# block 1

--- src/rtl/mmio_master.sv ---
// rtl/mmio_master.sv - single-word MMIO bus initiator (optional timeout: MMIO_TIMEOUT_EN)
module mmio_master #(
    parameter int unsigned TIMEOUT_CYCLES = 255,
    parameter int unsigned CNT_W          = 8
) (
    input  logic        sys_clk,
    input  logic        rst_n,
    input  logic        req_valid,
    output logic        req_ready,
    input  logic        req_write,
    input  logic [31:0] req_addr,
    input  logic [31:0] req_wdata,
    output logic        resp_valid,
    output logic        resp_err,
    output logic [31:0] resp_rdata,
    output logic        mmio_read,
    output logic        mmio_write,
    output logic [31:0] mmio_addr,
    output logic [31:0] mmio_write_data,
    input  logic        mmio_work,
    input  logic        mmio_done,
    input  logic [31:0] mmio_read_data
);

    typedef enum logic {IDLE, BUSY} state_t;

    state_t      state_q, state_d;
    logic        rd_q, rd_d, wr_q, wr_d;
    logic [31:0] addr_q, addr_d, wdata_q, wdata_d;
    logic        rv_q, rv_d, err_q, err_d;
    logic [31:0] rdata_q, rdata_d;
    // first_q marks the first BUSY cycle, where the address claim is sampled
    logic        first_q, first_d;
    logic        unclaimed_q, unclaimed_d;
`ifdef MMIO_TIMEOUT_EN
    logic [CNT_W-1:0] cnt_q, cnt_d;
`endif

    // Reject out-of-range configurations at elaboration
    if (TIMEOUT_CYCLES < 2 || TIMEOUT_CYCLES > (2 ** CNT_W) - 1) begin : g_bad_timeout
        $error("mmio_master: TIMEOUT_CYCLES out of range for CNT_W");
    end

    assign req_ready       = rst_n & (state_q == IDLE);
    assign resp_valid      = rv_q;
    assign resp_err        = err_q;
    assign resp_rdata      = rdata_q;
    assign mmio_read       = rd_q;
    assign mmio_write      = wr_q;
    assign mmio_addr       = addr_q;
    assign mmio_write_data = wdata_q;

    // Next-state and registered-output computation
    always_comb begin
        state_d     = state_q;
        rd_d        = rd_q;
        wr_d        = wr_q;
        addr_d      = addr_q;
        wdata_d     = wdata_q;
        rv_d        = 1'b0;
        err_d       = 1'b0;
        rdata_d     = 32'd0;
        first_d     = first_q;
        unclaimed_d = unclaimed_q;
`ifdef MMIO_TIMEOUT_EN
        cnt_d       = cnt_q;
`endif
        case (state_q)
            IDLE: begin
                if (req_valid) begin
                    state_d     = BUSY;
                    addr_d      = req_addr;
                    wdata_d     = req_wdata;
                    wr_d        = req_write;
                    rd_d        = ~req_write;
                    first_d     = 1'b1;
                    unclaimed_d = 1'b0;
`ifdef MMIO_TIMEOUT_EN
                    cnt_d       = '0;
`endif
                end
            end
            BUSY: begin
                first_d = 1'b0;
                if (first_q) begin
                    unclaimed_d = ~mmio_work;
                end
                // Done wins over both error sources; strobes drop on the sampling edge
                if (mmio_done) begin
                    state_d = IDLE;
                    rd_d    = 1'b0;
                    wr_d    = 1'b0;
                    rv_d    = 1'b1;
                    rdata_d = rd_q ? mmio_read_data : 32'd0;
                end else if (unclaimed_q) begin
                    state_d = IDLE;
                    rd_d    = 1'b0;
                    wr_d    = 1'b0;
                    rv_d    = 1'b1;
                    err_d   = 1'b1;
                end
`ifdef MMIO_TIMEOUT_EN
                else if (cnt_q == CNT_W'(TIMEOUT_CYCLES - 1)) begin
                    state_d = IDLE;
                    rd_d    = 1'b0;
                    wr_d    = 1'b0;
                    rv_d    = 1'b1;
                    err_d   = 1'b1;
                end else begin
                    cnt_d = cnt_q + 1'b1;
                end
`endif
            end
            default: state_d = IDLE;
        endcase
    end

    // State and output registers, cleared by asynchronous reset
    always_ff @(posedge sys_clk or negedge rst_n) begin
        if (!rst_n) begin
            state_q     <= IDLE;
            rd_q        <= 1'b0;
            wr_q        <= 1'b0;
            addr_q      <= 32'd0;
            wdata_q     <= 32'd0;
            rv_q        <= 1'b0;
            err_q       <= 1'b0;
            rdata_q     <= 32'd0;
            first_q     <= 1'b0;
            unclaimed_q <= 1'b0;
`ifdef MMIO_TIMEOUT_EN
            cnt_q       <= '0;
`endif
        end else begin
            state_q     <= state_d;
            rd_q        <= rd_d;
            wr_q        <= wr_d;
            addr_q      <= addr_d;
            wdata_q     <= wdata_d;
            rv_q        <= rv_d;
            err_q       <= err_d;
            rdata_q     <= rdata_d;
            first_q     <= first_d;
            unclaimed_q <= unclaimed_d;
`ifdef MMIO_TIMEOUT_EN
            cnt_q       <= cnt_d;
`endif
        end
    end

endmodule

--- config.mk ---
export PLATFORM = sky130hd
export DESIGN_NAME = mmio_master
export DESIGN_NICKNAME = d
export VERILOG_FILES = /design/src/rtl/mmio_master.sv
export SDC_FILE = /design/constraint.sdc
export NUM_CORES = 1
export LEC_CHECK = 0
export CELL_PAD_IN_SITES_DETAIL_PLACEMENT = 2
export CELL_PAD_IN_SITES_GLOBAL_PLACEMENT = 2
export CORE_ASPECT_RATIO = 0.75
export CORE_MARGIN = 2
export CORE_UTILIZATION = 26
export CTS_BUF_LIST = sky130_fd_sc_hd__clkbuf_4 sky130_fd_sc_hd__clkbuf_8
export DETAILED_ROUTE_END_ITERATION = 12
export PLACE_DENSITY_LB_ADDON = 0.2
export SKIP_CTS_REPAIR_TIMING = 1
export SLEW_MARGIN = 20
export SYNTH_ARGS = -nofsm -noshare
export SYNTH_HDL_FRONTEND = slang
export SYNTH_SLANG_ARGS = --single-unit
--- constraint.sdc ---
create_clock -name sys_clk -period 1.36 [get_ports sys_clk]
set_input_delay 0.204 -clock sys_clk [delete_from_list [all_inputs] [get_ports sys_clk]]
set_output_delay 0.204 -clock sys_clk [all_outputs]
set_load 0.005 [all_outputs]
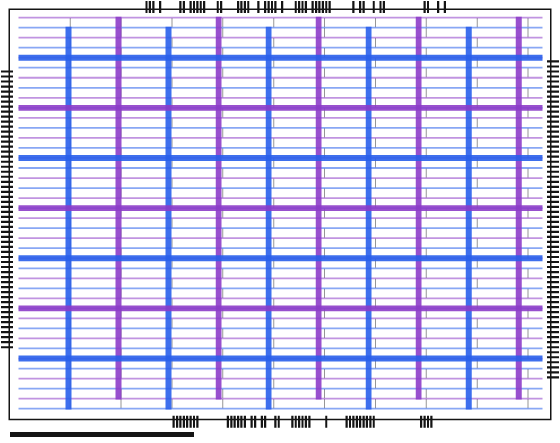
Figure 1: block 1, power grid.
The bar under the picture is 50 µm long. Pins as bars on the die edge. Tap cells in gray.
blue -> VSS
purple -> VDD
met1 rails = 40
met5 straps = 7
Peak VDD IR: 0.0006364 V
Die Width: 146.5 µm
Die H: 110.9 µm
core area: 15,080 µm²

==> results.ini <==
[logic_synthesis]
area_leaders = dfrtp_1, mux2_4, and2_1
top_cell_area_share_pct = 65.11
yosys_area_um2 = 3959
mux_share_pct = 23.10
edf_count = 0
async_flop_share_pct = 100.0
synth_top_cell_by_count = dfrtp_1
ys.warnings.count = 0

[layout]
flops = 103
diodes = 1
final_area_um2 = 7062
final_cells = 695
clock_area_share_pct = 2.711
buf_share_pct = 39.05
seq_area_share_pct = 36.50

[power]
power_density_nw_per_um2 = 1544

[final_timing]
tns_ns = 0
fin_crit_ns = 1.353
worstMarginPinSlew_ns = 0.5574

[setup_path]
timing.rr.start = state_q
crit_chain = nor2b_4, buf_12, buf_12, mux2_4
cp.arrival_ns = 1.61
crit_path_start_kind = flop
rrSetupSlack_ns = 0.007
critPathLaunch = state_q
worstSetupPathType = flop to flop
crit_slowest_cell = dfrtp_1

[route]
num_vias = 2847
ant_nets = 0
vias_per_cell = 4.096

[flow_run]
maxCapViolCount = 0

[worst_hold_path]
holdCritPathClass = input pin to flop

[clocking]
ctsHtreeMaxLevel = 3
clkTransAtPathRegs_ns = 0.09

[outcome]
outcome = complete, no violations

[grt]
antenna_found_initial = 1
overflow = 0
grt_max_degree = 104
first_global_vias = 3097

[place]
place_congestion = 0.7144
place_area_um2 = 6290

[floorplan]
die_area_um2 = 16240

==> registers in the layout, summed over array words and instances (netlist names) <==
register,count
first_q,1
mmio_addr,32
mmio_read,1
mmio_write,1
mmio_write_data,32
resp_err,1
resp_rdata,32
resp_valid,1
state_q,1
unclaimed_q,1
==> where the power goes <==
part           switching [mW]  internal, mW  leakage, nW
logic                    1.38          3.17         2.91
registers               0.477          3.92         1.28
clock network            1.05         0.905       0.0929
==> per-layer routing <==
layer  GRT usage (%)  share of wire, %  vias up
met3           7.901                11       15
met4           4.984               1.6        0
met1           17.72                42     1422
met5               0                 0        -
li1                -                 -     1277
met2           22.14                45      133

# block 2

Figure 2. Power grid (block 2).
The bar under the picture is 20 µm long. Pins as bars on the die edge. Tap cells in gray.
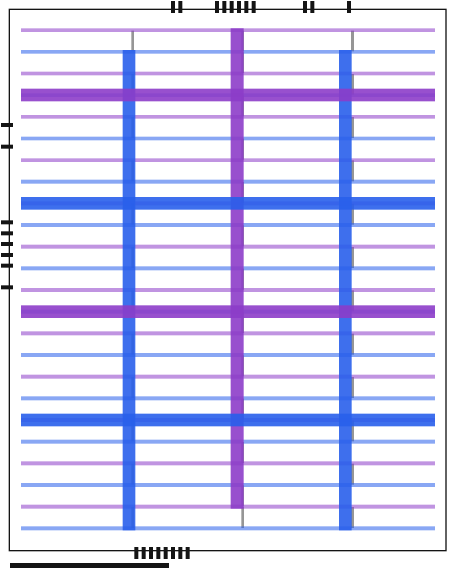
Figure 3. Cells colored by class (block 2).
The bar under the picture is 20 µm long.
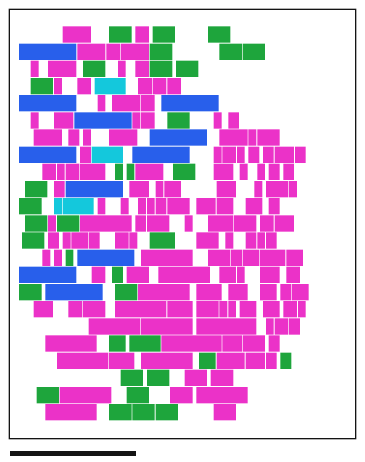
Figure 4. Clock wires, drivers and flops (block 2).
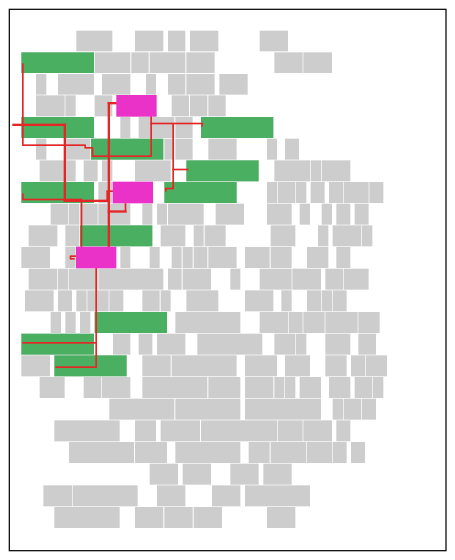
--- config.mk ---
export PLATFORM = sky130hd
export DESIGN_NAME = rr_arbiter8
export DESIGN_NICKNAME = d
export VERILOG_FILES = /design/src/rtl/rr_arbiter8.sv
export SDC_FILE = /design/constraint.sdc
export NUM_CORES = 1
export LEC_CHECK = 0
export ABC_AREA = 0
export CORE_ASPECT_RATIO = 1.25
export CORE_UTILIZATION = 45
export CTS_CLUSTER_DIAMETER = 120
export DETAILED_ROUTE_END_ITERATION = 6
export GPL_TIMING_DRIVEN = 0
export PLACE_DENSITY = 0.75
export SKIP_CTS_REPAIR_TIMING = 1
export SLEW_MARGIN = 20
export SYNTH_ARGS = -nofsm -noshare
export SYNTH_HDL_FRONTEND = slang
export SYNTH_SLANG_ARGS = --single-unit
--- constraint.sdc ---
create_clock -name clk -period 3.5 [get_ports clk]
set_clock_uncertainty 0.2 [all_clocks]
set_input_delay 0.525 -clock clk [delete_from_list [all_inputs] [get_ports clk]]
set_output_delay 0.525 -clock clk [all_outputs]
set_load 0.05 [all_outputs]
--- src/rtl/rr_arbiter8.sv ---
// rtl/rr_arbiter8.sv - eight-way round-robin arbiter with done/drop/timeout release
module rr_arbiter8 #(
    parameter int HOLD_MAX = 8,
    parameter int CNT_W    = 4
) (
    input  logic             clk,
    input  logic             rst,
    input  logic [7:0]       req,
    input  logic             done,
    output logic             grant_valid,
    output logic [2:0]       grant_idx,
    output logic [7:0]       grant_onehot,
    output logic [CNT_W-1:0] busy_cnt
);

    typedef enum logic {
        IDLE  = 1'b0,
        GRANT = 1'b1
    } state_t;

    localparam logic [CNT_W-1:0] CNT_LAST = CNT_W'(HOLD_MAX - 1);

    state_t     state;
    state_t     state_nxt;
    logic [2:0] ptr;
    logic [2:0] sel_idx;
    logic       any_req;
    logic       release_grant;

    assign any_req = |req;

    // Walk offsets from farthest to nearest so the closest set bit to ptr wins.
    always_comb begin
        sel_idx = ptr;
        for (int i = 7; i >= 0; i--) begin
            if (req[ptr + 3'(i)]) begin
                sel_idx = ptr + 3'(i);
            end
        end
    end

    assign release_grant = done | ~req[grant_idx] | (busy_cnt == CNT_LAST);

    always_ff @(posedge clk or posedge rst) begin
        if (rst) begin
            state <= IDLE;
        end else begin
            state <= state_nxt;
        end
    end

    always_comb begin
        state_nxt = state;
        case (state)
            IDLE: begin
                if (any_req) begin
                    state_nxt = GRANT;
                end
            end
            GRANT: begin
                if (release_grant) begin
                    state_nxt = IDLE;
                end
            end
            default: state_nxt = IDLE;
        endcase
    end

    always_ff @(posedge clk or posedge rst) begin
        if (rst) begin
            ptr       <= 3'd0;
            grant_idx <= 3'd0;
            busy_cnt  <= '0;
        end else begin
            case (state)
                IDLE: begin
                    busy_cnt <= '0;
                    if (any_req) begin
                        grant_idx <= sel_idx;
                    end
                end
                GRANT: begin
                    if (release_grant) begin
                        ptr      <= grant_idx + 3'd1;
                        busy_cnt <= '0;
                    end else begin
                        busy_cnt <= busy_cnt + 1'b1;
                    end
                end
                default: begin
                    busy_cnt <= '0;
                end
            endcase
        end
    end

    always_comb begin
        grant_valid  = (state == GRANT);
        grant_onehot = grant_valid ? (8'd1 << grant_idx) : 8'd0;
    end

endmodule

==> results.ini <==
[outcome]
outcome = complete, no violations

[logic_synthesis]
ys_cells = 163
synth_top_cell_by_area = dfrtp_1
mux_share_pct = 34.43
yosys_area_um2 = 1559
synth_top_cell_by_count = nand2_1
edf_count = 0
flop_cell = dfrtp_1
synth_cells = 163
compound_area_share_pct = 16.93
ys_sh_adder_pct = 7.223

[setup_path]
rr_worst_depth = 11
end_kind = flop
cpMostUsedCell = clkbuf_4
crit_path_start_kind = flop
rrSetupSlack_ns = 0.21
r2r-end = grant_idx[1]
critPathTopFamily = buffers and inverters

[layout]
clkbuf_count = 4
syn2layout_area_growth_pct = 22.87
final_cells = 230
comb_area_share_pct = 61.92
drive_above_1_share_pct = 15.54
fillers = 285
clock_area_share_pct = 2.351
flops = 11
comb_area_um2 = 1186

[final_timing]
fin_crit_sh_pct = 94.01
worstMarginPinSlew_ns = 0.5400
fin_crit_ns = 3.290
setup_ws_ns = 0.2095
clock.fmax_mhz = 303.9
setup_viol = 0
slew_headroom_pct = 64.00

[floorplan]
tapCellCount = 37

[place]
place_area_um2 = 1866

[clocking]
cts_buffers = 3

[route]
drt-pass1-iter-count = 4
ant_nets = 0
drc = 0

[power]
ir_drop_v = 0.0006250
pg_comb_mw = 1.72
power.total_mw = 2.092
p_leak_nw = 0.8073

[grt]
antenna_found_initial = 0
overflow = 0

[worst_hold_path]
holdCritPathClass = flop to flop

## Picture notes: Figure 2
blue -> VSS
purple -> VDD
met5 straps = 4
signal pins = 27
met4 straps = 3
met1 rails = 24
Die H: 67.81 µm
Die Width: 54.65 µm
core area: 3252 µm²

## Picture notes: Figure 3
blue -> sequential cells  # cells 11
green -> remaining buffers and delay cells  # cells 35
cyan -> clock drivers and dummy loads  # cells 4
magenta -> combinational and other logic  # cells 143
Rows: 23
Final Cell Area: 1916 µm²
final core area utilization: 58.91%

## Picture notes: Figure 4
green -> flip-flops  # count 11
magenta -> clock drivers  # count 3
red -> clock wires  # length 156 µm
routed clock nets = 4
Clk power: 128 µW
Clk network pwr share: 6.1%
later-pin clock latency in the skew report: 0.24 ns

sequential cells by signal, indices dropped and copies added (netlist names):
name,cells
busy_cnt,4
ptr,3
grant_idx,3
grant_valid,1
routing by layer:
metal	GRT usage [%]	routed length [µm]	up-vias	share of wire, %
met5	0	0	-	0
met4	11.54	119	0	2.8
met3	2.477	139	13	3.3
met2	42.47	2218	47	53
met1	33.29	1742	722	41
li1	-	-	681	-

# block 3

===== src/rtl/jk_pkg.sv =====
// rtl/jk_pkg.sv - JK stage mode encoding and next-state helper
package jk_pkg;

    typedef logic [1:0] jk_mode_t;  // {J,K}

    localparam jk_mode_t JK_HOLD   = 2'b00;
    localparam jk_mode_t JK_CLEAR  = 2'b01;
    localparam jk_mode_t JK_SET    = 2'b10;
    localparam jk_mode_t JK_TOGGLE = 2'b11;

    function automatic logic jk_next(input jk_mode_t mode, input logic q);
        logic nq;
        case (mode)
            JK_CLEAR:  nq = 1'b0;
            JK_SET:    nq = 1'b1;
            JK_TOGGLE: nq = ~q;
            default:   nq = q;
        endcase
        return nq;
    endfunction

endpackage


===== src/rtl/jk_ff_rst.sv =====
// rtl/jk_ff_rst.sv - edge-triggered JK flip-flop stage with async active-low reset
module jk_ff_rst
    import jk_pkg::*;
(
    input  logic clk,
    input  logic reset,
    input  logic j,
    input  logic k,
    output logic out1,
    output logic out2
);

    logic q_r;

    // Master-slave pair collapses to one edge-sampled register; J/K only matter at the rising edge.
    always_ff @(posedge clk or negedge reset) begin
        if (!reset) begin
            q_r <= 1'b0;
        end else begin
            q_r <= jk_next({j, k}, q_r);
        end
    end

    assign out1 = q_r;
    assign out2 = ~q_r;

endmodule


===== src/rtl/jk_counter_rst.sv =====
// rtl/jk_counter_rst.sv - up/down loadable counter built from a chain of JK stages
module jk_counter_rst
    import jk_pkg::*;
#(
    parameter int WIDTH = 4
) (
    input  logic             clk,
    input  logic             reset,
    input  logic             en,
    input  logic             up,
    input  logic             load,
    input  logic [WIDTH-1:0] d,
    output logic [WIDTH-1:0] q,
    output logic [WIDTH-1:0] qn,
    output logic             tc
);

    for (genvar i = 0; i < WIDTH; i++) begin : g_stage
        logic     tog;
        jk_mode_t mode;

        // A stage flips when every lower bit is at its carry (up) or borrow (down) value.
        if (i == 0) begin : g_lsb
            assign tog = 1'b1;
        end else begin : g_upper
            assign tog = up ? (&q[i-1:0]) : ~(|q[i-1:0]);
        end

        always_comb begin
            mode = JK_HOLD;
            if (load) begin
                mode = {d[i], ~d[i]};
            end else if (en && tog) begin
                mode = JK_TOGGLE;
            end
        end

        jk_ff_rst u_ff (
            .clk  (clk),
            .reset(reset),
            .j    (mode[1]),
            .k    (mode[0]),
            .out1 (q[i]),
            .out2 (qn[i])
        );
    end

    // Not gated by load: downstream dividers see terminal count even on a reload edge.
    assign tc = en & (up ? (&q) : ~(|q));

endmodule

===== config.mk =====
export PLATFORM = sky130hd
export DESIGN_NAME = jk_counter_rst
export DESIGN_NICKNAME = d
export VERILOG_FILES = /design/src/rtl/jk_pkg.sv /design/src/rtl/jk_ff_rst.sv /design/src/rtl/jk_counter_rst.sv
export SDC_FILE = /design/constraint.sdc
export NUM_CORES = 1
export LEC_CHECK = 0
export CAP_MARGIN = 30
export CORE_AREA = 8 8 45 47
export CTS_CLUSTER_DIAMETER = 80
export DETAILED_ROUTE_END_ITERATION = 8
export DIE_AREA = 0 0 53 55
export PLACE_DENSITY = 0.6
export SLEW_MARGIN = 20
export SYNTH_ARGS = -nofsm -noshare
export SYNTH_HDL_FRONTEND = slang
export SYNTH_SLANG_ARGS = --single-unit
export TNS_END_PERCENT = 20

===== constraint.sdc =====
create_clock -name clk -period 1.8 [get_ports clk]
set_clock_uncertainty 0.2 [all_clocks]
set_input_delay 0.36 -clock clk [delete_from_list [all_inputs] [get_ports clk]]
set_output_delay 0.36 -clock clk [all_outputs]
set_load 0.01 [all_outputs]

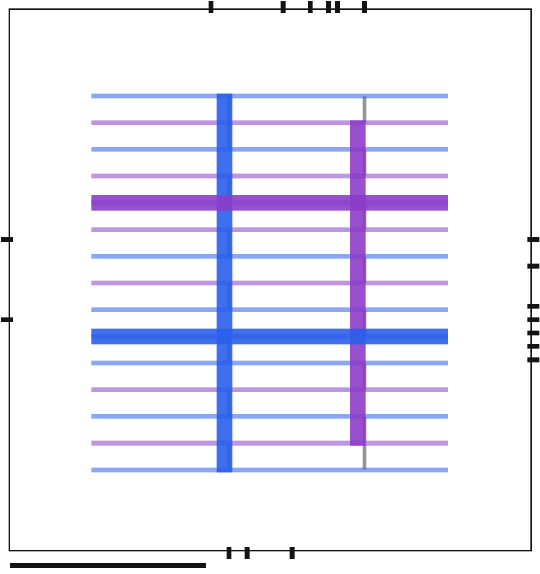
Figure 5: block 3, power grid.
The bar under the picture is 20 µm long. Pins as bars on the die edge. Tap cells in gray.
purple -> VDD
blue -> VSS
met4 straps = 2
signal pins = 18
tap cells = 16
core area: 1384 µm²
Die Width: 53 µm
Die H: 55 µm
Peak VDD IR: 0.0002580 V

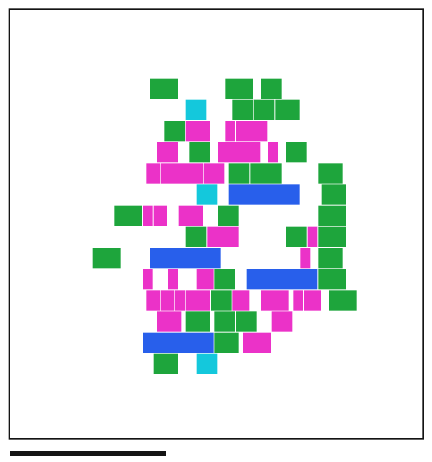
Figure 6: block 3, cells colored by class.
The bar under the picture is 20 µm long.
magenta -> combinational and other logic  # cells 29
green -> remaining buffers and delay cells  # cells 30
blue -> sequential cells  # cells 4
cyan -> clock drivers  # cells 3
Rows: 14
Final Cell Area: 603.1 µm²

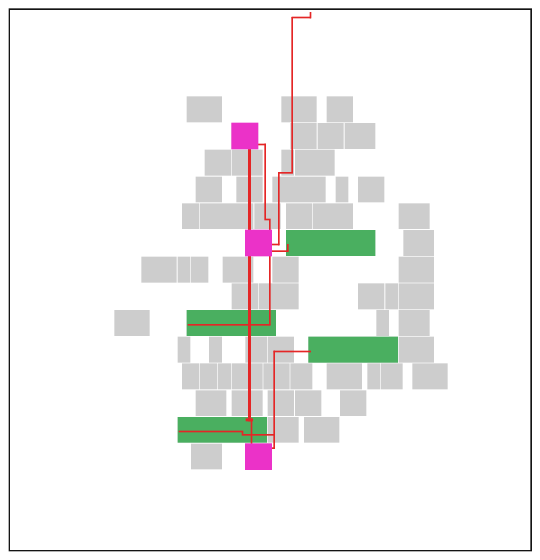
Figure 7: block 3, clock wires, drivers and flops.
red -> clock wires  # length 120 µm
green -> flip-flops  # count 4
magenta -> clock drivers  # count 3
flops lie = center
routed clock nets = 4
Clk network pwr share: 29.9%
later-pin clock latency in the skew report: 0.25 ns

==> results.ini <==
[floorplan]
tapCellCount = 16

[clocking]
clkTransAtPathRegs_ns = 0.04
postCtsHoldBufs = 0
cts_sinks = 4
postCtsSetupBuffers = 1
cts_root_buf = clkbuf_4
ctsHtreeMaxLevel = 1

[route]
vias_per_cell = 4.512
wl_met1_um = 382
drc = 0

[layout]
diodes = 0
fillers = 153
buffers = 30
seq_area_share_pct = 16.60
nets = 77
final_util_pct = 43.58
register_area_um2 = 100.1
lay_top_cells = buf_4, clkdlybuf4s50_1, dlygate4sd2_1
clock_area_share_pct = 3.734
nNonClkInverters = 5
comb_area_um2 = 183.9
drive_above_1_share_pct = 33.33
comb_area_share_pct = 30.50

[logic_synthesis]
ys_cells = 43
yosys_area_um2 = 366.6
synth_nets = 52
flop_cell = dfrtp_1
synth.avg_cell_area_um2 = 8.526
ys_ff = 4
synth_top_cell_by_area = dfrtp_1
ys.warnings.count = 0
ys_seq_share_pct = 27.30
synth.top_cells.by_count = buf_4, inv_1, dfrtp_1
synth.cell_area_um2 = 366.6

[power]
netSwitchingFraction_pct = 31.90
p_sw_uw = 130.3
p_int_uw = 278.0
pg_comb_uw = 177
p_leak_nw = 0.2792
powerSeq_uw = 109

[outcome]
outcome = complete, but fails checks
violations = negative setup slack

[flow_run]
log.warning_count = 29

[setup_path]
worstSetupPathType = flop to primary output
worstPathMaxFanout = 2
timing.rr.start = g_stage[0].u_ff.out1
endpoint = tc
critPathLaunch = g_stage[0].u_ff.out1
end_kind = primary output
rr_worst_depth = 5

[final_timing]
worstMarginPinSlew_ns = 0.2412
setup_ws_ns = -0.3705
setup_viol = 2
fin_crit_ns = 2.170
rsz0062_at_grt = true

[place]
place_ws_ns = -1.005
place_congestion = 0.7002

[grt]
use_met2_pct = 12.70
grt_util_met1_pct = 7.023
antenna_found_initial = 0
grt_pass1_wl_um = 1538
first_global_vias = 360

## cell families after synthesis
logic type,after synthesis,share of synthesized area [%]
and+or+nand+nor,15,25.26
buffers and inverters,15,25.60
DFF,4,27.30
AOI/OAI and AO/OA,6,13.99
xor gates and xnor gates,2,4.779
muxes,1,3.071
## worst max-delay path: stages, from the launching register on
cell and delay [ns]:
dfrtp_1 0.37, or4_4 0.53, mux2_4 0.28, nor2_4 0.08, buf_6 0.10

# block 4

Figure 8. Power grid (block 4).
The bar under the picture is 20 µm long. Pins as bars on the die edge. Tap cells in gray.
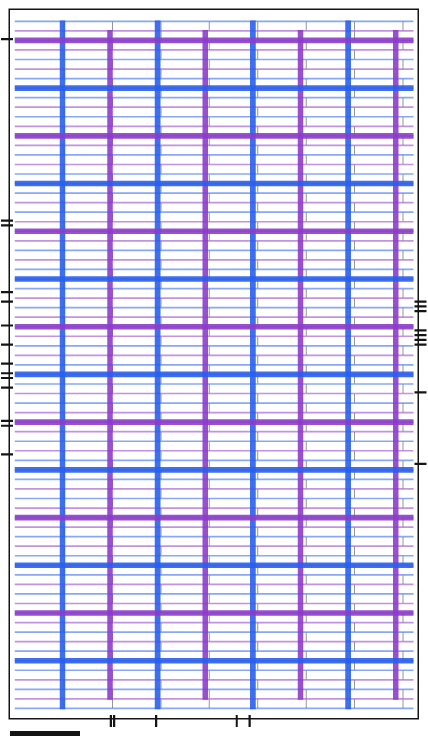
### config.mk
export PLATFORM = sky130hd
export DESIGN_NAME = free_list_bank_flat
export DESIGN_NICKNAME = d
export VERILOG_FILES = /design/src/rtl/free_list_bank_pkg.sv /design/src/rtl/free_list_bank_if.sv /design/src/rtl/free_list_bank.sv /design/src/flat_wrapper.sv
export SDC_FILE = /design/constraint.sdc
export NUM_CORES = 1
export LEC_CHECK = 0
export CORE_ASPECT_RATIO = 1.75
export CORE_MARGIN = 1
export CORE_UTILIZATION = 51
export DETAILED_ROUTE_END_ITERATION = 6
export GPL_TIMING_DRIVEN = 0
export PLACE_DENSITY = 0.68
export SYNTH_ARGS = -nofsm -noshare
export SYNTH_HDL_FRONTEND = slang
export SYNTH_SLANG_ARGS = --single-unit
### constraint.sdc
create_clock -name clk -period 3.6 [get_ports clk]
set_clock_uncertainty 0.15 [all_clocks]
set_input_delay 0.72 -clock clk [delete_from_list [all_inputs] [get_ports clk]]
set_output_delay 0.72 -clock clk [all_outputs]
set_load 0.01 [all_outputs]
### src/rtl/free_list_bank_pkg.sv
// free_list_bank_pkg: core sizing constants, PR tag type and reset tag helper for the free-list banks
package free_list_bank_pkg;
  localparam int LOG_PR_COUNT = 7;
  localparam int PRF_BANK_COUNT = 4;
  localparam int LOG_PRF_BANK_COUNT = 2;
  localparam int AR_COUNT = 32;
  localparam int FREE_LIST_LENGTH_PER_BANK = 32;
  localparam int LOG_FREE_LIST_LENGTH_PER_BANK = 5;
  localparam int FREE_LIST_LOWER_THRESHOLD = 8;
  localparam int FREE_LIST_UPPER_THRESHOLD = 24;
  localparam int FREE_LIST_INIT_PER_BANK = FREE_LIST_LENGTH_PER_BANK - AR_COUNT / PRF_BANK_COUNT;
  typedef logic [LOG_PR_COUNT-1:0] pr_t;
  typedef logic [LOG_FREE_LIST_LENGTH_PER_BANK-1:0] fl_ptr_t;
  typedef logic [LOG_FREE_LIST_LENGTH_PER_BANK:0] fl_count_t;
  // Reset slot j holds the j-th PR of this bank above the ones mapped by architectural registers.
  function automatic pr_t init_pr(int bank, int j);
    return pr_t'((AR_COUNT / PRF_BANK_COUNT + j) * PRF_BANK_COUNT + bank);
  endfunction
endpackage

### src/rtl/free_list_bank_if.sv
// free_list_bank_if: enqueue (commit), dequeue (rename) and occupancy signals of one free-list bank
interface free_list_bank_if;
  import free_list_bank_pkg::*;
  logic enq_valid;
  pr_t enq_pr;
  logic enq_ready;
  logic deq_valid;
  pr_t deq_pr;
  logic deq_ready;
  fl_count_t count;
  logic below_lower;
  logic above_upper;
  modport master (
    output enq_valid, enq_pr, deq_ready,
    input enq_ready, deq_valid, deq_pr, count, below_lower, above_upper
  );
  modport slave (
    input enq_valid, enq_pr, deq_ready,
    output enq_ready, deq_valid, deq_pr, count, below_lower, above_upper
  );
endinterface

### src/rtl/free_list_bank.sv
// free_list_bank: circular FIFO of free PR tags for one bank, preloaded at reset, with occupancy thresholds
module free_list_bank
  import free_list_bank_pkg::*;
#(
  parameter int BANK_ID = 0,
  parameter int LOWER_THRESHOLD = FREE_LIST_LOWER_THRESHOLD,
  parameter int UPPER_THRESHOLD = FREE_LIST_UPPER_THRESHOLD
) (
  input logic clk,
  input logic rst,
  free_list_bank_if.slave bus
);
  localparam int DEPTH = FREE_LIST_LENGTH_PER_BANK;
  localparam int CW = LOG_FREE_LIST_LENGTH_PER_BANK + 1;
  localparam int PW = LOG_FREE_LIST_LENGTH_PER_BANK;
  pr_t r_mem [DEPTH];
  fl_ptr_t r_head;
  fl_ptr_t r_tail;
  fl_count_t r_count;
  logic w_enq_fire;
  logic w_deq_fire;
  // Full/empty come from the registered count only, so there is no enq/deq bypass.
  always_comb begin
    bus.enq_ready = r_count != CW'(DEPTH);
    bus.deq_valid = r_count != '0;
    bus.deq_pr = r_mem[r_head];
    bus.count = r_count;
    bus.below_lower = r_count < CW'(LOWER_THRESHOLD);
    bus.above_upper = r_count > CW'(UPPER_THRESHOLD);
    w_enq_fire = bus.enq_valid & bus.enq_ready;
    w_deq_fire = bus.deq_valid & bus.deq_ready;
  end
  always_ff @(posedge clk) begin
    if (rst) begin
      for (int j = 0; j < DEPTH; j++)
        r_mem[j] <= j < FREE_LIST_INIT_PER_BANK ? init_pr(BANK_ID, j) : '0;
      r_head <= '0;
      r_tail <= PW'(FREE_LIST_INIT_PER_BANK);
      r_count <= CW'(FREE_LIST_INIT_PER_BANK);
    end else begin
      if (w_enq_fire) r_mem[r_tail] <= bus.enq_pr;
      r_tail <= w_enq_fire ? r_tail + PW'(1) : r_tail;
      r_head <= w_deq_fire ? r_head + PW'(1) : r_head;
      r_count <= r_count + CW'(w_enq_fire) - CW'(w_deq_fire);
    end
  end
  // PRs are conserved, so a push toward a full bank means the commit path has lost track.
  always_ff @(posedge clk) begin
    if (!rst) begin
      assert (!w_enq_fire || bus.enq_pr[LOG_PRF_BANK_COUNT-1:0] == LOG_PRF_BANK_COUNT'(BANK_ID))
        else $error("free_list_bank: enqueued PR %0d does not belong to bank %0d", bus.enq_pr, BANK_ID);
      assert (!(bus.enq_valid && r_count == CW'(DEPTH)))
        else $warning("free_list_bank: enq_valid while bank %0d is full", BANK_ID);
      assert (!(bus.deq_ready && !bus.deq_valid))
        else $error("free_list_bank: deq_ready while bank %0d is empty", BANK_ID);
    end
  end
endmodule

### src/flat_wrapper.sv
// flat-port wrapper written by rule: the top's interface ports become plain ports
module free_list_bank_flat import free_list_bank_pkg::*;
#(
  parameter int BANK_ID = 0,
  parameter int LOWER_THRESHOLD = FREE_LIST_LOWER_THRESHOLD,
  parameter int UPPER_THRESHOLD = FREE_LIST_UPPER_THRESHOLD
)
  (clk, rst, bus_enq_valid, bus_enq_pr, bus_deq_ready, bus_enq_ready, bus_deq_valid, bus_deq_pr, bus_count, bus_below_lower, bus_above_upper);
  free_list_bank_if bus_i ();
  input logic clk;
  input logic rst;
  input wire logic [$bits(bus_i.enq_valid)-1:0] bus_enq_valid;
  input wire logic [$bits(bus_i.enq_pr)-1:0] bus_enq_pr;
  input wire logic [$bits(bus_i.deq_ready)-1:0] bus_deq_ready;
  output wire logic [$bits(bus_i.enq_ready)-1:0] bus_enq_ready;
  output wire logic [$bits(bus_i.deq_valid)-1:0] bus_deq_valid;
  output wire logic [$bits(bus_i.deq_pr)-1:0] bus_deq_pr;
  output wire logic [$bits(bus_i.count)-1:0] bus_count;
  output wire logic [$bits(bus_i.below_lower)-1:0] bus_below_lower;
  output wire logic [$bits(bus_i.above_upper)-1:0] bus_above_upper;
  assign bus_i.enq_valid = bus_enq_valid;
  assign bus_i.enq_pr = bus_enq_pr;
  assign bus_i.deq_ready = bus_deq_ready;
  assign bus_enq_ready = bus_i.enq_ready;
  assign bus_deq_valid = bus_i.deq_valid;
  assign bus_deq_pr = bus_i.deq_pr;
  assign bus_count = bus_i.count;
  assign bus_below_lower = bus_i.below_lower;
  assign bus_above_upper = bus_i.above_upper;
  free_list_bank #(.BANK_ID(BANK_ID), .LOWER_THRESHOLD(LOWER_THRESHOLD), .UPPER_THRESHOLD(UPPER_THRESHOLD)) u_core (.clk(clk), .rst(rst), .bus(bus_i));
endmodule
==> results.ini <==
[outcome]
outcome = complete, no violations

[clocking]
clkTransAtPathRegs_ns = 0.07
cts_buffers = 22
cts_sinks = 245

[final_timing]
slew_violations = 0
setup_ws_ns = 0.06126
worstMarginPinSlew_ns = 1.203
fin_crit_ns = 3.539

[power]
pg_comb_uw = 846
p_int_mw = 4.885
pg_clk_mw = 2.37
p_sw_mw = 1.593
p_leak_nw = 4.218

[setup_path]
critPathTopFamily = buffers and inverters
rrSetupSlack_ns = 0.37
crit_slowest_cell = dfxtp_1
crit_path_start_kind = flop
timing.rr.start = u_core.bus.count[3]
crit_path_max_incr_delay_ns = 0.52

[floorplan]
rows = 72
ioPinCount = 28

[layout]
syn2layout_area_growth_pct = 12.41
flops = 245
clock_area_share_pct = 5.483
comb_area_um2 = 4095
largest_class = sequential cells
seq_area_share_pct = 54.65

[flow_run]
maxCapViolCount = 0
log.warning_count = 34

[grt]
grt_usage_pct = 28.27
first_global_vias = 7524
overflow = 0

[route]
drc = 0

[logic_synthesis]
ys_cells = 849
synth.top_cells.by_count = edfxtp_1, and2_1, or3_1
ys.warnings.count = 0

[place]
portBuffers = 26

[worst_hold_path]
holdCritPathClass = input pin to flop

Notes on Figure 8 above:
purple -> VDD
blue -> VSS
signal pins = 28
met5 straps = 14
tap cells = 296
rows = 72
core area: 22,250 µm²
Peak VDD IR: 0.0004215 V
Die Width: 116.2 µm

-- logic make-up after synthesis --
group	count (synthesis)	synth area share, %
compound gates	80	4.195
xor+xnor	10	0.7529
fa+ha+maj	18	2.001
buf+inv	88	3.722
flops	245	61.44
mux	70	10.54
simple gates	338	17.35
-- metal layers --
metal,wire [µm],share of wire [%],track usage (%),vias to the layer above
met5,0,0,0,-
met2,16520,53,50.28,331
met1,9796,31,28.76,3561
met3,1890,6.0,3.388,120
met4,3086,9.9,23.58,0
li1,-,-,-,3235

# block 5

Figure 9. Power grid (block 5).
The bar under the picture is 50 µm long. Pins as bars on the die edge. Tap cells in gray.
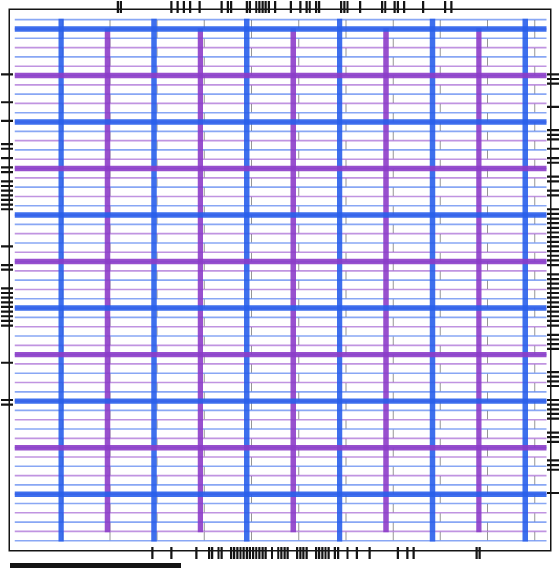
## src/rtl/fetch_prefetch_unit.sv

```systemverilog
// Instruction fetch stage: issues sequential fetches to a variable-latency memory and buffers
// returned words in an in-order prefetch queue; redirects flush the queue and drop stale responses.
module fetch_prefetch_unit #(
  parameter int unsigned     XLEN     = 32,
  parameter int unsigned     DEPTH    = 4,
  parameter logic [XLEN-1:0] RESET_PC = '0
) (
  input  logic            clk,
  input  logic            rst,
  output logic            imem_req,
  output logic [XLEN-1:0] imem_addr,
  input  logic            imem_gnt,
  input  logic            imem_rvalid,
  input  logic [XLEN-1:0] imem_rdata,
  input  logic            redirect_valid,
  input  logic [XLEN-1:0] redirect_pc,
  output logic            out_valid,
  input  logic            out_ready,
  output logic [XLEN-1:0] out_inst,
  output logic [XLEN-1:0] out_pc4
);

  localparam int unsigned PW = $clog2(DEPTH);
  localparam int unsigned CW = $clog2(DEPTH + 1);

  typedef enum logic {FETCH, FLUSH} state_e;

  state_e          state_q, state_d;
  logic [XLEN-1:0] fetch_pc_q, fetch_pc_d;
  logic [XLEN-1:0] resp_pc_q, resp_pc_d;
  logic [CW-1:0]   count_q, count_d;
  logic [CW-1:0]   inflight_q, inflight_d;
  logic [CW-1:0]   drop_q, drop_d;
  logic [PW-1:0]   head_q, head_d;
  logic [PW-1:0]   tail_q, tail_d;
  logic [XLEN-1:0] inst_q [DEPTH];
  logic [XLEN-1:0] pc4_q  [DEPTH];

  logic credit, issue, pop, push;

  // Queue slots already reserved by in-flight requests count against the credit.
  assign credit    = ({1'b0, count_q} + {1'b0, inflight_q}) < (CW + 1)'(DEPTH);
  assign imem_req  = !rst && !redirect_valid && credit;
  assign imem_addr = fetch_pc_q;
  assign issue     = imem_req && imem_gnt;

  assign out_valid = (count_q != '0);
  assign out_inst  = out_valid ? inst_q[head_q] : '0;
  assign out_pc4   = out_valid ? pc4_q[head_q] : fetch_pc_q + XLEN'(4);
  assign pop       = out_valid && out_ready;

  assign push      = imem_rvalid && !redirect_valid && (state_q == FETCH);

  always_comb begin
    state_d    = state_q;
    fetch_pc_d = fetch_pc_q;
    resp_pc_d  = resp_pc_q;
    count_d    = count_q;
    head_d     = head_q;
    tail_d     = tail_q;
    drop_d     = drop_q;
    inflight_d = inflight_q + CW'(issue) - CW'(imem_rvalid);

    if (issue) begin
      fetch_pc_d = fetch_pc_q + XLEN'(4);
    end

    if (redirect_valid) begin
      fetch_pc_d = redirect_pc;
      resp_pc_d  = redirect_pc;
      count_d    = '0;
      head_d     = '0;
      tail_d     = '0;
      drop_d     = inflight_d;
      state_d    = (inflight_d != '0) ? FLUSH : FETCH;
    end else begin
      if (push) begin
        tail_d    = tail_q + PW'(1);
        resp_pc_d = resp_pc_q + XLEN'(4);
      end
      if (pop) begin
        head_d = head_q + PW'(1);
      end
      count_d = count_q + CW'(push) - CW'(pop);
      // Every response seen while flushing belongs to a request issued before the redirect.
      if ((state_q == FLUSH) && imem_rvalid) begin
        drop_d = drop_q - CW'(1);
        if (drop_d == '0) begin
          state_d = FETCH;
        end
      end
    end
  end

  always_ff @(posedge clk) begin
    if (rst) begin
      state_q    <= FETCH;
      fetch_pc_q <= RESET_PC;
      resp_pc_q  <= RESET_PC;
      count_q    <= '0;
      inflight_q <= '0;
      drop_q     <= '0;
      head_q     <= '0;
      tail_q     <= '0;
    end else begin
      state_q    <= state_d;
      fetch_pc_q <= fetch_pc_d;
      resp_pc_q  <= resp_pc_d;
      count_q    <= count_d;
      inflight_q <= inflight_d;
      drop_q     <= drop_d;
      head_q     <= head_d;
      tail_q     <= tail_d;
    end
  end

  always_ff @(posedge clk) begin
    if (push && !rst) begin
      inst_q[tail_q] <= imem_rdata;
      pc4_q[tail_q]  <= resp_pc_q + XLEN'(4);
    end
  end

endmodule

```

## config.mk

```make
export PLATFORM = sky130hd
export DESIGN_NAME = fetch_prefetch_unit
export DESIGN_NICKNAME = d
export VERILOG_FILES = /design/src/rtl/fetch_prefetch_unit.sv
export SDC_FILE = /design/constraint.sdc
export NUM_CORES = 1
export LEC_CHECK = 0
export CORE_UTILIZATION = 61
export CTS_BUF_LIST = sky130_fd_sc_hd__clkbuf_16
export DETAILED_ROUTE_END_ITERATION = 8
export PLACE_DENSITY = 0.83
export SYNTH_ARGS = -nofsm -noshare
export SYNTH_HDL_FRONTEND = slang
export SYNTH_SLANG_ARGS = --single-unit
```

## constraint.sdc

```tcl
create_clock -name clk -period 12.55 [get_ports clk]
set_clock_uncertainty 0.2 [all_clocks]
set_input_delay 3.765 -clock clk [delete_from_list [all_inputs] [get_ports clk]]
set_output_delay 3.765 -clock clk [all_outputs]
set_load 0.05 [all_outputs]
```

==> results.ini <==
[route]
finalWirelength_um = 35230
met3WireLength_um = 2798

[outcome]
outcome = complete, no violations

[layout]
final_cells = 1580
nMultiInputCombCells = 659
fillers = 1590
comb_area_share_pct = 29.07
buffers = 179

[setup_path]
endpoint = imem_req
rr_worst_depth = 12
crit_path_start_kind = input pin
rrSetupSlack_ns = 8.86
end_kind = primary output

[floorplan]
die_area_um2 = 24920

[power]
pwr-share-clk_pct = 36.9
netSwitchingFraction_pct = 26.39
power.total_mw = 2.584
p_sw_uw = 681.8

[logic_synthesis]
compound_area_share_pct = 6.138
ys_seq_share_pct = 62.68
synth_nets = 1174
topCombFamilyByArea = simple AND/OR/NAND/NOR gates
edf_count = 256
synth.top_cells.by_count = edfxtp_1, nand2_1, dfxtp_1
yosys_area_um2 = 14820

[place]
place_ws_ns = 2.995

[grt]
use_met2_pct = 48.60
use_met3_pct = 5.174
grt.busiest_layer = met2
grt_pass1_wl_um = 53920

[final_timing]
hold_ws_ns = 0.3094
hold_viol = 0
fin_crit_ns = 9.550
worstMarginPinSlew_ns = 1.158

[clocking]
cts_root_buf = clkbuf_16
postCtsHoldBufs = 0

[worst_hold_path]
hold_end = imem_addr[1]

About Figure 9:
blue -> VSS
purple -> VDD
signal pins = 168
rows = 56
tap cells = 319
met4 straps = 11
core area: 23,680 µm²
Peak VDD IR: 0.0001166 V
Die H: 157.9 µm
Die Width: 157.9 µm

==> critical path, stage by stage <==
cell and delay, ns:
clkdlybuf4s50_1 0.40, buf_4 0.25, nor3_1 0.23, and2_1 0.15
clkdlybuf4s50_1 0.80
==> logic make-up (layout without fill, tap and decap cells) <==
group,Yosys count,in the layout
and+or+nand+nor,331,331
DFF,336,336
xor gates and xnor gates,94,94
AOI/OAI and AO/OA,149,149
muxes,69,69
adders and majority gates,16,16
buffers and inverters,93,266

# block 6

Figure 10. Power grid (block 6).
The bar under the picture is 50 µm long. Pins as bars on the die edge. Tap cells in gray.
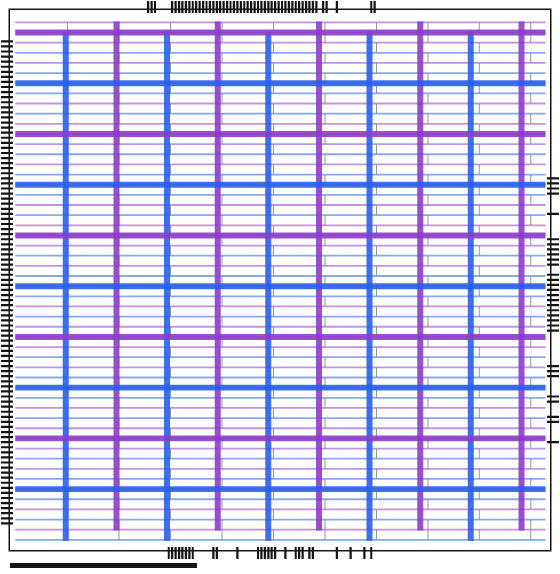
--- src/rtl/adder_arbiter.sv ---
// Two-requester add unit: one shared 32-bit ripple adder behind a
// round-robin grant, with a registered result and Ack handshake.

module FA_dataflow_32bit (
  input  logic [31:0] In1,
  input  logic [31:0] In2,
  input  logic        Cin,
  output logic [31:0] Sum,
  output logic        Cout
);

  logic [32:0] c;

  assign c[0] = Cin;

  for (genvar i = 0; i < 32; i++) begin : g_fa
    assign Sum[i]  = In1[i] ^ In2[i] ^ c[i];
    assign c[i+1]  = (In1[i] & In2[i]) |
                     (c[i] & (In1[i] ^ In2[i]));
  end

  assign Cout = c[32];

endmodule

module adder_arbiter #(
  parameter int WIDTH = 32,
  parameter int CNT_W = 16
) (
  input  logic             Clk,
  input  logic             Reset,
  input  logic             ReqA,
  input  logic [WIDTH-1:0] InA1,
  input  logic [WIDTH-1:0] InA2,
  input  logic             CinA,
  output logic             GntA,
  input  logic             ReqB,
  input  logic [WIDTH-1:0] InB1,
  input  logic [WIDTH-1:0] InB2,
  input  logic             CinB,
  output logic             GntB,
  output logic [WIDTH-1:0] Sum,
  output logic             Cout,
  output logic             Ovf,
  output logic             ValidOut,
  output logic             Owner,
  input  logic             Ack,
  output logic [CNT_W-1:0] CountA,
  output logic [CNT_W-1:0] CountB
);

  typedef enum logic {
    IDLE,
    RESULT
  } state_t;

  localparam logic [CNT_W-1:0] CNT_MAX = '1;

  state_t           state_q, state_d;
  logic             prio_q, prio_d;
  logic             valid_q, valid_d;
  logic             owner_q, owner_d;
  logic [WIDTH-1:0] sum_q, sum_d;
  logic             cout_q, cout_d;
  logic             ovf_q, ovf_d;
  logic [CNT_W-1:0] cnt_a_q, cnt_a_d;
  logic [CNT_W-1:0] cnt_b_q, cnt_b_d;

  logic [WIDTH-1:0] op1, op2, add_sum;
  logic             op_cin, add_cout;

  // Operand mux steered by the grant; A is the default path.
  assign op1    = GntB ? InB1 : InA1;
  assign op2    = GntB ? InB2 : InA2;
  assign op_cin = GntB ? CinB : CinA;

  FA_dataflow_32bit u_add (
    .In1  (op1),
    .In2  (op2),
    .Cin  (op_cin),
    .Sum  (add_sum),
    .Cout (add_cout)
  );

  always_comb begin
    state_d = state_q;
    prio_d  = prio_q;
    valid_d = valid_q;
    owner_d = owner_q;
    sum_d   = sum_q;
    cout_d  = cout_q;
    ovf_d   = ovf_q;
    cnt_a_d = cnt_a_q;
    cnt_b_d = cnt_b_q;
    GntA    = 1'b0;
    GntB    = 1'b0;
    unique case (state_q)
      IDLE: begin
        if (!Reset) begin
          GntA = ReqA && (!ReqB || !prio_q);
          GntB = ReqB && (!ReqA || prio_q);
        end
        if (GntA || GntB) begin
          state_d = RESULT;
          valid_d = 1'b1;
          owner_d = GntB;
          sum_d   = add_sum;
          cout_d  = add_cout;
          ovf_d   = (op1[WIDTH-1] == op2[WIDTH-1]) &&
                    (add_sum[WIDTH-1] != op1[WIDTH-1]);
          if (GntA && cnt_a_q != CNT_MAX)
            cnt_a_d = cnt_a_q + 1'b1;
          if (GntB && cnt_b_q != CNT_MAX)
            cnt_b_d = cnt_b_q + 1'b1;
        end
      end
      RESULT: begin
        if (Ack) begin
          state_d = IDLE;
          valid_d = 1'b0;
          prio_d  = ~owner_q;
        end
      end
      default: state_d = IDLE;
    endcase
  end

  always_ff @(posedge Clk) begin
    if (Reset) begin
      state_q <= IDLE;
      prio_q  <= 1'b0;
      valid_q <= 1'b0;
      owner_q <= 1'b0;
      sum_q   <= '0;
      cout_q  <= 1'b0;
      ovf_q   <= 1'b0;
      cnt_a_q <= '0;
      cnt_b_q <= '0;
    end else begin
      state_q <= state_d;
      prio_q  <= prio_d;
      valid_q <= valid_d;
      owner_q <= owner_d;
      sum_q   <= sum_d;
      cout_q  <= cout_d;
      ovf_q   <= ovf_d;
      cnt_a_q <= cnt_a_d;
      cnt_b_q <= cnt_b_d;
    end
  end

  assign Sum      = sum_q;
  assign Cout     = cout_q;
  assign Ovf      = ovf_q;
  assign ValidOut = valid_q;
  assign Owner    = owner_q;
  assign CountA   = cnt_a_q;
  assign CountB   = cnt_b_q;

endmodule

--- config.mk ---
export PLATFORM = sky130hd
export DESIGN_NAME = adder_arbiter
export DESIGN_NICKNAME = d
export VERILOG_FILES = /design/src/rtl/adder_arbiter.sv
export SDC_FILE = /design/constraint.sdc
export NUM_CORES = 1
export LEC_CHECK = 0
export ABC_AREA = 0
export CAP_MARGIN = 20
export CELL_PAD_IN_SITES_DETAIL_PLACEMENT = 2
export CELL_PAD_IN_SITES_GLOBAL_PLACEMENT = 2
export CORE_UTILIZATION = 21
export DETAILED_ROUTE_END_ITERATION = 12
export HOLD_SLACK_MARGIN = 0.06
export PLACE_DENSITY = 0.8
export SLEW_MARGIN = 20
export SYNTH_ARGS = -nofsm -noshare
export SYNTH_HDL_FRONTEND = slang
export SYNTH_SLANG_ARGS = --single-unit
--- constraint.sdc ---
create_clock -name Clk -period 17.8 [get_ports Clk]
set_input_delay 3.56 -clock Clk [delete_from_list [all_inputs] [get_ports Clk]]
set_output_delay 3.56 -clock Clk [all_outputs]
set_load 0.1 [all_outputs]
==> results.ini <==
[layout]
diodes = 0
comb_area_share_pct = 39.99
register_area_um2 = 1401
comb_area_um2 = 2758
buffers = 212
final_cells = 903
largest_class = combinational gates

[power]
pg_clk_uw = 175
power.total_uw = 551.1
p_int_uw = 341.7
pg_comb_uw = 202
pwr-share-clk_pct = 31.7

[floorplan]
ioPinCount = 205
tapCellCount = 265
fp_util_pct = 21.70
die_area_um2 = 20950

[clocking]
ctsHtreeMaxLevel = 3
clkTransAtPathRegs_ns = 0.06
cts_buffers = 9
cts_root_buf = clkbuf_16
cts_tree = yes
cts_buffer_depth = 2

[logic_synthesis]
compound_area_share_pct = 8.830
synth_cells = 433
topCombFamilyByArea = simple AND/OR/NAND/NOR gates
ys.warnings.count = 0
synth_nets = 603
ys_sh_adder_pct = 15.85
synth.cell_area_um2 = 4279
top_cell_area_share_pct = 32.75
ys_ff = 70
ys_types = 45
simple_gate_share_pct = 19.04
ys_seq_share_pct = 32.75

[worst_hold_path]
holdCritPathClass = flop to flop
whs_path_depth = 2
hold_end = Sum[31]
worstHoldStart = Sum[31]

[final_timing]
tns_ns = 0
clock.fmax_mhz = 57.69
slew_violations = 0
worstMarginPinSlew_ns = 1.055
setup_ws_ns = 0.4664
fin_crit_ns = 17.33

[setup_path]
cp_num_buf_inv = 4
rr_worst_depth = 40
cp.arrival_ns = 17.59
end_kind = flop
crit_path_max_incr_delay_ns = 0.62
worstPathMaxFanout = 5
worstSetupPathType = input pin to flop

[flow_run]
maxCapViolCount = 0

[grt]
grt_usage_pct = 16.24
grt_max_degree = 75
first_global_vias = 4801
grt.busiest_layer = met2

[place]
place_congestion = 0.8101
portBuffers = 204

[route]
drc = 0
wl_met1_um = 6271
routed-wl-met2_um = 8811
drt_iter0_drc = 77
finalWirelength_um = 16440
met3WireLength_um = 1168

[outcome]
outcome = complete, no violations

Notes on Figure 10 above:
purple -> VDD
blue -> VSS
rows = 51
met1 rails = 52
core area: 19,720 µm²
Die H: 144.7 µm
Peak VDD IR: 0.00003085 V
Die Width: 144.7 µm

[state kept, by name, indices dropped and copies added, names as in the netlist]
signal / flops
Sum: 32
CountA: 16
CountB: 16
Cout: 1
Ovf: 1
Owner: 1
ValidOut: 1
prio_q: 1
state_q: 1
[cell usage in the layout (no fill, tap or decap), types with 9 or more instances in the layout]
master	n
dfxtp_1	70
clkbuf_16	9
a211oi_1	32
nand4_1	10
a21oi_1	10
mux2i_1	61
nor3_1	12
fa_1	21
fa_2	11
nand3_1	9
clkdlybuf4s50_1	203
nor2_1	65
nand2_1	29
xnor2_1	23

# block 7

Figure 11. Power grid (block 7).
The bar under the picture is 20 µm long. Pins as bars on the die edge. Tap cells in gray.
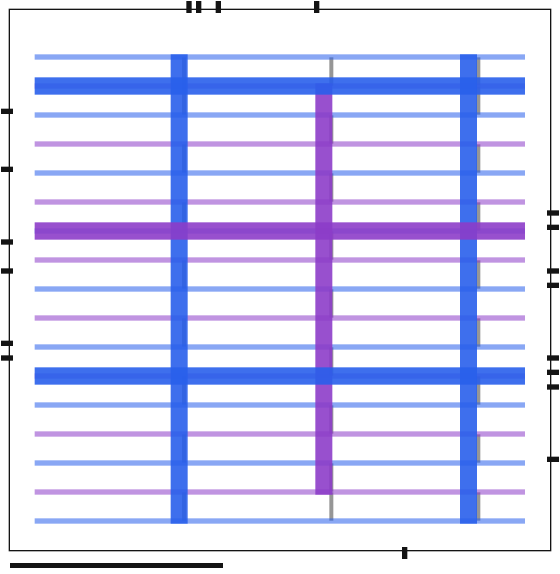
Figure 12. Cells colored by class (block 7).
The bar under the picture is 20 µm long.
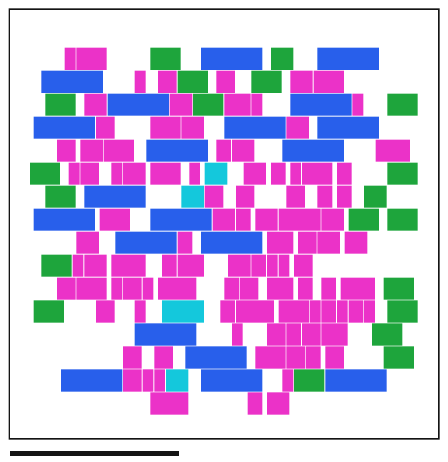
===== src/rtl/fifo_uart_tx_if.sv =====
// -----------------------------------------------------------------------------
// fifo_uart_tx_if
// Read-side bus of the team's 16x8 byte FIFO as seen by a consumer.
//
// Signals:
//   fifo_empty         FIFO empty flag (FIFO -> consumer)
//   fifo_dout[7:0]     FIFO read data, valid the cycle after a successful pop
//   fifo_write_enable  monitor copy of the FIFO write strobe (FIFO -> consumer)
//   fifo_read_enable   pop request (consumer -> FIFO)
//
// Handshake: a pop succeeds on a rising clk edge where fifo_read_enable=1,
// fifo_empty=0 and fifo_write_enable=0 (write has priority and the FIFO drops
// the read). fifo_dout holds the popped byte during the following cycle.
//
// Modports:
//   master  the FIFO side (drives flags and data)
//   slave   the consumer side (drives the pop request)
// -----------------------------------------------------------------------------
`timescale 1ns/1ps

interface fifo_uart_tx_if;
    logic       fifo_empty;
    logic [7:0] fifo_dout;
    logic       fifo_write_enable;
    logic       fifo_read_enable;

    modport master (
        output fifo_empty,
        output fifo_dout,
        output fifo_write_enable,
        input  fifo_read_enable
    );

    modport slave (
        input  fifo_empty,
        input  fifo_dout,
        input  fifo_write_enable,
        output fifo_read_enable
    );
endinterface


===== src/rtl/fifo_uart_tx.sv =====
// -----------------------------------------------------------------------------
// fifo_uart_tx
// Pops bytes from the team's 16x8 FIFO and sends each one as an 8N1 UART
// frame, LSB first. Back-to-back frames are separated by only the two
// tx-high cycles needed to pop and capture the next byte.
//
// Optional feature: define FIFO_UART_TX_PARITY_EN to insert an even-parity
// bit between the data bits and the stop bit (8E1, 11 bit periods).
//
// Parameters:
//   CLKS_PER_BIT  clk cycles per serial bit (2..65535)
//
// Ports:
//   clk        system clock, all logic on posedge
//   reset      synchronous active-low reset
//   fifo       FIFO read-side bus (slave modport)
//   tx         serial line, idle high (registered)
//   busy       high whenever the FSM is not IDLE
//   tx_done    one-cycle pulse in the cycle after the stop bit ends (registered)
//   state_dbg  current FSM state encoding, for observation
// -----------------------------------------------------------------------------
`timescale 1ns/1ps

module fifo_uart_tx #(
    parameter int CLKS_PER_BIT = 16
) (
    input  logic            clk,
    input  logic            reset,
    fifo_uart_tx_if.slave   fifo,
    output logic            tx,
    output logic            busy,
    output logic            tx_done,
    output logic [2:0]      state_dbg
);

    localparam int CNT_W = (CLKS_PER_BIT > 1) ? $clog2(CLKS_PER_BIT) : 1;
    localparam logic [CNT_W-1:0] CNT_LAST = CNT_W'(CLKS_PER_BIT - 1);

    // Fixed encodings so the debug view is stable with or without parity.
    typedef enum logic [2:0] {
        IDLE   = 3'd0,
        POP    = 3'd1,
        LOAD   = 3'd2,
        START  = 3'd3,
        DATA   = 3'd4,
        STOP   = 3'd5
`ifdef FIFO_UART_TX_PARITY_EN
        ,
        PARITY = 3'd6
`endif
    } state_t;

    state_t           state_q, state_n;
    logic [CNT_W-1:0] clk_cnt_q, clk_cnt_n;
    logic [2:0]       bit_idx_q, bit_idx_n;
    logic [7:0]       shift_q, shift_n;
    logic             tx_q, tx_n;
    logic             tx_done_q, tx_done_n;
`ifdef FIFO_UART_TX_PARITY_EN
    logic             parity_q, parity_n;
`endif

    logic bit_end;
    assign bit_end = (clk_cnt_q == CNT_LAST);

    always_ff @(posedge clk) begin
        if (!reset) begin
            state_q   <= IDLE;
            clk_cnt_q <= '0;
            bit_idx_q <= '0;
            shift_q   <= '0;
            tx_q      <= 1'b1;
            tx_done_q <= 1'b0;
`ifdef FIFO_UART_TX_PARITY_EN
            parity_q  <= 1'b0;
`endif
        end else begin
            state_q   <= state_n;
            clk_cnt_q <= clk_cnt_n;
            bit_idx_q <= bit_idx_n;
            shift_q   <= shift_n;
            tx_q      <= tx_n;
            tx_done_q <= tx_done_n;
`ifdef FIFO_UART_TX_PARITY_EN
            parity_q  <= parity_n;
`endif
        end
    end

    // tx_n is the line level for the state being entered, so the registered
    // tx changes on the same edge as the state.
    always_comb begin
        state_n   = state_q;
        clk_cnt_n = clk_cnt_q;
        bit_idx_n = bit_idx_q;
        shift_n   = shift_q;
        tx_n      = tx_q;
        tx_done_n = 1'b0;
`ifdef FIFO_UART_TX_PARITY_EN
        parity_n  = parity_q;
`endif

        unique case (state_q)
            IDLE: begin
                tx_n = 1'b1;
                if (!fifo.fifo_empty) begin
                    state_n = POP;
                end
            end

            POP: begin
                // A concurrent write makes the FIFO ignore this read: retry.
                if (!fifo.fifo_write_enable) begin
                    state_n = LOAD;
                end
            end

            LOAD: begin
                shift_n   = fifo.fifo_dout;
                clk_cnt_n = '0;
                bit_idx_n = '0;
`ifdef FIFO_UART_TX_PARITY_EN
                parity_n  = ^fifo.fifo_dout;
`endif
                tx_n      = 1'b0;
                state_n   = START;
            end

            START: begin
                if (bit_end) begin
                    clk_cnt_n = '0;
                    bit_idx_n = '0;
                    tx_n      = shift_q[0];
                    state_n   = DATA;
                end else begin
                    clk_cnt_n = clk_cnt_q + CNT_W'(1);
                end
            end

            DATA: begin
                if (bit_end) begin
                    clk_cnt_n = '0;
                    shift_n   = {1'b0, shift_q[7:1]};
                    if (bit_idx_q == 3'd7) begin
`ifdef FIFO_UART_TX_PARITY_EN
                        tx_n    = parity_q;
                        state_n = PARITY;
`else
                        tx_n    = 1'b1;
                        state_n = STOP;
`endif
                    end else begin
                        bit_idx_n = bit_idx_q + 3'd1;
                        tx_n      = shift_q[1];
                    end
                end else begin
                    clk_cnt_n = clk_cnt_q + CNT_W'(1);
                end
            end

`ifdef FIFO_UART_TX_PARITY_EN
            PARITY: begin
                if (bit_end) begin
                    clk_cnt_n = '0;
                    tx_n      = 1'b1;
                    state_n   = STOP;
                end else begin
                    clk_cnt_n = clk_cnt_q + CNT_W'(1);
                end
            end
`endif

            STOP: begin
                if (bit_end) begin
                    clk_cnt_n = '0;
                    tx_n      = 1'b1;
                    tx_done_n = 1'b1;
                    // Chain straight into the next pop when more data waits.
                    state_n   = fifo.fifo_empty ? IDLE : POP;
                end else begin
                    clk_cnt_n = clk_cnt_q + CNT_W'(1);
                end
            end

            default: begin
                tx_n    = 1'b1;
                state_n = IDLE;
            end
        endcase
    end

    assign fifo.fifo_read_enable = (state_q == POP);
    assign busy                  = (state_q != IDLE);
    assign tx                    = tx_q;
    assign tx_done               = tx_done_q;
    assign state_dbg             = state_q;

endmodule

===== src/flat_wrapper.sv =====
// flat-port wrapper written by rule: the top's interface ports become plain ports
module fifo_uart_tx_flat 
#(
    parameter int CLKS_PER_BIT = 16
)
  (clk, reset, tx, busy, tx_done, state_dbg, fifo_fifo_empty, fifo_fifo_dout, fifo_fifo_write_enable, fifo_fifo_read_enable);
  fifo_uart_tx_if fifo_i ();
  input  logic clk;
  input  logic reset;
  output logic tx;
  output logic busy;
  output logic tx_done;
  output logic [2:0] state_dbg;
  input wire logic [$bits(fifo_i.fifo_empty)-1:0] fifo_fifo_empty;
  input wire logic [$bits(fifo_i.fifo_dout)-1:0] fifo_fifo_dout;
  input wire logic [$bits(fifo_i.fifo_write_enable)-1:0] fifo_fifo_write_enable;
  output wire logic [$bits(fifo_i.fifo_read_enable)-1:0] fifo_fifo_read_enable;
  assign fifo_i.fifo_empty = fifo_fifo_empty;
  assign fifo_i.fifo_dout = fifo_fifo_dout;
  assign fifo_i.fifo_write_enable = fifo_fifo_write_enable;
  assign fifo_fifo_read_enable = fifo_i.fifo_read_enable;
  fifo_uart_tx #(.CLKS_PER_BIT(CLKS_PER_BIT)) u_core (.clk(clk), .reset(reset), .fifo(fifo_i), .tx(tx), .busy(busy), .tx_done(tx_done), .state_dbg(state_dbg));
endmodule

===== config.mk =====
export PLATFORM = sky130hd
export DESIGN_NAME = fifo_uart_tx_flat
export DESIGN_NICKNAME = d
export VERILOG_FILES = /design/src/rtl/fifo_uart_tx_if.sv /design/src/rtl/fifo_uart_tx.sv /design/src/flat_wrapper.sv
export SDC_FILE = /design/constraint.sdc
export NUM_CORES = 1
export LEC_CHECK = 0
export CORE_MARGIN = 2
export CORE_UTILIZATION = 51
export CTS_CLUSTER_DIAMETER = 50
export CTS_CLUSTER_SIZE = 24
export DETAILED_ROUTE_END_ITERATION = 6
export PLACE_DENSITY_LB_ADDON = 0.25
export SYNTH_ARGS = -nofsm -noshare
export SYNTH_HDL_FRONTEND = slang
export SYNTH_SLANG_ARGS = --single-unit

===== constraint.sdc =====
create_clock -name clk -period 2.5 [get_ports clk]
set_clock_uncertainty 0.2 [all_clocks]
set_input_delay 0.375 -clock clk [delete_from_list [all_inputs] [get_ports clk]]
set_output_delay 0.375 -clock clk [all_outputs]
set_load 0.005 [all_outputs]

==> results.ini <==
[setup_path]
critPathLaunch = u_core.state_dbg[0]
worstPathMaxFanout = 8
end_kind = primary output
cp_num_buf_inv = 1

[logic_synthesis]
synth.avg_cell_area_um2 = 8.603
xor_share_pct = 0
synth.top_cells.by_count = dfxtp_1, nand2_1, nand2b_1
topCombFamilyByArea = simple AND/OR/NAND/NOR gates

[outcome]
outcome = complete, no violations

[layout]
comb_area_share_pct = 49.67
clock_area_share_pct = 2.728
syn2layout_area_growth_pct = 19.84
largestRegisters = u_core.shift_q x8, u_core.clk_cnt_q x4
register_area_um2 = 400.4

[floorplan]
ioPinCount = 19
tapCellCount = 27
die_area_um2 = 2565

[final_timing]
worstMarginPinSlew_ns = 0.4829

[place]
place_congestion = 0.8480

[power]
pg_clk_uw = 186

[route]
met3WireLength_um = 95

[grt]
grt_util_met1_pct = 24.35

[clocking]
ctsResizeCount = 0
clkTransAtPathRegs_ns = 0.11

## Picture notes: Figure 11
purple -> VDD
blue -> VSS
met4 straps = 3
met5 straps = 3
met1 rails = 17
signal pins = 19
tap cells = 27
Die Width: 50.65 µm
core area: 2002 µm²
Die H: 50.65 µm
Peak VDD IR: 0.0003518 V

## Picture notes: Figure 12
cyan -> clock drivers and dummy loads  # cells 4
magenta -> combinational and other logic  # cells 100
green -> remaining buffers and delay cells  # cells 20
blue -> sequential cells  # cells 20
Seq/total area: 30.10%
final core area utilization: 66.44%
Rows: 16
Final Cell Area: 1330 µm²

[metrics by stage]
stage	power (mW)	hold WS (ns)	worst slack [ns]
2_1_floorplan	0.4755	0.2348	0.6973
3_3_place_gp	0.5480	0.2468	0.5464
3_5_place_dp	0.5518	0.2557	0.5036
4_1_cts	0.7377	0.2731	0.2352
5_1_grt	0.7717	0.3007	0.1466
6_report	0.7298	0.2703	0.2418
[path summary, 6_finish.rpt]
kind	endpoint	slack (ns)
worst max register to register	u_core.bit_idx_q[2]	0.47
worst min register to register	u_core.shift_q[2]	0.27
worst min-delay path	u_core.shift_q[2]	0.27
worst max-delay path	fifo_fifo_read_enable	0.24

# block 8

File: src/rtl/fifo_uart_tx.sv
// fifo_uart_tx: pulls words from an upstream FIFO and sends them as UART frames
module fifo_uart_tx #(
  parameter int p_WORD_LEN     = 8,
  parameter int p_CLKS_PER_BIT = 16,
  parameter int p_PARITY_EN    = 0,
  parameter int p_STOP_BITS    = 1
) (
  input  logic                  i_clk,
  input  logic                  i_reset_n,
  input  logic                  i_enable,
  input  logic [p_WORD_LEN-1:0] i_fifo_data,
  input  logic                  i_fifo_rdy,
  output logic                  o_fifo_deq,
  output logic                  o_tx,
  output logic                  o_busy,
  output logic                  o_done
);
  localparam int cw = $clog2(p_CLKS_PER_BIT);
  localparam int iw = (p_WORD_LEN > 2) ? $clog2(p_WORD_LEN) : 1;
  localparam logic [cw-1:0] last_cnt  = cw'(p_CLKS_PER_BIT - 1);
  localparam logic [iw-1:0] last_bit  = iw'(p_WORD_LEN - 1);
  localparam logic [iw-1:0] last_stop = iw'(p_STOP_BITS - 1);
  typedef enum logic [2:0] {IDLE, START, DATA, PARITY, STOP} state_t;
  state_t state, state_d;
  logic [cw-1:0] cnt, cnt_d;
  logic [iw-1:0] idx, idx_d;
  logic [p_WORD_LEN-1:0] shift, shift_d;
  logic tx_q, tx_d, tick, go;
  assign tick   = cnt == last_cnt;
  assign go     = i_reset_n && i_enable && i_fifo_rdy;
  assign o_tx   = tx_q;
  assign o_busy = state != IDLE;
  // next state, dequeue/done strobes, and the line level for the coming cycle
  always_comb begin
    state_d    = state;
    idx_d      = idx;
    shift_d    = shift;
    o_fifo_deq = 1'b0;
    o_done     = 1'b0;
    cnt_d      = (state == IDLE || tick) ? '0 : cnt + 1'b1;
    case (state)
      IDLE: if (go) begin
        o_fifo_deq = 1'b1;
        shift_d    = i_fifo_data;
        state_d    = START;
      end
      START: if (tick) state_d = DATA;
      DATA: if (tick) begin
        idx_d = (idx == last_bit) ? '0 : idx + 1'b1;
        if (idx == last_bit) state_d = (p_PARITY_EN != 0) ? PARITY : STOP;
      end
      PARITY: if (tick) state_d = STOP;
      STOP: if (tick) begin
        idx_d = (idx == last_stop) ? '0 : idx + 1'b1;
        if (idx == last_stop) begin
          o_done  = 1'b1;
          state_d = IDLE;
          if (go) begin
            o_fifo_deq = 1'b1;
            shift_d    = i_fifo_data;
            state_d    = START;
          end
        end
      end
      default: state_d = IDLE;
    endcase
    tx_d = (state_d == START)  ? 1'b0 :
           (state_d == DATA)   ? shift_d[idx_d] :
           (state_d == PARITY) ? ^shift_d : 1'b1;
  end
  // state, counters, latched word and registered line output
  always_ff @(posedge i_clk or negedge i_reset_n) begin
    if (!i_reset_n) begin
      state <= IDLE;
      cnt   <= '0;
      idx   <= '0;
      shift <= '0;
      tx_q  <= 1'b1;
    end else begin
      state <= state_d;
      cnt   <= cnt_d;
      idx   <= idx_d;
      shift <= shift_d;
      tx_q  <= tx_d;
    end
  end
endmodule

File: config.mk
export PLATFORM = sky130hd
export DESIGN_NAME = fifo_uart_tx
export DESIGN_NICKNAME = d
export VERILOG_FILES = /design/src/rtl/fifo_uart_tx.sv
export SDC_FILE = /design/constraint.sdc
export NUM_CORES = 1
export LEC_CHECK = 0
export ABC_AREA = 1
export CAP_MARGIN = 20
export CORE_ASPECT_RATIO = 1.2
export CORE_MARGIN = 10
export CORE_UTILIZATION = 50
export CTS_CLUSTER_SIZE = 40
export DETAILED_ROUTE_END_ITERATION = 16
export PLACE_DENSITY = 0.79
export SLEW_MARGIN = 20
export SYNTH_ARGS = -nofsm -noshare
export SYNTH_HDL_FRONTEND = slang
export SYNTH_SLANG_ARGS = --single-unit
File: constraint.sdc
create_clock -name i_clk -period 1.8 [get_ports i_clk]
set_clock_uncertainty 0.05 [all_clocks]
set_input_delay 0.27 -clock i_clk [delete_from_list [all_inputs] [get_ports i_clk]]
set_output_delay 0.27 -clock i_clk [all_outputs]
set_load 0.01 [all_outputs]
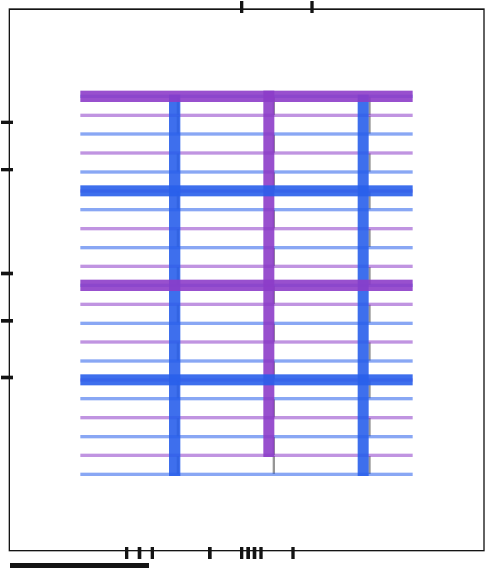
Figure 13: block 8, power grid.
The bar under the picture is 20 µm long. Pins as bars on the die edge. Tap cells in gray.
blue -> VSS
purple -> VDD
met4 straps = 3
signal pins = 16
tap cells = 33
met5 straps = 4
rows = 20
core area: 2603 µm²
Peak VDD IR: 0.0009563 V
Die H: 77.71 µm
Die Width: 68.09 µm

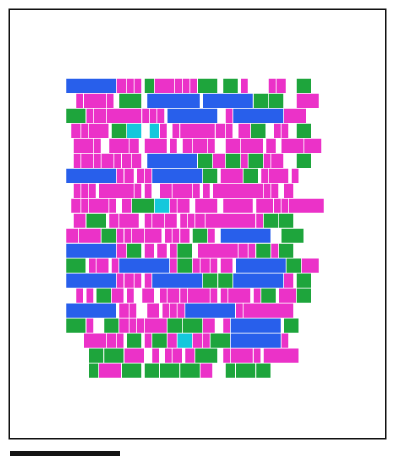
Figure 14: block 8, cells colored by class.
The bar under the picture is 20 µm long.
green -> remaining buffers and delay cells  # cells 56
magenta -> combinational and other logic  # cells 184
cyan -> clock drivers and dummy loads  # cells 4
blue -> sequential cells  # cells 19
Seq/total area: 22.22%
Final Cell Area: 2146 µm²

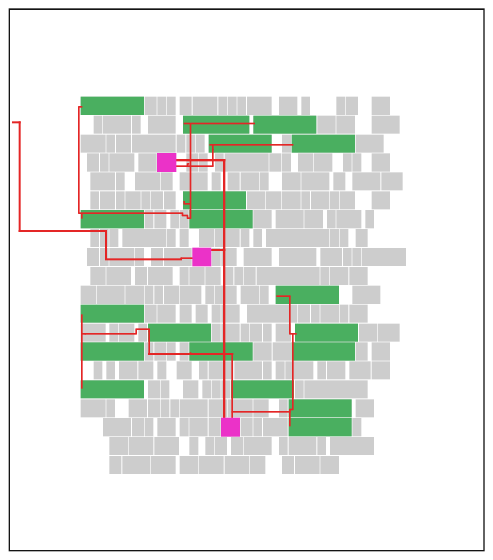
Figure 15: block 8, clock wires, drivers and flops.
red -> clock wires  # length 258 µm
magenta -> clock drivers  # count 3
green -> flip-flops  # count 19
routed clock nets = 4
later-pin clock latency in the skew report: 0.32 ns
Clk network pwr share: 8.9%
Clk power: 227 µW

## power breakdown
group          switching (mW)  total [mW]  internal [mW]
combinational           0.945        1.67          0.723
clock                   0.144       0.227         0.0834
sequential             0.0949       0.659          0.564
## worst max-delay path: cells and delay by family (launching register included)
kind	cells	cell delay [ns]
fa+ha+maj	1	0.17
simple gates	14	1.31
flops	1	0.41
buf+inv	1	0.12
## routing by layer
metal  global-route usage, %  routed length (µm)
met4                   5.444                 211
met5                       0                   0
met3                   2.299                 138
met2                   28.26                2390
met1                   16.12                1717
==> results.ini <==
[outcome]
outcome = complete, but fails checks
violations = negative setup slack

[logic_synthesis]
ys_cells = 204
synth.avg_cell_area_um2 = 6.802
simple_gate_share_pct = 44.27
synth_top_cell_by_count = nand2_1
ys_types = 24
edf_count = 0
compound_area_share_pct = 4.689
synth.top_cells.by_count = nand2_1, inv_1, nand3_1
ys_sh_adder_pct = 3.607
synth.cell_area_um2 = 1388

[clocking]
cts_root_buf = clkbuf_4
postCtsSetupBuffers = 7
ctsHtreeMaxLevel = 1
cts_tree = yes
postCtsHoldBufs = 0

[final_timing]
setup_viol = 3
setup_ws_ns = -0.3098
rsz0062_at_grt = true

[setup_path]
worstSetupPathType = flop to flop
timing.rr.start = cnt[1]
r2r-end = o_tx
crit_slowest_cell = dfrtp_1

[route]
ant_nets = 0
drt-pass1-iter-count = 4
drt_iter0_drc = 138
routedWlPerCell_um = 15.06

[grt]
antenna_found_initial = 0

[power]
power_density_nw_per_um2 = 1190

[layout]
nMultiInputCombCells = 144
buffers = 56
largest_reg_flops = 8
final_cells = 296
buf_share_pct = 21.34
mostFrequentLayoutCell = nand2_1

[floorplan]
fp_util_pct = 53.32

[place]
place.detailed.hpwl_um = 2624


# block 9

**src/rtl/link_scheduler.sv**
```systemverilog
// Round-robin scheduler that lends one linked handshake worker to N_REQ requesters,
// re-arming the worker through its active-low reset after every job.
module link_scheduler #(
   parameter int N_REQ     = 4,
   parameter int TO_CYCLES = 16
) (
   input  logic             CLK,
   input  logic             RESET,
   input  logic [N_REQ-1:0] REQ,
   output logic [N_REQ-1:0] GNT,
   output logic [N_REQ-1:0] DONE,
   output logic [N_REQ-1:0] ERR,
   output logic             BUSY,
   output logic             W_X,
   output logic             W_NRST,
   input  logic             W_START,
   input  logic             W_Y
);

   localparam int CW = $clog2(TO_CYCLES + 1);
   localparam int LW = (N_REQ > 1) ? $clog2(N_REQ) : 1;

   localparam logic [2:0] INIT    = 3'd0;
   localparam logic [2:0] IDLE    = 3'd1;
   localparam logic [2:0] WAIT_ST = 3'd2;
   localparam logic [2:0] RUN     = 3'd3;
   localparam logic [2:0] CLEAR   = 3'd4;
   localparam logic [2:0] ABORT   = 3'd5;

   localparam logic [CW-1:0]    TOP    = CW'(TO_CYCLES - 1);
   localparam logic [LW-1:0]    LASTRS = LW'(N_REQ - 1);
   localparam logic [N_REQ-1:0] ONE    = {{(N_REQ-1){1'b0}}, 1'b1};

   logic [2:0]    state;
   logic [CW-1:0] cnt;
   logic [LW-1:0] last;
   logic [LW-1:0] pick;
   logic          pickValid;
   int            idx;

   // Search starts just after the last granted requester and wraps modulo N_REQ.
   always_comb begin
      pick      = '0;
      pickValid = 1'b0;
      idx       = 0;
      for (int k = 1; k <= N_REQ; k++) begin
         idx = int'(last) + k;
         if (idx >= N_REQ) begin
            idx = idx - N_REQ;
         end
         if (!pickValid && REQ[idx]) begin
            pickValid = 1'b1;
            pick      = LW'(idx);
         end
      end
   end

   // Worker events win over the watchdog when both land in the same cycle.
   always_ff @(posedge CLK) begin
      if (RESET) begin
         state <= INIT;
         GNT   <= '0;
         cnt   <= '0;
         last  <= LASTRS;
      end else begin
         case (state)
            INIT: begin
               state <= IDLE;
            end
            IDLE: begin
               if (pickValid) begin
                  GNT   <= ONE << pick;
                  last  <= pick;
                  cnt   <= '0;
                  state <= WAIT_ST;
               end
            end
            WAIT_ST: begin
               if (W_START) begin
                  cnt   <= '0;
                  state <= RUN;
               end else begin
                  cnt <= cnt + 1'b1;
                  if (cnt == TOP) begin
                     state <= ABORT;
                  end
               end
            end
            RUN: begin
               if (W_Y) begin
                  state <= CLEAR;
               end else begin
                  cnt <= cnt + 1'b1;
                  if (cnt == TOP) begin
                     state <= ABORT;
                  end
               end
            end
            CLEAR, ABORT: begin
               GNT   <= '0;
               state <= IDLE;
            end
            default: begin
               GNT   <= '0;
               cnt   <= '0;
               state <= INIT;
            end
         endcase
      end
   end

   // The worker's done state is sticky, so it is held in reset while reporting.
   assign DONE   = (state == CLEAR) ? GNT : '0;
   assign ERR    = (state == ABORT) ? GNT : '0;
   assign BUSY   = (state != IDLE);
   assign W_X    = (state == WAIT_ST) || (state == RUN);
   assign W_NRST = !((state == INIT) || (state == CLEAR) || (state == ABORT));

endmodule

```
**config.mk**
```make
export PLATFORM = sky130hd
export DESIGN_NAME = link_scheduler
export DESIGN_NICKNAME = d
export VERILOG_FILES = /design/src/rtl/link_scheduler.sv
export SDC_FILE = /design/constraint.sdc
export NUM_CORES = 1
export LEC_CHECK = 0
export CAP_MARGIN = 15
export CORE_ASPECT_RATIO = 1.25
export CORE_MARGIN = 2
export CORE_UTILIZATION = 46
export DETAILED_ROUTE_END_ITERATION = 8
export PLACE_DENSITY = 0.88
export SYNTH_ARGS = -nofsm -noshare
export SYNTH_HDL_FRONTEND = slang
export SYNTH_SLANG_ARGS = --single-unit
```
**constraint.sdc**
```tcl
create_clock -name CLK -period 2.2 [get_ports CLK]
set_input_delay 0.44 -clock CLK [delete_from_list [all_inputs] [get_ports CLK]]
set_output_delay 0.44 -clock CLK [all_outputs]
set_load 0.03 [all_outputs]
```
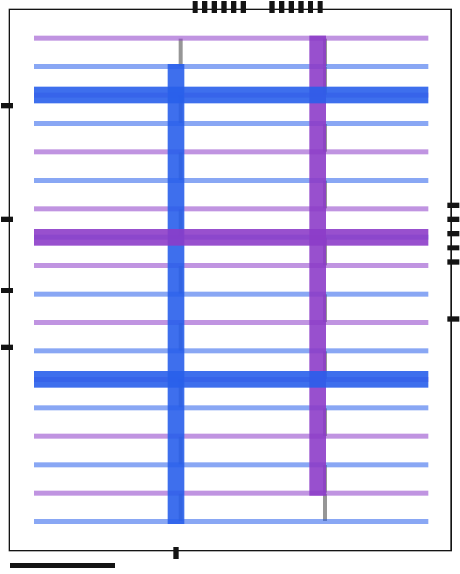
Figure 16: block 9, power grid.
The bar under the picture is 10 µm long. Pins as bars on the die edge. Tap cells in gray.
purple -> VDD
blue -> VSS
met5 straps = 3
met1 rails = 18
signal pins = 23
core area: 1744 µm²
Die Width: 42.13 µm

==> results.ini <==
[power]
netSwitchingFraction_pct = 31.99
power.group.top = registers
pwr-share-clk_pct = 28.0

[layout]
nets = 130
comb_area_um2 = 515.5
final_area_um2 = 1104

[final_timing]
tns_ns = 0
clock.fmax_mhz = 506.2
hold_viol = 0
rsz0062_at_grt = false

[setup_path]
cp_num_buf_inv = 1
worstPathMaxFanout = 10
crit_chain = and2b_2, and3_1, dlygate4sd2_1

[logic_synthesis]
synth_nets = 105

[floorplan]
rows = 17

[clocking]
ctsResizeCount = 12
cts_sinks = 14
cts_root_buf = clkbuf_4

[route]
met3WireLength_um = 90
routedWlPerCell_um = 13.76

[outcome]
outcome = complete, no violations

[grt]
grt_usage_pct = 19.11

kinds of logic after synthesis:
kind of cell	synth area share, %
and+or+nand+nor	31.14
muxes	2.395
buffers and inverters	5.389
AOI/OAI and AO/OA	24.55
adders and majority gates	2.994
DFF	33.53
area by class of cell:
class | count | area share, %
sequential | 14 | 25.62
multi-input combinational | 73 | 46.71
inverter | 3 | 1.020
timing repair buffer | 25 | 21.20
tap | 19 | 2.154
clock buffer | 4 | 3.288
sequential cells by signal, summed over array words and instances (netlist names):
name   cells
cnt        5
GNT        4
last       2
state      3

# block 10

File: config.mk
export PLATFORM = sky130hd
export DESIGN_NAME = fifo_uart_tx_flat
export DESIGN_NICKNAME = d
export VERILOG_FILES = /design/src/rtl/fifo_uart_tx_if.sv /design/src/rtl/fifo_uart_tx.sv /design/src/flat_wrapper.sv
export SDC_FILE = /design/constraint.sdc
export NUM_CORES = 1
export LEC_CHECK = 0
export CAP_MARGIN = 5
export CORE_MARGIN = 10
export CORE_UTILIZATION = 54
export CTS_CLUSTER_DIAMETER = 200
export CTS_CLUSTER_SIZE = 16
export DETAILED_ROUTE_END_ITERATION = 7
export PLACE_DENSITY = 0.88
export SETUP_SLACK_MARGIN = 0.3
export SLEW_MARGIN = 0
export SYNTH_ARGS = -nofsm -noshare
export SYNTH_HDL_FRONTEND = slang
export SYNTH_SLANG_ARGS = --single-unit
File: constraint.sdc
create_clock -name CLK -period 2.2 [get_ports CLK]
set_clock_uncertainty 0.15 [all_clocks]
set_input_delay 0.33 -clock CLK [delete_from_list [all_inputs] [get_ports CLK]]
set_output_delay 0.33 -clock CLK [all_outputs]
set_load 0.01 [all_outputs]
File: src/rtl/fifo_uart_tx_if.sv
// FIFO read-port bundle between a FIFO and its single consumer.
//   fifo_empty : FIFO empty flag (FIFO -> consumer)
//   fifo_data  : FIFO read data, valid while fifo_rd_en is high (FIFO -> consumer)
//   fifo_rd_en : one-cycle pop strobe (consumer -> FIFO)
// modport master : the reading block (drives fifo_rd_en)
// modport slave  : the FIFO side
interface fifo_uart_tx_if #(
    parameter int DW = 8
);
    logic          fifo_empty;
    logic [DW-1:0] fifo_data;
    logic          fifo_rd_en;

    modport master (
        input  fifo_empty,
        input  fifo_data,
        output fifo_rd_en
    );

    modport slave (
        output fifo_empty,
        output fifo_data,
        input  fifo_rd_en
    );
endinterface

File: src/rtl/fifo_uart_tx.sv
// fifo_uart_tx : pops words from a FIFO and serializes them onto a UART line
// (start bit, DW data bits LSB first, optional even parity, STOP_BITS stop bits).
// Ports:
//   CLK        : clock, rising edge
//   RST        : asynchronous active-low reset
//   tx_en      : transmit enable, sampled in IDLE and on the last stop-bit cycle
//   fifo       : FIFO read port (fifo_uart_tx_if.master)
//   tx         : serial output, idles high
//   busy       : high from POP through the last stop-bit cycle
//   frame_done : one-cycle pulse after the final stop-bit cycle
// Build option: define FIFO_UART_TX_PARITY_EN to insert an even-parity bit
// between the data bits and the stop bit(s).
module fifo_uart_tx #(
    parameter int DW           = 8,
    parameter int CLKS_PER_BIT = 16,
    parameter int STOP_BITS    = 1,
    parameter int CW           = 8
) (
    input  logic                  CLK,
    input  logic                  RST,
    input  logic                  tx_en,
    fifo_uart_tx_if.master        fifo,
    output logic                  tx,
    output logic                  busy,
    output logic                  frame_done
);

    // bit_idx counts data bits in DATA and stop bits in STOP
    localparam int BW = $clog2(DW + 1);

    localparam logic [CW-1:0] TMAX      = CW'(CLKS_PER_BIT - 1);
    localparam logic [BW-1:0] LAST_DATA = BW'(DW - 1);
    localparam logic [BW-1:0] LAST_STOP = BW'(STOP_BITS - 1);

    localparam logic [2:0] S_IDLE   = 3'd0;
    localparam logic [2:0] S_POP    = 3'd1;
    localparam logic [2:0] S_START  = 3'd2;
    localparam logic [2:0] S_DATA   = 3'd3;
    localparam logic [2:0] S_PARITY = 3'd4;
    localparam logic [2:0] S_STOP   = 3'd5;

    logic [2:0]    state_r,   state_s;
    logic [CW-1:0] timer_r,   timer_s;
    logic [BW-1:0] bit_idx_r, bit_idx_s;
    logic [DW-1:0] shift_r,   shift_s;
    logic          done_s;
    logic          bit_end_s;
    logic          tx_r;
    logic          busy_r;
    logic          rd_en_r;
    logic          done_r;

`ifdef FIFO_UART_TX_PARITY_EN
    logic          par_r, par_s;

    function automatic logic parity_even(input logic [DW-1:0] d);
        return ^d;
    endfunction
`endif

    assign bit_end_s = (timer_r == TMAX);

    // Next-state, bit timer, bit index and shift register
    always_comb begin
        state_s   = state_r;
        timer_s   = timer_r;
        bit_idx_s = bit_idx_r;
        shift_s   = shift_r;
        done_s    = 1'b0;
`ifdef FIFO_UART_TX_PARITY_EN
        par_s     = par_r;
`endif
        case (state_r)
            S_IDLE: begin
                timer_s   = {CW{1'b0}};
                bit_idx_s = {BW{1'b0}};
                if (tx_en && !fifo.fifo_empty) begin
                    state_s = S_POP;
                end else begin
                    state_s = S_IDLE;
                end
            end
            S_POP: begin
                // fifo_data is valid in the pop cycle; capture it on the closing edge
                shift_s   = fifo.fifo_data;
`ifdef FIFO_UART_TX_PARITY_EN
                par_s     = parity_even(fifo.fifo_data);
`endif
                timer_s   = {CW{1'b0}};
                bit_idx_s = {BW{1'b0}};
                state_s   = S_START;
            end
            S_START: begin
                if (bit_end_s) begin
                    timer_s   = {CW{1'b0}};
                    bit_idx_s = {BW{1'b0}};
                    state_s   = S_DATA;
                end else begin
                    timer_s   = timer_r + CW'(1);
                end
            end
            S_DATA: begin
                if (bit_end_s) begin
                    timer_s = {CW{1'b0}};
                    shift_s = shift_r >> 1;
                    if (bit_idx_r == LAST_DATA) begin
                        bit_idx_s = {BW{1'b0}};
`ifdef FIFO_UART_TX_PARITY_EN
                        state_s   = S_PARITY;
`else
                        state_s   = S_STOP;
`endif
                    end else begin
                        bit_idx_s = bit_idx_r + BW'(1);
                    end
                end else begin
                    timer_s = timer_r + CW'(1);
                end
            end
`ifdef FIFO_UART_TX_PARITY_EN
            S_PARITY: begin
                if (bit_end_s) begin
                    timer_s   = {CW{1'b0}};
                    bit_idx_s = {BW{1'b0}};
                    state_s   = S_STOP;
                end else begin
                    timer_s   = timer_r + CW'(1);
                end
            end
`endif
            S_STOP: begin
                if (bit_end_s) begin
                    timer_s = {CW{1'b0}};
                    if (bit_idx_r == LAST_STOP) begin
                        // last stop-bit cycle: chain straight into the next pop if possible
                        bit_idx_s = {BW{1'b0}};
                        done_s    = 1'b1;
                        if (tx_en && !fifo.fifo_empty) begin
                            state_s = S_POP;
                        end else begin
                            state_s = S_IDLE;
                        end
                    end else begin
                        bit_idx_s = bit_idx_r + BW'(1);
                    end
                end else begin
                    timer_s = timer_r + CW'(1);
                end
            end
            default: begin
                state_s   = S_IDLE;
                timer_s   = {CW{1'b0}};
                bit_idx_s = {BW{1'b0}};
            end
        endcase
    end

    // FSM state registers
    always_ff @(posedge CLK or negedge RST) begin
        if (!RST) begin
            state_r   <= S_IDLE;
            timer_r   <= {CW{1'b0}};
            bit_idx_r <= {BW{1'b0}};
            shift_r   <= {DW{1'b0}};
        end else begin
            state_r   <= state_s;
            timer_r   <= timer_s;
            bit_idx_r <= bit_idx_s;
            shift_r   <= shift_s;
        end
    end

`ifdef FIFO_UART_TX_PARITY_EN
    // Parity of the word in flight, captured at pop time
    always_ff @(posedge CLK or negedge RST) begin
        if (!RST) begin
            par_r <= 1'b0;
        end else begin
            par_r <= par_s;
        end
    end
`endif

    // Output registers decoded from the next state so they line up with state_r
    always_ff @(posedge CLK or negedge RST) begin
        if (!RST) begin
            tx_r    <= 1'b1;
            busy_r  <= 1'b0;
            rd_en_r <= 1'b0;
            done_r  <= 1'b0;
        end else begin
            busy_r  <= (state_s != S_IDLE);
            rd_en_r <= (state_s == S_POP);
            done_r  <= done_s;
            case (state_s)
                S_START: tx_r <= 1'b0;
                S_DATA:  tx_r <= shift_s[0];
`ifdef FIFO_UART_TX_PARITY_EN
                S_PARITY: tx_r <= par_s;
`endif
                default: tx_r <= 1'b1;
            endcase
        end
    end

    assign tx              = tx_r;
    assign busy            = busy_r;
    assign frame_done      = done_r;
    assign fifo.fifo_rd_en = rd_en_r;

endmodule

File: src/flat_wrapper.sv
// flat-port wrapper written by rule: the top's interface ports become plain ports
module fifo_uart_tx_flat 
#(
    parameter int DW           = 8,
    parameter int CLKS_PER_BIT = 16,
    parameter int STOP_BITS    = 1,
    parameter int CW           = 8
)
  (CLK, RST, tx_en, tx, busy, frame_done, fifo_fifo_empty, fifo_fifo_data, fifo_fifo_rd_en);
  fifo_uart_tx_if #(.DW(DW)) fifo_i ();
  input  logic CLK;
  input  logic RST;
  input  logic tx_en;
  output logic tx;
  output logic busy;
  output logic frame_done;
  input wire logic [$bits(fifo_i.fifo_empty)-1:0] fifo_fifo_empty;
  input wire logic [$bits(fifo_i.fifo_data)-1:0] fifo_fifo_data;
  output wire logic [$bits(fifo_i.fifo_rd_en)-1:0] fifo_fifo_rd_en;
  assign fifo_i.fifo_empty = fifo_fifo_empty;
  assign fifo_i.fifo_data = fifo_fifo_data;
  assign fifo_fifo_rd_en = fifo_i.fifo_rd_en;
  fifo_uart_tx #(.DW(DW), .CLKS_PER_BIT(CLKS_PER_BIT), .STOP_BITS(STOP_BITS), .CW(CW)) u_core (.CLK(CLK), .RST(RST), .tx_en(tx_en), .fifo(fifo_i), .tx(tx), .busy(busy), .frame_done(frame_done));
endmodule
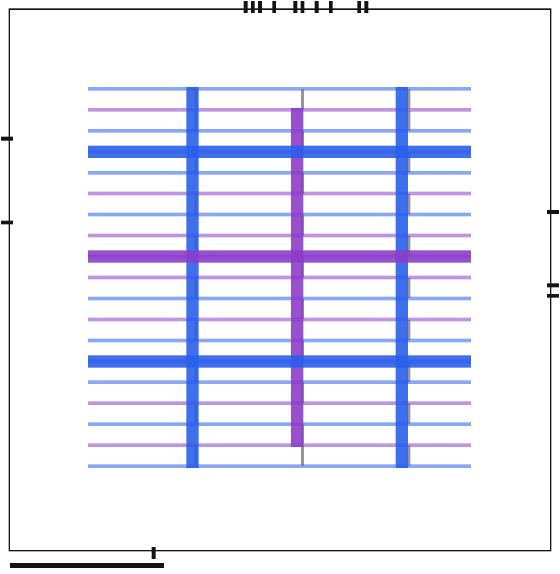
Figure 17: block 10, power grid.
The bar under the picture is 20 µm long. Pins as bars on the die edge. Tap cells in gray.
blue -> VSS
purple -> VDD
met4 straps = 3
met1 rails = 19
Die Width: 70.07 µm
Peak VDD IR: 0.0003443 V
core area: 2432 µm²

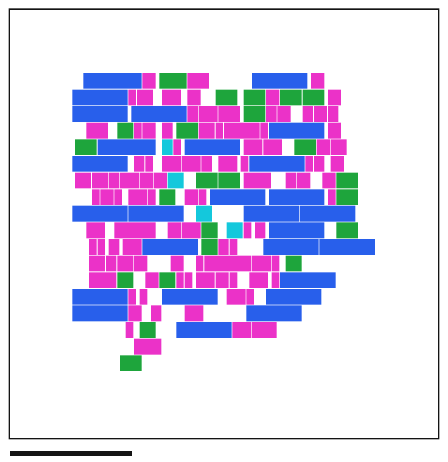
Figure 18: block 10, cells colored by class.
The bar under the picture is 20 µm long.
green -> remaining buffers and delay cells  # cells 23
blue -> sequential cells  # cells 27
magenta -> combinational and other logic  # cells 100
cyan -> clock drivers and dummy loads  # cells 4
Seq/total area: 41.82%
Rows: 18
Final Cell Area: 1622 µm²

-- routing by layer --
metal / GRT usage, % / vias to the layer above / wire, µm
met5: 0 / - / 0
met4: 3.509 / 0 / 34
met3: 3.390 / 4 / 131
met2: 20.34 / 31 / 1549
met1: 12.89 / 501 / 1341
li1: - / 525 / -
-- where the power goes --
group	switching [mW]	total [mW]	internal [mW]	leakage, nW
Combinational	0.0150	0.0377	0.0227	0.372
Clock	0.148	0.217	0.0681	0.0177
Sequential	0.00131	0.501	0.500	0.349
Total	0.165	0.755	0.591	0.738
==> results.ini <==
[layout]
clkbuf_count = 3
register_area_um2 = 678.2
largest_class = sequential cells
buf_share_pct = 13.12
drive_above_1_share_pct = 14.94
lay_top_cells = dfrtp_1, clkdlybuf4s50_1, nand2_1
final_cells = 184
diodes = 0
syn2layout_area_growth_pct = 19.78
comb_area_um2 = 650.6

[final_timing]
hold_viol = 0
tns_ns = 0
fin_crit_sh_pct = 87.05
fin_crit_ns = 1.915
slew_violations = 0
hold_ws_ns = 0.2009

[logic_synthesis]
flop_cell = dfrtp_1
synth.top_cells.by_count = dfrtp_1, nand2_1, nor2_1, o22ai_1, a21oi_1
synth.cell_area_um2 = 1354
edf_count = 0
async_flop_share_pct = 100.0
mux_share_pct = 0
synth_nets = 147

[grt]
overflow = 0

[clocking]
worstSkewPairLatency_ns = 0.33
cts_tree = yes
ctsResizeCount = 3
cts_sinks = 27
postCtsHoldBufs = 0
postCtsSetupBuffers = 0

[setup_path]
rr_worst_depth = 7
cp.required_ns = 2.32
worstSetupPathType = flop to flop
crit_slowest_cell = dfrtp_1
endpoint = u_core.tx
r2r-end = u_core.tx
crit_chain = inv_1, ha_1, nor3b_4, and4_1, o21ba_2, nand3b_1, a21bo_1

[route]
ant_nets = 0
drt-pass1-iter-count = 4

[place]
dpl.cell_count = 172
place.detailed.hpwl_um = 2069

[power]
p_leak_nw = 0.7382

[outcome]
outcome = complete, no violations

[floorplan]
tapCellCount = 30
fp_util_pct = 55.66


# block 11

Figure 19. Power grid (block 11).
The bar under the picture is 50 µm long. Pins as bars on the die edge. Tap cells in gray.
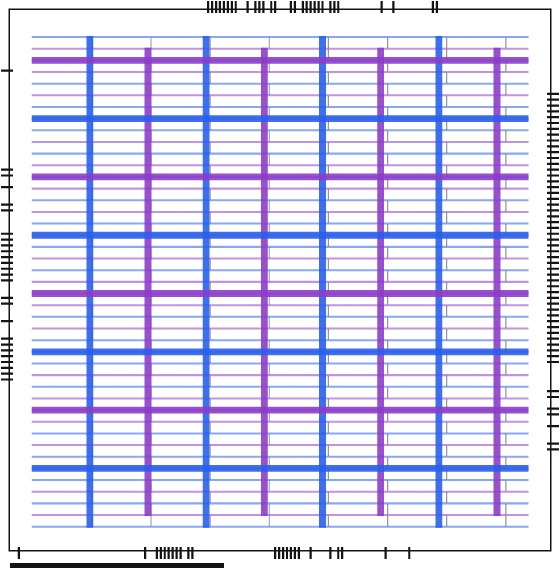
Figure 20. Cells colored by class (block 11).
The bar under the picture is 50 µm long.
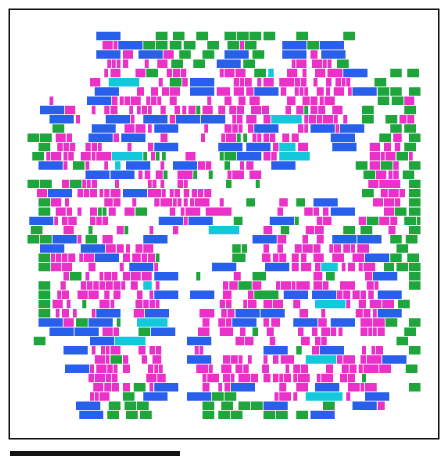
Figure 21. Clock wires, drivers and flops (block 11).
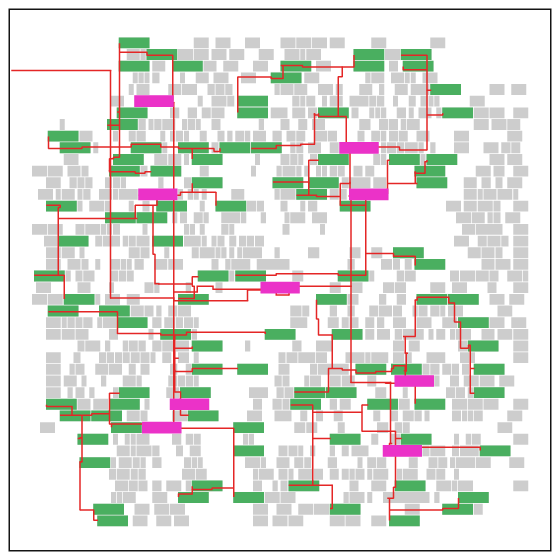
## src/rtl/pipe_hazard_ctrl.sv

```systemverilog
// Hazard and pipeline-control unit for the 5-stage core.
// Produces PC / IF/ID / ID/EX enables and flushes, with a halt/drain/resume
// sequencer and saturating performance counters.
//
// state   | meaning
// --------+--------------------------------------------------------------
// S_RUN   | normal issue; load-use / syscall stalls and jb flushes active
// S_DRAIN | front end frozen, bubbles inserted while EX/MEM/WB empty out
// S_HALT  | core parked, halted=1, waits for a resume pulse
module pipe_hazard_ctrl #(
  parameter int REG_W     = 5,
  parameter int LOAD_LAT  = 1,
  parameter int DRAIN_CYC = 3,
  parameter int CNT_W     = 32
) (
  input  logic             clk,
  input  logic             rst_n,
  input  logic [REG_W-1:0] id_rs,
  input  logic [REG_W-1:0] id_rt,
  input  logic             id_rs_used,
  input  logic             id_rt_used,
  input  logic             id_syscall,
  input  logic [REG_W-1:0] ex_dst,
  input  logic             ex_we,
  input  logic             ex_mem_read,
  input  logic [REG_W-1:0] mem_dst,
  input  logic             mem_we,
  input  logic             mem_mem_read,
  input  logic             jb,
  input  logic             halt_req,
  input  logic             resume,
  output logic             pc_en,
  output logic             if_id_en,
  output logic             if_id_clr,
  output logic             id_ex_clr,
  output logic             halted,
  output logic [CNT_W-1:0] cycle_cnt,
  output logic [CNT_W-1:0] stall_cnt,
  output logic [CNT_W-1:0] flush_cnt
);

  typedef enum logic [1:0] {S_RUN, S_DRAIN, S_HALT} state_t;

  localparam int DW = (DRAIN_CYC > 1) ? $clog2(DRAIN_CYC) : 1;
  localparam logic [DW-1:0]    DRAIN_LOAD = DW'(DRAIN_CYC - 1);
  localparam logic [REG_W-1:0] R_V0 = REG_W'(2);
  localparam logic [REG_W-1:0] R_A0 = REG_W'(4);
  localparam logic             LAT2 = (LOAD_LAT == 2);

  state_t        state;
  logic [DW-1:0] drain_cnt;
  logic          lu_ex, lu_mem, sys_haz, stall;
  logic          drain_first;

  // $0 is hardwired, so a read of it can never depend on an in-flight write
  function automatic logic reg_hit(input logic used, input logic [REG_W-1:0] src,
                                   input logic [REG_W-1:0] dst);
    return used && (src != '0) && (src == dst);
  endfunction

  // Hazard detection from ID sources against EX/MEM destinations
  always_comb begin
    lu_ex   = ex_mem_read &
              (reg_hit(id_rs_used, id_rs, ex_dst) | reg_hit(id_rt_used, id_rt, ex_dst));
    lu_mem  = LAT2 & mem_mem_read &
              (reg_hit(id_rs_used, id_rs, mem_dst) | reg_hit(id_rt_used, id_rt, mem_dst));
    sys_haz = id_syscall &
              ((ex_we  & ((ex_dst  == R_V0) | (ex_dst  == R_A0))) |
               (mem_we & ((mem_dst == R_V0) | (mem_dst == R_A0))));
    stall   = lu_ex | lu_mem | sys_haz;
    drain_first = (drain_cnt == DRAIN_LOAD);
  end

  // Pipeline controls: combinational from inputs and current state
  always_comb begin
    pc_en     = 1'b1;
    if_id_en  = 1'b1;
    if_id_clr = 1'b0;
    id_ex_clr = 1'b0;
    if (!rst_n) begin
      // Hold both buffers in flush while reset is asserted
      if_id_clr = 1'b1;
      id_ex_clr = 1'b1;
    end else begin
      case (state)
        S_RUN: begin
          if (jb) begin
            if_id_clr = 1'b1;
            id_ex_clr = 1'b1;
          end else if (stall) begin
            pc_en     = 1'b0;
            if_id_en  = 1'b0;
            id_ex_clr = 1'b1;
          end
        end
        S_DRAIN: begin
          pc_en     = 1'b0;
          if_id_en  = 1'b0;
          id_ex_clr = 1'b1;
          // A branch resolving as draining starts would leave a wrong-path fetch in IF/ID
          if_id_clr = jb & drain_first;
        end
        default: begin
          pc_en     = 1'b0;
          if_id_en  = 1'b0;
          id_ex_clr = 1'b1;
        end
      endcase
    end
  end

  // Run/drain/halt sequencer with drain down-counter and registered halted flag
  always_ff @(posedge clk) begin
    if (!rst_n) begin
      state     <= S_RUN;
      drain_cnt <= '0;
      halted    <= 1'b0;
    end else begin
      case (state)
        S_RUN: begin
          if (halt_req) begin
            state     <= S_DRAIN;
            drain_cnt <= DRAIN_LOAD;
          end
        end
        S_DRAIN: begin
          if (drain_cnt == '0) begin
            state  <= S_HALT;
            halted <= 1'b1;
          end else begin
            drain_cnt <= drain_cnt - DW'(1);
          end
        end
        default: begin
          if (resume) begin
            state  <= S_RUN;
            halted <= 1'b0;
          end
        end
      endcase
    end
  end

  // Saturating performance counters
  always_ff @(posedge clk) begin
    if (!rst_n) begin
      cycle_cnt <= '0;
      stall_cnt <= '0;
      flush_cnt <= '0;
    end else begin
      if ((state != S_HALT) && (cycle_cnt != '1))
        cycle_cnt <= cycle_cnt + CNT_W'(1);
      if ((state == S_RUN) && stall && !jb && (stall_cnt != '1))
        stall_cnt <= stall_cnt + CNT_W'(1);
      if ((state == S_RUN) && jb && (flush_cnt != '1))
        flush_cnt <= flush_cnt + CNT_W'(1);
    end
  end

endmodule

```

## config.mk

```make
export PLATFORM = sky130hd
export DESIGN_NAME = pipe_hazard_ctrl
export DESIGN_NICKNAME = d
export VERILOG_FILES = /design/src/rtl/pipe_hazard_ctrl.sv
export SDC_FILE = /design/constraint.sdc
export NUM_CORES = 1
export LEC_CHECK = 0
export ABC_AREA = 0
export CAP_MARGIN = 5
export CORE_MARGIN = 5
export CORE_UTILIZATION = 40
export DETAILED_ROUTE_END_ITERATION = 7
export GPL_TIMING_DRIVEN = 0
export HOLD_SLACK_MARGIN = 0.05
export PLACE_DENSITY = 0.67
export SETUP_SLACK_MARGIN = 0.02
export SLEW_MARGIN = 30
export SYNTH_ARGS = -nofsm -noshare
export SYNTH_HDL_FRONTEND = slang
export SYNTH_SLANG_ARGS = --single-unit
```

## constraint.sdc

```tcl
create_clock -name clk -period 3 [get_ports clk]
set_input_delay 0.3 -clock clk [delete_from_list [all_inputs] [get_ports clk]]
set_output_delay 0.3 -clock clk [all_outputs]
set_load 0.05 [all_outputs]
```

==> results.ini <==
[route]
num_vias = 5448
routedWlPerCell_um = 16.16
wl_met1_um = 7294
drc = 0

[logic_synthesis]
top_cell_area_share_pct = 37.57
ys.warnings.count = 0
synth_top_cell_by_count = dfxtp_1
ys_seq_share_pct = 37.57
synth.avg_cell_area_um2 = 8.105
async_flop_share_pct = 0
synth_nets = 701

[setup_path]
crit_slowest_cell = clkdlybuf4s50_1
end_kind = primary output
crit_chain = clkdlybuf4s50_1, xor2_1, and4_1, o21ai_0, o211a_4, clkbuf_4, nor2_1, o31ai_4, buf_4, clkbuf_4
r2r-end = stall_cnt[31]
cp_num_buf_inv = 4
critPathTopFamily = buffers and inverters
cp.arrival_ns = 2.53
timing.rr.start = stall_cnt[0]
rrSetupSlack_ns = 0.28

[place]
place.detailed.hpwl_um = 11700
place_area_um2 = 6922

[outcome]
outcome = complete, no violations

[grt]
use_met2_pct = 31.74
first_global_vias = 5143
overflow = 0

[power]
seqPwrFrac_pct = 47.2
pg_comb_uw = 349
power.group.top = registers
p_sw_uw = 747.7
pwr-share-comb_pct = 11.9
power.total_mw = 2.922

[final_timing]
slew_violations = 0
hold_viol = 0
fin_crit_sh_pct = 94.26
worstMarginPinSlew_ns = 0.8977

[floorplan]
fp_util_pct = 40.64

[layout]
buffers = 166
clock_area_share_pct = 4.143
diodes = 0
buf_share_pct = 20.56
lay_top_cells = clkdlybuf4s50_1, dfxtp_1, nor2_1
mostFrequentLayoutCell = clkdlybuf4s50_1
flops = 101

[worst_hold_path]
worstHoldStart = rst_n
hold_end = cycle_cnt[13]
holdCritPathClass = input pin to flop
whs_path_depth = 3

[clocking]
cts_buffers = 9
cts_tree = yes
ctsHtreeMaxLevel = 3

About Figure 19:
purple -> VDD
blue -> VSS
met5 straps = 8
met4 straps = 8
tap cells = 176
Peak VDD IR: 0.0002123 V
core area: 13,240 µm²

About Figure 20:
cyan -> clock drivers and dummy loads  # cells 15
magenta -> combinational and other logic  # cells 528
blue -> sequential cells  # cells 101
green -> remaining buffers and delay cells  # cells 166
Rows: 42
final core area utilization: 54.73%
Seq/total area: 27.90%
Final Cell Area: 7248 µm²

About Figure 21:
red -> clock wires  # length 1,350 µm
green -> flip-flops  # count 101
magenta -> clock drivers  # count 9
flops lie = spread over the die
Clk power: 1.19 mW
Clk network pwr share: 40.9%

==> flip-flops by register name (all words and copies together), names as in the netlist <==
register / cells
flush_cnt: 32
halted: 1
stall_cnt: 32
drain_cnt: 2
cycle_cnt: 32
state: 2
==> cells by family (layout without fill, tap and decap cells) <==
group	count (synthesis)	after routing	share of synthesized area, %
XOR/XNOR	60	60	9.765
buffers and inverters	49	195	4.348
AND-OR/OR-AND	75	75	8.231
flip-flops	101	101	37.57
AND/OR/NAND/NOR	355	355	35.36
adder cells (fa/ha/maj)	5	5	1.163
multiplexers	19	19	3.557

# block 12

$ cat config.mk
export PLATFORM = sky130hd
export DESIGN_NAME = lfsr_index_decoder_flat
export DESIGN_NICKNAME = d
export VERILOG_FILES = /design/src/rtl/lfsr_index_decoder_pkg.sv /design/src/rtl/lfsr_index_decoder_if.sv /design/src/rtl/lfsr_index_decoder_step_core.sv /design/src/rtl/lfsr_index_decoder.sv /design/src/flat_wrapper.sv
export SDC_FILE = /design/constraint.sdc
export NUM_CORES = 1
export LEC_CHECK = 0
export CORE_UTILIZATION = 53
export DETAILED_ROUTE_END_ITERATION = 10
export PLACE_DENSITY_LB_ADDON = 0.3
export RECOVER_POWER = 25
export SETUP_SLACK_MARGIN = 0.05
export SLEW_MARGIN = 20
export SYNTH_ARGS = -nofsm -noshare
export SYNTH_HDL_FRONTEND = slang
export SYNTH_SLANG_ARGS = --single-unit
export TNS_END_PERCENT = 1
$ cat constraint.sdc
create_clock -name LFSR_Clock -period 2.27 [get_ports LFSR_Clock]
set_input_delay 0.681 -clock LFSR_Clock [delete_from_list [all_inputs] [get_ports LFSR_Clock]]
set_output_delay 0.681 -clock LFSR_Clock [all_outputs]
set_load 0.05 [all_outputs]
$ cat src/rtl/lfsr_index_decoder_pkg.sv
// Shared LFSR definitions: width, seed, decoder state encoding and the single
// step rule used by both the search LFSR and the index decoder.
package lfsr_pkg;

    localparam int LFSR_WIDTH = 16;
    localparam logic [LFSR_WIDTH-1:0] LFSR_SEED = 16'h8000;
    localparam int LFSR_MAX_WIDTH = 32;

    typedef enum logic [1:0] {
        IDLE   = 2'd0,
        SEARCH = 2'd1,
        DONE   = 2'd2
    } state_t;

    // Operates on a zero-extended state so any width up to LFSR_MAX_WIDTH shares one rule.
    function automatic logic [LFSR_MAX_WIDTH-1:0] lfsr_next(
        input logic [LFSR_MAX_WIDTH-1:0] s,
        input logic [LFSR_MAX_WIDTH-1:0] en,
        input int unsigned               w
    );
        logic [LFSR_MAX_WIDTH-1:0] fb;
        fb = {{(LFSR_MAX_WIDTH-1){1'b0}}, ^(s & en)};
        return (s >> 1) | (fb << (w - 1));
    endfunction

endpackage

$ cat src/rtl/lfsr_index_decoder_if.sv
// Request/result bundle between a decode requester and lfsr_index_decoder.
interface lfsr_index_decoder_if
    import lfsr_pkg::*;
#(
    parameter int WIDTH = LFSR_WIDTH
);
    logic [WIDTH-1:0] En;
    logic [WIDTH-1:0] Target;
    logic             Start;
    logic             Busy;
    logic             Done;
    logic             Found;
    logic [15:0]      Index;

    modport master (output En, Target, Start, input Busy, Done, Found, Index);
    modport slave  (input En, Target, Start, output Busy, Done, Found, Index);
endinterface

$ cat src/rtl/lfsr_index_decoder_step_core.sv
// Shadow LFSR register: loads the seed or advances one step per enabled cycle.
module lfsr_step_core
    import lfsr_pkg::*;
#(
    parameter int               WIDTH = LFSR_WIDTH,
    parameter logic [WIDTH-1:0] SEED  = WIDTH'(LFSR_SEED)
) (
    input  logic             clk,
    input  logic             rst,
    input  logic             load,
    input  logic             step,
    input  logic [WIDTH-1:0] en,
    output logic [WIDTH-1:0] state
);

    logic [WIDTH-1:0] next_state;

    assign next_state = WIDTH'(lfsr_next(LFSR_MAX_WIDTH'(state), LFSR_MAX_WIDTH'(en), WIDTH));

    always_ff @(posedge clk) begin
        if (rst) begin
            state <= SEED;
        end else if (load) begin
            state <= SEED;
        end else if (step) begin
            state <= next_state;
        end
    end

endmodule

$ cat src/rtl/lfsr_index_decoder.sv
// Converts an LFSR state into its step index from SEED by replaying a shadow LFSR.
//   state  | meaning
//   IDLE   | waiting for Start
//   SEARCH | one compare per cycle, shadow/count advance on miss
//   DONE   | single cycle, Done high, Start accepted here too
module lfsr_index_decoder
    import lfsr_pkg::*;
#(
    parameter int               WIDTH     = LFSR_WIDTH,
    parameter logic [WIDTH-1:0] SEED      = WIDTH'(LFSR_SEED),
    parameter int               MAX_STEPS = 65535
) (
    input  logic                 LFSR_Clock,
    input  logic                 Reset,
    lfsr_index_decoder_if.slave  bus
);

    state_t           state;
    state_t           state_next;
    logic [WIDTH-1:0] target_q;
    logic [WIDTH-1:0] en_q;
    logic [WIDTH-1:0] shadow;
    logic [15:0]      count;
    logic [15:0]      index_q;
    logic             found_q;
    logic             accept;
    logic             zero_tgt;
    logic             hit;
    logic             last;
    logic             finish;

    assign accept   = bus.Start && (state != SEARCH);
    assign zero_tgt = (target_q == '0);
    assign hit      = (shadow == target_q);
    assign last     = (count == 16'(MAX_STEPS - 1));
    assign finish   = (state == SEARCH) && (zero_tgt || hit || last);

    always_ff @(posedge LFSR_Clock) begin
        if (Reset) begin
            state <= IDLE;
        end else begin
            state <= state_next;
        end
    end

    always_comb begin
        state_next = state;
        case (state)
            IDLE:    if (bus.Start) state_next = SEARCH;
            SEARCH:  if (finish) state_next = DONE;
            DONE:    state_next = bus.Start ? SEARCH : IDLE;
            default: state_next = IDLE;
        endcase
    end

    always_comb begin
        bus.Busy = 1'b0;
        bus.Done = 1'b0;
        case (state)
            SEARCH:  bus.Busy = 1'b1;
            DONE:    bus.Done = 1'b1;
            default: ;
        endcase
    end

    // Compare priority: zero target, then match, then bound; first match gives the smallest index.
    always_ff @(posedge LFSR_Clock) begin
        if (Reset) begin
            target_q <= '0;
            en_q     <= '0;
            count    <= '0;
            found_q  <= 1'b0;
            index_q  <= '0;
        end else if (accept) begin
            target_q <= bus.Target;
            en_q     <= bus.En;
            count    <= '0;
            found_q  <= 1'b0;
            index_q  <= '0;
        end else if (state == SEARCH) begin
            if (zero_tgt) begin
                found_q <= 1'b0;
                index_q <= 16'(MAX_STEPS);
            end else if (hit) begin
                found_q <= 1'b1;
                index_q <= count;
            end else if (last) begin
                found_q <= 1'b0;
                index_q <= 16'(MAX_STEPS);
            end else begin
                count <= count + 16'd1;
            end
        end
    end

    lfsr_step_core #(
        .WIDTH (WIDTH),
        .SEED  (SEED)
    ) u_core (
        .clk   (LFSR_Clock),
        .rst   (Reset),
        .load  (accept),
        .step  ((state == SEARCH) && !finish),
        .en    (en_q),
        .state (shadow)
    );

    assign bus.Found = found_q;
    assign bus.Index = index_q;

endmodule
$ cat src/flat_wrapper.sv
// flat-port wrapper written by rule: the top's interface ports become plain ports
module lfsr_index_decoder_flat import lfsr_pkg::*;
#(
    parameter int               WIDTH     = LFSR_WIDTH,
    parameter logic [WIDTH-1:0] SEED      = WIDTH'(LFSR_SEED),
    parameter int               MAX_STEPS = 65535
)
  (LFSR_Clock, Reset, bus_En, bus_Target, bus_Start, bus_Busy, bus_Done, bus_Found, bus_Index);
  lfsr_index_decoder_if #(.WIDTH(WIDTH)) bus_i ();
  input  logic LFSR_Clock;
  input  logic Reset;
  input wire logic [$bits(bus_i.En)-1:0] bus_En;
  input wire logic [$bits(bus_i.Target)-1:0] bus_Target;
  input wire logic [$bits(bus_i.Start)-1:0] bus_Start;
  output wire logic [$bits(bus_i.Busy)-1:0] bus_Busy;
  output wire logic [$bits(bus_i.Done)-1:0] bus_Done;
  output wire logic [$bits(bus_i.Found)-1:0] bus_Found;
  output wire logic [$bits(bus_i.Index)-1:0] bus_Index;
  assign bus_i.En = bus_En;
  assign bus_i.Target = bus_Target;
  assign bus_i.Start = bus_Start;
  assign bus_Busy = bus_i.Busy;
  assign bus_Done = bus_i.Done;
  assign bus_Found = bus_i.Found;
  assign bus_Index = bus_i.Index;
  lfsr_index_decoder #(.WIDTH(WIDTH), .SEED(SEED), .MAX_STEPS(MAX_STEPS)) u_core (.LFSR_Clock(LFSR_Clock), .Reset(Reset), .bus(bus_i));
endmodule
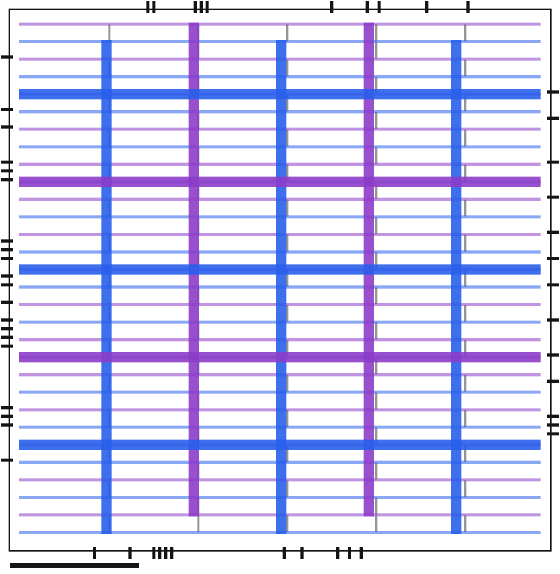
Figure 22: block 12, power grid.
The bar under the picture is 20 µm long. Pins as bars on the die edge. Tap cells in gray.
purple -> VDD
blue -> VSS
signal pins = 54
tap cells = 77
met5 straps = 5
rows = 29
met1 rails = 30
Die Width: 83.78 µm
core area: 6386 µm²
Peak VDD IR: 0.0004693 V
Die H: 83.78 µm

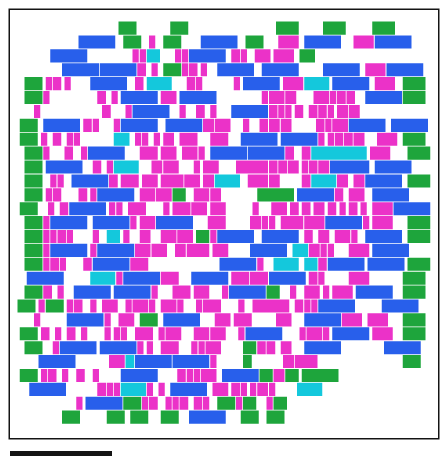
Figure 23: block 12, cells colored by class.
The bar under the picture is 20 µm long.
green -> remaining buffers and delay cells  # cells 62
blue -> sequential cells  # cells 83
magenta -> combinational and other logic  # cells 292
cyan -> clock drivers and dummy loads  # cells 16
final core area utilization: 68.20%
Final Cell Area: 4355 µm²

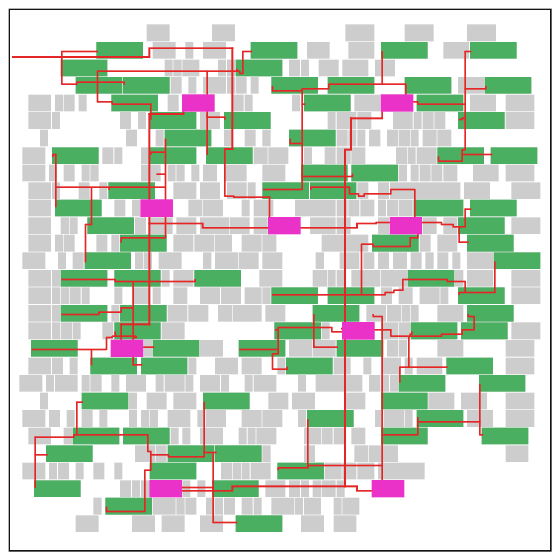
Figure 24: block 12, clock wires, drivers and flops.
green -> flip-flops  # count 83
magenta -> clock drivers  # count 9
red -> clock wires  # length 942 µm
routed clock nets = 10
flops lie = spread over the die
skew final: 0.007338 ns
later-pin clock latency in the skew report: 0.36 ns
Clk power: 1.07 mW
Clk network pwr share: 35.2%

==> cell usage after synthesis, drive strengths merged <==
library cell	instances	area [µm²]
ha	2	25.02
nor2	30	131.4
or3	9	56.30
and3	2	12.51
nand3	6	35.03
mux2i	16	160.2
dfxtp	83	1662
o221a	16	180.2
nor2b	1	6.260
and4	2	17.52
a21oi	41	205.2
xnor2	19	166.4
o22ai	1	6.260
buf	7	93.83
clkbuf	15	56.30
xor2	20	175.2
nor3	6	30.03
o21ai	7	35.03
or4	1	11.26
nand2b	3	21.27
inv	3	11.26
nand2	94	352.8
nand4	2	12.51
nor4	9	68.81
and2	2	12.51
==> results.ini <==
[setup_path]
rrSetupSlack_ns = 0.14
cp.arrival_ns = 1.50
critPathLaunch = u_core.bus.Index[0]
cp.required_ns = 1.59
endpoint = bus_Index[0]
rr_worst_depth = 7
cp_num_cells = 1
crit_slowest_cell = clkdlybuf4s50_1

[logic_synthesis]
synth.avg_cell_area_um2 = 8.929
yosys_area_um2 = 3545
synth_cells = 397
mux_share_pct = 4.518
ys_sh_adder_pct = 0.7060
ys_seq_share_pct = 46.88
compound_area_share_pct = 12.04
synth_nets = 434
topCombFamilyByArea = simple AND/OR/NAND/NOR gates

[layout]
nMultiInputCombCells = 289
largest_class = combinational gates
buf_share_pct = 14.97
clock_area_share_pct = 4.568
buffers = 62
syn2layout_area_growth_pct = 22.87
seq_area_share_pct = 38.18
nets = 485
lay_top_cells = nand2_1, dfxtp_1, a21oi_1
final_cells = 530

[final_timing]
setup_viol = 0
hold_viol = 0
setup_ws_ns = 0.09038
slew_violations = 0
slew_headroom_pct = 61.76
tns_ns = 0
fin_crit_ns = 2.180

[grt]
use_met2_pct = 39.17
grt.busiest_layer = met2
grt_usage_pct = 22.71

[place]
portBuffers = 53
place_area_um2 = 4109
place_congestion = 0.9027
place_ws_ns = 0.09557

[worst_hold_path]
worstHoldStart = u_core.en_q[4]

[route]
routed-wl-met2_um = 3730
drt-pass1-iter-count = 4
routedWlPerCell_um = 13.93
topRoutingLayerUsed = met4

[clocking]
postCtsSetupBuffers = 0
cts_root_buf = clkbuf_8
clkTransAtPathRegs_ns = 0.08
postCtsHoldBufs = 0
cts_tree = yes
cts_buffer_depth = 2

[power]
p_sw_uw = 830.6
pwr-share-comb_pct = 13.5
power.group.top = registers
power.total_mw = 3.036

[floorplan]
ioPinCount = 54
die_area_um2 = 7019

[outcome]
outcome = complete, no violations

[flow_run]
maxCapViolCount = 0


# block 13

===== src/rtl/expr_check_arbiter.sv =====
// Round-robin arbiter that lends one external expression-checker FSM to two character-stream requesters.
// Optional per-requester legal-verdict counters are built only when EXPR_ARB_STATS_EN is defined.
module expr_check_arbiter #(
    parameter logic [7:0] TERM_CHAR = 8'h3B,
    parameter int         MAX_LEN   = 16
) (
    input  logic       clk,
    input  logic       clr,
    input  logic       req0,
    input  logic       req1,
    input  logic       vld0,
    input  logic       vld1,
    input  logic [7:0] in0,
    input  logic [7:0] in1,
    output logic       gnt0,
    output logic       gnt1,
    output logic       rdy,
    output logic       chk_clr,
    output logic [7:0] chk_in,
    input  logic       chk_out,
    output logic       done,
    output logic       done_id,
    output logic       result,
    output logic       err,
    output logic [7:0] ok_cnt0,
    output logic [7:0] ok_cnt1
);

    localparam int CW = $clog2(MAX_LEN + 1);

    typedef enum logic [1:0] {IDLE, CLEAR, STREAM, REPORT} state_t;

    state_t          state, state_nxt;
    logic            owner, last_gnt, pick;
    logic [CW-1:0]   count;
    logic            cur_vld, is_term, can_take, accept;
    logic [7:0]      cur_char;

    assign cur_vld  = owner ? vld1 : vld0;
    assign cur_char = owner ? in1  : in0;
    assign is_term  = (cur_char == TERM_CHAR);
    assign can_take = (count < CW'(MAX_LEN));
    assign accept   = (state == STREAM) && cur_vld && !is_term && can_take;

    // On a tie the requester that did not win last time is served.
    assign pick = (req0 && req1) ? ~last_gnt : req1;

    always_ff @(posedge clk) begin
        if (clr) state <= IDLE;
        else     state <= state_nxt;
    end

    always_comb begin
        state_nxt = state;
        case (state)
            IDLE:    if (req0 || req1) state_nxt = CLEAR;
            CLEAR:   state_nxt = STREAM;
            // Terminator, gap and overflow all end the expression.
            STREAM:  if (!accept) state_nxt = REPORT;
            REPORT:  state_nxt = IDLE;
            default: state_nxt = IDLE;
        endcase
    end

    always_comb begin
        gnt0    = 1'b0;
        gnt1    = 1'b0;
        rdy     = 1'b0;
        done    = 1'b0;
        chk_clr = clr;
        chk_in  = 8'h00;
        case (state)
            CLEAR: begin
                gnt0    = !owner;
                gnt1    = owner;
                chk_clr = 1'b1;
            end
            STREAM: begin
                gnt0   = !owner;
                gnt1   = owner;
                rdy    = 1'b1;
                chk_in = accept ? cur_char : 8'h00;
            end
            REPORT:  done = 1'b1;
            default: ;
        endcase
    end

    always_ff @(posedge clk) begin
        if (clr) begin
            owner    <= 1'b0;
            last_gnt <= 1'b1;
            count    <= '0;
            done_id  <= 1'b0;
            result   <= 1'b0;
            err      <= 1'b0;
        end else begin
            case (state)
                IDLE: begin
                    if (req0 || req1) begin
                        owner    <= pick;
                        last_gnt <= pick;
                    end
                end
                STREAM: begin
                    if (accept) begin
                        count <= count + 1'b1;
                    end else begin
                        done_id <= owner;
                        if (cur_vld && is_term) begin
                            // chk_out already reflects every forwarded character.
                            result <= (count != '0) && chk_out;
                            err    <= 1'b0;
                        end else begin
                            result <= 1'b0;
                            err    <= 1'b1;
                        end
                    end
                end
                REPORT:  count <= '0;
                default: ;
            endcase
        end
    end

`ifdef EXPR_ARB_STATS_EN
    logic [7:0] cnt0_q, cnt1_q;

    always_ff @(posedge clk) begin
        if (clr) begin
            cnt0_q <= 8'h00;
            cnt1_q <= 8'h00;
        end else if (state == REPORT && result) begin
            if (!done_id && cnt0_q != 8'hFF) cnt0_q <= cnt0_q + 8'h01;
            if (done_id  && cnt1_q != 8'hFF) cnt1_q <= cnt1_q + 8'h01;
        end
    end

    assign ok_cnt0 = cnt0_q;
    assign ok_cnt1 = cnt1_q;
`else
    assign ok_cnt0 = 8'h00;
    assign ok_cnt1 = 8'h00;
`endif

endmodule


===== config.mk =====
export PLATFORM = sky130hd
export DESIGN_NAME = expr_check_arbiter
export DESIGN_NICKNAME = d
export VERILOG_FILES = /design/src/rtl/expr_check_arbiter.sv
export SDC_FILE = /design/constraint.sdc
export NUM_CORES = 1
export LEC_CHECK = 0
export CAP_MARGIN = 25
export CORE_UTILIZATION = 23
export CTS_BUF_LIST = sky130_fd_sc_hd__clkbuf_8
export CTS_CLUSTER_SIZE = 20
export DETAILED_ROUTE_END_ITERATION = 6
export PLACE_DENSITY = 0.5
export SETUP_SLACK_MARGIN = 0.5
export SYNTH_ARGS = -nofsm -noshare
export SYNTH_HDL_FRONTEND = slang
export SYNTH_SLANG_ARGS = --single-unit

===== constraint.sdc =====
create_clock -name clk -period 2.7 [get_ports clk]
set_clock_uncertainty 0.1 [all_clocks]
set_input_delay 0.54 -clock clk [delete_from_list [all_inputs] [get_ports clk]]
set_output_delay 0.54 -clock clk [all_outputs]
set_load 0.005 [all_outputs]

==> results.ini <==
[logic_synthesis]
ys_ff = 12
ys_types = 34
xor_share_pct = 0

[floorplan]
fp_util_pct = 24.40
die_area_um2 = 4603

[grt]
grt_usage_pct = 13.04
first_global_vias = 1032
grt.busiest_layer = met2

[route]
topRoutingLayerUsed = met4
wl_met1_um = 1143

[outcome]
outcome = complete, no violations

[place]
portBuffers = 38
place.detailed.hpwl_um = 2076

[flow_run]
maxCapViolCount = 0

[layout]
largest_register = count
final_cells = 228

[power]
pg_clk_uw = 202
pg_comb_uw = 410
p_int_uw = 561.8
p_sw_uw = 293.5

[final_timing]
setup_ws_ns = 0.3522

[setup_path]
rr_worst_depth = 7
worstSetupPathType = flop to primary output

[worst_hold_path]
hold_end = done_id

## Yosys cell counts, drive strengths merged (2+ instances only)
cell type	n
nor2b	2
ha	6
nand4b	3
mux2i	9
o31ai	2
inv	7
a211oi	2
nand2	13
clkbuf	2
nand3	2
or4	4
nor2	13
o211ai	3
dfxtp	12
or2	2
or3	2
nand2b	3
a22oi	2
a21oi	7
o221a	2
buf	18
## area by class of cell
class | count | share of cell area (%)
sequential | 12 | 15.76
clock buffer | 4 | 3.557
multi-input combinational | 101 | 47.70
inverter | 7 | 1.698
timing repair buffer | 54 | 27.24
tap | 50 | 4.042
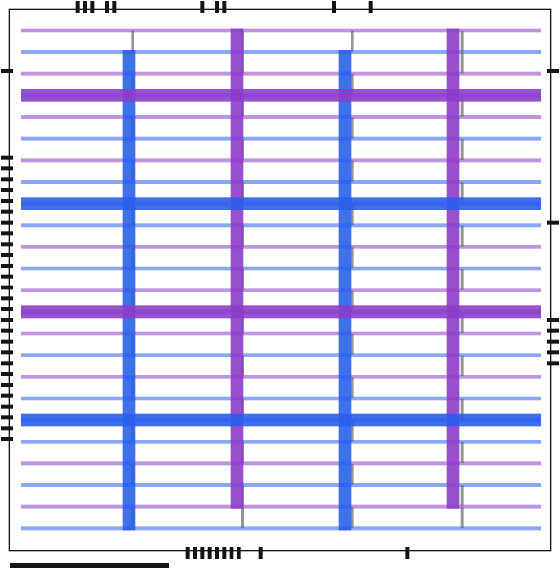
Figure 25: block 13, power grid.
The bar under the picture is 20 µm long. Pins as bars on the die edge. Tap cells in gray.
purple -> VDD
blue -> VSS
met5 straps = 4
met1 rails = 24
rows = 23
met4 straps = 4
signal pins = 55
Die H: 67.85 µm
Peak VDD IR: 0.0001890 V
Die Width: 67.85 µm
core area: 4086 µm²

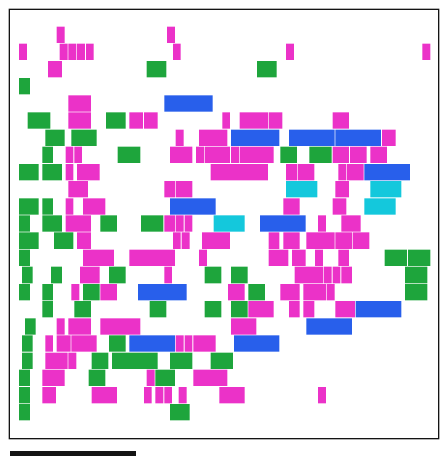
Figure 26: block 13, cells colored by class.
The bar under the picture is 20 µm long.
cyan -> clock drivers and dummy loads  # cells 4
magenta -> combinational and other logic  # cells 108
blue -> sequential cells  # cells 12
green -> remaining buffers and delay cells  # cells 54
Rows: 23
Final Cell Area: 1548 µm²
final core area utilization: 37.88%
Seq/total area: 15.76%


# block 14

Figure 27. Power grid (block 14).
The bar under the picture is 50 µm long. Pins as bars on the die edge. Tap cells in gray.
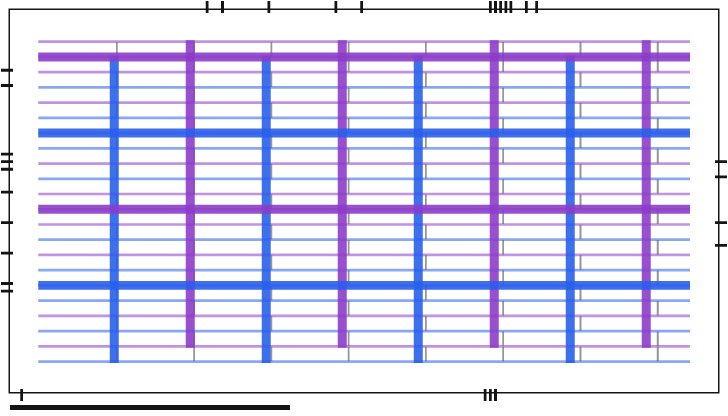
`src/rtl/morse_char_decode_pkg.sv`:
```
// Shared widths, ASCII constants and type definitions for the Morse character decoder.
package morse_char_decode_pkg;

  localparam int MORSE_LEN_W       = 3;
  localparam int MAX_MORSE_LEN     = 6;
  localparam int MORSE_LUT_MAX_LEN = 5;

  localparam logic [7:0] MORSE_ASCII_SPACE = 8'h20;
  localparam logic [7:0] MORSE_ASCII_ERR   = 8'h3F;

  localparam int LUT_KEY_W = MORSE_LEN_W + MAX_MORSE_LEN;

  typedef enum logic [1:0] {
    KIND_CHAR = 2'd0,
    KIND_WORD = 2'd1,
    KIND_BAD  = 2'd2
  } event_kind_e;

  typedef enum logic {
    ST_SPACED  = 1'b0,
    ST_IN_WORD = 1'b1
  } space_state_e;

  // LUT key: element count in the upper bits, masked pattern (bit 0 = first element) below.
  function automatic logic [LUT_KEY_W-1:0] lut_key(input int len, input int pattern);
    logic [31:0] l;
    logic [31:0] p;
    l = len;
    p = pattern;
    return {l[MORSE_LEN_W-1:0], p[MAX_MORSE_LEN-1:0]};
  endfunction

endpackage

```
`src/rtl/morse_char_decode_lut.sv`:
```
// Combinational Morse pattern to uppercase ASCII lookup for A-Z and 0-9.
module morse_lut
  import morse_char_decode_pkg::*;
(
  input  logic [MORSE_LEN_W-1:0]   len,
  input  logic [MAX_MORSE_LEN-1:0] dits_dahs,
  output logic [7:0]               ascii,
  output logic                     hit
);

  logic [MAX_MORSE_LEN-1:0] pat_masked;
  logic [LUT_KEY_W-1:0]     key;

  // Elements at or beyond len are don't-care, so clear them before matching.
  generate
    for (genvar gi = 0; gi < MAX_MORSE_LEN; gi++) begin : g_mask
      assign pat_masked[gi] = dits_dahs[gi] & (len > MORSE_LEN_W'(gi));
    end
  endgenerate

  assign key = {len, pat_masked};

  always_comb begin
    ascii = 8'h00;
    hit   = 1'b1;
    case (key)
      lut_key(2,  2): ascii = "A";
      lut_key(4,  1): ascii = "B";
      lut_key(4,  5): ascii = "C";
      lut_key(3,  1): ascii = "D";
      lut_key(1,  0): ascii = "E";
      lut_key(4,  4): ascii = "F";
      lut_key(3,  3): ascii = "G";
      lut_key(4,  0): ascii = "H";
      lut_key(2,  0): ascii = "I";
      lut_key(4, 14): ascii = "J";
      lut_key(3,  5): ascii = "K";
      lut_key(4,  2): ascii = "L";
      lut_key(2,  3): ascii = "M";
      lut_key(2,  1): ascii = "N";
      lut_key(3,  7): ascii = "O";
      lut_key(4,  6): ascii = "P";
      lut_key(4, 11): ascii = "Q";
      lut_key(3,  2): ascii = "R";
      lut_key(3,  0): ascii = "S";
      lut_key(1,  1): ascii = "T";
      lut_key(3,  4): ascii = "U";
      lut_key(4,  8): ascii = "V";
      lut_key(3,  6): ascii = "W";
      lut_key(4,  9): ascii = "X";
      lut_key(4, 13): ascii = "Y";
      lut_key(4,  3): ascii = "Z";
      lut_key(5, 31): ascii = "0";
      lut_key(5, 30): ascii = "1";
      lut_key(5, 28): ascii = "2";
      lut_key(5, 24): ascii = "3";
      lut_key(5, 16): ascii = "4";
      lut_key(5,  0): ascii = "5";
      lut_key(5,  1): ascii = "6";
      lut_key(5,  3): ascii = "7";
      lut_key(5,  7): ascii = "8";
      lut_key(5, 15): ascii = "9";
      default: begin
        ascii = 8'h00;
        hit   = 1'b0;
      end
    endcase
  end

endmodule

```
`src/rtl/morse_char_decode.sv`:
```
// Morse character event decoder: LUT stage, word-space FSM and output FIFO.
// Optional MORSE_ERROR_CHAR_EN: BAD events push '?' instead of being dropped.
module morse_char_decode
  import morse_char_decode_pkg::*;
#(
  parameter int DEPTH = 8,
  parameter int AW    = $clog2(DEPTH)
) (
  input  logic                     clk,
  input  logic                     rst,
  input  logic                     in_valid,
  input  logic [MORSE_LEN_W-1:0]   in_len,
  input  logic [MAX_MORSE_LEN-1:0] in_dits_dahs,
  input  logic                     in_error,
  input  logic                     in_word_end,
  output logic [7:0]               out_char,
  output logic                     out_valid,
  input  logic                     out_ready,
  output logic [AW:0]              level,
  output logic                     ovf,
  input  logic                     ovf_clr
);

  localparam logic [AW:0] FULL_LEVEL = (AW + 1)'(DEPTH);

  logic [7:0]   lut_ascii;
  logic         lut_hit;
  event_kind_e  kind_d;

  logic         st_valid_q, st_valid_d;
  event_kind_e  st_kind_q, st_kind_d;
  logic [7:0]   st_char_q, st_char_d;

  space_state_e state_q, state_d, state_tgt;
  logic         push_req, push_ok, pop;
  logic [7:0]   push_data;

  logic [7:0]   mem_q [DEPTH];
  logic [AW-1:0] wr_ptr_q, wr_ptr_d, rd_ptr_q, rd_ptr_d;
  logic [AW:0]  level_q, level_d;
  logic         ovf_q, ovf_d;

  morse_lut u_lut (
    .len       (in_len),
    .dits_dahs (in_dits_dahs),
    .ascii     (lut_ascii),
    .hit       (lut_hit)
  );

  always_comb begin
    if (in_word_end)                kind_d = KIND_WORD;
    else if (!in_error && lut_hit)  kind_d = KIND_CHAR;
    else                            kind_d = KIND_BAD;
  end

  assign st_valid_d = in_valid;
  assign st_kind_d  = in_valid ? kind_d : st_kind_q;
  assign st_char_d  = in_valid ? lut_ascii : st_char_q;

  // Space FSM: decides what (if anything) stage 2 pushes and where it would go.
  always_comb begin
    push_req  = 1'b0;
    push_data = 8'h00;
    state_tgt = state_q;
    if (st_valid_q) begin
      case (st_kind_q)
        KIND_CHAR: begin
          push_req  = 1'b1;
          push_data = st_char_q;
          state_tgt = ST_IN_WORD;
        end
        KIND_WORD: begin
          if (state_q == ST_IN_WORD) begin
            push_req  = 1'b1;
            push_data = MORSE_ASCII_SPACE;
            state_tgt = ST_SPACED;
          end
        end
        KIND_BAD: begin
`ifdef MORSE_ERROR_CHAR_EN
          push_req  = 1'b1;
          push_data = MORSE_ASCII_ERR;
          state_tgt = ST_IN_WORD;
`endif
        end
        default: ;
      endcase
    end
  end

  assign out_valid = (level_q != '0);
  assign pop       = out_valid & out_ready;
  assign push_ok   = push_req & ((level_q != FULL_LEVEL) | pop);
  // A dropped push leaves the FSM where it was.
  assign state_d   = push_ok ? state_tgt : state_q;

  always_comb begin
    wr_ptr_d = wr_ptr_q;
    rd_ptr_d = rd_ptr_q;
    level_d  = level_q;
    if (push_ok) wr_ptr_d = wr_ptr_q + AW'(1);
    if (pop)     rd_ptr_d = rd_ptr_q + AW'(1);
    if (push_ok && !pop)      level_d = level_q + (AW + 1)'(1);
    else if (!push_ok && pop) level_d = level_q - (AW + 1)'(1);
  end

  // Set wins over clear when both happen in one cycle.
  assign ovf_d = (ovf_q & ~ovf_clr) | (push_req & ~push_ok);

  always_ff @(posedge clk or posedge rst) begin
    if (rst) begin
      st_valid_q <= 1'b0;
      st_kind_q  <= KIND_CHAR;
      st_char_q  <= 8'h00;
      state_q    <= ST_SPACED;
      wr_ptr_q   <= '0;
      rd_ptr_q   <= '0;
      level_q    <= '0;
      ovf_q      <= 1'b0;
    end else begin
      st_valid_q <= st_valid_d;
      st_kind_q  <= st_kind_d;
      st_char_q  <= st_char_d;
      state_q    <= state_d;
      wr_ptr_q   <= wr_ptr_d;
      rd_ptr_q   <= rd_ptr_d;
      level_q    <= level_d;
      ovf_q      <= ovf_d;
    end
  end

  always_ff @(posedge clk) begin
    if (push_ok) mem_q[wr_ptr_q] <= push_data;
  end

  assign out_char = out_valid ? mem_q[rd_ptr_q] : 8'h00;
  assign level    = level_q;
  assign ovf      = ovf_q;

endmodule

```
`config.mk`:
```
export PLATFORM = sky130hd
export DESIGN_NAME = morse_char_decode
export DESIGN_NICKNAME = d
export VERILOG_FILES = /design/src/rtl/morse_char_decode_pkg.sv /design/src/rtl/morse_char_decode_lut.sv /design/src/rtl/morse_char_decode.sv
export SDC_FILE = /design/constraint.sdc
export NUM_CORES = 1
export LEC_CHECK = 0
export CORE_ASPECT_RATIO = 0.5
export CORE_MARGIN = 5
export CORE_UTILIZATION = 57
export CTS_CLUSTER_SIZE = 30
export DETAILED_ROUTE_END_ITERATION = 8
export HOLD_SLACK_MARGIN = 0.08
export PLACE_DENSITY = 0.88
export SYNTH_ARGS = -nofsm -noshare
export SYNTH_HDL_FRONTEND = slang
export SYNTH_SLANG_ARGS = --single-unit
```
`constraint.sdc`:
```
create_clock -name clk -period 3.6 [get_ports clk]
set_clock_uncertainty 0.2 [all_clocks]
set_input_delay 1.08 -clock clk [delete_from_list [all_inputs] [get_ports clk]]
set_output_delay 1.08 -clock clk [all_outputs]
set_load 0.02 [all_outputs]
```
==> results.ini <==
[logic_synthesis]
mux_share_pct = 11.43
synth.avg_cell_area_um2 = 13.28
yosys_area_um2 = 3865
compound_area_share_pct = 9.647
synth.cell_area_um2 = 3865
ys_seq_share_pct = 57.75
synth.top_cells.by_count = edfxtp_1, nor2_1, dfrtp_1
xor_share_pct = 2.039
edf_count = 56
synth_nets = 313
area_leaders = edfxtp_1, dfrtp_1, mux4_2
async_flop_share_pct = 28.21
synth_top_cell_by_area = edfxtp_1
topCombFamilyByArea = simple AND/OR/NAND/NOR gates

[setup_path]
critPathLaunch = rd_ptr_q[0]
end_kind = primary output
cp_num_cells = 5
worstPathMaxFanout = 16
rr_worst_depth = 11
crit_slowest_cell = clkdlybuf4s50_1
critPathTopFamily = buffers and inverters
timing.rr.start = level[0]
r2r-end = level[3]

[floorplan]
fp_util_pct = 58.14
tapCellCount = 92

[route]
drc = 0
ant_nets = 0
vias_per_cell = 6.127

[layout]
fillers = 420
flops = 78
largest_class = sequential cells
nMultiInputCombCells = 187
buffers = 44
diodes = 0
syn2layout_area_growth_pct = 19.52
seq_area_share_pct = 48.35
buf_share_pct = 8.938

[final_timing]
clock.fmax_mhz = 285.8
tns_ns = 0
hold_ws_ns = 0.2979

[flow_run]
maxCapViolCount = 0

[outcome]
outcome = complete, no violations

[power]
pg_comb_mw = 1.14
power_density_nw_per_um2 = 744.6
pwr-share-clk_pct = 29.2
p_leak_nw = 1.685

[place]
place_congestion = 0.9151
place_area_um2 = 4284

[clocking]
ctsResizeCount = 1
postCtsHoldBufs = 0

Notes on Figure 27 above:
blue -> VSS
purple -> VDD
met1 rails = 22
met4 straps = 8
core area: 6648 µm²
Die H: 68.23 µm

[per-layer routing]
metal	GRT usage [%]	share of wire, %
met1	27.69	41
met2	37.76	50
met3	3.819	7.0
met4	8.289	1.9
met5	0	0
[cell usage in the layout, fill, tap and decap left out, types with 7 or more instances in the layout]
cell type,synthesis,routed
mux4_2,14,14
nor3_1,7,7
clkbuf_16,0,9
clkdlybuf4s50_1,0,26
buf_4,2,16
nor2_1,26,26
dfrtp_1,22,21
inv_1,7,7
a21oi_1,7,7
nand2_1,16,16
nor3b_1,8,8
nor2b_1,7,7
edfxtp_1,56,56
mux2i_1,7,7

# block 15

File: src/rtl/vsynth_midi_pkg.sv
// MIDI voice controller shared definitions: status nibbles,
// parser state type and the data-bytes-per-status lookup.
package vsynth_midi_pkg;

  localparam logic [3:0] NOTE_OFF   = 4'h8;
  localparam logic [3:0] NOTE_ON    = 4'h9;
  localparam logic [3:0] POLY_AT    = 4'hA;
  localparam logic [3:0] CTRL_CHG   = 4'hB;
  localparam logic [3:0] PROG_CHG   = 4'hC;
  localparam logic [3:0] CHAN_AT    = 4'hD;
  localparam logic [3:0] PITCH_BEND = 4'hE;

  typedef enum logic [1:0] {
    IDLE  = 2'd0,
    DATA1 = 2'd1,
    DATA2 = 2'd2
  } midi_state_t;

  function automatic logic [1:0] data_bytes(
    input logic [3:0] nib
  );
    logic [1:0] n;
    case (nib)
      NOTE_OFF, NOTE_ON, POLY_AT,
      CTRL_CHG, PITCH_BEND: n = 2'd2;
      PROG_CHG, CHAN_AT:    n = 2'd1;
      default:              n = 2'd0;
    endcase
    return n;
  endfunction

endpackage

File: src/rtl/midi_status_classify.sv
// Combinational MIDI byte classifier.
// Ports: byte_in -> is_status/is_realtime/is_syscommon, nibble, channel, data_cnt.
module midi_status_classify
  import vsynth_midi_pkg::*;
(
  input  logic [7:0] byte_in,
  output logic       is_status,
  output logic       is_realtime,
  output logic       is_syscommon,
  output logic [3:0] nibble,
  output logic [3:0] channel,
  output logic [1:0] data_cnt
);

  assign is_status    = byte_in[7] && (byte_in[7:4] != 4'hF);
  assign is_realtime  = (byte_in[7:3] == 5'b11111);
  assign is_syscommon = (byte_in[7:3] == 5'b11110);
  assign nibble       = byte_in[7:4];
  assign channel      = byte_in[3:0];
  assign data_cnt     = data_bytes(byte_in[7:4]);

endmodule

File: src/rtl/midi_voice_ctrl.sv
// MIDI channel-voice parser driving one monophonic voice.
// Ports: CLK, RST (async high), BYTE_IN/BYTE_VALID in;
// NOTE_NUM, VELOCITY, GATE, PROGRAM, NOTE_STROBE out.
// Option: MIDI_RUNNING_STATUS_EN keeps status after a message.
module midi_voice_ctrl
  import vsynth_midi_pkg::*;
#(
  parameter int MIDI_CHANNEL = 0
) (
  input  logic       CLK,
  input  logic       RST,
  input  logic [7:0] BYTE_IN,
  input  logic       BYTE_VALID,
  output logic [6:0] NOTE_NUM,
  output logic [6:0] VELOCITY,
  output logic       GATE,
  output logic [6:0] PROGRAM,
  output logic       NOTE_STROBE
);

  localparam logic [3:0] CH = 4'(MIDI_CHANNEL);

  logic       is_st;
  logic       is_rt;
  logic       is_sc;
  logic [3:0] in_nib;
  logic [3:0] in_ch;
  logic [1:0] in_cnt;

  midi_status_classify u_cls (
    .byte_in      (BYTE_IN),
    .is_status    (is_st),
    .is_realtime  (is_rt),
    .is_syscommon (is_sc),
    .nibble       (in_nib),
    .channel      (in_ch),
    .data_cnt     (in_cnt)
  );

  midi_state_t state_q;
  midi_state_t state_d;

  // Latched status: nibble, channel match, data byte count.
  logic [3:0] nib_q;
  logic       ch_ok_q;
  logic [1:0] cnt_q;
  logic [6:0] d1_q;

  logic latch;
  logic clear;
  logic take_d1;
  logic exec;
  logic done_clr;
  midi_state_t done_st;

`ifdef MIDI_RUNNING_STATUS_EN
  assign done_st  = DATA1;
  assign done_clr = 1'b0;
`else
  assign done_st  = IDLE;
  assign done_clr = 1'b1;
`endif

  always_ff @(posedge CLK or posedge RST) begin
    if (RST) state_q <= IDLE;
    else     state_q <= state_d;
  end

  always_comb begin
    state_d = state_q;
    latch   = 1'b0;
    clear   = 1'b0;
    take_d1 = 1'b0;
    exec    = 1'b0;
    if (BYTE_VALID) begin
      unique case (1'b1)
        is_rt: begin
        end
        is_sc: begin
          state_d = IDLE;
          clear   = 1'b1;
        end
        is_st: begin
          state_d = DATA1;
          latch   = 1'b1;
        end
        default: begin
          case (state_q)
            DATA1: begin
              if (cnt_q == 2'd2) begin
                state_d = DATA2;
                take_d1 = 1'b1;
              end else begin
                exec    = 1'b1;
                state_d = done_st;
                clear   = done_clr;
              end
            end
            DATA2: begin
              exec    = 1'b1;
              state_d = done_st;
              clear   = done_clr;
            end
            default: begin
            end
          endcase
        end
      endcase
    end
  end

  always_ff @(posedge CLK or posedge RST) begin
    if (RST) begin
      nib_q       <= 4'd0;
      ch_ok_q     <= 1'b0;
      cnt_q       <= 2'd0;
      d1_q        <= 7'd0;
      NOTE_NUM    <= 7'd0;
      VELOCITY    <= 7'd0;
      GATE        <= 1'b0;
      PROGRAM     <= 7'd0;
      NOTE_STROBE <= 1'b0;
    end else begin
      NOTE_STROBE <= 1'b0;
      if (latch) begin
        nib_q   <= in_nib;
        ch_ok_q <= (in_ch == CH);
        cnt_q   <= in_cnt;
      end else if (clear) begin
        nib_q   <= 4'd0;
        ch_ok_q <= 1'b0;
        cnt_q   <= 2'd0;
      end
      if (take_d1) d1_q <= BYTE_IN[6:0];
      if (exec && ch_ok_q) begin
        case (nib_q)
          NOTE_ON: begin
            if (BYTE_IN[6:0] != 7'd0) begin
              NOTE_NUM    <= d1_q;
              VELOCITY    <= BYTE_IN[6:0];
              GATE        <= 1'b1;
              NOTE_STROBE <= 1'b1;
            end else if (d1_q == NOTE_NUM) begin
              GATE <= 1'b0;
            end
          end
          NOTE_OFF: begin
            if (d1_q == NOTE_NUM) GATE <= 1'b0;
          end
          PROG_CHG: PROGRAM <= BYTE_IN[6:0];
          default: begin
          end
        endcase
      end
    end
  end

endmodule

File: config.mk
export PLATFORM = sky130hd
export DESIGN_NAME = midi_voice_ctrl
export DESIGN_NICKNAME = d
export VERILOG_FILES = /design/src/rtl/vsynth_midi_pkg.sv /design/src/rtl/midi_status_classify.sv /design/src/rtl/midi_voice_ctrl.sv
export SDC_FILE = /design/constraint.sdc
export NUM_CORES = 1
export LEC_CHECK = 0
export CAP_MARGIN = 20
export CORE_UTILIZATION = 35
export DETAILED_ROUTE_END_ITERATION = 8
export REMOVE_ABC_BUFFERS = 1
export SLEW_MARGIN = 20
export SYNTH_ARGS = -nofsm -noshare
export SYNTH_HDL_FRONTEND = slang
export SYNTH_SLANG_ARGS = --single-unit
File: constraint.sdc
create_clock -name CLK -period 4.8 [get_ports CLK]
set_input_delay 0.96 -clock CLK [delete_from_list [all_inputs] [get_ports CLK]]
set_output_delay 0.96 -clock CLK [all_outputs]
set_load 0.02 [all_outputs]
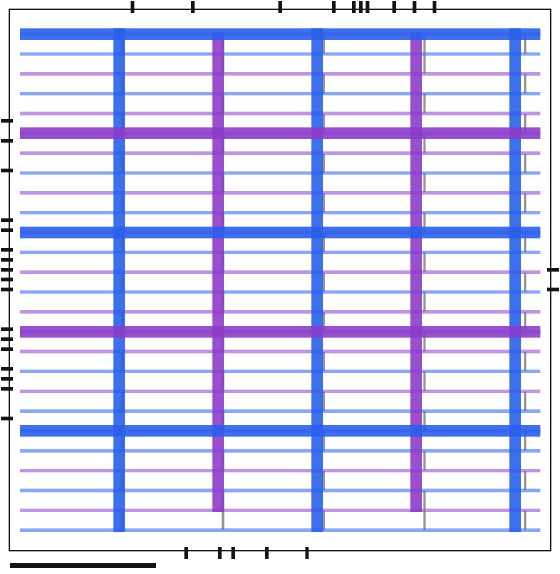
Figure 28: block 15, power grid.
The bar under the picture is 20 µm long. Pins as bars on the die edge. Tap cells in gray.
blue -> VSS
purple -> VDD
rows = 25
met1 rails = 26
met5 straps = 5
tap cells = 67
met4 straps = 5
Die Width: 74.02 µm
Die H: 74.02 µm
Peak VDD IR: 0.0001698 V

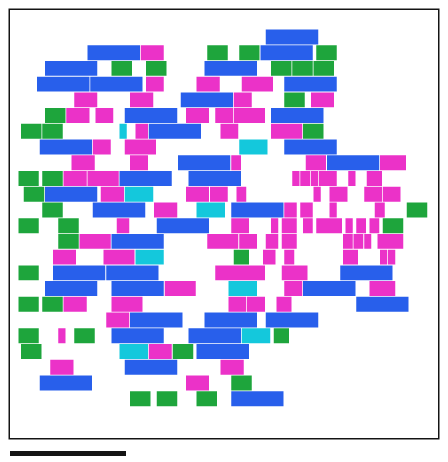
Figure 29: block 15, cells colored by class.
The bar under the picture is 20 µm long.
blue -> sequential cells  # cells 39
magenta -> combinational and other logic  # cells 85
cyan -> clock drivers and dummy loads  # cells 8
green -> remaining buffers and delay cells  # cells 35
core area: 4848 µm²
Seq/total area: 42.79%
final core area utilization: 47.05%

-- final cells by class --
cell class,instances,area share [%]
clock buffers,8,4.388
inverters,7,1.152
flip-flops and latches,39,42.79
repair buffers,35,15.14
multi-input cells,78,32.86
well taps,67,3.675
-- where the power goes --
group / total [mW] / leakage (nW) / switching (mW) / internal, mW
clock: 0.239 / 0.0515 / 0.108 / 0.131
sequential: 0.419 / 0.512 / 0.0407 / 0.378
combinational: 0.166 / 0.431 / 0.0771 / 0.0888
==> results.ini <==
[setup_path]
r2r-end = NOTE_NUM[4]
end_kind = flop
timing.rr.start = state_q[1]

[place]
place_area_um2 = 2181
dpl.cell_count = 226

[final_timing]
hold_viol = 0
slew_headroom_pct = 44.90
rsz0062_at_grt = false
worstMarginPinSlew_ns = 0.8255
hold_ws_ns = 0.4974

[grt]
use_met2_pct = 21.41
use_met3_pct = 4.336
grt_pass1_wl_um = 6003
grt_usage_pct = 15.05

[logic_synthesis]
mux_share_pct = 19.23
xor_share_pct = 3.377
async_flop_share_pct = 100.0
ys.warnings.count = 0
area_leaders = dfrtp_1, mux2_2, mux2_4
top_cell_area_share_pct = 53.76
synth.top_cells.by_count = dfrtp_1, mux2_2, mux2_4
synth.cell_area_um2 = 1815

[clocking]
ctsResizeCount = 0
cts_sinks = 39

[route]
num_vias = 1151
finalWirelength_um = 3673
drt-pass1-iter-count = 4
ant_nets = 0
routedWlPerCell_um = 15.70

[worst_hold_path]
worstHoldStart = PROGRAM[6]

[layout]
syn2layout_area_growth_pct = 25.64
fillers = 454
final_area_um2 = 2281
final_cells = 234

[floorplan]
rows = 25
fp_util_pct = 37.45

[outcome]
outcome = complete, no violations

[flow_run]
log.warning_count = 26
maxCapViolCount = 0

[power]
p_leak_nw = 0.9949
power_density_nw_per_um2 = 361.2


# block 16

Figure 30. Power grid (block 16).
The bar under the picture is 20 µm long. Pins as bars on the die edge. Tap cells in gray.
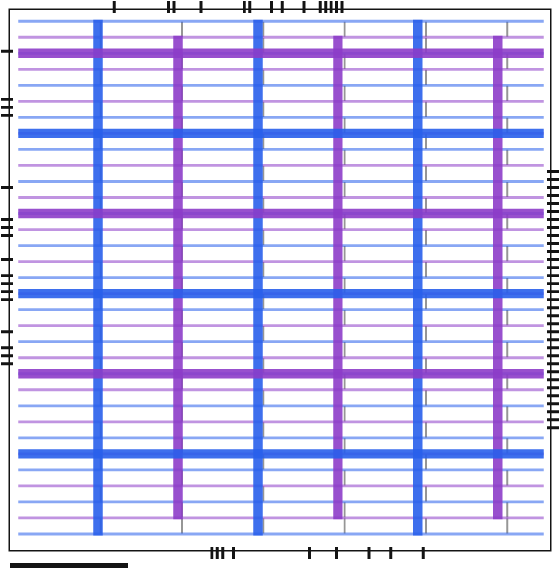
File: src/rtl/multicycle_ctrl_pkg.sv
// rtl/multicycle_ctrl_pkg.sv - shared RV32I types for the multi-cycle controller
package multicycle_ctrl_pkg;

  typedef enum logic [6:0] {
    OP_LOAD     = 7'b0000011,
    OP_MISC_MEM = 7'b0001111,
    OP_IMM      = 7'b0010011,
    OP_AUIPC    = 7'b0010111,
    OP_STORE    = 7'b0100011,
    OP_OP       = 7'b0110011,
    OP_LUI      = 7'b0110111,
    OP_BRANCH   = 7'b1100011,
    OP_JALR     = 7'b1100111,
    OP_JAL      = 7'b1101111,
    OP_SYSTEM   = 7'b1110011
  } opcode_t;

  // Encoded as {funct7[5], funct3} so OP/OP_IMM map straight through.
  typedef enum logic [3:0] {
    ALU_ADD  = 4'b0000,
    ALU_SLL  = 4'b0001,
    ALU_SLT  = 4'b0010,
    ALU_SLTU = 4'b0011,
    ALU_XOR  = 4'b0100,
    ALU_SRL  = 4'b0101,
    ALU_OR   = 4'b0110,
    ALU_AND  = 4'b0111,
    ALU_SUB  = 4'b1000,
    ALU_SRA  = 4'b1101
  } alu_op_t;

  typedef enum logic [2:0] {
    CMP_EQ  = 3'b000,
    CMP_NE  = 3'b001,
    CMP_LT  = 3'b100,
    CMP_GE  = 3'b101,
    CMP_LTU = 3'b110,
    CMP_GEU = 3'b111
  } cmp_op_t;

  typedef enum logic [2:0] {
    FMT_R = 3'd0,
    FMT_I = 3'd1,
    FMT_S = 3'd2,
    FMT_B = 3'd3,
    FMT_U = 3'd4,
    FMT_J = 3'd5
  } inst_format_t;

  typedef enum logic [2:0] {
    ST_IDLE, ST_FETCH, ST_DECODE, ST_EXECUTE, ST_MEM, ST_WRITEBACK, ST_TRAP
  } ctrl_state_t;

  typedef enum logic [1:0] {
    PC_PLUS4 = 2'b00,
    PC_REL   = 2'b01,
    PC_JALR  = 2'b10
  } pc_sel_t;

  typedef enum logic [1:0] {
    WB_ALU = 2'b00,
    WB_MEM = 2'b01,
    WB_PC4 = 2'b10,
    WB_IMM = 2'b11
  } wb_sel_t;

  typedef enum logic [1:0] {
    TC_NONE   = 2'b00,
    TC_OPCODE = 2'b01,
    TC_FUNCT3 = 2'b10,
    TC_SYSTEM = 2'b11
  } trap_cause_t;

endpackage

File: src/rtl/ctrl_decode.sv
// rtl/ctrl_decode.sv - opcode/funct decode to ALU op, immediate format, writeback select, legality
module ctrl_decode
  import multicycle_ctrl_pkg::*;
(
  input  logic [6:0]   opcode_i,
  input  logic [2:0]   funct3_i,
  input  logic         funct7_5_i,
  output alu_op_t      alu_op_o,
  output inst_format_t imm_fmt_o,
  output wb_sel_t      wb_sel_o,
  output trap_cause_t  trap_cause_o
);

  always_comb begin
    alu_op_o     = ALU_ADD;
    imm_fmt_o    = FMT_R;
    wb_sel_o     = WB_ALU;
    trap_cause_o = TC_NONE;
    case (opcode_i)
      OP_OP:       alu_op_o = alu_op_t'({funct7_5_i, funct3_i});
      OP_IMM: begin
        // IR[30] is immediate data except for the shift-right pair.
        alu_op_o  = alu_op_t'({(funct3_i == 3'b101) & funct7_5_i, funct3_i});
        imm_fmt_o = FMT_I;
      end
      OP_LOAD: begin
        imm_fmt_o = FMT_I;
        wb_sel_o  = WB_MEM;
      end
      OP_STORE:    imm_fmt_o = FMT_S;
      OP_BRANCH: begin
        imm_fmt_o = FMT_B;
        if (funct3_i == 3'b010 || funct3_i == 3'b011) trap_cause_o = TC_FUNCT3;
      end
      OP_JAL: begin
        imm_fmt_o = FMT_J;
        wb_sel_o  = WB_PC4;
      end
      OP_JALR: begin
        imm_fmt_o = FMT_I;
        wb_sel_o  = WB_PC4;
      end
      OP_LUI: begin
        imm_fmt_o = FMT_U;
        wb_sel_o  = WB_IMM;
      end
      OP_AUIPC:    imm_fmt_o = FMT_U;
      OP_MISC_MEM: imm_fmt_o = FMT_I;
      OP_SYSTEM: begin
        imm_fmt_o    = FMT_I;
        trap_cause_o = TC_SYSTEM;
      end
      default:     trap_cause_o = TC_OPCODE;
    endcase
  end

endmodule

File: src/rtl/multicycle_ctrl.sv
// rtl/multicycle_ctrl.sv - multi-cycle RV32I sequencing FSM: datapath controls, memory handshake, traps, instret
module multicycle_ctrl
  import multicycle_ctrl_pkg::*;
#(
  parameter int XLEN        = 32,
  parameter bit RESET_START = 1'b0
) (
  input  logic            clk,
  input  logic            rst_n,
  input  logic            en,
  input  logic [6:0]      opcode_i,
  input  logic [2:0]      funct3_i,
  input  logic            funct7_5_i,
  input  logic            cmp_true_i,
  input  logic            mem_ready_i,
  output logic            ir_we_o,
  output logic            pc_we_o,
  output logic [1:0]      pc_sel_o,
  output logic            alu_src_a_o,
  output logic            alu_src_b_o,
  output logic [3:0]      alu_op_o,
  output logic [2:0]      cmp_op_o,
  output logic [2:0]      imm_fmt_o,
  output logic            mem_req_o,
  output logic            mem_we_o,
  output logic            mem_addr_sel_o,
  output logic            reg_we_o,
  output logic [1:0]      wb_sel_o,
  output logic            trap_o,
  output logic [1:0]      trap_cause_o,
  output logic [XLEN-1:0] instret_o
);

  ctrl_state_t     state_q, state_d;
  logic [XLEN-1:0] instret_q, instret_d;
  logic            trap_q, trap_d;
  trap_cause_t     cause_q, cause_d;
  logic            retire;

  alu_op_t         dec_alu_op;
  inst_format_t    dec_imm_fmt;
  wb_sel_t         dec_wb_sel;
  trap_cause_t     dec_trap;

  logic is_load, is_store, is_branch, is_fence, is_op, is_auipc, is_jal, is_jalr;
  assign is_load   = (opcode_i == OP_LOAD);
  assign is_store  = (opcode_i == OP_STORE);
  assign is_branch = (opcode_i == OP_BRANCH);
  assign is_fence  = (opcode_i == OP_MISC_MEM);
  assign is_op     = (opcode_i == OP_OP);
  assign is_auipc  = (opcode_i == OP_AUIPC);
  assign is_jal    = (opcode_i == OP_JAL);
  assign is_jalr   = (opcode_i == OP_JALR);

  ctrl_decode u_decode (
    .opcode_i     (opcode_i),
    .funct3_i     (funct3_i),
    .funct7_5_i   (funct7_5_i),
    .alu_op_o     (dec_alu_op),
    .imm_fmt_o    (dec_imm_fmt),
    .wb_sel_o     (dec_wb_sel),
    .trap_cause_o (dec_trap)
  );

  always_ff @(posedge clk or negedge rst_n) begin
    if (!rst_n) begin
      state_q   <= ST_IDLE;
      instret_q <= '0;
      trap_q    <= 1'b0;
      cause_q   <= TC_NONE;
    end else begin
      state_q   <= state_d;
      instret_q <= instret_d;
      trap_q    <= trap_d;
      cause_q   <= cause_d;
    end
  end

  always_comb begin
    state_d = state_q;
    trap_d  = trap_q;
    cause_d = cause_q;
    retire  = 1'b0;
    case (state_q)
      ST_IDLE:   if (en || RESET_START) state_d = ST_FETCH;
      ST_FETCH:  if (mem_ready_i) state_d = ST_DECODE;
      ST_DECODE: begin
        if (dec_trap != TC_NONE) begin
          state_d = ST_TRAP;
          trap_d  = 1'b1;
          cause_d = dec_trap;
        end else begin
          state_d = ST_EXECUTE;
        end
      end
      ST_EXECUTE: begin
        if (is_load || is_store)       state_d = ST_MEM;
        else if (is_branch || is_fence) retire = 1'b1;
        else                            state_d = ST_WRITEBACK;
      end
      ST_MEM: begin
        if (mem_ready_i) begin
          if (is_store) retire  = 1'b1;
          else          state_d = ST_WRITEBACK;
        end
      end
      ST_WRITEBACK: retire = 1'b1;
      ST_TRAP:      state_d = ST_TRAP;
      default:      state_d = ST_IDLE;
    endcase
    // en is only consulted at instruction boundaries.
    if (retire) state_d = en ? ST_FETCH : ST_IDLE;
    instret_d = retire ? instret_q + XLEN'(1) : instret_q;
  end

  always_comb begin
    ir_we_o        = 1'b0;
    pc_we_o        = 1'b0;
    pc_sel_o       = PC_PLUS4;
    alu_src_a_o    = 1'b0;
    alu_src_b_o    = 1'b0;
    alu_op_o       = ALU_ADD;
    cmp_op_o       = 3'b000;
    imm_fmt_o      = FMT_R;
    mem_req_o      = 1'b0;
    mem_we_o       = 1'b0;
    mem_addr_sel_o = 1'b0;
    reg_we_o       = 1'b0;
    wb_sel_o       = WB_ALU;
    case (state_q)
      ST_FETCH: begin
        mem_req_o = 1'b1;
        ir_we_o   = mem_ready_i;
      end
      ST_DECODE: imm_fmt_o = dec_imm_fmt;
      ST_EXECUTE, ST_MEM, ST_WRITEBACK: begin
        imm_fmt_o   = dec_imm_fmt;
        alu_op_o    = dec_alu_op;
        cmp_op_o    = funct3_i;
        alu_src_a_o = is_auipc;
        alu_src_b_o = !(is_op || is_branch);
        if (state_q == ST_EXECUTE) begin
          if (is_branch) begin
            pc_we_o  = 1'b1;
            pc_sel_o = cmp_true_i ? PC_REL : PC_PLUS4;
          end else if (is_fence) begin
            pc_we_o  = 1'b1;
          end
        end else if (state_q == ST_MEM) begin
          mem_req_o      = 1'b1;
          mem_addr_sel_o = 1'b1;
          mem_we_o       = is_store;
          pc_we_o        = is_store && mem_ready_i;
        end else begin
          reg_we_o = 1'b1;
          pc_we_o  = 1'b1;
          wb_sel_o = dec_wb_sel;
          pc_sel_o = is_jal ? PC_REL : (is_jalr ? PC_JALR : PC_PLUS4);
        end
      end
      default: ;
    endcase
  end

  assign trap_o       = trap_q;
  assign trap_cause_o = cause_q;
  assign instret_o    = instret_q;

endmodule
File: config.mk
export PLATFORM = sky130hd
export DESIGN_NAME = multicycle_ctrl
export DESIGN_NICKNAME = d
export VERILOG_FILES = /design/src/rtl/multicycle_ctrl_pkg.sv /design/src/rtl/ctrl_decode.sv /design/src/rtl/multicycle_ctrl.sv
export SDC_FILE = /design/constraint.sdc
export NUM_CORES = 1
export LEC_CHECK = 0
export CAP_MARGIN = 20
export CORE_UTILIZATION = 30
export CTS_CLUSTER_DIAMETER = 120
export CTS_CLUSTER_SIZE = 8
export DETAILED_ROUTE_END_ITERATION = 7
export GPL_ROUTABILITY_DRIVEN = 0
export PLACE_DENSITY = 0.57
export RECOVER_POWER = 100
export SETUP_SLACK_MARGIN = 0.3
export SKIP_LAST_GASP = 1
export SYNTH_ARGS = -nofsm -noshare
export SYNTH_HDL_FRONTEND = slang
export SYNTH_SLANG_ARGS = --single-unit
File: constraint.sdc
create_clock -name clk -period 2.3 [get_ports clk]
set_input_delay 0.345 -clock clk [delete_from_list [all_inputs] [get_ports clk]]
set_output_delay 0.345 -clock clk [all_outputs]
set_load 0.02 [all_outputs]
==> results.ini <==
[clocking]
cts_sinks = 38
cts_buffer_depth = 2
ctsResizeCount = 88
clkTransAtPathRegs_ns = 0.08

[final_timing]
setup_viol = 0
slew_violations = 0
rsz0062_at_grt = true
hold_viol = 0
fin_crit_ns = 2.062
setup_ws_ns = 0.2378

[grt]
use_met2_pct = 25.81
grt_pass1_wl_um = 10840
use_met3_pct = 3.068
grt.busiest_layer = met2

[outcome]
outcome = complete, no violations

[setup_path]
cp_num_buf_inv = 1
crit_path_max_incr_delay_ns = 0.43
r2r-end = state_q[0]
worstSetupPathType = flop to primary output
rr_worst_depth = 5
cp_num_cells = 5
end_kind = primary output

[power]
power_density_nw_per_um2 = 722.0
power.group.top = combinational logic
powerSeq_uw = 840
pwr-share-clk_pct = 17.0
p_leak_nw = 1.701
pwr-share-comb_pct = 49.8
seqPwrFrac_pct = 33.2

[logic_synthesis]
synth.cell_area_um2 = 2412
flop_cell = dfrtp_1
synth_top_cell_by_area = dfrtp_1
synth.avg_cell_area_um2 = 9.573
ys_types = 49
synth_nets = 269
top_cell_area_share_pct = 39.42
mux_share_pct = 0.4668
topCombFamilyByArea = simple AND/OR/NAND/NOR gates
yosys_area_um2 = 2412
synth.top_cells.by_count = dfrtp_1, xor2_1, nand2_1

[layout]
lay_top_cells = buf_4, dfrtp_1, dlygate4sd3_1
diodes = 0

[route]
topRoutingLayerUsed = met4
drt-pass1-iter-count = 6
finalWirelength_um = 6583
routed-wl-met2_um = 3130
drt_iter0_drc = 67

[floorplan]
die_area_um2 = 8403

[place]
place_ws_ns = -0.3361

[flow_run]
maxCapViolCount = 0
log.warning_count = 28

## Picture notes: Figure 30
blue -> VSS
purple -> VDD
met1 rails = 33
rows = 32
met5 straps = 6
signal pins = 73
tap cells = 102
Peak VDD IR: 0.0004284 V
core area: 7767 µm²
Die Width: 91.67 µm

==> area by class of cell <==
type | instances | area, µm²
Inverter | 9 | 33.78
Clock inverter | 2 | 10.01
Clock buffer | 5 | 68.82
Fill cell | 786 | 4264
Sequential cell | 38 | 950.9
Tap cell | 102 | 127.6
Timing Repair Buffer | 119 | 973.4
Multi-Input combinational cell | 190 | 1339
==> state kept, by name, indices dropped and copies added (netlist names) <==
signal / count
instret_o: 32
state_q: 3
trap_cause_o: 2
trap_o: 1

# block 17

===== config.mk =====
export PLATFORM = sky130hd
export DESIGN_NAME = glitch_pulse_seq
export DESIGN_NICKNAME = d
export VERILOG_FILES = /design/src/rtl/glitch_pulse_seq.sv
export SDC_FILE = /design/constraint.sdc
export NUM_CORES = 1
export LEC_CHECK = 0
export CORE_MARGIN = 1.5
export CORE_UTILIZATION = 45
export DETAILED_ROUTE_END_ITERATION = 6
export PLACE_DENSITY = 0.77
export SLEW_MARGIN = 20
export SYNTH_ARGS = -nofsm -noshare
export SYNTH_HDL_FRONTEND = slang
export SYNTH_SLANG_ARGS = --single-unit
export TNS_END_PERCENT = 100

===== constraint.sdc =====
create_clock -name clk -period 3.4 [get_ports clk]
set_clock_uncertainty 0.2 [all_clocks]
set_input_delay 0.85 -clock clk [delete_from_list [all_inputs] [get_ports clk]]
set_output_delay 0.85 -clock clk [all_outputs]
set_load 0.03 [all_outputs]

===== src/rtl/glitch_pulse_seq.sv =====
// glitch_pulse_seq
// ----------------
// Glitch pulse sequencer. After the host arms it, the block waits for a
// qualified edge on the synchronised target trigger. It then emits a train
// of pulses, set by a delay, a pulse width, a pulse count and a spacing.
//
// Parameters
//   DELAY_W     width of delay counter / delay_i
//   WIDTH_W     width of pulse-width counter / width_i
//   COUNT_W     width of pulse counter / num_pulses_i
//   SPACING_W   width of spacing counter / spacing_i
//   SYNC_STAGES trigger synchroniser depth (>= 2)
//
// Ports
//   clk            single clock
//   rst            synchronous active-low reset
//   trigger_i      asynchronous target trigger
//   arm_i          one-cycle strobe: arm and latch configuration (IDLE only)
//   abort_i        level: return to IDLE from any other state
//   delay_i        cycles from qualified edge to first pulse
//   width_i        pulse high time (0 behaves as 1)
//   num_pulses_i   pulses per train (0 makes the arm a no-op)
//   spacing_i      low time between pulses (0 behaves as 1)
//   trig_falling_i 0 = rising edge, 1 = falling edge
//   auto_rearm_i   after a train go back to ARMED instead of IDLE
//   pulse_o        registered glitch pulse
//   armed_o        high in ARMED
//   busy_o         high in DELAY, PULSE or SPACE
//   done_o         one-cycle strobe at the end of a train
module glitch_pulse_seq #(
  parameter int DELAY_W     = 16,
  parameter int WIDTH_W     = 8,
  parameter int COUNT_W     = 8,
  parameter int SPACING_W   = 16,
  parameter int SYNC_STAGES = 2
) (
  input  logic                 clk,
  input  logic                 rst,
  input  logic                 trigger_i,
  input  logic                 arm_i,
  input  logic                 abort_i,
  input  logic [DELAY_W-1:0]   delay_i,
  input  logic [WIDTH_W-1:0]   width_i,
  input  logic [COUNT_W-1:0]   num_pulses_i,
  input  logic [SPACING_W-1:0] spacing_i,
  input  logic                 trig_falling_i,
  input  logic                 auto_rearm_i,
  output logic                 pulse_o,
  output logic                 armed_o,
  output logic                 busy_o,
  output logic                 done_o
);

  typedef enum logic [2:0] {
    IDLE  = 3'd0,
    ARMED = 3'd1,
    DELAY = 3'd2,
    PULSE = 3'd3,
    SPACE = 3'd4
  } state_t;

  state_t state_reg, state_next;

  // Trigger synchroniser plus edge-history flop
  logic [SYNC_STAGES-1:0] sync_reg;
  logic                   trig_prev_reg;
  logic                   trig_sync;
  logic                   edge_rise;
  logic                   edge_fall;
  logic                   edge_qual;

  // Shadow configuration, captured only when an arm is accepted
  logic [DELAY_W-1:0]   delay_sh_reg,   delay_sh_next;
  logic [WIDTH_W-1:0]   width_sh_reg,   width_sh_next;
  logic [COUNT_W-1:0]   num_sh_reg,     num_sh_next;
  logic [SPACING_W-1:0] spacing_sh_reg, spacing_sh_next;
  logic                 falling_sh_reg, falling_sh_next;
  logic                 rearm_sh_reg,   rearm_sh_next;

  // Phase counters
  logic [DELAY_W-1:0]   delay_cnt_reg, delay_cnt_next;
  logic [WIDTH_W-1:0]   width_cnt_reg, width_cnt_next;
  logic [SPACING_W-1:0] space_cnt_reg, space_cnt_next;
  logic [COUNT_W-1:0]   rem_cnt_reg,   rem_cnt_next;

  logic pulse_next, armed_next, busy_next, done_next;

  // Zero width/spacing is stretched to one cycle so pulses never merge
  logic [WIDTH_W-1:0]   width_eff;
  logic [SPACING_W-1:0] spacing_eff;

  assign width_eff   = (width_sh_reg == '0)   ? WIDTH_W'(1)   : width_sh_reg;
  assign spacing_eff = (spacing_sh_reg == '0) ? SPACING_W'(1) : spacing_sh_reg;

  assign trig_sync = sync_reg[SYNC_STAGES-1];
  assign edge_rise = trig_sync & ~trig_prev_reg;
  assign edge_fall = ~trig_sync & trig_prev_reg;
  assign edge_qual = falling_sh_reg ? edge_fall : edge_rise;

  always_ff @(posedge clk) begin
    if (!rst) begin
      sync_reg       <= '0;
      trig_prev_reg  <= 1'b0;
      state_reg      <= IDLE;
      delay_sh_reg   <= '0;
      width_sh_reg   <= '0;
      num_sh_reg     <= '0;
      spacing_sh_reg <= '0;
      falling_sh_reg <= 1'b0;
      rearm_sh_reg   <= 1'b0;
      delay_cnt_reg  <= '0;
      width_cnt_reg  <= '0;
      space_cnt_reg  <= '0;
      rem_cnt_reg    <= '0;
      pulse_o        <= 1'b0;
      armed_o        <= 1'b0;
      busy_o         <= 1'b0;
      done_o         <= 1'b0;
    end else begin
      sync_reg       <= {sync_reg[SYNC_STAGES-2:0], trigger_i};
      trig_prev_reg  <= trig_sync;
      state_reg      <= state_next;
      delay_sh_reg   <= delay_sh_next;
      width_sh_reg   <= width_sh_next;
      num_sh_reg     <= num_sh_next;
      spacing_sh_reg <= spacing_sh_next;
      falling_sh_reg <= falling_sh_next;
      rearm_sh_reg   <= rearm_sh_next;
      delay_cnt_reg  <= delay_cnt_next;
      width_cnt_reg  <= width_cnt_next;
      space_cnt_reg  <= space_cnt_next;
      rem_cnt_reg    <= rem_cnt_next;
      pulse_o        <= pulse_next;
      armed_o        <= armed_next;
      busy_o         <= busy_next;
      done_o         <= done_next;
    end
  end

  always_comb begin
    state_next      = state_reg;
    delay_sh_next   = delay_sh_reg;
    width_sh_next   = width_sh_reg;
    num_sh_next     = num_sh_reg;
    spacing_sh_next = spacing_sh_reg;
    falling_sh_next = falling_sh_reg;
    rearm_sh_next   = rearm_sh_reg;
    delay_cnt_next  = delay_cnt_reg;
    width_cnt_next  = width_cnt_reg;
    space_cnt_next  = space_cnt_reg;
    rem_cnt_next    = rem_cnt_reg;
    done_next       = 1'b0;

    if (abort_i && state_reg != IDLE) begin
      // Abort wins over everything; the shadow configuration is kept
      state_next     = IDLE;
      delay_cnt_next = '0;
      width_cnt_next = '0;
      space_cnt_next = '0;
      rem_cnt_next   = '0;
    end else begin
      case (state_reg)
        IDLE: begin
          if (arm_i && !abort_i && num_pulses_i != '0) begin
            state_next      = ARMED;
            delay_sh_next   = delay_i;
            width_sh_next   = width_i;
            num_sh_next     = num_pulses_i;
            spacing_sh_next = spacing_i;
            falling_sh_next = trig_falling_i;
            rearm_sh_next   = auto_rearm_i;
          end
        end
        ARMED: begin
          if (edge_qual) begin
            rem_cnt_next = num_sh_reg;
            if (delay_sh_reg == '0) begin
              state_next     = PULSE;
              width_cnt_next = width_eff;
            end else begin
              state_next     = DELAY;
              delay_cnt_next = delay_sh_reg;
            end
          end
        end
        DELAY: begin
          // Loaded with the delay on entry; the last count leaves on the
          // following edge, so DELAY lasts exactly 'delay' cycles.
          if (delay_cnt_reg <= DELAY_W'(1)) begin
            state_next     = PULSE;
            delay_cnt_next = '0;
            width_cnt_next = width_eff;
          end else begin
            delay_cnt_next = delay_cnt_reg - DELAY_W'(1);
          end
        end
        PULSE: begin
          if (width_cnt_reg <= WIDTH_W'(1)) begin
            width_cnt_next = '0;
            rem_cnt_next   = rem_cnt_reg - COUNT_W'(1);
            if (rem_cnt_reg <= COUNT_W'(1)) begin
              done_next  = 1'b1;
              state_next = rearm_sh_reg ? ARMED : IDLE;
            end else begin
              state_next     = SPACE;
              space_cnt_next = spacing_eff;
            end
          end else begin
            width_cnt_next = width_cnt_reg - WIDTH_W'(1);
          end
        end
        SPACE: begin
          if (space_cnt_reg <= SPACING_W'(1)) begin
            state_next     = PULSE;
            space_cnt_next = '0;
            width_cnt_next = width_eff;
          end else begin
            space_cnt_next = space_cnt_reg - SPACING_W'(1);
          end
        end
        default: begin
          state_next = IDLE;
        end
      endcase
    end

    // Outputs are registered copies of the decoded next state
    pulse_next = (state_next == PULSE);
    armed_next = (state_next == ARMED);
    busy_next  = (state_next == DELAY) || (state_next == PULSE) ||
                 (state_next == SPACE);
  end

endmodule

==> results.ini <==
[outcome]
outcome = complete, no violations

[logic_synthesis]
flop_cell = dfxtp_1
top_cell_area_share_pct = 38.49
area_leaders = dfxtp_1, nand2_1, a21boi_1
synth_top_cell_by_area = dfxtp_1
xor_share_pct = 0.9354
edf_count = 0
synth.top_cells.by_count = nand2_1, dfxtp_1, a21boi_1
ys.warnings.count = 0
synth_nets = 774
compound_area_share_pct = 29.53

[grt]
grt_pass1_wl_um = 25280
overflow = 0
grt_usage_pct = 24.08

[setup_path]
critPathTopFamily = AND-OR/OR-AND gates
end_kind = flop
worstPathMaxFanout = 10
cp.required_ns = 3.46
crit_chain = nor4_4, o2111a_1, a31oi_2, or3_1, o32ai_1
crit_path_start_kind = flop

[power]
powerSeq_mw = 1.36
seqPwrFrac_pct = 44.1
pg_comb_uw = 466
ir_drop_v = 0.0003164
netSwitchingFraction_pct = 25.11
p_sw_uw = 772.6
power_density_nw_per_um2 = 457.3

[place]
portBuffers = 58
place_ws_ns = 0.3356
dpl.cell_count = 904

[layout]
buffers = 77
mostFrequentLayoutCell = nand2_1
largest_class = combinational gates
clkbuf_count = 10
lay_top_cells = nand2_1, dfxtp_1, clkdlybuf4s50_1
diodes = 0
nets = 810
nMultiInputCombCells = 533
final_cells = 919
drive_above_1_share_pct = 6.391
nNonClkInverters = 18
fillers = 1131
flops = 108

[clocking]
ctsResizeCount = 0
clkTransAtPathRegs_ns = 0.07
cts_root_buf = clkbuf_16
cts_tree = yes
postCtsHoldBufs = 0

[floorplan]
tapCellCount = 168
fp_util_pct = 46.38
die_area_um2 = 13160

[flow_run]
log.warning_count = 30
maxCapViolCount = 0

[route]
drt_iter0_drc = 439
drc = 0
drt-pass1-iter-count = 5
vias_per_cell = 6.074

[final_timing]
clock.fmax_mhz = 357.9
hold_viol = 0
hold_ws_ns = 0.2379

[worst_hold_path]
holdCritPathClass = flop to flop

path summary, 6_finish.rpt:
kind / startpoint / endpoint / slack (ns) / depth (start not counted)
worst max-delay path: space_cnt_reg[8] / width_cnt_reg[2] / 0.61 / 5
worst min-delay path: sync_reg[0] / sync_reg[1] / 0.24 / 1
worst max register to register: space_cnt_reg[8] / width_cnt_reg[2] / 0.61 / 5
worst min register to register: sync_reg[0] / sync_reg[1] / 0.24 / 1
routing by layer:
metal,vias to the layer above,wire (µm),track usage (%)
li1,2674,-,-
met1,2616,6581,31.11
met2,252,7248,39.80
met3,40,1081,4.006
met4,0,427,10.78
met5,-,0,0
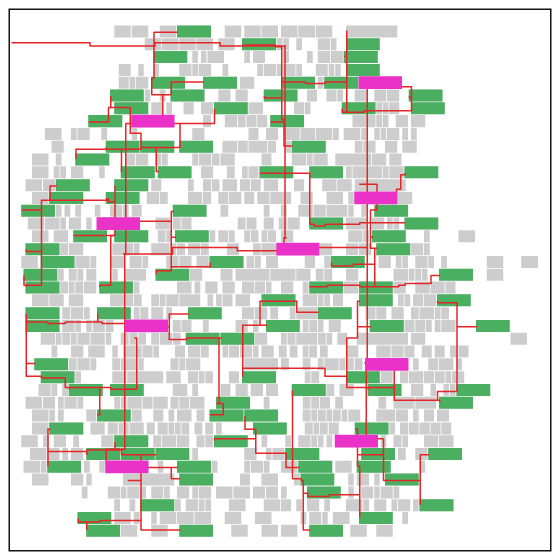
Figure 31: block 17, clock wires, drivers and flops.
magenta -> clock drivers  # count 9
green -> flip-flops  # count 108
red -> clock wires  # length 1,290 µm
routed clock nets = 10
Clk power: 1.25 mW
Clk network pwr share: 40.7%
later-pin clock latency in the skew report: 0.35 ns

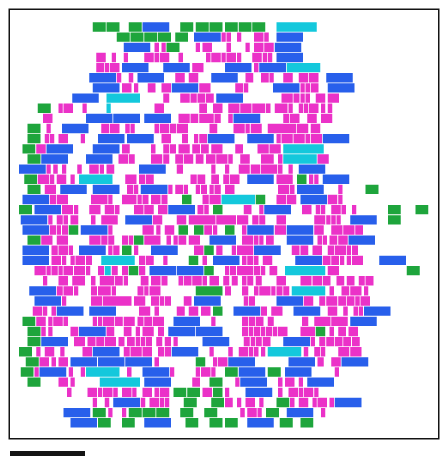
Figure 32: block 17, cells colored by class.
The bar under the picture is 20 µm long.
blue -> sequential cells  # cells 108
magenta -> combinational and other logic  # cells 551
cyan -> clock drivers and dummy loads  # cells 15
green -> remaining buffers and delay cells  # cells 77
final core area utilization: 55.56%
Final Cell Area: 6729 µm²
Seq/total area: 32.13%


# block 18

<file path="src/rtl/matrix_scan_ctrl_if.sv">
// Panel-side bundle of the HUB75 scan generator: addresses, strobes, mask.
// master drives the pins/addresses, slave is the frame buffer / pin mux.
interface matrix_scan_ctrl_if #(
   parameter int COL_W = 6,
   parameter int ROW_W = 4,
   parameter int BITS  = 6
);
   logic [COL_W-1:0] column_address;
   logic [ROW_W-1:0] row_address;
   logic [ROW_W-1:0] row_address_active;
   logic             clk_pixel_load;
   logic             clk_pixel;
   logic             row_latch;
   logic             output_enable;
   logic [BITS-1:0]  brightness_mask;

   modport master (
      output column_address, row_address, row_address_active,
             clk_pixel_load, clk_pixel, row_latch,
             output_enable, brightness_mask
   );

   modport slave (
      input  column_address, row_address, row_address_active,
             clk_pixel_load, clk_pixel, row_latch,
             output_enable, brightness_mask
   );
endinterface

</file>
<file path="src/rtl/matrix_scan_ctrl.sv">
// HUB75 scan/timing generator: SHIFT -> LATCH -> DISPLAY, binary-coded planes.
// Define MATRIX_SCAN_BLANK_EN to insert a BLANK settle state after LATCH.
module matrix_scan_ctrl #(
   parameter int PIXELS_PER_ROW  = 64,
   parameter int ROW_PAIRS       = 16,
   parameter int BRIGHTNESS_BITS = 6,
   parameter int BASE_ON_CYCLES  = 4,
   parameter int BLANK_CYCLES    = 4
) (
   input logic                clk_in,
   input logic                reset,
   matrix_scan_ctrl_if.master scan
);
   localparam int COL_W     = $clog2(PIXELS_PER_ROW);
   localparam int ROW_W     = $clog2(ROW_PAIRS);
   localparam int PL_W      = (BRIGHTNESS_BITS > 1) ? $clog2(BRIGHTNESS_BITS) : 1;
   localparam int SHIFT_LEN = 2 * PIXELS_PER_ROW;
   localparam int DISP_MAX  = BASE_ON_CYCLES << (BRIGHTNESS_BITS - 1);
   localparam int CNT_MAX   = (SHIFT_LEN > DISP_MAX) ? SHIFT_LEN : DISP_MAX;
   localparam int CNT_W     = $clog2(CNT_MAX) + 1;

   typedef enum logic [1:0] {SHIFT, LATCH, BLANK, DISPLAY} state_t;

   state_t           state, state_n;
   logic [CNT_W-1:0] cnt, cnt_n, disp_len;
   logic [PL_W-1:0]  plane, plane_n;
   logic [ROW_W-1:0] row, row_n;

   assign disp_len = CNT_W'(BASE_ON_CYCLES) << plane;

   always_ff @(posedge clk_in) begin
      if (reset) begin
         state <= SHIFT;
         cnt   <= '0;
         plane <= '0;
         row   <= '0;
      end else begin
         state <= state_n;
         cnt   <= cnt_n;
         plane <= plane_n;
         row   <= row_n;
      end
   end

   always_comb begin
      state_n = state;
      cnt_n   = cnt + 1'b1;
      plane_n = plane;
      row_n   = row;
      unique case (state)
         SHIFT: begin
            if (cnt == CNT_W'(SHIFT_LEN - 1)) begin
               state_n = LATCH;
               cnt_n   = '0;
            end
         end
         LATCH: begin
            cnt_n = '0;
`ifdef MATRIX_SCAN_BLANK_EN
            state_n = BLANK;
`else
            state_n = DISPLAY;
`endif
         end
         BLANK: begin
            if (cnt == CNT_W'(BLANK_CYCLES - 1)) begin
               state_n = DISPLAY;
               cnt_n   = '0;
            end
         end
         DISPLAY: begin
            if (cnt == disp_len - 1'b1) begin
               state_n = SHIFT;
               cnt_n   = '0;
               // last plane of the row: wrap mask and move to next row pair
               if (plane == PL_W'(BRIGHTNESS_BITS - 1)) begin
                  plane_n = '0;
                  row_n   = (row == ROW_W'(ROW_PAIRS - 1)) ? '0 : row + 1'b1;
               end else begin
                  plane_n = plane + 1'b1;
               end
            end
         end
         default: begin
            state_n = SHIFT;
            cnt_n   = '0;
         end
      endcase
   end

   // Pins are a registered decode of the sequencer, one cycle behind it.
   always_ff @(posedge clk_in) begin
      if (reset) begin
         scan.column_address     <= '0;
         scan.row_address        <= '0;
         scan.row_address_active <= '0;
         scan.clk_pixel_load     <= 1'b0;
         scan.clk_pixel          <= 1'b0;
         scan.row_latch          <= 1'b0;
         scan.output_enable      <= 1'b0;
         scan.brightness_mask    <= BRIGHTNESS_BITS'(1);
      end else begin
         scan.clk_pixel_load  <= (state == SHIFT) && !cnt[0];
         scan.clk_pixel       <= (state == SHIFT) && cnt[0];
         scan.row_latch       <= (state == LATCH);
         scan.output_enable   <= (state == DISPLAY);
         scan.brightness_mask <= BRIGHTNESS_BITS'(1) << plane;
         scan.row_address     <= row;
         if (state == SHIFT)
            scan.column_address <= cnt[COL_W:1];
         if (scan.row_latch)
            scan.row_address_active <= scan.row_address;
      end
   end
endmodule

</file>
<file path="src/flat_wrapper.sv">
// flat-port wrapper written by rule: the top's interface ports become plain ports
module matrix_scan_ctrl_flat 
#(
   parameter int PIXELS_PER_ROW  = 64,
   parameter int ROW_PAIRS       = 16,
   parameter int BRIGHTNESS_BITS = 6,
   parameter int BASE_ON_CYCLES  = 4,
   parameter int BLANK_CYCLES    = 4
)
  (clk_in, reset, scan_column_address, scan_row_address, scan_row_address_active, scan_clk_pixel_load, scan_clk_pixel, scan_row_latch, scan_output_enable, scan_brightness_mask);
  matrix_scan_ctrl_if #(.COL_W(6), .ROW_W(4), .BITS(6)) scan_i ();
  input logic clk_in;
  input logic reset;
  output wire logic [$bits(scan_i.column_address)-1:0] scan_column_address;
  output wire logic [$bits(scan_i.row_address)-1:0] scan_row_address;
  output wire logic [$bits(scan_i.row_address_active)-1:0] scan_row_address_active;
  output wire logic [$bits(scan_i.clk_pixel_load)-1:0] scan_clk_pixel_load;
  output wire logic [$bits(scan_i.clk_pixel)-1:0] scan_clk_pixel;
  output wire logic [$bits(scan_i.row_latch)-1:0] scan_row_latch;
  output wire logic [$bits(scan_i.output_enable)-1:0] scan_output_enable;
  output wire logic [$bits(scan_i.brightness_mask)-1:0] scan_brightness_mask;
  assign scan_column_address = scan_i.column_address;
  assign scan_row_address = scan_i.row_address;
  assign scan_row_address_active = scan_i.row_address_active;
  assign scan_clk_pixel_load = scan_i.clk_pixel_load;
  assign scan_clk_pixel = scan_i.clk_pixel;
  assign scan_row_latch = scan_i.row_latch;
  assign scan_output_enable = scan_i.output_enable;
  assign scan_brightness_mask = scan_i.brightness_mask;
  matrix_scan_ctrl #(.PIXELS_PER_ROW(PIXELS_PER_ROW), .ROW_PAIRS(ROW_PAIRS), .BRIGHTNESS_BITS(BRIGHTNESS_BITS), .BASE_ON_CYCLES(BASE_ON_CYCLES), .BLANK_CYCLES(BLANK_CYCLES)) u_core (.clk_in(clk_in), .reset(reset), .scan(scan_i));
endmodule
</file>
<file path="config.mk">
export PLATFORM = sky130hd
export DESIGN_NAME = matrix_scan_ctrl_flat
export DESIGN_NICKNAME = d
export VERILOG_FILES = /design/src/rtl/matrix_scan_ctrl_if.sv /design/src/rtl/matrix_scan_ctrl.sv /design/src/flat_wrapper.sv
export SDC_FILE = /design/constraint.sdc
export NUM_CORES = 1
export LEC_CHECK = 0
export ABC_CLOCK_PERIOD_IN_PS = 3100
export CAP_MARGIN = 20
export CORE_MARGIN = 2
export CORE_UTILIZATION = 53
export DETAILED_ROUTE_END_ITERATION = 12
export PLACE_DENSITY = 0.78
export RECOVER_POWER = 25
export SKIP_CTS_REPAIR_TIMING = 1
export SLEW_MARGIN = 10
export SYNTH_ARGS = -nofsm -noshare
export SYNTH_HDL_FRONTEND = slang
export SYNTH_SLANG_ARGS = --single-unit
</file>
<file path="constraint.sdc">
create_clock -name clk_in -period 3.1 [get_ports clk_in]
set_clock_uncertainty 0.1 [all_clocks]
set_input_delay 0.62 -clock clk_in [delete_from_list [all_inputs] [get_ports clk_in]]
set_output_delay 0.62 -clock clk_in [all_outputs]
set_load 0.1 [all_outputs]
</file>
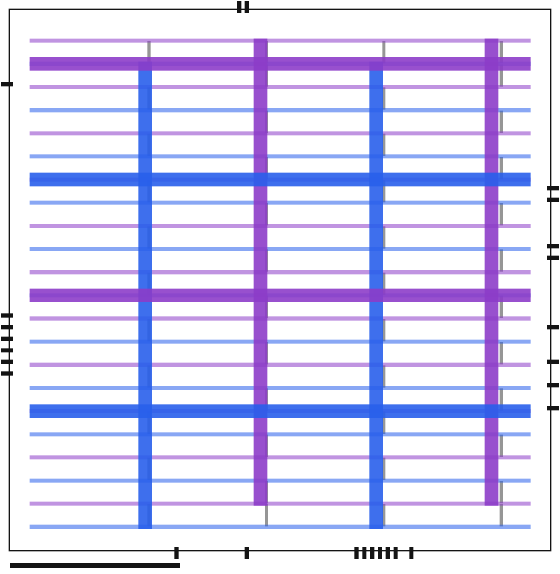
Figure 33: block 18, power grid.
The bar under the picture is 20 µm long. Pins as bars on the die edge. Tap cells in gray.
purple -> VDD
blue -> VSS
met5 straps = 4
rows = 21
Peak VDD IR: 0.0003359 V
Die H: 63.45 µm

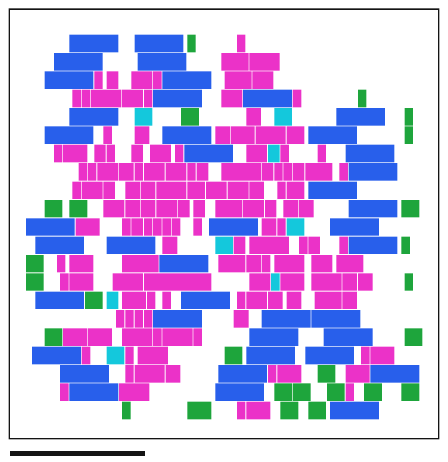
Figure 34: block 18, cells colored by class.
The bar under the picture is 20 µm long.
blue -> sequential cells  # cells 41
magenta -> combinational and other logic  # cells 142
cyan -> clock drivers and dummy loads  # cells 8
green -> remaining buffers and delay cells  # cells 26
Rows: 21
core area: 3363 µm²
final core area utilization: 62.54%
Final Cell Area: 2103 µm²
Seq/total area: 39.02%

==> results.ini <==
[route]
routedWlPerCell_um = 13.13
met3WireLength_um = 171
finalWirelength_um = 3454
routed-wl-met2_um = 1715
ant_nets = 0
topRoutingLayerUsed = met4
drt-pass1-iter-count = 4
drc = 0

[layout]
syn2layout_area_growth_pct = 12.29
diodes = 0
largestRegisters = u_core.cnt x8, u_core.scan.brightness_mask x6, u_core.scan.column_address x6
largest_reg_flops = 8

[logic_synthesis]
synth_nets = 204
edf_count = 0
synth.top_cells.by_count = dfxtp_1, nor2_1, inv_1, mux2i_1, nor2b_1
ys_cells = 193
ys_ff = 41
mux_share_pct = 9.619
area_leaders = dfxtp_1, mux2i_1, ha_1
yosys_area_um2 = 1873
simple_gate_share_pct = 19.91
top_cell_area_share_pct = 43.82
ys.warnings.count = 0
flop_cell = dfxtp_1

[power]
netSwitchingFraction_pct = 35.74
seqPwrFrac_pct = 51.0
power.group.top = registers
powerSeq_uw = 595
power_density_nw_per_um2 = 554.4
p_leak_nw = 0.8862

[setup_path]
rr_worst_depth = 7
cp_num_cells = 7
crit_chain = inv_1, ha_1, xnor2_1, nor3_1, o21ai_4, a2111oi_4, mux2_4
critPathTopFamily = AND-OR/OR-AND gates
critPathLaunch = u_core.plane[2]
timing.rr.start = u_core.plane[2]
cp.required_ns = 3.25
end_kind = flop
endpoint = u_core.state[0]
crit_path_start_kind = flop
crit_slowest_cell = dfxtp_1

[grt]
grt.busiest_layer = met2
grt_pass1_wl_um = 6141
grt_max_degree = 20
grt_util_met1_pct = 21.95
use_met2_pct = 32.37
antenna_found_initial = 0

[final_timing]
hold_ws_ns = 0.4083
tns_ns = 0
setup_ws_ns = 0.4632
rsz0062_at_grt = false
setup_viol = 0
worstMarginPinSlew_ns = 1.180
slew_headroom_pct = 21.65

[worst_hold_path]
hold_end = u_core.cnt[0]
worstHoldStart = u_core.cnt[0]
whs_path_depth = 1

[clocking]
cts_tree = yes
worstSkewPairLatency_ns = 0.35
clkTransAtPathRegs_ns = 0.11

[floorplan]
die_x_um = 63.45
ioPinCount = 26

[outcome]
outcome = complete, no violations

-- final cells by class --
type,instances,area [µm²]
clock buffers,6,41.29
repair buffers,26,171.4
inverters,12,45.04
well taps,46,57.56
fillers,306,1260
multi-input cells,130,957.2
flip-flops and latches,41,820.8
clock inverters,2,10.01
-- per-stage QoR --
step | power (mW) | std cells | utilization (%) | cell area [µm²]
floorplan | 0.8713 | 193 | - | 1873
global placement | 0.9233 | 255 | 61.79 | 2078
detailed placement | 0.9305 | 255 | 61.79 | 2078
CTS | 1.181 | 263 | 63.32 | 2130
global route | 1.230 | 263 | 62.54 | 2103
finish | 1.166 | 263 | 62.54 | 2103

# block 19

Figure 35. Power grid (block 19).
The bar under the picture is 20 µm long. Pins as bars on the die edge. Tap cells in gray.
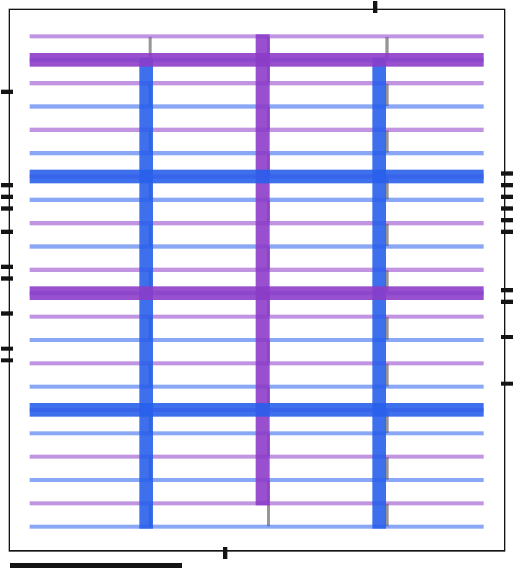
Figure 36. Cells colored by class (block 19).
The bar under the picture is 20 µm long.
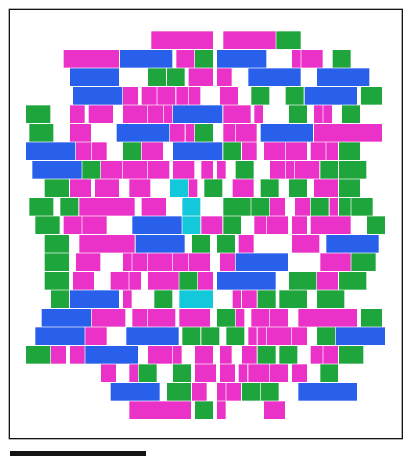
[src/rtl/uart_retrans_tx.sv]
// Even-parity UART transmitter with ack/nack-driven retransmission and a retry limit.
// Optional build macro UART_TX_ERR_INJECT_EN adds inject_err to corrupt the first parity bit.
module uart_retrans_tx #(
    parameter int unsigned CLKS_PER_BIT = 1,
    parameter int unsigned ACK_TIMEOUT  = 16,
    parameter int unsigned MAX_RETRIES  = 3
) (
    input  logic       clk,
    input  logic       reset,
    input  logic [7:0] data_in,
    input  logic       send,
`ifdef UART_TX_ERR_INJECT_EN
    input  logic       inject_err,
`endif
    input  logic       nack,
    input  logic       ack,
    output logic       signal,
    output logic       busy,
    output logic       done,
    output logic       fail,
    output logic [4:0] retry_count
);

    localparam int unsigned CW = (CLKS_PER_BIT > 1) ? $clog2(CLKS_PER_BIT) : 1;
    localparam int unsigned TW = (ACK_TIMEOUT > 1) ? $clog2(ACK_TIMEOUT) : 1;
    localparam logic [CW-1:0] BitLast   = CW'(CLKS_PER_BIT - 1);
    localparam logic [TW-1:0] TimerLast = TW'(ACK_TIMEOUT - 1);
    localparam logic [4:0]    RetryMax  = 5'(MAX_RETRIES);

    typedef enum logic [2:0] {
        StIdle,
        StStart,
        StData,
        StParity,
        StStop,
        StWait
    } state_e;

    state_e        state_q, state_d;
    logic [7:0]    data_q, data_d;
    logic [2:0]    bit_q, bit_d;
    logic [CW-1:0] baud_q, baud_d;
    logic [TW-1:0] timer_q, timer_d;
    logic [4:0]    retry_q, retry_d;
    logic          signal_q, signal_d;
    logic          inj_q, inj_d;
    logic          inject_sample;
    logic          bit_end;
    logic          resend_req;

`ifdef UART_TX_ERR_INJECT_EN
    assign inject_sample = inject_err;
`else
    assign inject_sample = 1'b0;
`endif

    assign bit_end    = (baud_q == BitLast);
    assign resend_req = nack || (timer_q == TimerLast);

    always_ff @(posedge clk) begin
        if (!reset) begin
            state_q  <= StIdle;
            data_q   <= '0;
            bit_q    <= '0;
            baud_q   <= '0;
            timer_q  <= '0;
            retry_q  <= '0;
            signal_q <= 1'b0;
            inj_q    <= 1'b0;
        end else begin
            state_q  <= state_d;
            data_q   <= data_d;
            bit_q    <= bit_d;
            baud_q   <= baud_d;
            timer_q  <= timer_d;
            retry_q  <= retry_d;
            signal_q <= signal_d;
            inj_q    <= inj_d;
        end
    end

    always_comb begin
        state_d = state_q;
        data_d  = data_q;
        bit_d   = bit_q;
        baud_d  = baud_q;
        timer_d = timer_q;
        retry_d = retry_q;
        inj_d   = inj_q;
        done    = 1'b0;
        fail    = 1'b0;

        // Baud counter runs in every line-driving state and restarts on each bit boundary.
        if (state_q != StIdle && state_q != StWait) begin
            baud_d = bit_end ? '0 : baud_q + 1'b1;
        end

        unique case (state_q)
            StIdle: begin
                if (send) begin
                    state_d = StStart;
                    data_d  = data_in;
                    retry_d = '0;
                    baud_d  = '0;
                    inj_d   = inject_sample;
                end
            end
            StStart: begin
                if (bit_end) begin
                    state_d = StData;
                    bit_d   = '0;
                end
            end
            StData: begin
                if (bit_end) begin
                    if (bit_q == 3'd7) begin
                        state_d = StParity;
                    end else begin
                        bit_d = bit_q + 3'd1;
                    end
                end
            end
            StParity: begin
                if (bit_end) begin
                    state_d = StStop;
                end
            end
            StStop: begin
                if (bit_end) begin
                    state_d = StWait;
                    timer_d = '0;
                end
            end
            StWait: begin
                timer_d = timer_q + 1'b1;
                // nack has priority over a simultaneous ack.
                if (resend_req) begin
                    if (retry_q < RetryMax) begin
                        retry_d = retry_q + 5'd1;
                        state_d = StStart;
                        baud_d  = '0;
                        inj_d   = 1'b0;
                    end else begin
                        fail    = 1'b1;
                        state_d = StIdle;
                    end
                end else if (ack) begin
                    done    = 1'b1;
                    state_d = StIdle;
                end
            end
            default: state_d = StIdle;
        endcase
    end

    // Line is registered: drive the value belonging to the state being entered.
    always_comb begin
        signal_d = 1'b0;
        unique case (state_d)
            StStart:  signal_d = 1'b1;
            StData:   signal_d = data_d[bit_d];
            StParity: signal_d = (^data_d) ^ inj_d;
            StStop:   signal_d = 1'b1;
            default:  signal_d = 1'b0;
        endcase
    end

    assign signal      = signal_q;
    assign busy        = (state_q != StIdle);
    assign retry_count = retry_q;

endmodule
[config.mk]
export PLATFORM = sky130hd
export DESIGN_NAME = uart_retrans_tx
export DESIGN_NICKNAME = d
export VERILOG_FILES = /design/src/rtl/uart_retrans_tx.sv
export SDC_FILE = /design/constraint.sdc
export NUM_CORES = 1
export LEC_CHECK = 0
export CAP_MARGIN = 15
export CORE_ASPECT_RATIO = 1.1
export CORE_MARGIN = 2
export CORE_UTILIZATION = 45
export DETAILED_ROUTE_END_ITERATION = 10
export HOLD_SLACK_MARGIN = 0.06
export PLACE_DENSITY = 0.71
export SYNTH_ARGS = -nofsm -noshare
export SYNTH_HDL_FRONTEND = slang
export SYNTH_SLANG_ARGS = --single-unit
[constraint.sdc]
create_clock -name clk -period 1.55 [get_ports clk]
set_input_delay 0.31 -clock clk [delete_from_list [all_inputs] [get_ports clk]]
set_output_delay 0.31 -clock clk [all_outputs]
set_load 0.005 [all_outputs]
==> results.ini <==
[outcome]
outcome = complete, but fails checks
violations = negative setup slack

[power]
pg_clk_uw = 349
power_density_nw_per_um2 = 884.2

[final_timing]
slew_headroom_pct = 68.65
setup_viol = 9
fin_crit_sh_pct = 123.3
setup_ws_ns = -0.3607

[layout]
drive_above_1_share_pct = 42.13
final_cells = 250

[setup_path]
critPathTopFamily = AND-OR/OR-AND gates
timing.rr.start = state_q[2]
rr_worst_depth = 7
endpoint = signal

[grt]
grt_pass1_wl_um = 6279
grt.busiest_layer = met2
overflow = 0

[logic_synthesis]
ys_cells = 152
compound_area_share_pct = 13.83
ys_seq_share_pct = 36.65

[clocking]
cts_buffers = 3
ctsResizeCount = 44
cts_sinks = 26

[worst_hold_path]
holdCritPathClass = flop to flop

About Figure 35:
purple -> VDD
blue -> VSS
signal pins = 22
met4 straps = 3
rows = 21
met5 straps = 4
met1 rails = 22
Die H: 62.92 µm
core area: 3022 µm²
Die Width: 57.56 µm
Peak VDD IR: 0.0007165 V

About Figure 36:
green -> remaining buffers and delay cells  # cells 66
cyan -> clock drivers and dummy loads  # cells 4
magenta -> combinational and other logic  # cells 120
blue -> sequential cells  # cells 26
final core area utilization: 71.64%
Final Cell Area: 2165 µm²
Seq/total area: 24.97%
Rows: 21

==> metrics by stage <==
step | utilization (%) | TNS, ns | hold WS [ns] | setup slack (ns)
2_1_floorplan | - | -0.06515 | 0.4650 | -0.06515
3_3_place_gp | 65.22 | -4.575 | 0.5468 | -0.5545
3_5_place_dp | 65.22 | -4.860 | 0.5519 | -0.5757
4_1_cts | 70.81 | -1.515 | 0.5730 | -0.3205
5_1_grt | 71.64 | -2.753 | 0.6137 | -0.4415
6_report | 71.64 | -1.452 | 0.5786 | -0.3607

# block 20

$ cat src/rtl/mac_seq_ctrl.sv
// Job sequencer for the MAC wrapper port: cfg pulse, enable/feed window, drain, read, result handshake.
// Read lands N+DRAIN+4 cycles after job_start (no bubbles); result is held until res_ready.
module mac_seq_ctrl #(
  parameter int LEN_W = 8,
  parameter int DRAIN = 3
) (
  input  logic             clk,
  input  logic             rst_n,
  input  logic             job_start,
  input  logic             job_mode,
  input  logic [LEN_W-1:0] job_len,
  output logic             job_busy,
  input  logic             op_valid,
  output logic             op_ready,
  input  logic [15:0]      op_a,
  input  logic [15:0]      op_b,
  output logic             mac_enable,
  output logic             mac_valid,
  output logic             mac_read,
  output logic             mac_cfg,
  output logic             mac_mode,
  output logic [15:0]      mac_a,
  output logic [15:0]      mac_b,
  input  logic [15:0]      mac_out,
  input  logic             mac_error,
  output logic             res_valid,
  input  logic             res_ready,
  output logic [15:0]      res_data,
  output logic             res_error
);

  localparam int DC_W = $clog2(DRAIN + 1);

  typedef enum logic [2:0] {
    S_IDLE, S_CFG, S_ARM, S_FEED, S_DRAIN, S_READ, S_RESULT
  } state_t;

  state_t           state_q, state_d;
  logic [LEN_W-1:0] len_q, cnt_q;
  logic [DC_W-1:0]  dcnt_q;
  logic             mode_q, valid_q, err_q;
  logic [15:0]      a_q, b_q, res_q;
  logic             op_acc;
  logic             err_window;

  assign op_acc     = (state_q == S_FEED) && op_valid;
  assign err_window = (state_q == S_ARM) || (state_q == S_FEED) ||
                      (state_q == S_DRAIN) || (state_q == S_READ);

  always_ff @(posedge clk or negedge rst_n) begin
    if (!rst_n) begin
      state_q <= S_IDLE;
    end else begin
      state_q <= state_d;
    end
  end

  always_comb begin
    state_d    = state_q;
    job_busy   = (state_q != S_IDLE);
    mac_cfg    = (state_q == S_CFG);
    mac_enable = err_window;
    mac_read   = (state_q == S_READ);
    op_ready   = (state_q == S_FEED);
    res_valid  = (state_q == S_RESULT);
    case (state_q)
      S_IDLE:   if (job_start) state_d = S_CFG;
      S_CFG:    state_d = S_ARM;
      S_ARM:    state_d = (len_q == '0) ? S_DRAIN : S_FEED;
      S_FEED:   if (op_acc && (cnt_q == len_q - LEN_W'(1))) state_d = S_DRAIN;
      S_DRAIN:  if (dcnt_q == DC_W'(DRAIN)) state_d = S_READ;
      S_READ:   state_d = S_RESULT;
      S_RESULT: if (res_ready) state_d = S_IDLE;
      default:  state_d = S_IDLE;
    endcase
  end

  always_ff @(posedge clk or negedge rst_n) begin
    if (!rst_n) begin
      len_q   <= '0;
      cnt_q   <= '0;
      dcnt_q  <= '0;
      mode_q  <= 1'b0;
      valid_q <= 1'b0;
      err_q   <= 1'b0;
      a_q     <= '0;
      b_q     <= '0;
      res_q   <= '0;
    end else begin
      // mode is latched at start so it is already on mac_mode during the CFG cycle
      if (state_q == S_IDLE && job_start) begin
        len_q  <= job_len;
        mode_q <= job_mode;
      end
      if (state_q == S_CFG) begin
        err_q <= 1'b0;
      end else if (err_window) begin
        err_q <= err_q | mac_error;
      end
      if (state_q == S_CFG) begin
        cnt_q <= '0;
      end else if (op_acc) begin
        cnt_q <= cnt_q + LEN_W'(1);
      end
      if (op_acc) begin
        a_q <= op_a;
        b_q <= op_b;
      end
      valid_q <= op_acc;
      dcnt_q  <= (state_q == S_DRAIN) ? dcnt_q + DC_W'(1) : '0;
      if (state_q == S_READ) begin
        res_q <= mac_out;
      end
    end
  end

  assign mac_mode  = mode_q;
  assign mac_valid = valid_q;
  assign mac_a     = a_q;
  assign mac_b     = b_q;
  assign res_data  = res_q;
  assign res_error = err_q;

endmodule
$ cat config.mk
export PLATFORM = sky130hd
export DESIGN_NAME = mac_seq_ctrl
export DESIGN_NICKNAME = d
export VERILOG_FILES = /design/src/rtl/mac_seq_ctrl.sv
export SDC_FILE = /design/constraint.sdc
export NUM_CORES = 1
export LEC_CHECK = 0
export ABC_AREA = 1
export CORE_ASPECT_RATIO = 1.25
export CORE_UTILIZATION = 39
export DETAILED_ROUTE_END_ITERATION = 6
export PLACE_DENSITY_LB_ADDON = 0.15
export RECOVER_POWER = 100
export SLEW_MARGIN = 20
export SYNTH_ARGS = -nofsm -noshare
export SYNTH_HDL_FRONTEND = slang
export SYNTH_SLANG_ARGS = --single-unit
$ cat constraint.sdc
create_clock -name clk -period 2.6 [get_ports clk]
set_clock_uncertainty 0.05 [all_clocks]
set_input_delay 0.26 -clock clk [delete_from_list [all_inputs] [get_ports clk]]
set_output_delay 0.26 -clock clk [all_outputs]
set_load 0.03 [all_outputs]
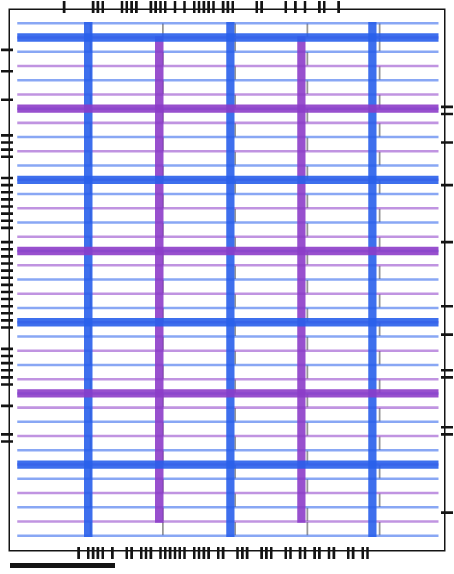
Figure 37: block 20, power grid.
The bar under the picture is 20 µm long. Pins as bars on the die edge. Tap cells in gray.
purple -> VDD
blue -> VSS
met4 straps = 5
met1 rails = 37
met5 straps = 7
signal pins = 120
Die Width: 82.93 µm
Die H: 103.2 µm
Peak VDD IR: 0.0005648 V

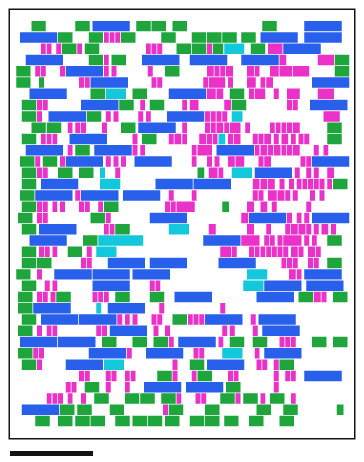
Figure 38: block 20, cells colored by class.
The bar under the picture is 20 µm long.
green -> remaining buffers and delay cells  # cells 123
cyan -> clock drivers and dummy loads  # cells 15
magenta -> combinational and other logic  # cells 306
blue -> sequential cells  # cells 72
core area: 7883 µm²
Seq/total area: 38.96%
final core area utilization: 58.67%

==> results.ini <==
[outcome]
outcome = complete, but fails checks
violations = max-capacitance violations, max-slew violations

[power]
pg_comb_mw = 2.76
pg_clk_uw = 876
pwr-share-comb_pct = 50.0
p_sw_mw = 2.455
p_int_mw = 3.073
seqPwrFrac_pct = 34.2
netSwitchingFraction_pct = 44.41
power.total_mw = 5.528

[final_timing]
fin_crit_sh_pct = 91.46
tns_ns = 0
setup_ws_ns = 0.2220
slew_headroom_pct = -18.78
setup_viol = 0
fin_crit_ns = 2.378
hold_viol = 0
slew_violations = 73

[floorplan]
rows = 36
die_area_um2 = 8555

[clocking]
cts_tree = yes
postCtsSetupBuffers = 0
ctsResizeCount = 0
cts_buffer_depth = 2
cts_root_buf = clkbuf_8
postCtsHoldBufs = 0

[setup_path]
rr_worst_depth = 8
cp_num_buf_inv = 3
crit_chain = inv_1, nor2_1, inv_1, nor2_1, dlygate4sd3_1
timing.rr.start = state_q[0]
r2r-end = res_data[5]
end_kind = primary output
crit_path_max_incr_delay_ns = 0.76
cp_num_cells = 5

[logic_synthesis]
synth_cells = 388
async_flop_share_pct = 100.0
ys_types = 28
ys_cells = 388
top_cell_area_share_pct = 56.43
synth_nets = 454
yosys_area_um2 = 3193
synth.cell_area_um2 = 3193
ys_sh_adder_pct = 1.176
flop_cell = dfrtp_1

[layout]
lay_top_cells = nand2_1, dfrtp_1, clkdlybuf4s50_1
fillers = 750
mostFrequentLayoutCell = nand2_1
nNonClkInverters = 28
buffers = 123
flops = 72

[route]
num_vias = 2871
finalWirelength_um = 7885

[place]
portBuffers = 119
place_congestion = 0.8358

[flow_run]
maxCapViolCount = 1

-- layer usage --
layer	global-route usage [%]	up-vias	wire length [µm]
met5	0	-	0
met4	9.947	0	207
met3	6.725	15	551
met2	33.54	87	4081
met1	21.33	1320	3044
li1	-	1449	-
-- registers in the layout, summed over array words and instances (netlist names) --
register / cells
mac_a: 16
res_data: 16
dcnt_q: 2
cnt_q: 8
res_error: 1
state_q: 3
mac_b: 16
mac_valid: 1
mac_mode: 1
len_q: 8

# block 21

Figure 39. Signal wires by layer (block 21).
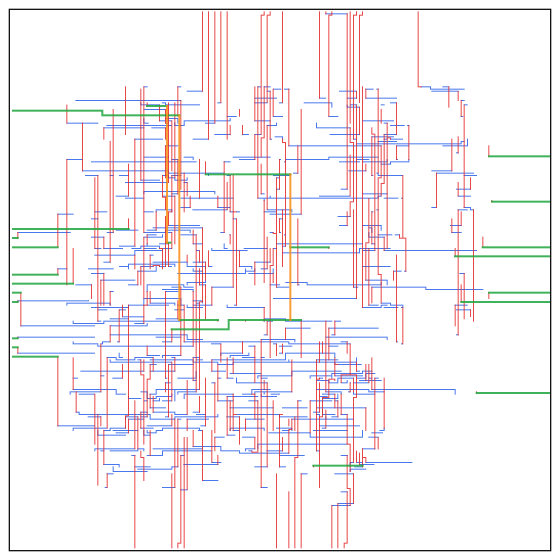
==> src/rtl/fifo_stream_reader.sv <==
// Read-side consumer for the team FIFO: issues rd_en, absorbs the 1-cycle read latency and
// re-presents words as a valid/ready stream through a small circular output buffer.
module fifo_stream_reader #(
    parameter int unsigned WIDTH     = 8,
    parameter int unsigned DEPTH     = 8,
    parameter int unsigned BUF_DEPTH = 2,
    parameter int unsigned CNT_WIDTH = 16
) (
    input  logic                       clk_in,
    input  logic                       rst_in,
    input  logic [WIDTH-1:0]           fifo_data_in,
    input  logic                       fifo_valid_in,
    input  logic [$clog2(DEPTH):0]     fifo_occupancy_in,
    output logic                       fifo_rd_en_out,
    input  logic                       flush_in,
    output logic [WIDTH-1:0]           m_data_out,
    output logic                       m_valid_out,
    input  logic                       m_ready_in,
    output logic [CNT_WIDTH-1:0]       words_out,
    output logic                       err_out
);

    localparam int unsigned OCC_W     = $clog2(DEPTH) + 1;
    localparam int unsigned PTR_W     = (BUF_DEPTH > 1) ? $clog2(BUF_DEPTH) : 1;
    localparam int unsigned BCNT_W    = $clog2(BUF_DEPTH + 1);
    localparam int unsigned SUM_W     = BCNT_W + 1;

    logic [WIDTH-1:0]  mem [BUF_DEPTH];
    logic [PTR_W-1:0]  head;
    logic [PTR_W-1:0]  tail;
    logic [BCNT_W-1:0] count;
    logic              inflight;

    logic              pop;
    logic              pop_eff;
    logic              capture_req;
    logic              capture;
    logic              overflow;
    logic [SUM_W-1:0]  pending;
    logic [PTR_W-1:0]  head_nxt;
    logic [PTR_W-1:0]  tail_nxt;

    // Handshake, read issue and buffer update decisions for this cycle
    always_comb begin
        m_valid_out    = 1'b0;
        pop            = 1'b0;
        pop_eff        = 1'b0;
        pending        = '0;
        fifo_rd_en_out = 1'b0;
        capture_req    = 1'b0;
        overflow       = 1'b0;
        capture        = 1'b0;
        head_nxt       = '0;
        tail_nxt       = '0;

        m_valid_out = !rst_in && (count != '0);
        pop         = m_valid_out && m_ready_in;
        pop_eff     = pop && !flush_in;

        // Counting this cycle's pop lets a 2-entry buffer keep one word per cycle flowing
        pending        = SUM_W'(count) + SUM_W'(inflight) - SUM_W'(pop);
        fifo_rd_en_out = !rst_in && !flush_in && (fifo_occupancy_in != OCC_W'(0))
                         && (pending < SUM_W'(BUF_DEPTH));

        capture_req = fifo_valid_in && inflight;
        overflow    = capture_req && !flush_in && !pop_eff
                      && (count == BCNT_W'(BUF_DEPTH));
        capture     = capture_req && !flush_in && !overflow;

        head_nxt = (head == PTR_W'(BUF_DEPTH - 1)) ? '0 : head + PTR_W'(1);
        tail_nxt = (tail == PTR_W'(BUF_DEPTH - 1)) ? '0 : tail + PTR_W'(1);
    end

    assign m_data_out = mem[head];

    // Buffer, in-flight tracking, delivered-word counter and sticky error
    always_ff @(posedge clk_in) begin
        if (rst_in) begin
            head      <= '0;
            tail      <= '0;
            count     <= '0;
            inflight  <= 1'b0;
            words_out <= '0;
            err_out   <= 1'b0;
            for (int i = 0; i < int'(BUF_DEPTH); i++) begin
                mem[i] <= '0;
            end
        end else begin
            inflight <= fifo_rd_en_out;

            if ((fifo_valid_in != inflight) || overflow) begin
                err_out <= 1'b1;
            end

            if (flush_in) begin
                head  <= '0;
                tail  <= '0;
                count <= '0;
            end else begin
                if (capture) begin
                    mem[tail] <= fifo_data_in;
                    tail      <= tail_nxt;
                end
                if (pop_eff) begin
                    head      <= head_nxt;
                    words_out <= words_out + CNT_WIDTH'(1);
                end
                case ({capture, pop_eff})
                    2'b10:   count <= count + BCNT_W'(1);
                    2'b01:   count <= count - BCNT_W'(1);
                    default: count <= count;
                endcase
            end
        end
    end

endmodule

==> config.mk <==
export PLATFORM = sky130hd
export DESIGN_NAME = fifo_stream_reader
export DESIGN_NICKNAME = d
export VERILOG_FILES = /design/src/rtl/fifo_stream_reader.sv
export SDC_FILE = /design/constraint.sdc
export NUM_CORES = 1
export LEC_CHECK = 0
export CORE_MARGIN = 8
export CORE_UTILIZATION = 44
export CTS_CLUSTER_DIAMETER = 100
export DETAILED_ROUTE_END_ITERATION = 16
export HOLD_SLACK_MARGIN = 0.05
export PLACE_DENSITY = 0.8
export SLEW_MARGIN = 20
export SYNTH_ARGS = -nofsm -noshare
export SYNTH_HDL_FRONTEND = slang
export SYNTH_SLANG_ARGS = --single-unit
==> constraint.sdc <==
create_clock -name clk_in -period 2.2 [get_ports clk_in]
set_input_delay 0.22 -clock clk_in [delete_from_list [all_inputs] [get_ports clk_in]]
set_output_delay 0.22 -clock clk_in [all_outputs]
set_load 0.005 [all_outputs]
==> results.ini <==
[outcome]
outcome = complete, but fails checks
violations = negative setup slack

[logic_synthesis]
simple_gate_share_pct = 23.40
ys_sh_adder_pct = 3.810
ys_types = 35
async_flop_share_pct = 0
flop_cell = dfxtp_1
yosys_area_um2 = 1839

[place]
place_ws_ns = -0.7309
place_congestion = 0.7701
place_area_um2 = 2422
place.detailed.hpwl_um = 2844

[clocking]
worstSkewPairLatency_ns = 0.28
ctsHtreeMaxLevel = 2
clkTransAtPathRegs_ns = 0.07
cts_buffer_depth = 2

[layout]
nets = 258
clkbuf_count = 5
final_util_pct = 64.25
drive_above_1_share_pct = 19.83
buf_share_pct = 21.18
mostFrequentLayoutCell = clkdlybuf4s50_1
nNonClkInverters = 6
diodes = 0
clock_area_share_pct = 4.187

[setup_path]
crit_path_max_incr_delay_ns = 0.36
cp.arrival_ns = 2.10
worstPathMaxFanout = 2
timing.rr.start = count[1]
rr_worst_depth = 7
critPathTopFamily = adder cells

[floorplan]
fp_util_pct = 45.98
die_area_um2 = 6505
die_x_um = 80.66
ioPinCount = 44
tapCellCount = 50
chipHeight_um = 80.66

[grt]
grt.busiest_layer = met2
antenna_found_initial = 0

[final_timing]
setup_viol = 1
setup_ws_ns = -0.1229

[power]
p_sw_uw = 287.4
ir_drop_v = 0.0005092
pg_clk_uw = 576
power.group.top = registers

[route]
topRoutingLayerUsed = met4
vias_per_cell = 5.035
drt_iter0_drc = 68
ant_nets = 0

[worst_hold_path]
whs_path_depth = 2

About Figure 39:
orange -> metal 4  # wire length 72.8 µm
blue -> metal 1  # wire length 1,580 µm
green -> metal 3  # wire length 205 µm
red -> metal 2  # wire length 1,990 µm
Total GRT Usage: 12.90%
drt wl/cell: 13.42 µm
final WL: 3851 µm
DR vias: 1,445

==> timing repair <==
action,in CTS,in global routing
endpoints found under the hold margin,0,0
setup endpoints to repair,1,1
gates cloned,0,0
pin swaps,6,4
resized,14,0
==> state kept, by name, indices dropped and copies added, names as in the netlist, named ones only <==
name and cells:
tail 1, err_out 1, inflight 1, mem 16
head 1, count 2, words_out 16
==> cells in the mapped netlist, types with 5 or more instances <==
library cell and instances:
dfxtp_1 23, nor2_1 19, and2_1 17, edfxtp_1 16
a21oi_1 9, mux2_2 9, xnor2_1 9, or4_1 7
inv_1 6, nand2_1 5, nand3_1 5, o31ai_1 5

# block 22

Figure 40. Power grid (block 22).
The bar under the picture is 50 µm long. Pins as bars on the die edge. Tap cells in gray.
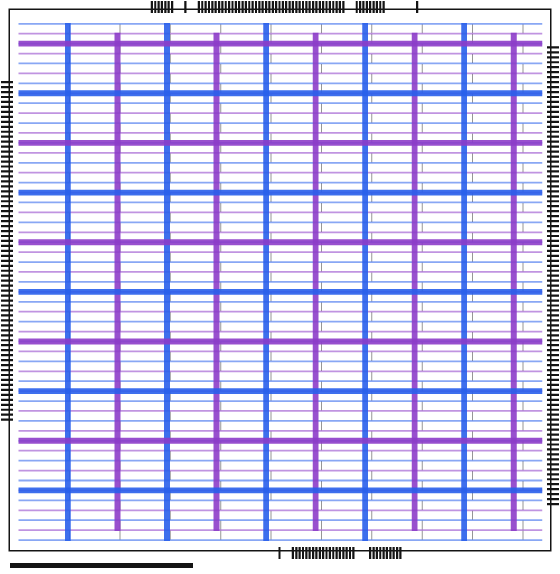
<file path="config.mk">
export PLATFORM = sky130hd
export DESIGN_NAME = fb_mem_arbiter
export DESIGN_NICKNAME = d
export VERILOG_FILES = /design/src/rtl/fb_mem_arbiter.sv
export SDC_FILE = /design/constraint.sdc
export NUM_CORES = 1
export LEC_CHECK = 0
export CELL_PAD_IN_SITES_DETAIL_PLACEMENT = 0
export CELL_PAD_IN_SITES_GLOBAL_PLACEMENT = 2
export CORE_MARGIN = 2
export CORE_UTILIZATION = 26
export DETAILED_ROUTE_END_ITERATION = 12
export PLACE_DENSITY = 0.81
export SLEW_MARGIN = 20
export SYNTH_ARGS = -nofsm -noshare
export SYNTH_HDL_FRONTEND = slang
export SYNTH_SLANG_ARGS = --single-unit
</file>
<file path="constraint.sdc">
create_clock -name clk -period 2.25 [get_ports clk]
set_clock_uncertainty 0.15 [all_clocks]
set_input_delay 0.225 -clock clk [delete_from_list [all_inputs] [get_ports clk]]
set_output_delay 0.225 -clock clk [all_outputs]
set_load 0.03 [all_outputs]
</file>
<file path="src/rtl/fb_mem_arbiter.sv">
// Two-requester frame-buffer memory arbiter: turns writer/reader req/ack handshakes into
// mutually exclusive active-low memory strobes, with bounded reads. Macro: FB_ARB_WR_PRIORITY_EN.
`default_nettype none

module fb_mem_arbiter #(
    parameter int DATA_WIDTH = 32,
    parameter int ADDR_WIDTH = 29,
    parameter int WR_CYCLES  = 2,
    parameter int RD_TIMEOUT = 8
) (
    input  logic                  clk,
    input  logic                  reset,

    input  logic                  wr_req,
    input  logic [ADDR_WIDTH-1:0] wr_req_addr,
    input  logic [DATA_WIDTH-1:0] wr_req_data,
    output logic                  wr_ack,

    input  logic                  rd_req,
    input  logic [ADDR_WIDTH-1:0] rd_req_addr,
    output logic                  rd_ack,
    output logic                  rd_err,
    output logic [DATA_WIDTH-1:0] rd_data,

    output logic                  mem_wr_en,
    output logic                  mem_rd_en,
    output logic [ADDR_WIDTH-1:0] mem_wr_addr,
    output logic [ADDR_WIDTH-1:0] mem_rd_addr,
    output logic [DATA_WIDTH-1:0] mem_wr_data,
    input  logic [DATA_WIDTH-1:0] mem_rd_data,
    input  logic                  mem_rd_data_valid
);

    localparam int CNT_MAX = (WR_CYCLES > RD_TIMEOUT) ? WR_CYCLES : RD_TIMEOUT;
    localparam int CNT_W   = $clog2(CNT_MAX + 1);

    localparam logic [CNT_W-1:0] WR_LOAD = CNT_W'(WR_CYCLES - 1);
    localparam logic [CNT_W-1:0] RD_LAST = CNT_W'(RD_TIMEOUT - 1);
    localparam logic             WR_ONE  = (WR_CYCLES == 1);

    typedef enum logic [1:0] {
        ST_IDLE,
        ST_WRITE,
        ST_READ
    } state_t;

    typedef enum logic {
        GNT_WRITE,
        GNT_READ
    } grant_t;

    state_t                r_state;
    grant_t                r_last_grant;
    logic [CNT_W-1:0]      r_cnt;
    logic                  r_wr_ack;
    logic                  r_rd_ack;
    logic                  r_rd_err;
    logic [DATA_WIDTH-1:0] r_rd_data;
    logic                  r_mem_wr_en;
    logic                  r_mem_rd_en;
    logic [ADDR_WIDTH-1:0] r_mem_wr_addr;
    logic [ADDR_WIDTH-1:0] r_mem_rd_addr;
    logic [DATA_WIDTH-1:0] r_mem_wr_data;

    logic                  w_grant_wr;
    logic                  w_grant_rd;

    // A read's ack is shown during the first IDLE cycle while the reader still
    // holds rd_req, so no grant is allowed in that cycle.
    always_comb begin
        // NOTE: every always_comb output gets a default first so no latch is inferred.
        w_grant_wr = 1'b0;
        w_grant_rd = 1'b0;
        if (r_state == ST_IDLE && !r_rd_ack) begin
            if (wr_req && rd_req) begin
`ifdef FB_ARB_WR_PRIORITY_EN
                w_grant_wr = 1'b1;
`else
                w_grant_wr = (r_last_grant == GNT_READ);
                w_grant_rd = (r_last_grant == GNT_WRITE);
`endif
            end else begin
                w_grant_wr = wr_req;
                w_grant_rd = rd_req;
            end
        end
    end

    always_ff @(posedge clk or negedge reset) begin
        if (!reset) begin
            r_state       <= ST_IDLE;
            r_last_grant  <= GNT_READ;
            r_cnt         <= '0;
            r_wr_ack      <= 1'b0;
            r_rd_ack      <= 1'b0;
            r_rd_err      <= 1'b0;
            r_rd_data     <= '0;
            r_mem_wr_en   <= 1'b1;
            r_mem_rd_en   <= 1'b1;
            r_mem_wr_addr <= '0;
            r_mem_rd_addr <= '0;
            r_mem_wr_data <= '0;
        end else begin
            // NOTE: sequential state uses non-blocking assignments so every register
            // samples pre-edge values regardless of statement order.
            case (r_state)
                ST_IDLE: begin
                    r_wr_ack <= 1'b0;
                    r_rd_ack <= 1'b0;
                    r_rd_err <= 1'b0;
                    if (w_grant_wr) begin
                        r_state       <= ST_WRITE;
                        r_last_grant  <= GNT_WRITE;
                        r_mem_wr_en   <= 1'b0;
                        r_mem_wr_addr <= wr_req_addr;
                        r_mem_wr_data <= wr_req_data;
                        r_cnt         <= WR_LOAD;
                        r_wr_ack      <= WR_ONE;
                    end else if (w_grant_rd) begin
                        r_state       <= ST_READ;
                        r_last_grant  <= GNT_READ;
                        r_mem_rd_en   <= 1'b0;
                        r_mem_rd_addr <= rd_req_addr;
                        r_cnt         <= '0;
                    end
                end

                // r_cnt counts the strobe cycles still to go; ack rides on the last one.
                ST_WRITE: begin
                    if (r_cnt == '0) begin
                        r_state     <= ST_IDLE;
                        r_mem_wr_en <= 1'b1;
                        r_wr_ack    <= 1'b0;
                    end else begin
                        r_cnt    <= r_cnt - 1'b1;
                        r_wr_ack <= (r_cnt == CNT_W'(1));
                    end
                end

                // Valid is checked before the timeout so a coincident valid still wins.
                ST_READ: begin
                    if (mem_rd_data_valid) begin
                        r_state     <= ST_IDLE;
                        r_mem_rd_en <= 1'b1;
                        r_rd_data   <= mem_rd_data;
                        r_rd_ack    <= 1'b1;
                        r_rd_err    <= 1'b0;
                    end else if (r_cnt == RD_LAST) begin
                        r_state     <= ST_IDLE;
                        r_mem_rd_en <= 1'b1;
                        r_rd_ack    <= 1'b1;
                        r_rd_err    <= 1'b1;
                    end else begin
                        r_cnt <= r_cnt + 1'b1;
                    end
                end

                default: begin
                    r_state     <= ST_IDLE;
                    r_mem_wr_en <= 1'b1;
                    r_mem_rd_en <= 1'b1;
                end
            endcase
        end
    end

    assign wr_ack      = r_wr_ack;
    assign rd_ack      = r_rd_ack;
    assign rd_err      = r_rd_err;
    assign rd_data     = r_rd_data;
    assign mem_wr_en   = r_mem_wr_en;
    assign mem_rd_en   = r_mem_rd_en;
    assign mem_wr_addr = r_mem_wr_addr;
    assign mem_rd_addr = r_mem_rd_addr;
    assign mem_wr_data = r_mem_wr_data;

`ifndef SYNTHESIS
    a_strobe_excl: assert property (@(posedge clk) disable iff (!reset)
        (r_mem_wr_en || r_mem_rd_en));
`endif

endmodule

`default_nettype wire
</file>
==> results.ini <==
[outcome]
outcome = complete, no violations

[final_timing]
fin_crit_ns = 2.020
hold_viol = 0
hold_ws_ns = 0.08787
slew_headroom_pct = 68.34
fin_crit_sh_pct = 89.76
clock.fmax_mhz = 495.2
worstMarginPinSlew_ns = 0.4748
slew_violations = 0

[layout]
drive_above_1_share_pct = 21.69
register_area_um2 = 3357
flops = 134
lay_top_cells = clkdlybuf4s50_1, dfrtp_1, mux2_2
comb_area_um2 = 1887
largest_class = sequential cells
mostFrequentLayoutCell = clkdlybuf4s50_1
final_area_um2 = 8895
nNonClkInverters = 6
seq_area_share_pct = 37.74
nMultiInputCombCells = 192
final_util_pct = 43.82
comb_area_share_pct = 21.21
syn2layout_area_growth_pct = 65.13

[route]
drt-pass1-iter-count = 4
finalWirelength_um = 14320
drt_iter0_drc = 63
wl_met1_um = 5696
routed-wl-met2_um = 6910
vias_per_cell = 4.261
num_vias = 3822

[floorplan]
tapCellCount = 270
die_area_um2 = 21880
ioPinCount = 254

[setup_path]
crit_chain = clkdlybuf4s50_1
crit_path_start_kind = flop
cp.required_ns = 1.88
worstSetupPathType = flop to primary output
cp.arrival_ns = 1.64
crit_path_max_incr_delay_ns = 0.70
end_kind = primary output

[logic_synthesis]
ys.warnings.count = 0
yosys_area_um2 = 5386
ys_cells = 350
synth.cell_area_um2 = 5386
synth_cells = 350
synth_nets = 485
ys_sh_adder_pct = 1.858
ys_ff = 134

[flow_run]
log.warning_count = 32
maxCapViolCount = 0

[grt]
grt_usage_pct = 13.38
first_global_vias = 4263
grt_util_met1_pct = 14.94
grt_pass1_wl_um = 22750
grt_max_degree = 71
antenna_found_initial = 0

[clocking]
ctsHtreeMaxLevel = 4
cts_sinks = 134
cts_buffers = 17
clkTransAtPathRegs_ns = 0.06
cts_root_buf = clkbuf_16
postCtsSetupBuffers = 0
worstSkewPairLatency_ns = 0.41
cts_buffer_depth = 2

[worst_hold_path]
holdCritPathClass = input pin to asynchronous set/reset pin

[place]
place_area_um2 = 8280
dpl.cell_count = 864
place.detailed.hpwl_um = 10590

[power]
p_leak_nw = 3.685

About Figure 40:
blue -> VSS
purple -> VDD
tap cells = 270
signal pins = 254
met5 straps = 10
rows = 52
met1 rails = 53
Die Width: 147.9 µm
Die H: 147.9 µm
Peak VDD IR: 0.0006996 V
core area: 20,300 µm²

[worst paths after layout]
path | startpoint | to | slack, ns
worst max-delay path | mem_rd_en | mem_rd_en | 0.23
worst min-delay path | reset | mem_wr_addr[27] | 0.09
worst max register to register | r_state[0] | r_state[0] | 0.23
worst min register to register | r_last_grant | r_last_grant | 0.32
max in group asynchronous | reset | r_last_grant | 1.20
min in group clk | wr_req_addr[25] | mem_wr_addr[25] | 0.25
[report_power, final]
part	leakage, nW	internal (mW)	switching (mW)
clock	0.289	1.76	1.09
sequential	1.59	3.64	0.665
combinational	1.80	3.44	3.88
total	3.69	8.84	5.64

# block 23

## src/rtl/game_pkg.sv

```systemverilog
// Shared game definitions: controller state encodings, spawner FSM states
// and the LFSR feedback mask used by the pseudo-random sources.
package game_pkg;

  typedef enum logic [3:0] {
    GS_TITLE = 4'd0,
    GS_READY = 4'd1,
    GS_RUN   = 4'd2,
    GS_OVER  = 4'd3
  } game_state_e;

  localparam logic [3:0] STATE_RUN = GS_RUN;

  typedef enum logic [1:0] {
    SP_IDLE,
    SP_GAP,
    SP_LAUNCH,
    SP_ACTIVE
  } spawn_state_e;

  localparam logic [15:0] LFSR_MASK = 16'hB400;

endpackage

```

## src/rtl/lfsr16.sv

```systemverilog
// Free-running 16-bit right-shifting Galois LFSR; shared by the obstacle
// spawner and sprite jitter.
module lfsr16
  import game_pkg::*;
#(
  parameter logic [15:0] SEED = 16'hACE1
) (
  input  logic        CLK,
  input  logic        RESET,
  output logic [15:0] lfsr
);

  always_ff @(posedge CLK or negedge RESET) begin
    if (!RESET) lfsr <= SEED;
    else        lfsr <= (lfsr >> 1) ^ (lfsr[0] ? LFSR_MASK : 16'h0000);
  end

endmodule

```

## src/rtl/obstacle_spawner.sv

```systemverilog
// Schedules the single on-screen obstacle: random gap, launch, wait for the
// obstacle stage to finish, then count the clear and ramp the speed.
module obstacle_spawner
  import game_pkg::*;
#(
  parameter logic [3:0]  RUN_STATE  = STATE_RUN,
  parameter int          MIN_GAP    = 8,
  parameter logic [7:0]  SPEED_INIT = 8'd1,
  parameter logic [7:0]  SPEED_MAX  = 8'd8,
  parameter int          RAMP_EVERY = 4,
  parameter logic [15:0] LFSR_SEED  = 16'hACE1
) (
  input  logic       CLK,
  input  logic       RESET,
  input  logic       tick,
  input  logic [3:0] state,
  input  logic       done,
  output logic       busy,
  output logic [2:0] location,
  output logic [7:0] speed,
  output logic [7:0] cleared
);

  localparam int                RAMP_W    = $clog2(RAMP_EVERY + 1);
  localparam logic [RAMP_W-1:0] RAMP_LAST = RAMP_W'(RAMP_EVERY - 1);
  localparam logic [RAMP_W-1:0] RAMP_ONE  = RAMP_W'(1);
  localparam logic [7:0]        GAP_BASE  = 8'(MIN_GAP);

  function automatic logic [7:0] sat_inc8(input logic [7:0] v);
    return (v == 8'hFF) ? v : v + 8'd1;
  endfunction

  function automatic logic [7:0] speed_step(input logic [7:0] v);
    return (v >= SPEED_MAX) ? SPEED_MAX : v + 8'd1;
  endfunction

  logic [15:0]       lfsr;
  logic              lfsr_unused;
  spawn_state_e      sp_q, sp_d;
  logic [7:0]        gap_cnt;
  logic [7:0]        gap_load;
  logic [RAMP_W-1:0] ramp_cnt;
  logic              run;
  logic              start, gap_dec, launch, clear_evt;

  lfsr16 #(.SEED(LFSR_SEED)) u_lfsr (
    .CLK   (CLK),
    .RESET (RESET),
    .lfsr  (lfsr)
  );

  // Bits above [5:0] belong to other consumers of the same generator.
  assign lfsr_unused = ^lfsr[15:6];

  assign run      = (state == RUN_STATE);
  assign gap_load = GAP_BASE + {4'b0000, lfsr[5:2]};
  assign busy     = (sp_q == SP_ACTIVE);

  always_ff @(posedge CLK or negedge RESET) begin
    if (!RESET) sp_q <= SP_IDLE;
    else        sp_q <= sp_d;
  end

  // Leaving the run state outranks tick and done in every state.
  always_comb begin
    sp_d      = sp_q;
    start     = 1'b0;
    gap_dec   = 1'b0;
    launch    = 1'b0;
    clear_evt = 1'b0;
    if (!run) begin
      sp_d = SP_IDLE;
    end else begin
      case (sp_q)
        SP_IDLE: begin
          start = 1'b1;
          sp_d  = SP_GAP;
        end
        SP_GAP: begin
          if (tick) begin
            if (gap_cnt == 8'd1) sp_d    = SP_LAUNCH;
            else                 gap_dec = 1'b1;
          end
        end
        SP_LAUNCH: begin
          launch = 1'b1;
          sp_d   = SP_ACTIVE;
        end
        SP_ACTIVE: begin
          if (done) begin
            clear_evt = 1'b1;
            sp_d      = SP_GAP;
          end
        end
        default: sp_d = SP_IDLE;
      endcase
    end
  end

  always_ff @(posedge CLK or negedge RESET) begin
    if (!RESET) begin
      gap_cnt  <= 8'd0;
      ramp_cnt <= '0;
      location <= 3'd0;
      speed    <= SPEED_INIT;
      cleared  <= 8'd0;
    end else begin
      if (start) begin
        gap_cnt  <= gap_load;
        ramp_cnt <= '0;
        speed    <= SPEED_INIT;
        cleared  <= 8'd0;
      end
      if (gap_dec) gap_cnt <= gap_cnt - 8'd1;
      if (launch)  location <= {1'b0, lfsr[1:0]};
      if (clear_evt) begin
        gap_cnt <= gap_load;
        cleared <= sat_inc8(cleared);
        if (ramp_cnt == RAMP_LAST) begin
          ramp_cnt <= '0;
          speed    <= speed_step(speed);
        end else begin
          ramp_cnt <= ramp_cnt + RAMP_ONE;
        end
      end
    end
  end

endmodule

```

## config.mk

```make
export PLATFORM = sky130hd
export DESIGN_NAME = obstacle_spawner
export DESIGN_NICKNAME = d
export VERILOG_FILES = /design/src/rtl/game_pkg.sv /design/src/rtl/lfsr16.sv /design/src/rtl/obstacle_spawner.sv
export SDC_FILE = /design/constraint.sdc
export NUM_CORES = 1
export LEC_CHECK = 0
export CAP_MARGIN = 20
export CORE_MARGIN = 2
export CORE_UTILIZATION = 30
export DETAILED_ROUTE_END_ITERATION = 8
export SLEW_MARGIN = 20
export SYNTH_ARGS = -nofsm -noshare
export SYNTH_HDL_FRONTEND = slang
export SYNTH_SLANG_ARGS = --single-unit
```

## constraint.sdc

```tcl
create_clock -name CLK -period 2.1 [get_ports CLK]
set_input_delay 0.525 -clock CLK [delete_from_list [all_inputs] [get_ports CLK]]
set_output_delay 0.525 -clock CLK [all_outputs]
set_load 0.05 [all_outputs]
```

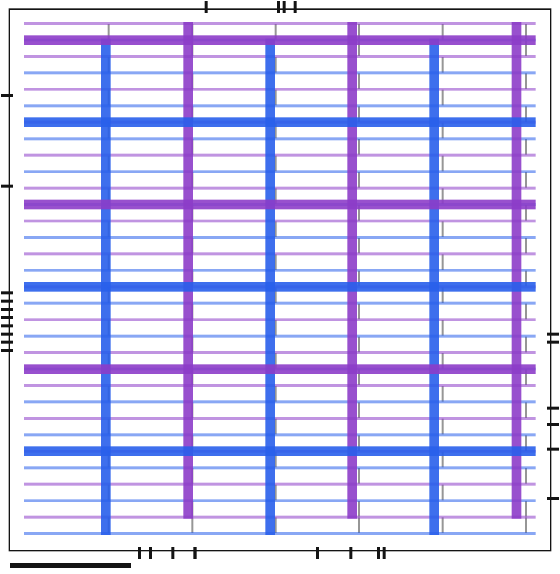
Figure 41: block 23, power grid.
The bar under the picture is 20 µm long. Pins as bars on the die edge. Tap cells in gray.
blue -> VSS
purple -> VDD
met1 rails = 32
signal pins = 28
tap cells = 99
Die Width: 89.29 µm
core area: 7137 µm²

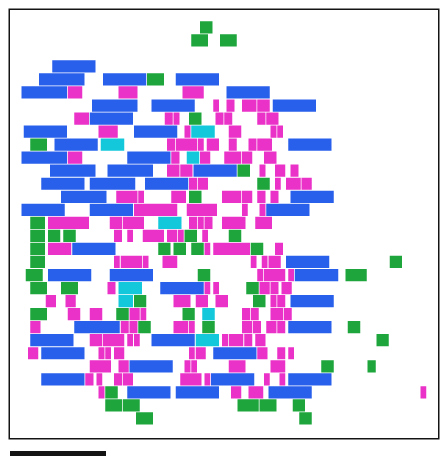
Figure 42: block 23, cells colored by class.
The bar under the picture is 20 µm long.
blue -> sequential cells  # cells 47
magenta -> combinational and other logic  # cells 146
cyan -> clock drivers and dummy loads  # cells 8
green -> remaining buffers and delay cells  # cells 47
Final Cell Area: 2788 µm²
Rows: 31
final core area utilization: 39.06%
Seq/total area: 42.59%

==> results.ini <==
[layout]
nMultiInputCombCells = 139
diodes = 0
lay_top_cells = dfrtp_1, buf_4, nand2_1, nor2_1, clkdlybuf4s50_1
comb_area_um2 = 962.2
largest_class = sequential cells
drive_above_1_share_pct = 23.39
nets = 266
final_cells = 347
largest_register = u_lfsr.lfsr

[power]
p_sw_uw = 414.7
netSwitchingFraction_pct = 25.57
p_leak_nw = 1.349
ir_drop_v = 0.0003964
pwr-share-clk_pct = 34.7
p_int_mw = 1.207
power_density_nw_per_um2 = 581.7
seqPwrFrac_pct = 57.3
power.total_mw = 1.622
pg_comb_uw = 130

[clocking]
cts_buffers = 5
worstSkewPairLatency_ns = 0.30
ctsHtreeMaxLevel = 2
cts_sinks = 47
postCtsHoldBufs = 0

[setup_path]
rr_worst_depth = 5
worstPathMaxFanout = 4
critPathTopFamily = buffers and inverters
crit_slowest_cell = clkdlybuf4s50_1
cp_num_buf_inv = 1

[final_timing]
setup_ws_ns = 0.05514
fin_crit_sh_pct = 97.37
setup_viol = 0
rsz0062_at_grt = false

[route]
met3WireLength_um = 180
wl_met1_um = 2073
ant_nets = 0
drc = 0

[logic_synthesis]
yosys_area_um2 = 2182
synth_nets = 215
flop_cell = dfrtp_1
ys_types = 45
async_flop_share_pct = 100.0
ys_seq_share_pct = 54.42

[grt]
antenna_found_initial = 0
grt_usage_pct = 12.15

[outcome]
outcome = complete, no violations

-- logic make-up (layout without fill, tap and decap cells) --
family | Yosys count | count (layout) | share of synthesized area [%]
simple gates | 78 | 78 | 20.58
flops | 47 | 47 | 54.42
fa+ha+maj | 11 | 11 | 6.307
xor+xnor | 7 | 7 | 2.810
buf+inv | 10 | 62 | 2.236
other cells | 1 | 1 | 0.1719
mux | 4 | 4 | 1.950
compound gates | 38 | 38 | 11.53
-- layer usage --
metal,vias up,GRT usage [%]
li1,791,-
met1,782,16.72
met2,25,18.11
met3,8,3.047
met4,0,5.427
met5,-,0

# block 24

Figure 43. Power grid (block 24).
The bar under the picture is 20 µm long. Pins as bars on the die edge. Tap cells in gray.
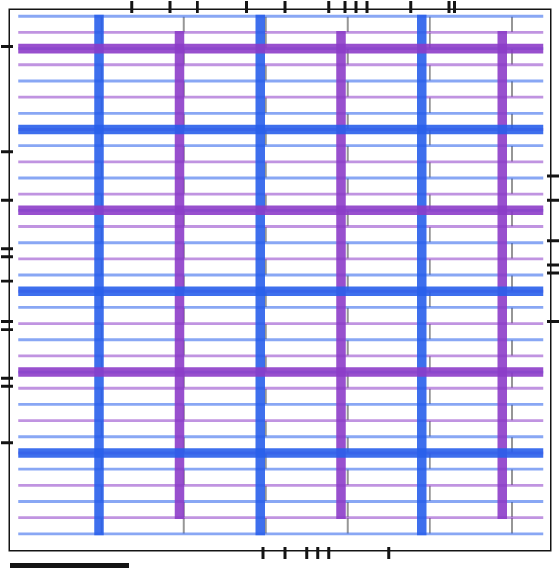
Figure 44. Cells colored by class (block 24).
The bar under the picture is 20 µm long.
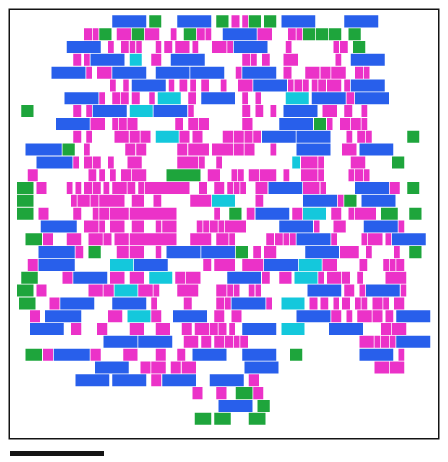
## config.mk

```make
export PLATFORM = sky130hd
export DESIGN_NAME = seg7_frame_decoder
export DESIGN_NICKNAME = d
export VERILOG_FILES = /design/src/rtl/seg7_frame_decoder.sv
export SDC_FILE = /design/constraint.sdc
export NUM_CORES = 1
export LEC_CHECK = 0
export CORE_UTILIZATION = 45
export DETAILED_ROUTE_END_ITERATION = 8
export HOLD_SLACK_MARGIN = 0.03
export PLACE_DENSITY_LB_ADDON = 0.3
export SETUP_SLACK_MARGIN = 0.05
export SKIP_LAST_GASP = 1
export SYNTH_ARGS = -nofsm -noshare
export SYNTH_HDL_FRONTEND = slang
export SYNTH_SLANG_ARGS = --single-unit
```

## constraint.sdc

```tcl
create_clock -name clk -period 2.4 [get_ports clk]
set_input_delay 0.24 -clock clk [delete_from_list [all_inputs] [get_ports clk]]
set_output_delay 0.24 -clock clk [all_outputs]
set_load 0.1 [all_outputs]
```

## src/rtl/seg7_frame_decoder.sv

```systemverilog
// Monitors a multiplexed 4-digit 7-segment bus. It filters glitches, decodes each digit and
// publishes every completed 16-bit frame with change, stale and error flags.
module seg7_frame_decoder #(
  parameter int unsigned HOLD_CYCLES    = 1,
  parameter int unsigned TIMEOUT_CYCLES = 1024
) (
  input  logic        clk,
  input  logic        rst_n,
  input  logic [11:0] HEX,
  output logic [15:0] value,
  output logic        value_valid,
  output logic        value_changed,
  output logic        stale,
  output logic        code_err,
  output logic        sel_err
);

  // The hold counter saturates one past the target, so each run is accepted exactly once.
  localparam int unsigned HoldW = $clog2(HOLD_CYCLES + 2);
  localparam int unsigned TmoW  = $clog2(TIMEOUT_CYCLES + 1);
  localparam logic [HoldW-1:0] HoldTarget = HoldW'(HOLD_CYCLES);
  localparam logic [HoldW-1:0] HoldMax    = HoldW'(HOLD_CYCLES + 1);
  localparam logic [TmoW-1:0]  TmoMax     = TmoW'(TIMEOUT_CYCLES);
  localparam logic [11:0]      HexIdle    = 12'h9A0;

  typedef enum logic [0:0] {StCollect, StPublish} state_e;

  state_e            state_q, state_d;
  logic [11:0]       hex_q, hex_prev_q;
  logic [HoldW-1:0]  hold_q, hold_d;
  logic [TmoW-1:0]   tmo_q, tmo_d;
  logic [15:0]       slots_q, slots_d;
  logic [3:0]        mask_q, mask_d;
  logic [15:0]       value_q, value_d;
  logic              changed_q, changed_d;
  logic              first_q, first_d;
  logic              code_err_q, code_err_d;
  logic              sel_err_q, sel_err_d;

  logic              accept;
  logic [3:0]        sel;
  logic              sel_none, sel_one, sel_multi;
  logic [1:0]        slot_idx;
  logic [7:0]        seg;
  logic [3:0]        nib;
  logic              code_ok;
  logic              publish_start;

  // Glitch filter: a pattern must sit on the bus for HOLD_CYCLES registered samples.
  always_comb begin
    if (hex_q != hex_prev_q) begin
      hold_d = HoldW'(1);
    end else if (hold_q == HoldMax) begin
      hold_d = hold_q;
    end else begin
      hold_d = hold_q + HoldW'(1);
    end
  end

  assign accept = (hold_d == HoldTarget);

  // sel[3] is D1 (value[15:12]) down to sel[0] for D4 (value[3:0]).
  assign sel       = {~hex_q[11], ~hex_q[8], ~hex_q[7], ~hex_q[5]};
  assign sel_none  = (sel == 4'd0);
  assign sel_one   = !sel_none && ((sel & (sel - 4'd1)) == 4'd0);
  assign sel_multi = !sel_none && !sel_one;

  always_comb begin
    slot_idx = 2'd0;
    unique case (sel)
      4'b1000: slot_idx = 2'd3;
      4'b0100: slot_idx = 2'd2;
      4'b0010: slot_idx = 2'd1;
      4'b0001: slot_idx = 2'd0;
      default: slot_idx = 2'd0;
    endcase
  end

  assign seg = {hex_q[10], hex_q[9], hex_q[6], hex_q[4], hex_q[3], hex_q[2], hex_q[1], hex_q[0]};

  always_comb begin
    nib     = 4'h0;
    code_ok = 1'b1;
    case (seg)
      8'hEB: nib = 4'h0;
      8'h28: nib = 4'h1;
      8'hB3: nib = 4'h2;
      8'hBA: nib = 4'h3;
      8'h78: nib = 4'h4;
      8'hDA: nib = 4'h5;
      8'hDB: nib = 4'h6;
      8'hA8: nib = 4'h7;
      8'hFB: nib = 4'h8;
      8'hFA: nib = 4'h9;
      8'hF9: nib = 4'hA;
      8'h5B: nib = 4'hB;
      8'hC3: nib = 4'hC;
      8'h3B: nib = 4'hD;
      8'hD3: nib = 4'hE;
      8'hD1: nib = 4'hF;
      default: code_ok = 1'b0;
    endcase
  end

  assign publish_start = (state_q == StCollect) && (mask_q == 4'hF);

  // The mask clear happens first so a digit captured on the publish edge opens the next frame.
  always_comb begin
    slots_d    = slots_q;
    mask_d     = mask_q;
    code_err_d = 1'b0;
    sel_err_d  = 1'b0;
    if (publish_start) begin
      mask_d = 4'd0;
    end
    if (accept) begin
      if (sel_multi) begin
        sel_err_d = 1'b1;
      end else if (sel_one) begin
        if (code_ok) begin
          slots_d[{slot_idx, 2'b00} +: 4] = nib;
          mask_d[slot_idx]                = 1'b1;
        end else begin
          mask_d[slot_idx] = 1'b0;
          code_err_d       = 1'b1;
        end
      end
    end
  end

  always_comb begin
    value_d   = value_q;
    changed_d = changed_q;
    first_d   = first_q;
    if (publish_start) begin
      value_d   = slots_q;
      changed_d = first_q || (slots_q != value_q);
      first_d   = 1'b0;
    end
  end

  // FSM next state
  always_comb begin
    state_d = state_q;
    unique case (state_q)
      StCollect: if (mask_q == 4'hF) state_d = StPublish;
      StPublish: state_d = StCollect;
      default:   state_d = StCollect;
    endcase
  end

  // Held at zero from the publish edge through the publish cycle, so stale drops with value_valid.
  always_comb begin
    if ((state_d == StPublish) || (state_q == StPublish)) begin
      tmo_d = '0;
    end else if (tmo_q == TmoMax) begin
      tmo_d = tmo_q;
    end else begin
      tmo_d = tmo_q + TmoW'(1);
    end
  end

  // FSM state register and datapath registers
  always_ff @(posedge clk) begin
    if (!rst_n) begin
      state_q    <= StCollect;
      hex_q      <= HexIdle;
      hex_prev_q <= HexIdle;
      hold_q     <= '0;
      tmo_q      <= '0;
      slots_q    <= 16'd0;
      mask_q     <= 4'd0;
      value_q    <= 16'd0;
      changed_q  <= 1'b0;
      first_q    <= 1'b1;
      code_err_q <= 1'b0;
      sel_err_q  <= 1'b0;
    end else begin
      state_q    <= state_d;
      hex_q      <= HEX;
      hex_prev_q <= hex_q;
      hold_q     <= hold_d;
      tmo_q      <= tmo_d;
      slots_q    <= slots_d;
      mask_q     <= mask_d;
      value_q    <= value_d;
      changed_q  <= changed_d;
      first_q    <= first_d;
      code_err_q <= code_err_d;
      sel_err_q  <= sel_err_d;
    end
  end

  // FSM outputs
  always_comb begin
    value         = value_q;
    value_valid   = (state_q == StPublish);
    value_changed = (state_q == StPublish) && changed_q;
    stale         = (tmo_q == TmoMax);
    code_err      = code_err_q;
    sel_err       = sel_err_q;
  end

endmodule

```

==> results.ini <==
[route]
vias_per_cell = 5.071
routed-wl-met2_um = 3201
routedWlPerCell_um = 12.81
num_vias = 2804

[logic_synthesis]
yosys_area_um2 = 3550
top_cell_area_share_pct = 43.99
synth_top_cell_by_area = dfxtp_1
simple_gate_share_pct = 27.49
synth_top_cell_by_count = dfxtp_1
ys_ff = 78
mux_share_pct = 1.445
xor_share_pct = 9.623
ys.warnings.count = 0

[power]
netSwitchingFraction_pct = 23.78
power_density_nw_per_um2 = 605.1
power.total_mw = 2.522

[final_timing]
clock.fmax_mhz = 457.1
hold_ws_ns = 0.4478
slew_headroom_pct = 36.14

[setup_path]
worstSetupPathType = flop to flop
crit_path_max_incr_delay_ns = 0.43
cp.required_ns = 2.61
crit_slowest_cell = or3b_1
crit_chain = or3b_1, a2111oi_4, a211oi_1, a311oi_4, buf_12, and2_1, o21ai_0
rr_worst_depth = 7

[worst_hold_path]
worstHoldStart = first_q

[place]
place_ws_ns = 0.1419

[layout]
final_util_pct = 54.22
lay_top_cells = nand2_1, dfxtp_1, xnor2_1
register_area_um2 = 1570
drive_above_1_share_pct = 13.08

[grt]
grt_pass1_wl_um = 12170
grt.busiest_layer = met2

[clocking]
postCtsHoldBufs = 0
ctsResizeCount = 0
postCtsSetupBuffers = 0

[flow_run]
log.warning_count = 33

[floorplan]
fp_util_pct = 46.18

[outcome]
outcome = complete, no violations

Notes on Figure 43 above:
blue -> VSS
purple -> VDD
met4 straps = 6
signal pins = 35
tap cells = 102
met5 straps = 6
rows = 32
Peak VDD IR: 0.0002701 V
core area: 7687 µm²
Die H: 90.82 µm
Die Width: 90.82 µm

Notes on Figure 44 above:
cyan -> clock drivers and dummy loads  # cells 16
magenta -> combinational and other logic  # cells 317
blue -> sequential cells  # cells 78
green -> remaining buffers and delay cells  # cells 40
Seq/total area: 37.68%
Rows: 32

area by class of cell:
class                           instances  area share [%]
Sequential cell                        78           37.68
Inverter                               11          0.9907
Multi-Input combinational cell        306           45.06
Clock buffer                           14           4.623
Clock inverter                          2          0.3002
Tap cell                              102           3.062
Timing Repair Buffer                   40           8.286
critical path, delay by kind of cell (launching register included):
family / cells / cell delay (ns)
compound gates: 4 / 0.92
buf+inv: 1 / 0.18
flops: 1 / 0.37
simple gates: 2 / 0.60

# block 25

Figure 45. Power grid (block 25).
The bar under the picture is 20 µm long. Pins as bars on the die edge. Tap cells in gray.
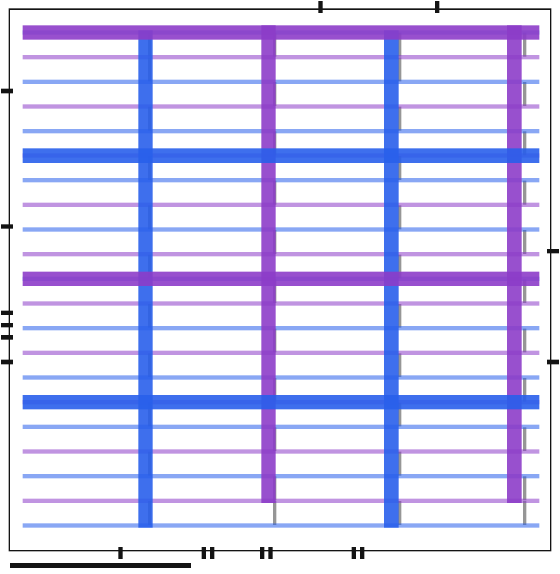
Figure 46. Cells colored by class (block 25).
The bar under the picture is 20 µm long.
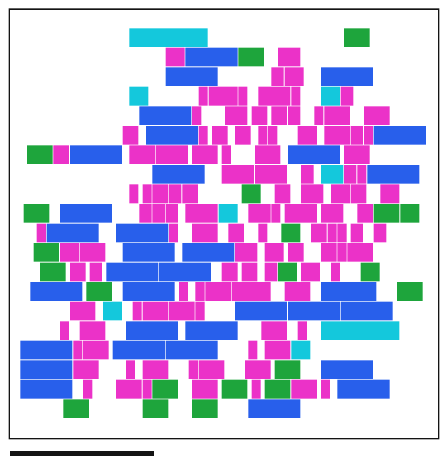
File: src/rtl/uart_rx.sv
// uart_rx: 8N1 UART receiver, LSB first, 16x oversampling with a 3-sample
// majority vote per bit. Received bytes are held under a valid/ack handshake.
// Framing errors produce a one-clock pulse, and an overwritten unacknowledged
// byte sets a sticky overrun flag.
module uart_rx #(
   parameter int unsigned OVERSAMPLE = 16
) (
   input  logic       clk,
   input  logic       rst,
   input  logic       sampleTick,
   input  logic       rx,
   input  logic       ack,
   output logic [7:0] data,
   output logic       valid,
   output logic       frameErr,
   output logic       overrun,
   output logic       busy
);

   localparam logic [3:0] CNT_LAST = 4'(OVERSAMPLE - 1);
   localparam logic [3:0] CNT_VOTE = 4'(OVERSAMPLE / 2 + 1);
   localparam logic [3:0] CNT_S0   = CNT_VOTE - 4'd2;
   localparam logic [3:0] CNT_S1   = CNT_VOTE - 4'd1;

   typedef enum logic [1:0] {IDLE, START, DATA, STOP} state_t;

   state_t     state, state_next;
   logic [3:0] cnt, cnt_next;
   logic [2:0] bit_idx, bit_next;
   logic [7:0] shift, shift_next;
   logic       rx_meta, rx_s, rx_prev;
   logic       samp0, samp1, maj;
   logic       load, ferr;

   // Two-flop synchronizer for the asynchronous serial line
   always_ff @(posedge clk) begin
      if (rst) begin
         rx_meta <= 1'b1;
         rx_s    <= 1'b1;
      end else begin
         rx_meta <= rx;
         rx_s    <= rx_meta;
      end
   end

   // State register, counters, shift register and vote samples (tick-gated)
   always_ff @(posedge clk) begin
      if (rst) begin
         state   <= IDLE;
         cnt     <= '0;
         bit_idx <= '0;
         shift   <= '0;
         rx_prev <= 1'b1;
         samp0   <= 1'b1;
         samp1   <= 1'b1;
      end else if (sampleTick) begin
         state   <= state_next;
         cnt     <= cnt_next;
         bit_idx <= bit_next;
         shift   <= shift_next;
         rx_prev <= rx_s;
         if (cnt == CNT_S0) samp0 <= rx_s;
         if (cnt == CNT_S1) samp1 <= rx_s;
      end
   end

   // Majority of the samples taken at cnt 7, 8 and the live one at cnt 9
   assign maj = (samp0 & samp1) | (samp0 & rx_s) | (samp1 & rx_s);

   // Next-state logic; load/ferr are single-cycle strobes at the STOP vote
   always_comb begin
      state_next = state;
      cnt_next   = cnt;
      bit_next   = bit_idx;
      shift_next = shift;
      load       = 1'b0;
      ferr       = 1'b0;
      if (sampleTick) begin
         case (state)
            IDLE: begin
               if (rx_prev && !rx_s) begin
                  state_next = START;
                  cnt_next   = '0;
               end
            end
            START: begin
               cnt_next = cnt + 4'd1;
               if (cnt == CNT_VOTE && maj) begin
                  state_next = IDLE;
                  cnt_next   = '0;
               end else if (cnt == CNT_LAST) begin
                  state_next = DATA;
                  cnt_next   = '0;
                  bit_next   = '0;
               end
            end
            DATA: begin
               cnt_next = cnt + 4'd1;
               if (cnt == CNT_VOTE) shift_next = {maj, shift[7:1]};
               if (cnt == CNT_LAST) begin
                  cnt_next = '0;
                  if (bit_idx == 3'd7) state_next = STOP;
                  else                 bit_next   = bit_idx + 3'd1;
               end
            end
            STOP: begin
               cnt_next = cnt + 4'd1;
               if (cnt == CNT_VOTE) begin
                  state_next = IDLE;
                  cnt_next   = '0;
                  if (maj) load = 1'b1;
                  else     ferr = 1'b1;
               end
            end
            default: state_next = IDLE;
         endcase
      end
   end

   // Output decode from the state register
   always_comb begin
      busy = (state != IDLE);
   end

   // Consumer handshake: a new byte wins over ack; ack in the same cycle
   // only suppresses the overrun flag
   always_ff @(posedge clk) begin
      if (rst) begin
         data     <= '0;
         valid    <= 1'b0;
         overrun  <= 1'b0;
         frameErr <= 1'b0;
      end else begin
         frameErr <= ferr;
         if (load) begin
            data    <= shift;
            valid   <= 1'b1;
            overrun <= valid && !ack;
         end else if (ack && valid) begin
            valid   <= 1'b0;
            overrun <= 1'b0;
         end
      end
   end

endmodule

File: config.mk
export PLATFORM = sky130hd
export DESIGN_NAME = uart_rx
export DESIGN_NICKNAME = d
export VERILOG_FILES = /design/src/rtl/uart_rx.sv
export SDC_FILE = /design/constraint.sdc
export NUM_CORES = 1
export LEC_CHECK = 0
export CORE_MARGIN = 1
export CORE_UTILIZATION = 45
export DETAILED_ROUTE_END_ITERATION = 6
export PLACE_DENSITY = 0.72
export SKIP_CTS_REPAIR_TIMING = 1
export SYNTH_ARGS = -nofsm -noshare
export SYNTH_HDL_FRONTEND = slang
export SYNTH_SLANG_ARGS = --single-unit
File: constraint.sdc
create_clock -name clk -period 2.14 [get_ports clk]
set_input_delay 0.321 -clock clk [delete_from_list [all_inputs] [get_ports clk]]
set_output_delay 0.321 -clock clk [all_outputs]
set_load 0.03 [all_outputs]
==> results.ini <==
[place]
dpl.cell_count = 213
portBuffers = 16

[logic_synthesis]
async_flop_share_pct = 0
mux_share_pct = 13.41
ys_cells = 157
synth_top_cell_by_area = dfxtp_1

[grt]
grt_util_met1_pct = 22.58

[final_timing]
tns_ns = 0
fin_crit_sh_pct = 92.07
fin_crit_ns = 1.970

[route]
num_vias = 1149
drc = 0

[outcome]
outcome = complete, no violations

[setup_path]
crit_slowest_cell = clkdlybuf4s50_1
cp.required_ns = 1.82
end_kind = primary output
r2r-end = cnt[2]

[layout]
lay_top_cells = dfxtp_1, nor2_1, mux2i_1
final_cells = 221

[worst_hold_path]
holdCritPathClass = flop to flop

[clocking]
clkTransAtPathRegs_ns = 0.11

[power]
powerSeq_uw = 619
pwr-share-comb_pct = 3.8
power.total_mw = 1.266

Notes on Figure 45 above:
blue -> VSS
purple -> VDD
met5 straps = 4
met1 rails = 21
signal pins = 17
met4 straps = 4
tap cells = 44
Peak VDD IR: 0.0003898 V
Die H: 59.60 µm
Die Width: 59.60 µm
core area: 3103 µm²

Notes on Figure 46 above:
cyan -> clock drivers and dummy loads  # cells 8
magenta -> combinational and other logic  # cells 115
green -> remaining buffers and delay cells  # cells 21
blue -> sequential cells  # cells 33
Seq/total area: 36.58%
Rows: 20
Final Cell Area: 1809 µm²
final core area utilization: 58.31%

==> final cells by class <==
cell class / instances / area (µm²) / area share (%)
Clock inverter: 3 / 68.82 / 3.804
Clock buffer: 5 / 37.54 / 2.075
Sequential cell: 33 / 661.9 / 36.58
Timing Repair Buffer: 21 / 197.7 / 10.93
Multi-Input combinational cell: 108 / 762.0 / 42.12
Inverter: 7 / 26.28 / 1.452
Tap cell: 44 / 55.05 / 3.043
==> state kept, by name, summed over array words and instances, names as in the netlist, 3 cells and up, named ones only <==
| name | flops |
|---|---|
| bit_idx | 3 |
| cnt | 4 |
| data | 8 |
| shift | 8 |


==> gallery <==
Routing congestion.
picture 1
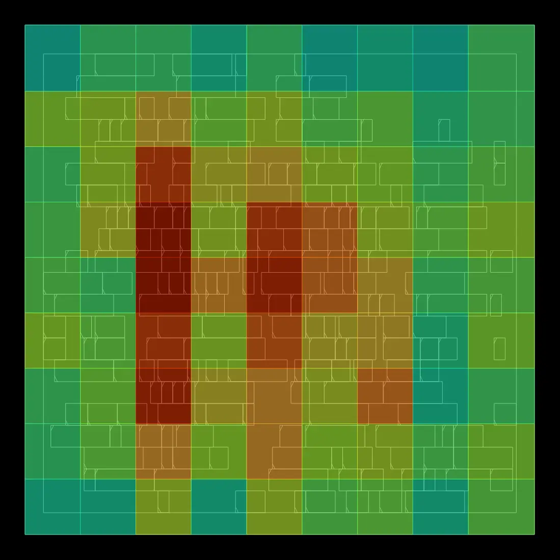
picture 2
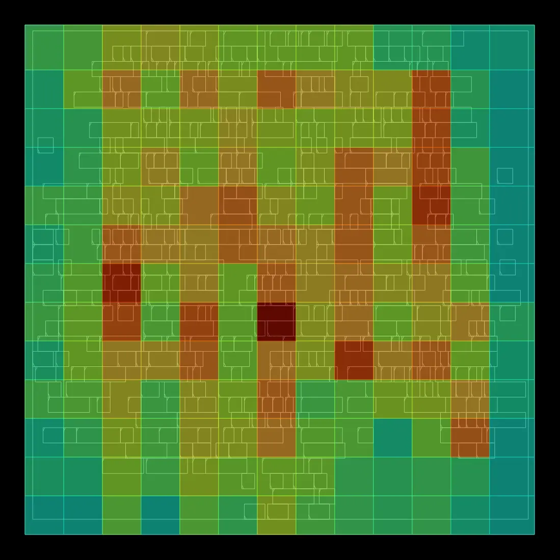
picture 3
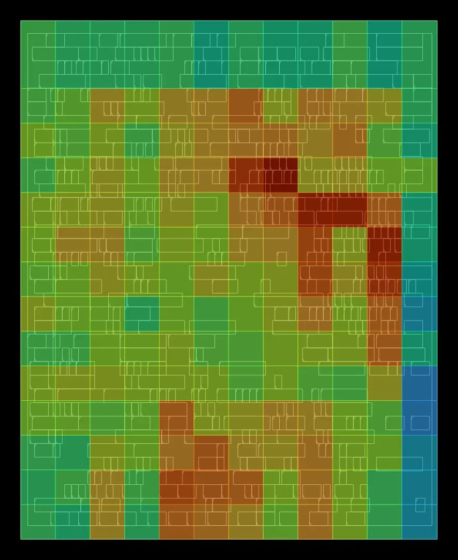
picture 4
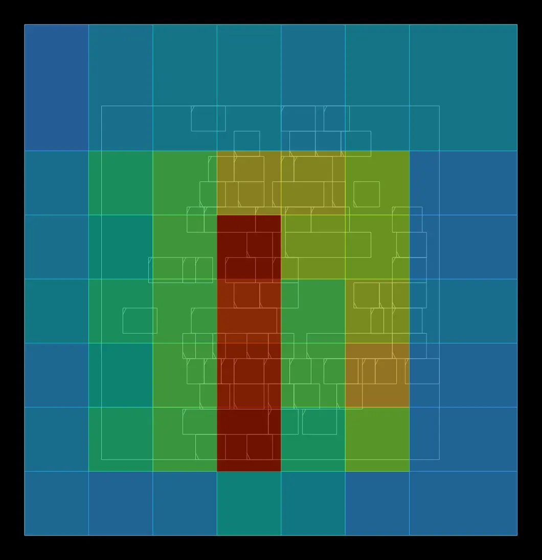
picture 5
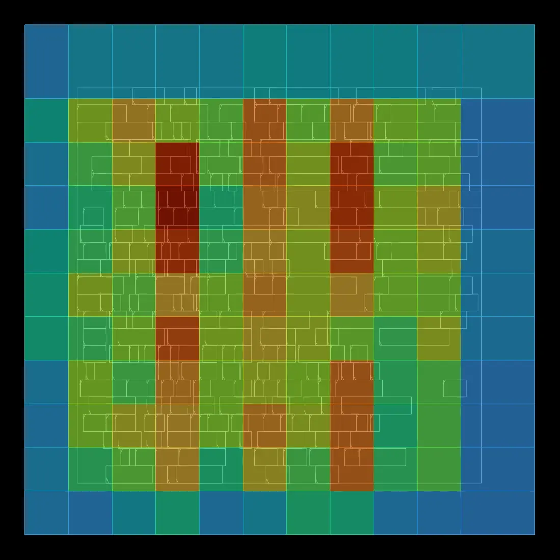
picture 6
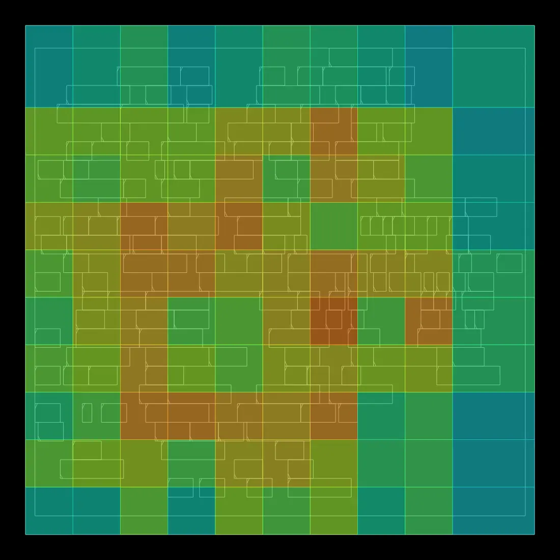
Picture 4 is block 3.
Picture 1 is block 18.
Picture 3 is block 20.
Picture 5 is block 21.
Picture 2 is block 24.
Picture 6 is block 15.


==> screenshots <==
Cells colored by class.
image #1
The bar under the picture is 20 µm long.
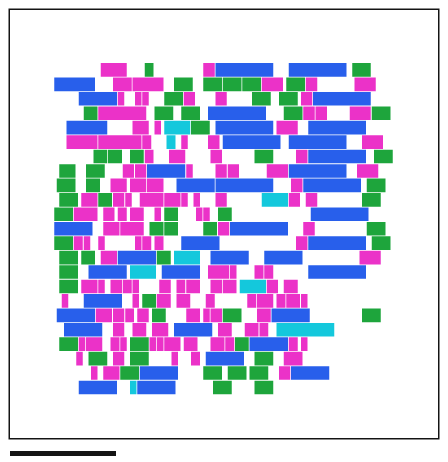
image #2
The bar under the picture is 20 µm long.
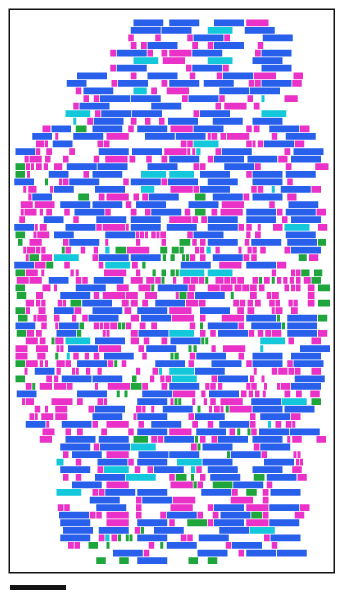
image #3
The bar under the picture is 50 µm long.
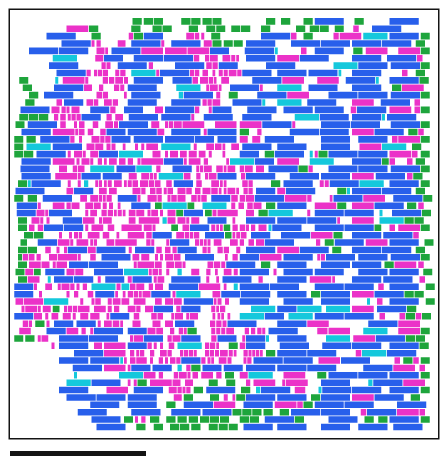
image #4
The bar under the picture is 20 µm long.
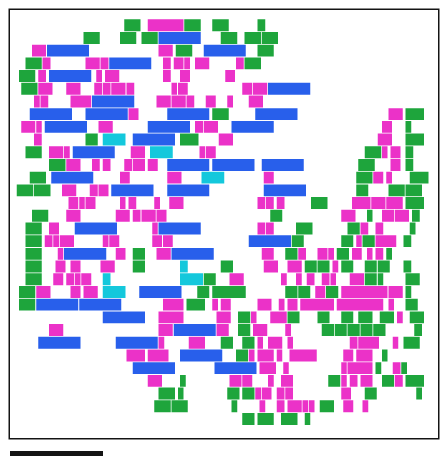
image #5
The bar under the picture is 50 µm long.
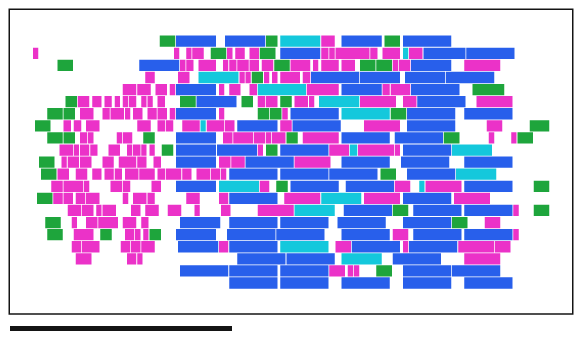
image #6
The bar under the picture is 50 µm long.
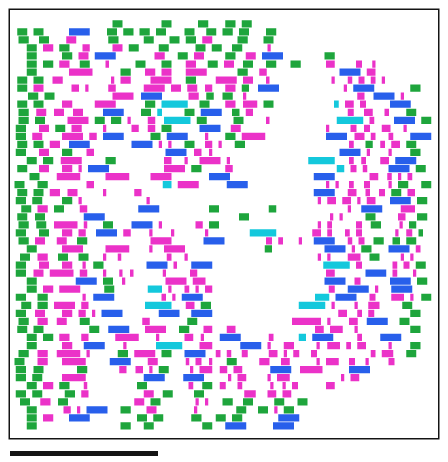
- most cells: image #3
Image #6 is block 6.
Image #2 is block 4.
Image #3 is block 5.
Image #5 is block 14.
Image #4 is block 16.
Image #1 is block 21.

Power is estimated from default activity; no workload was simulated.
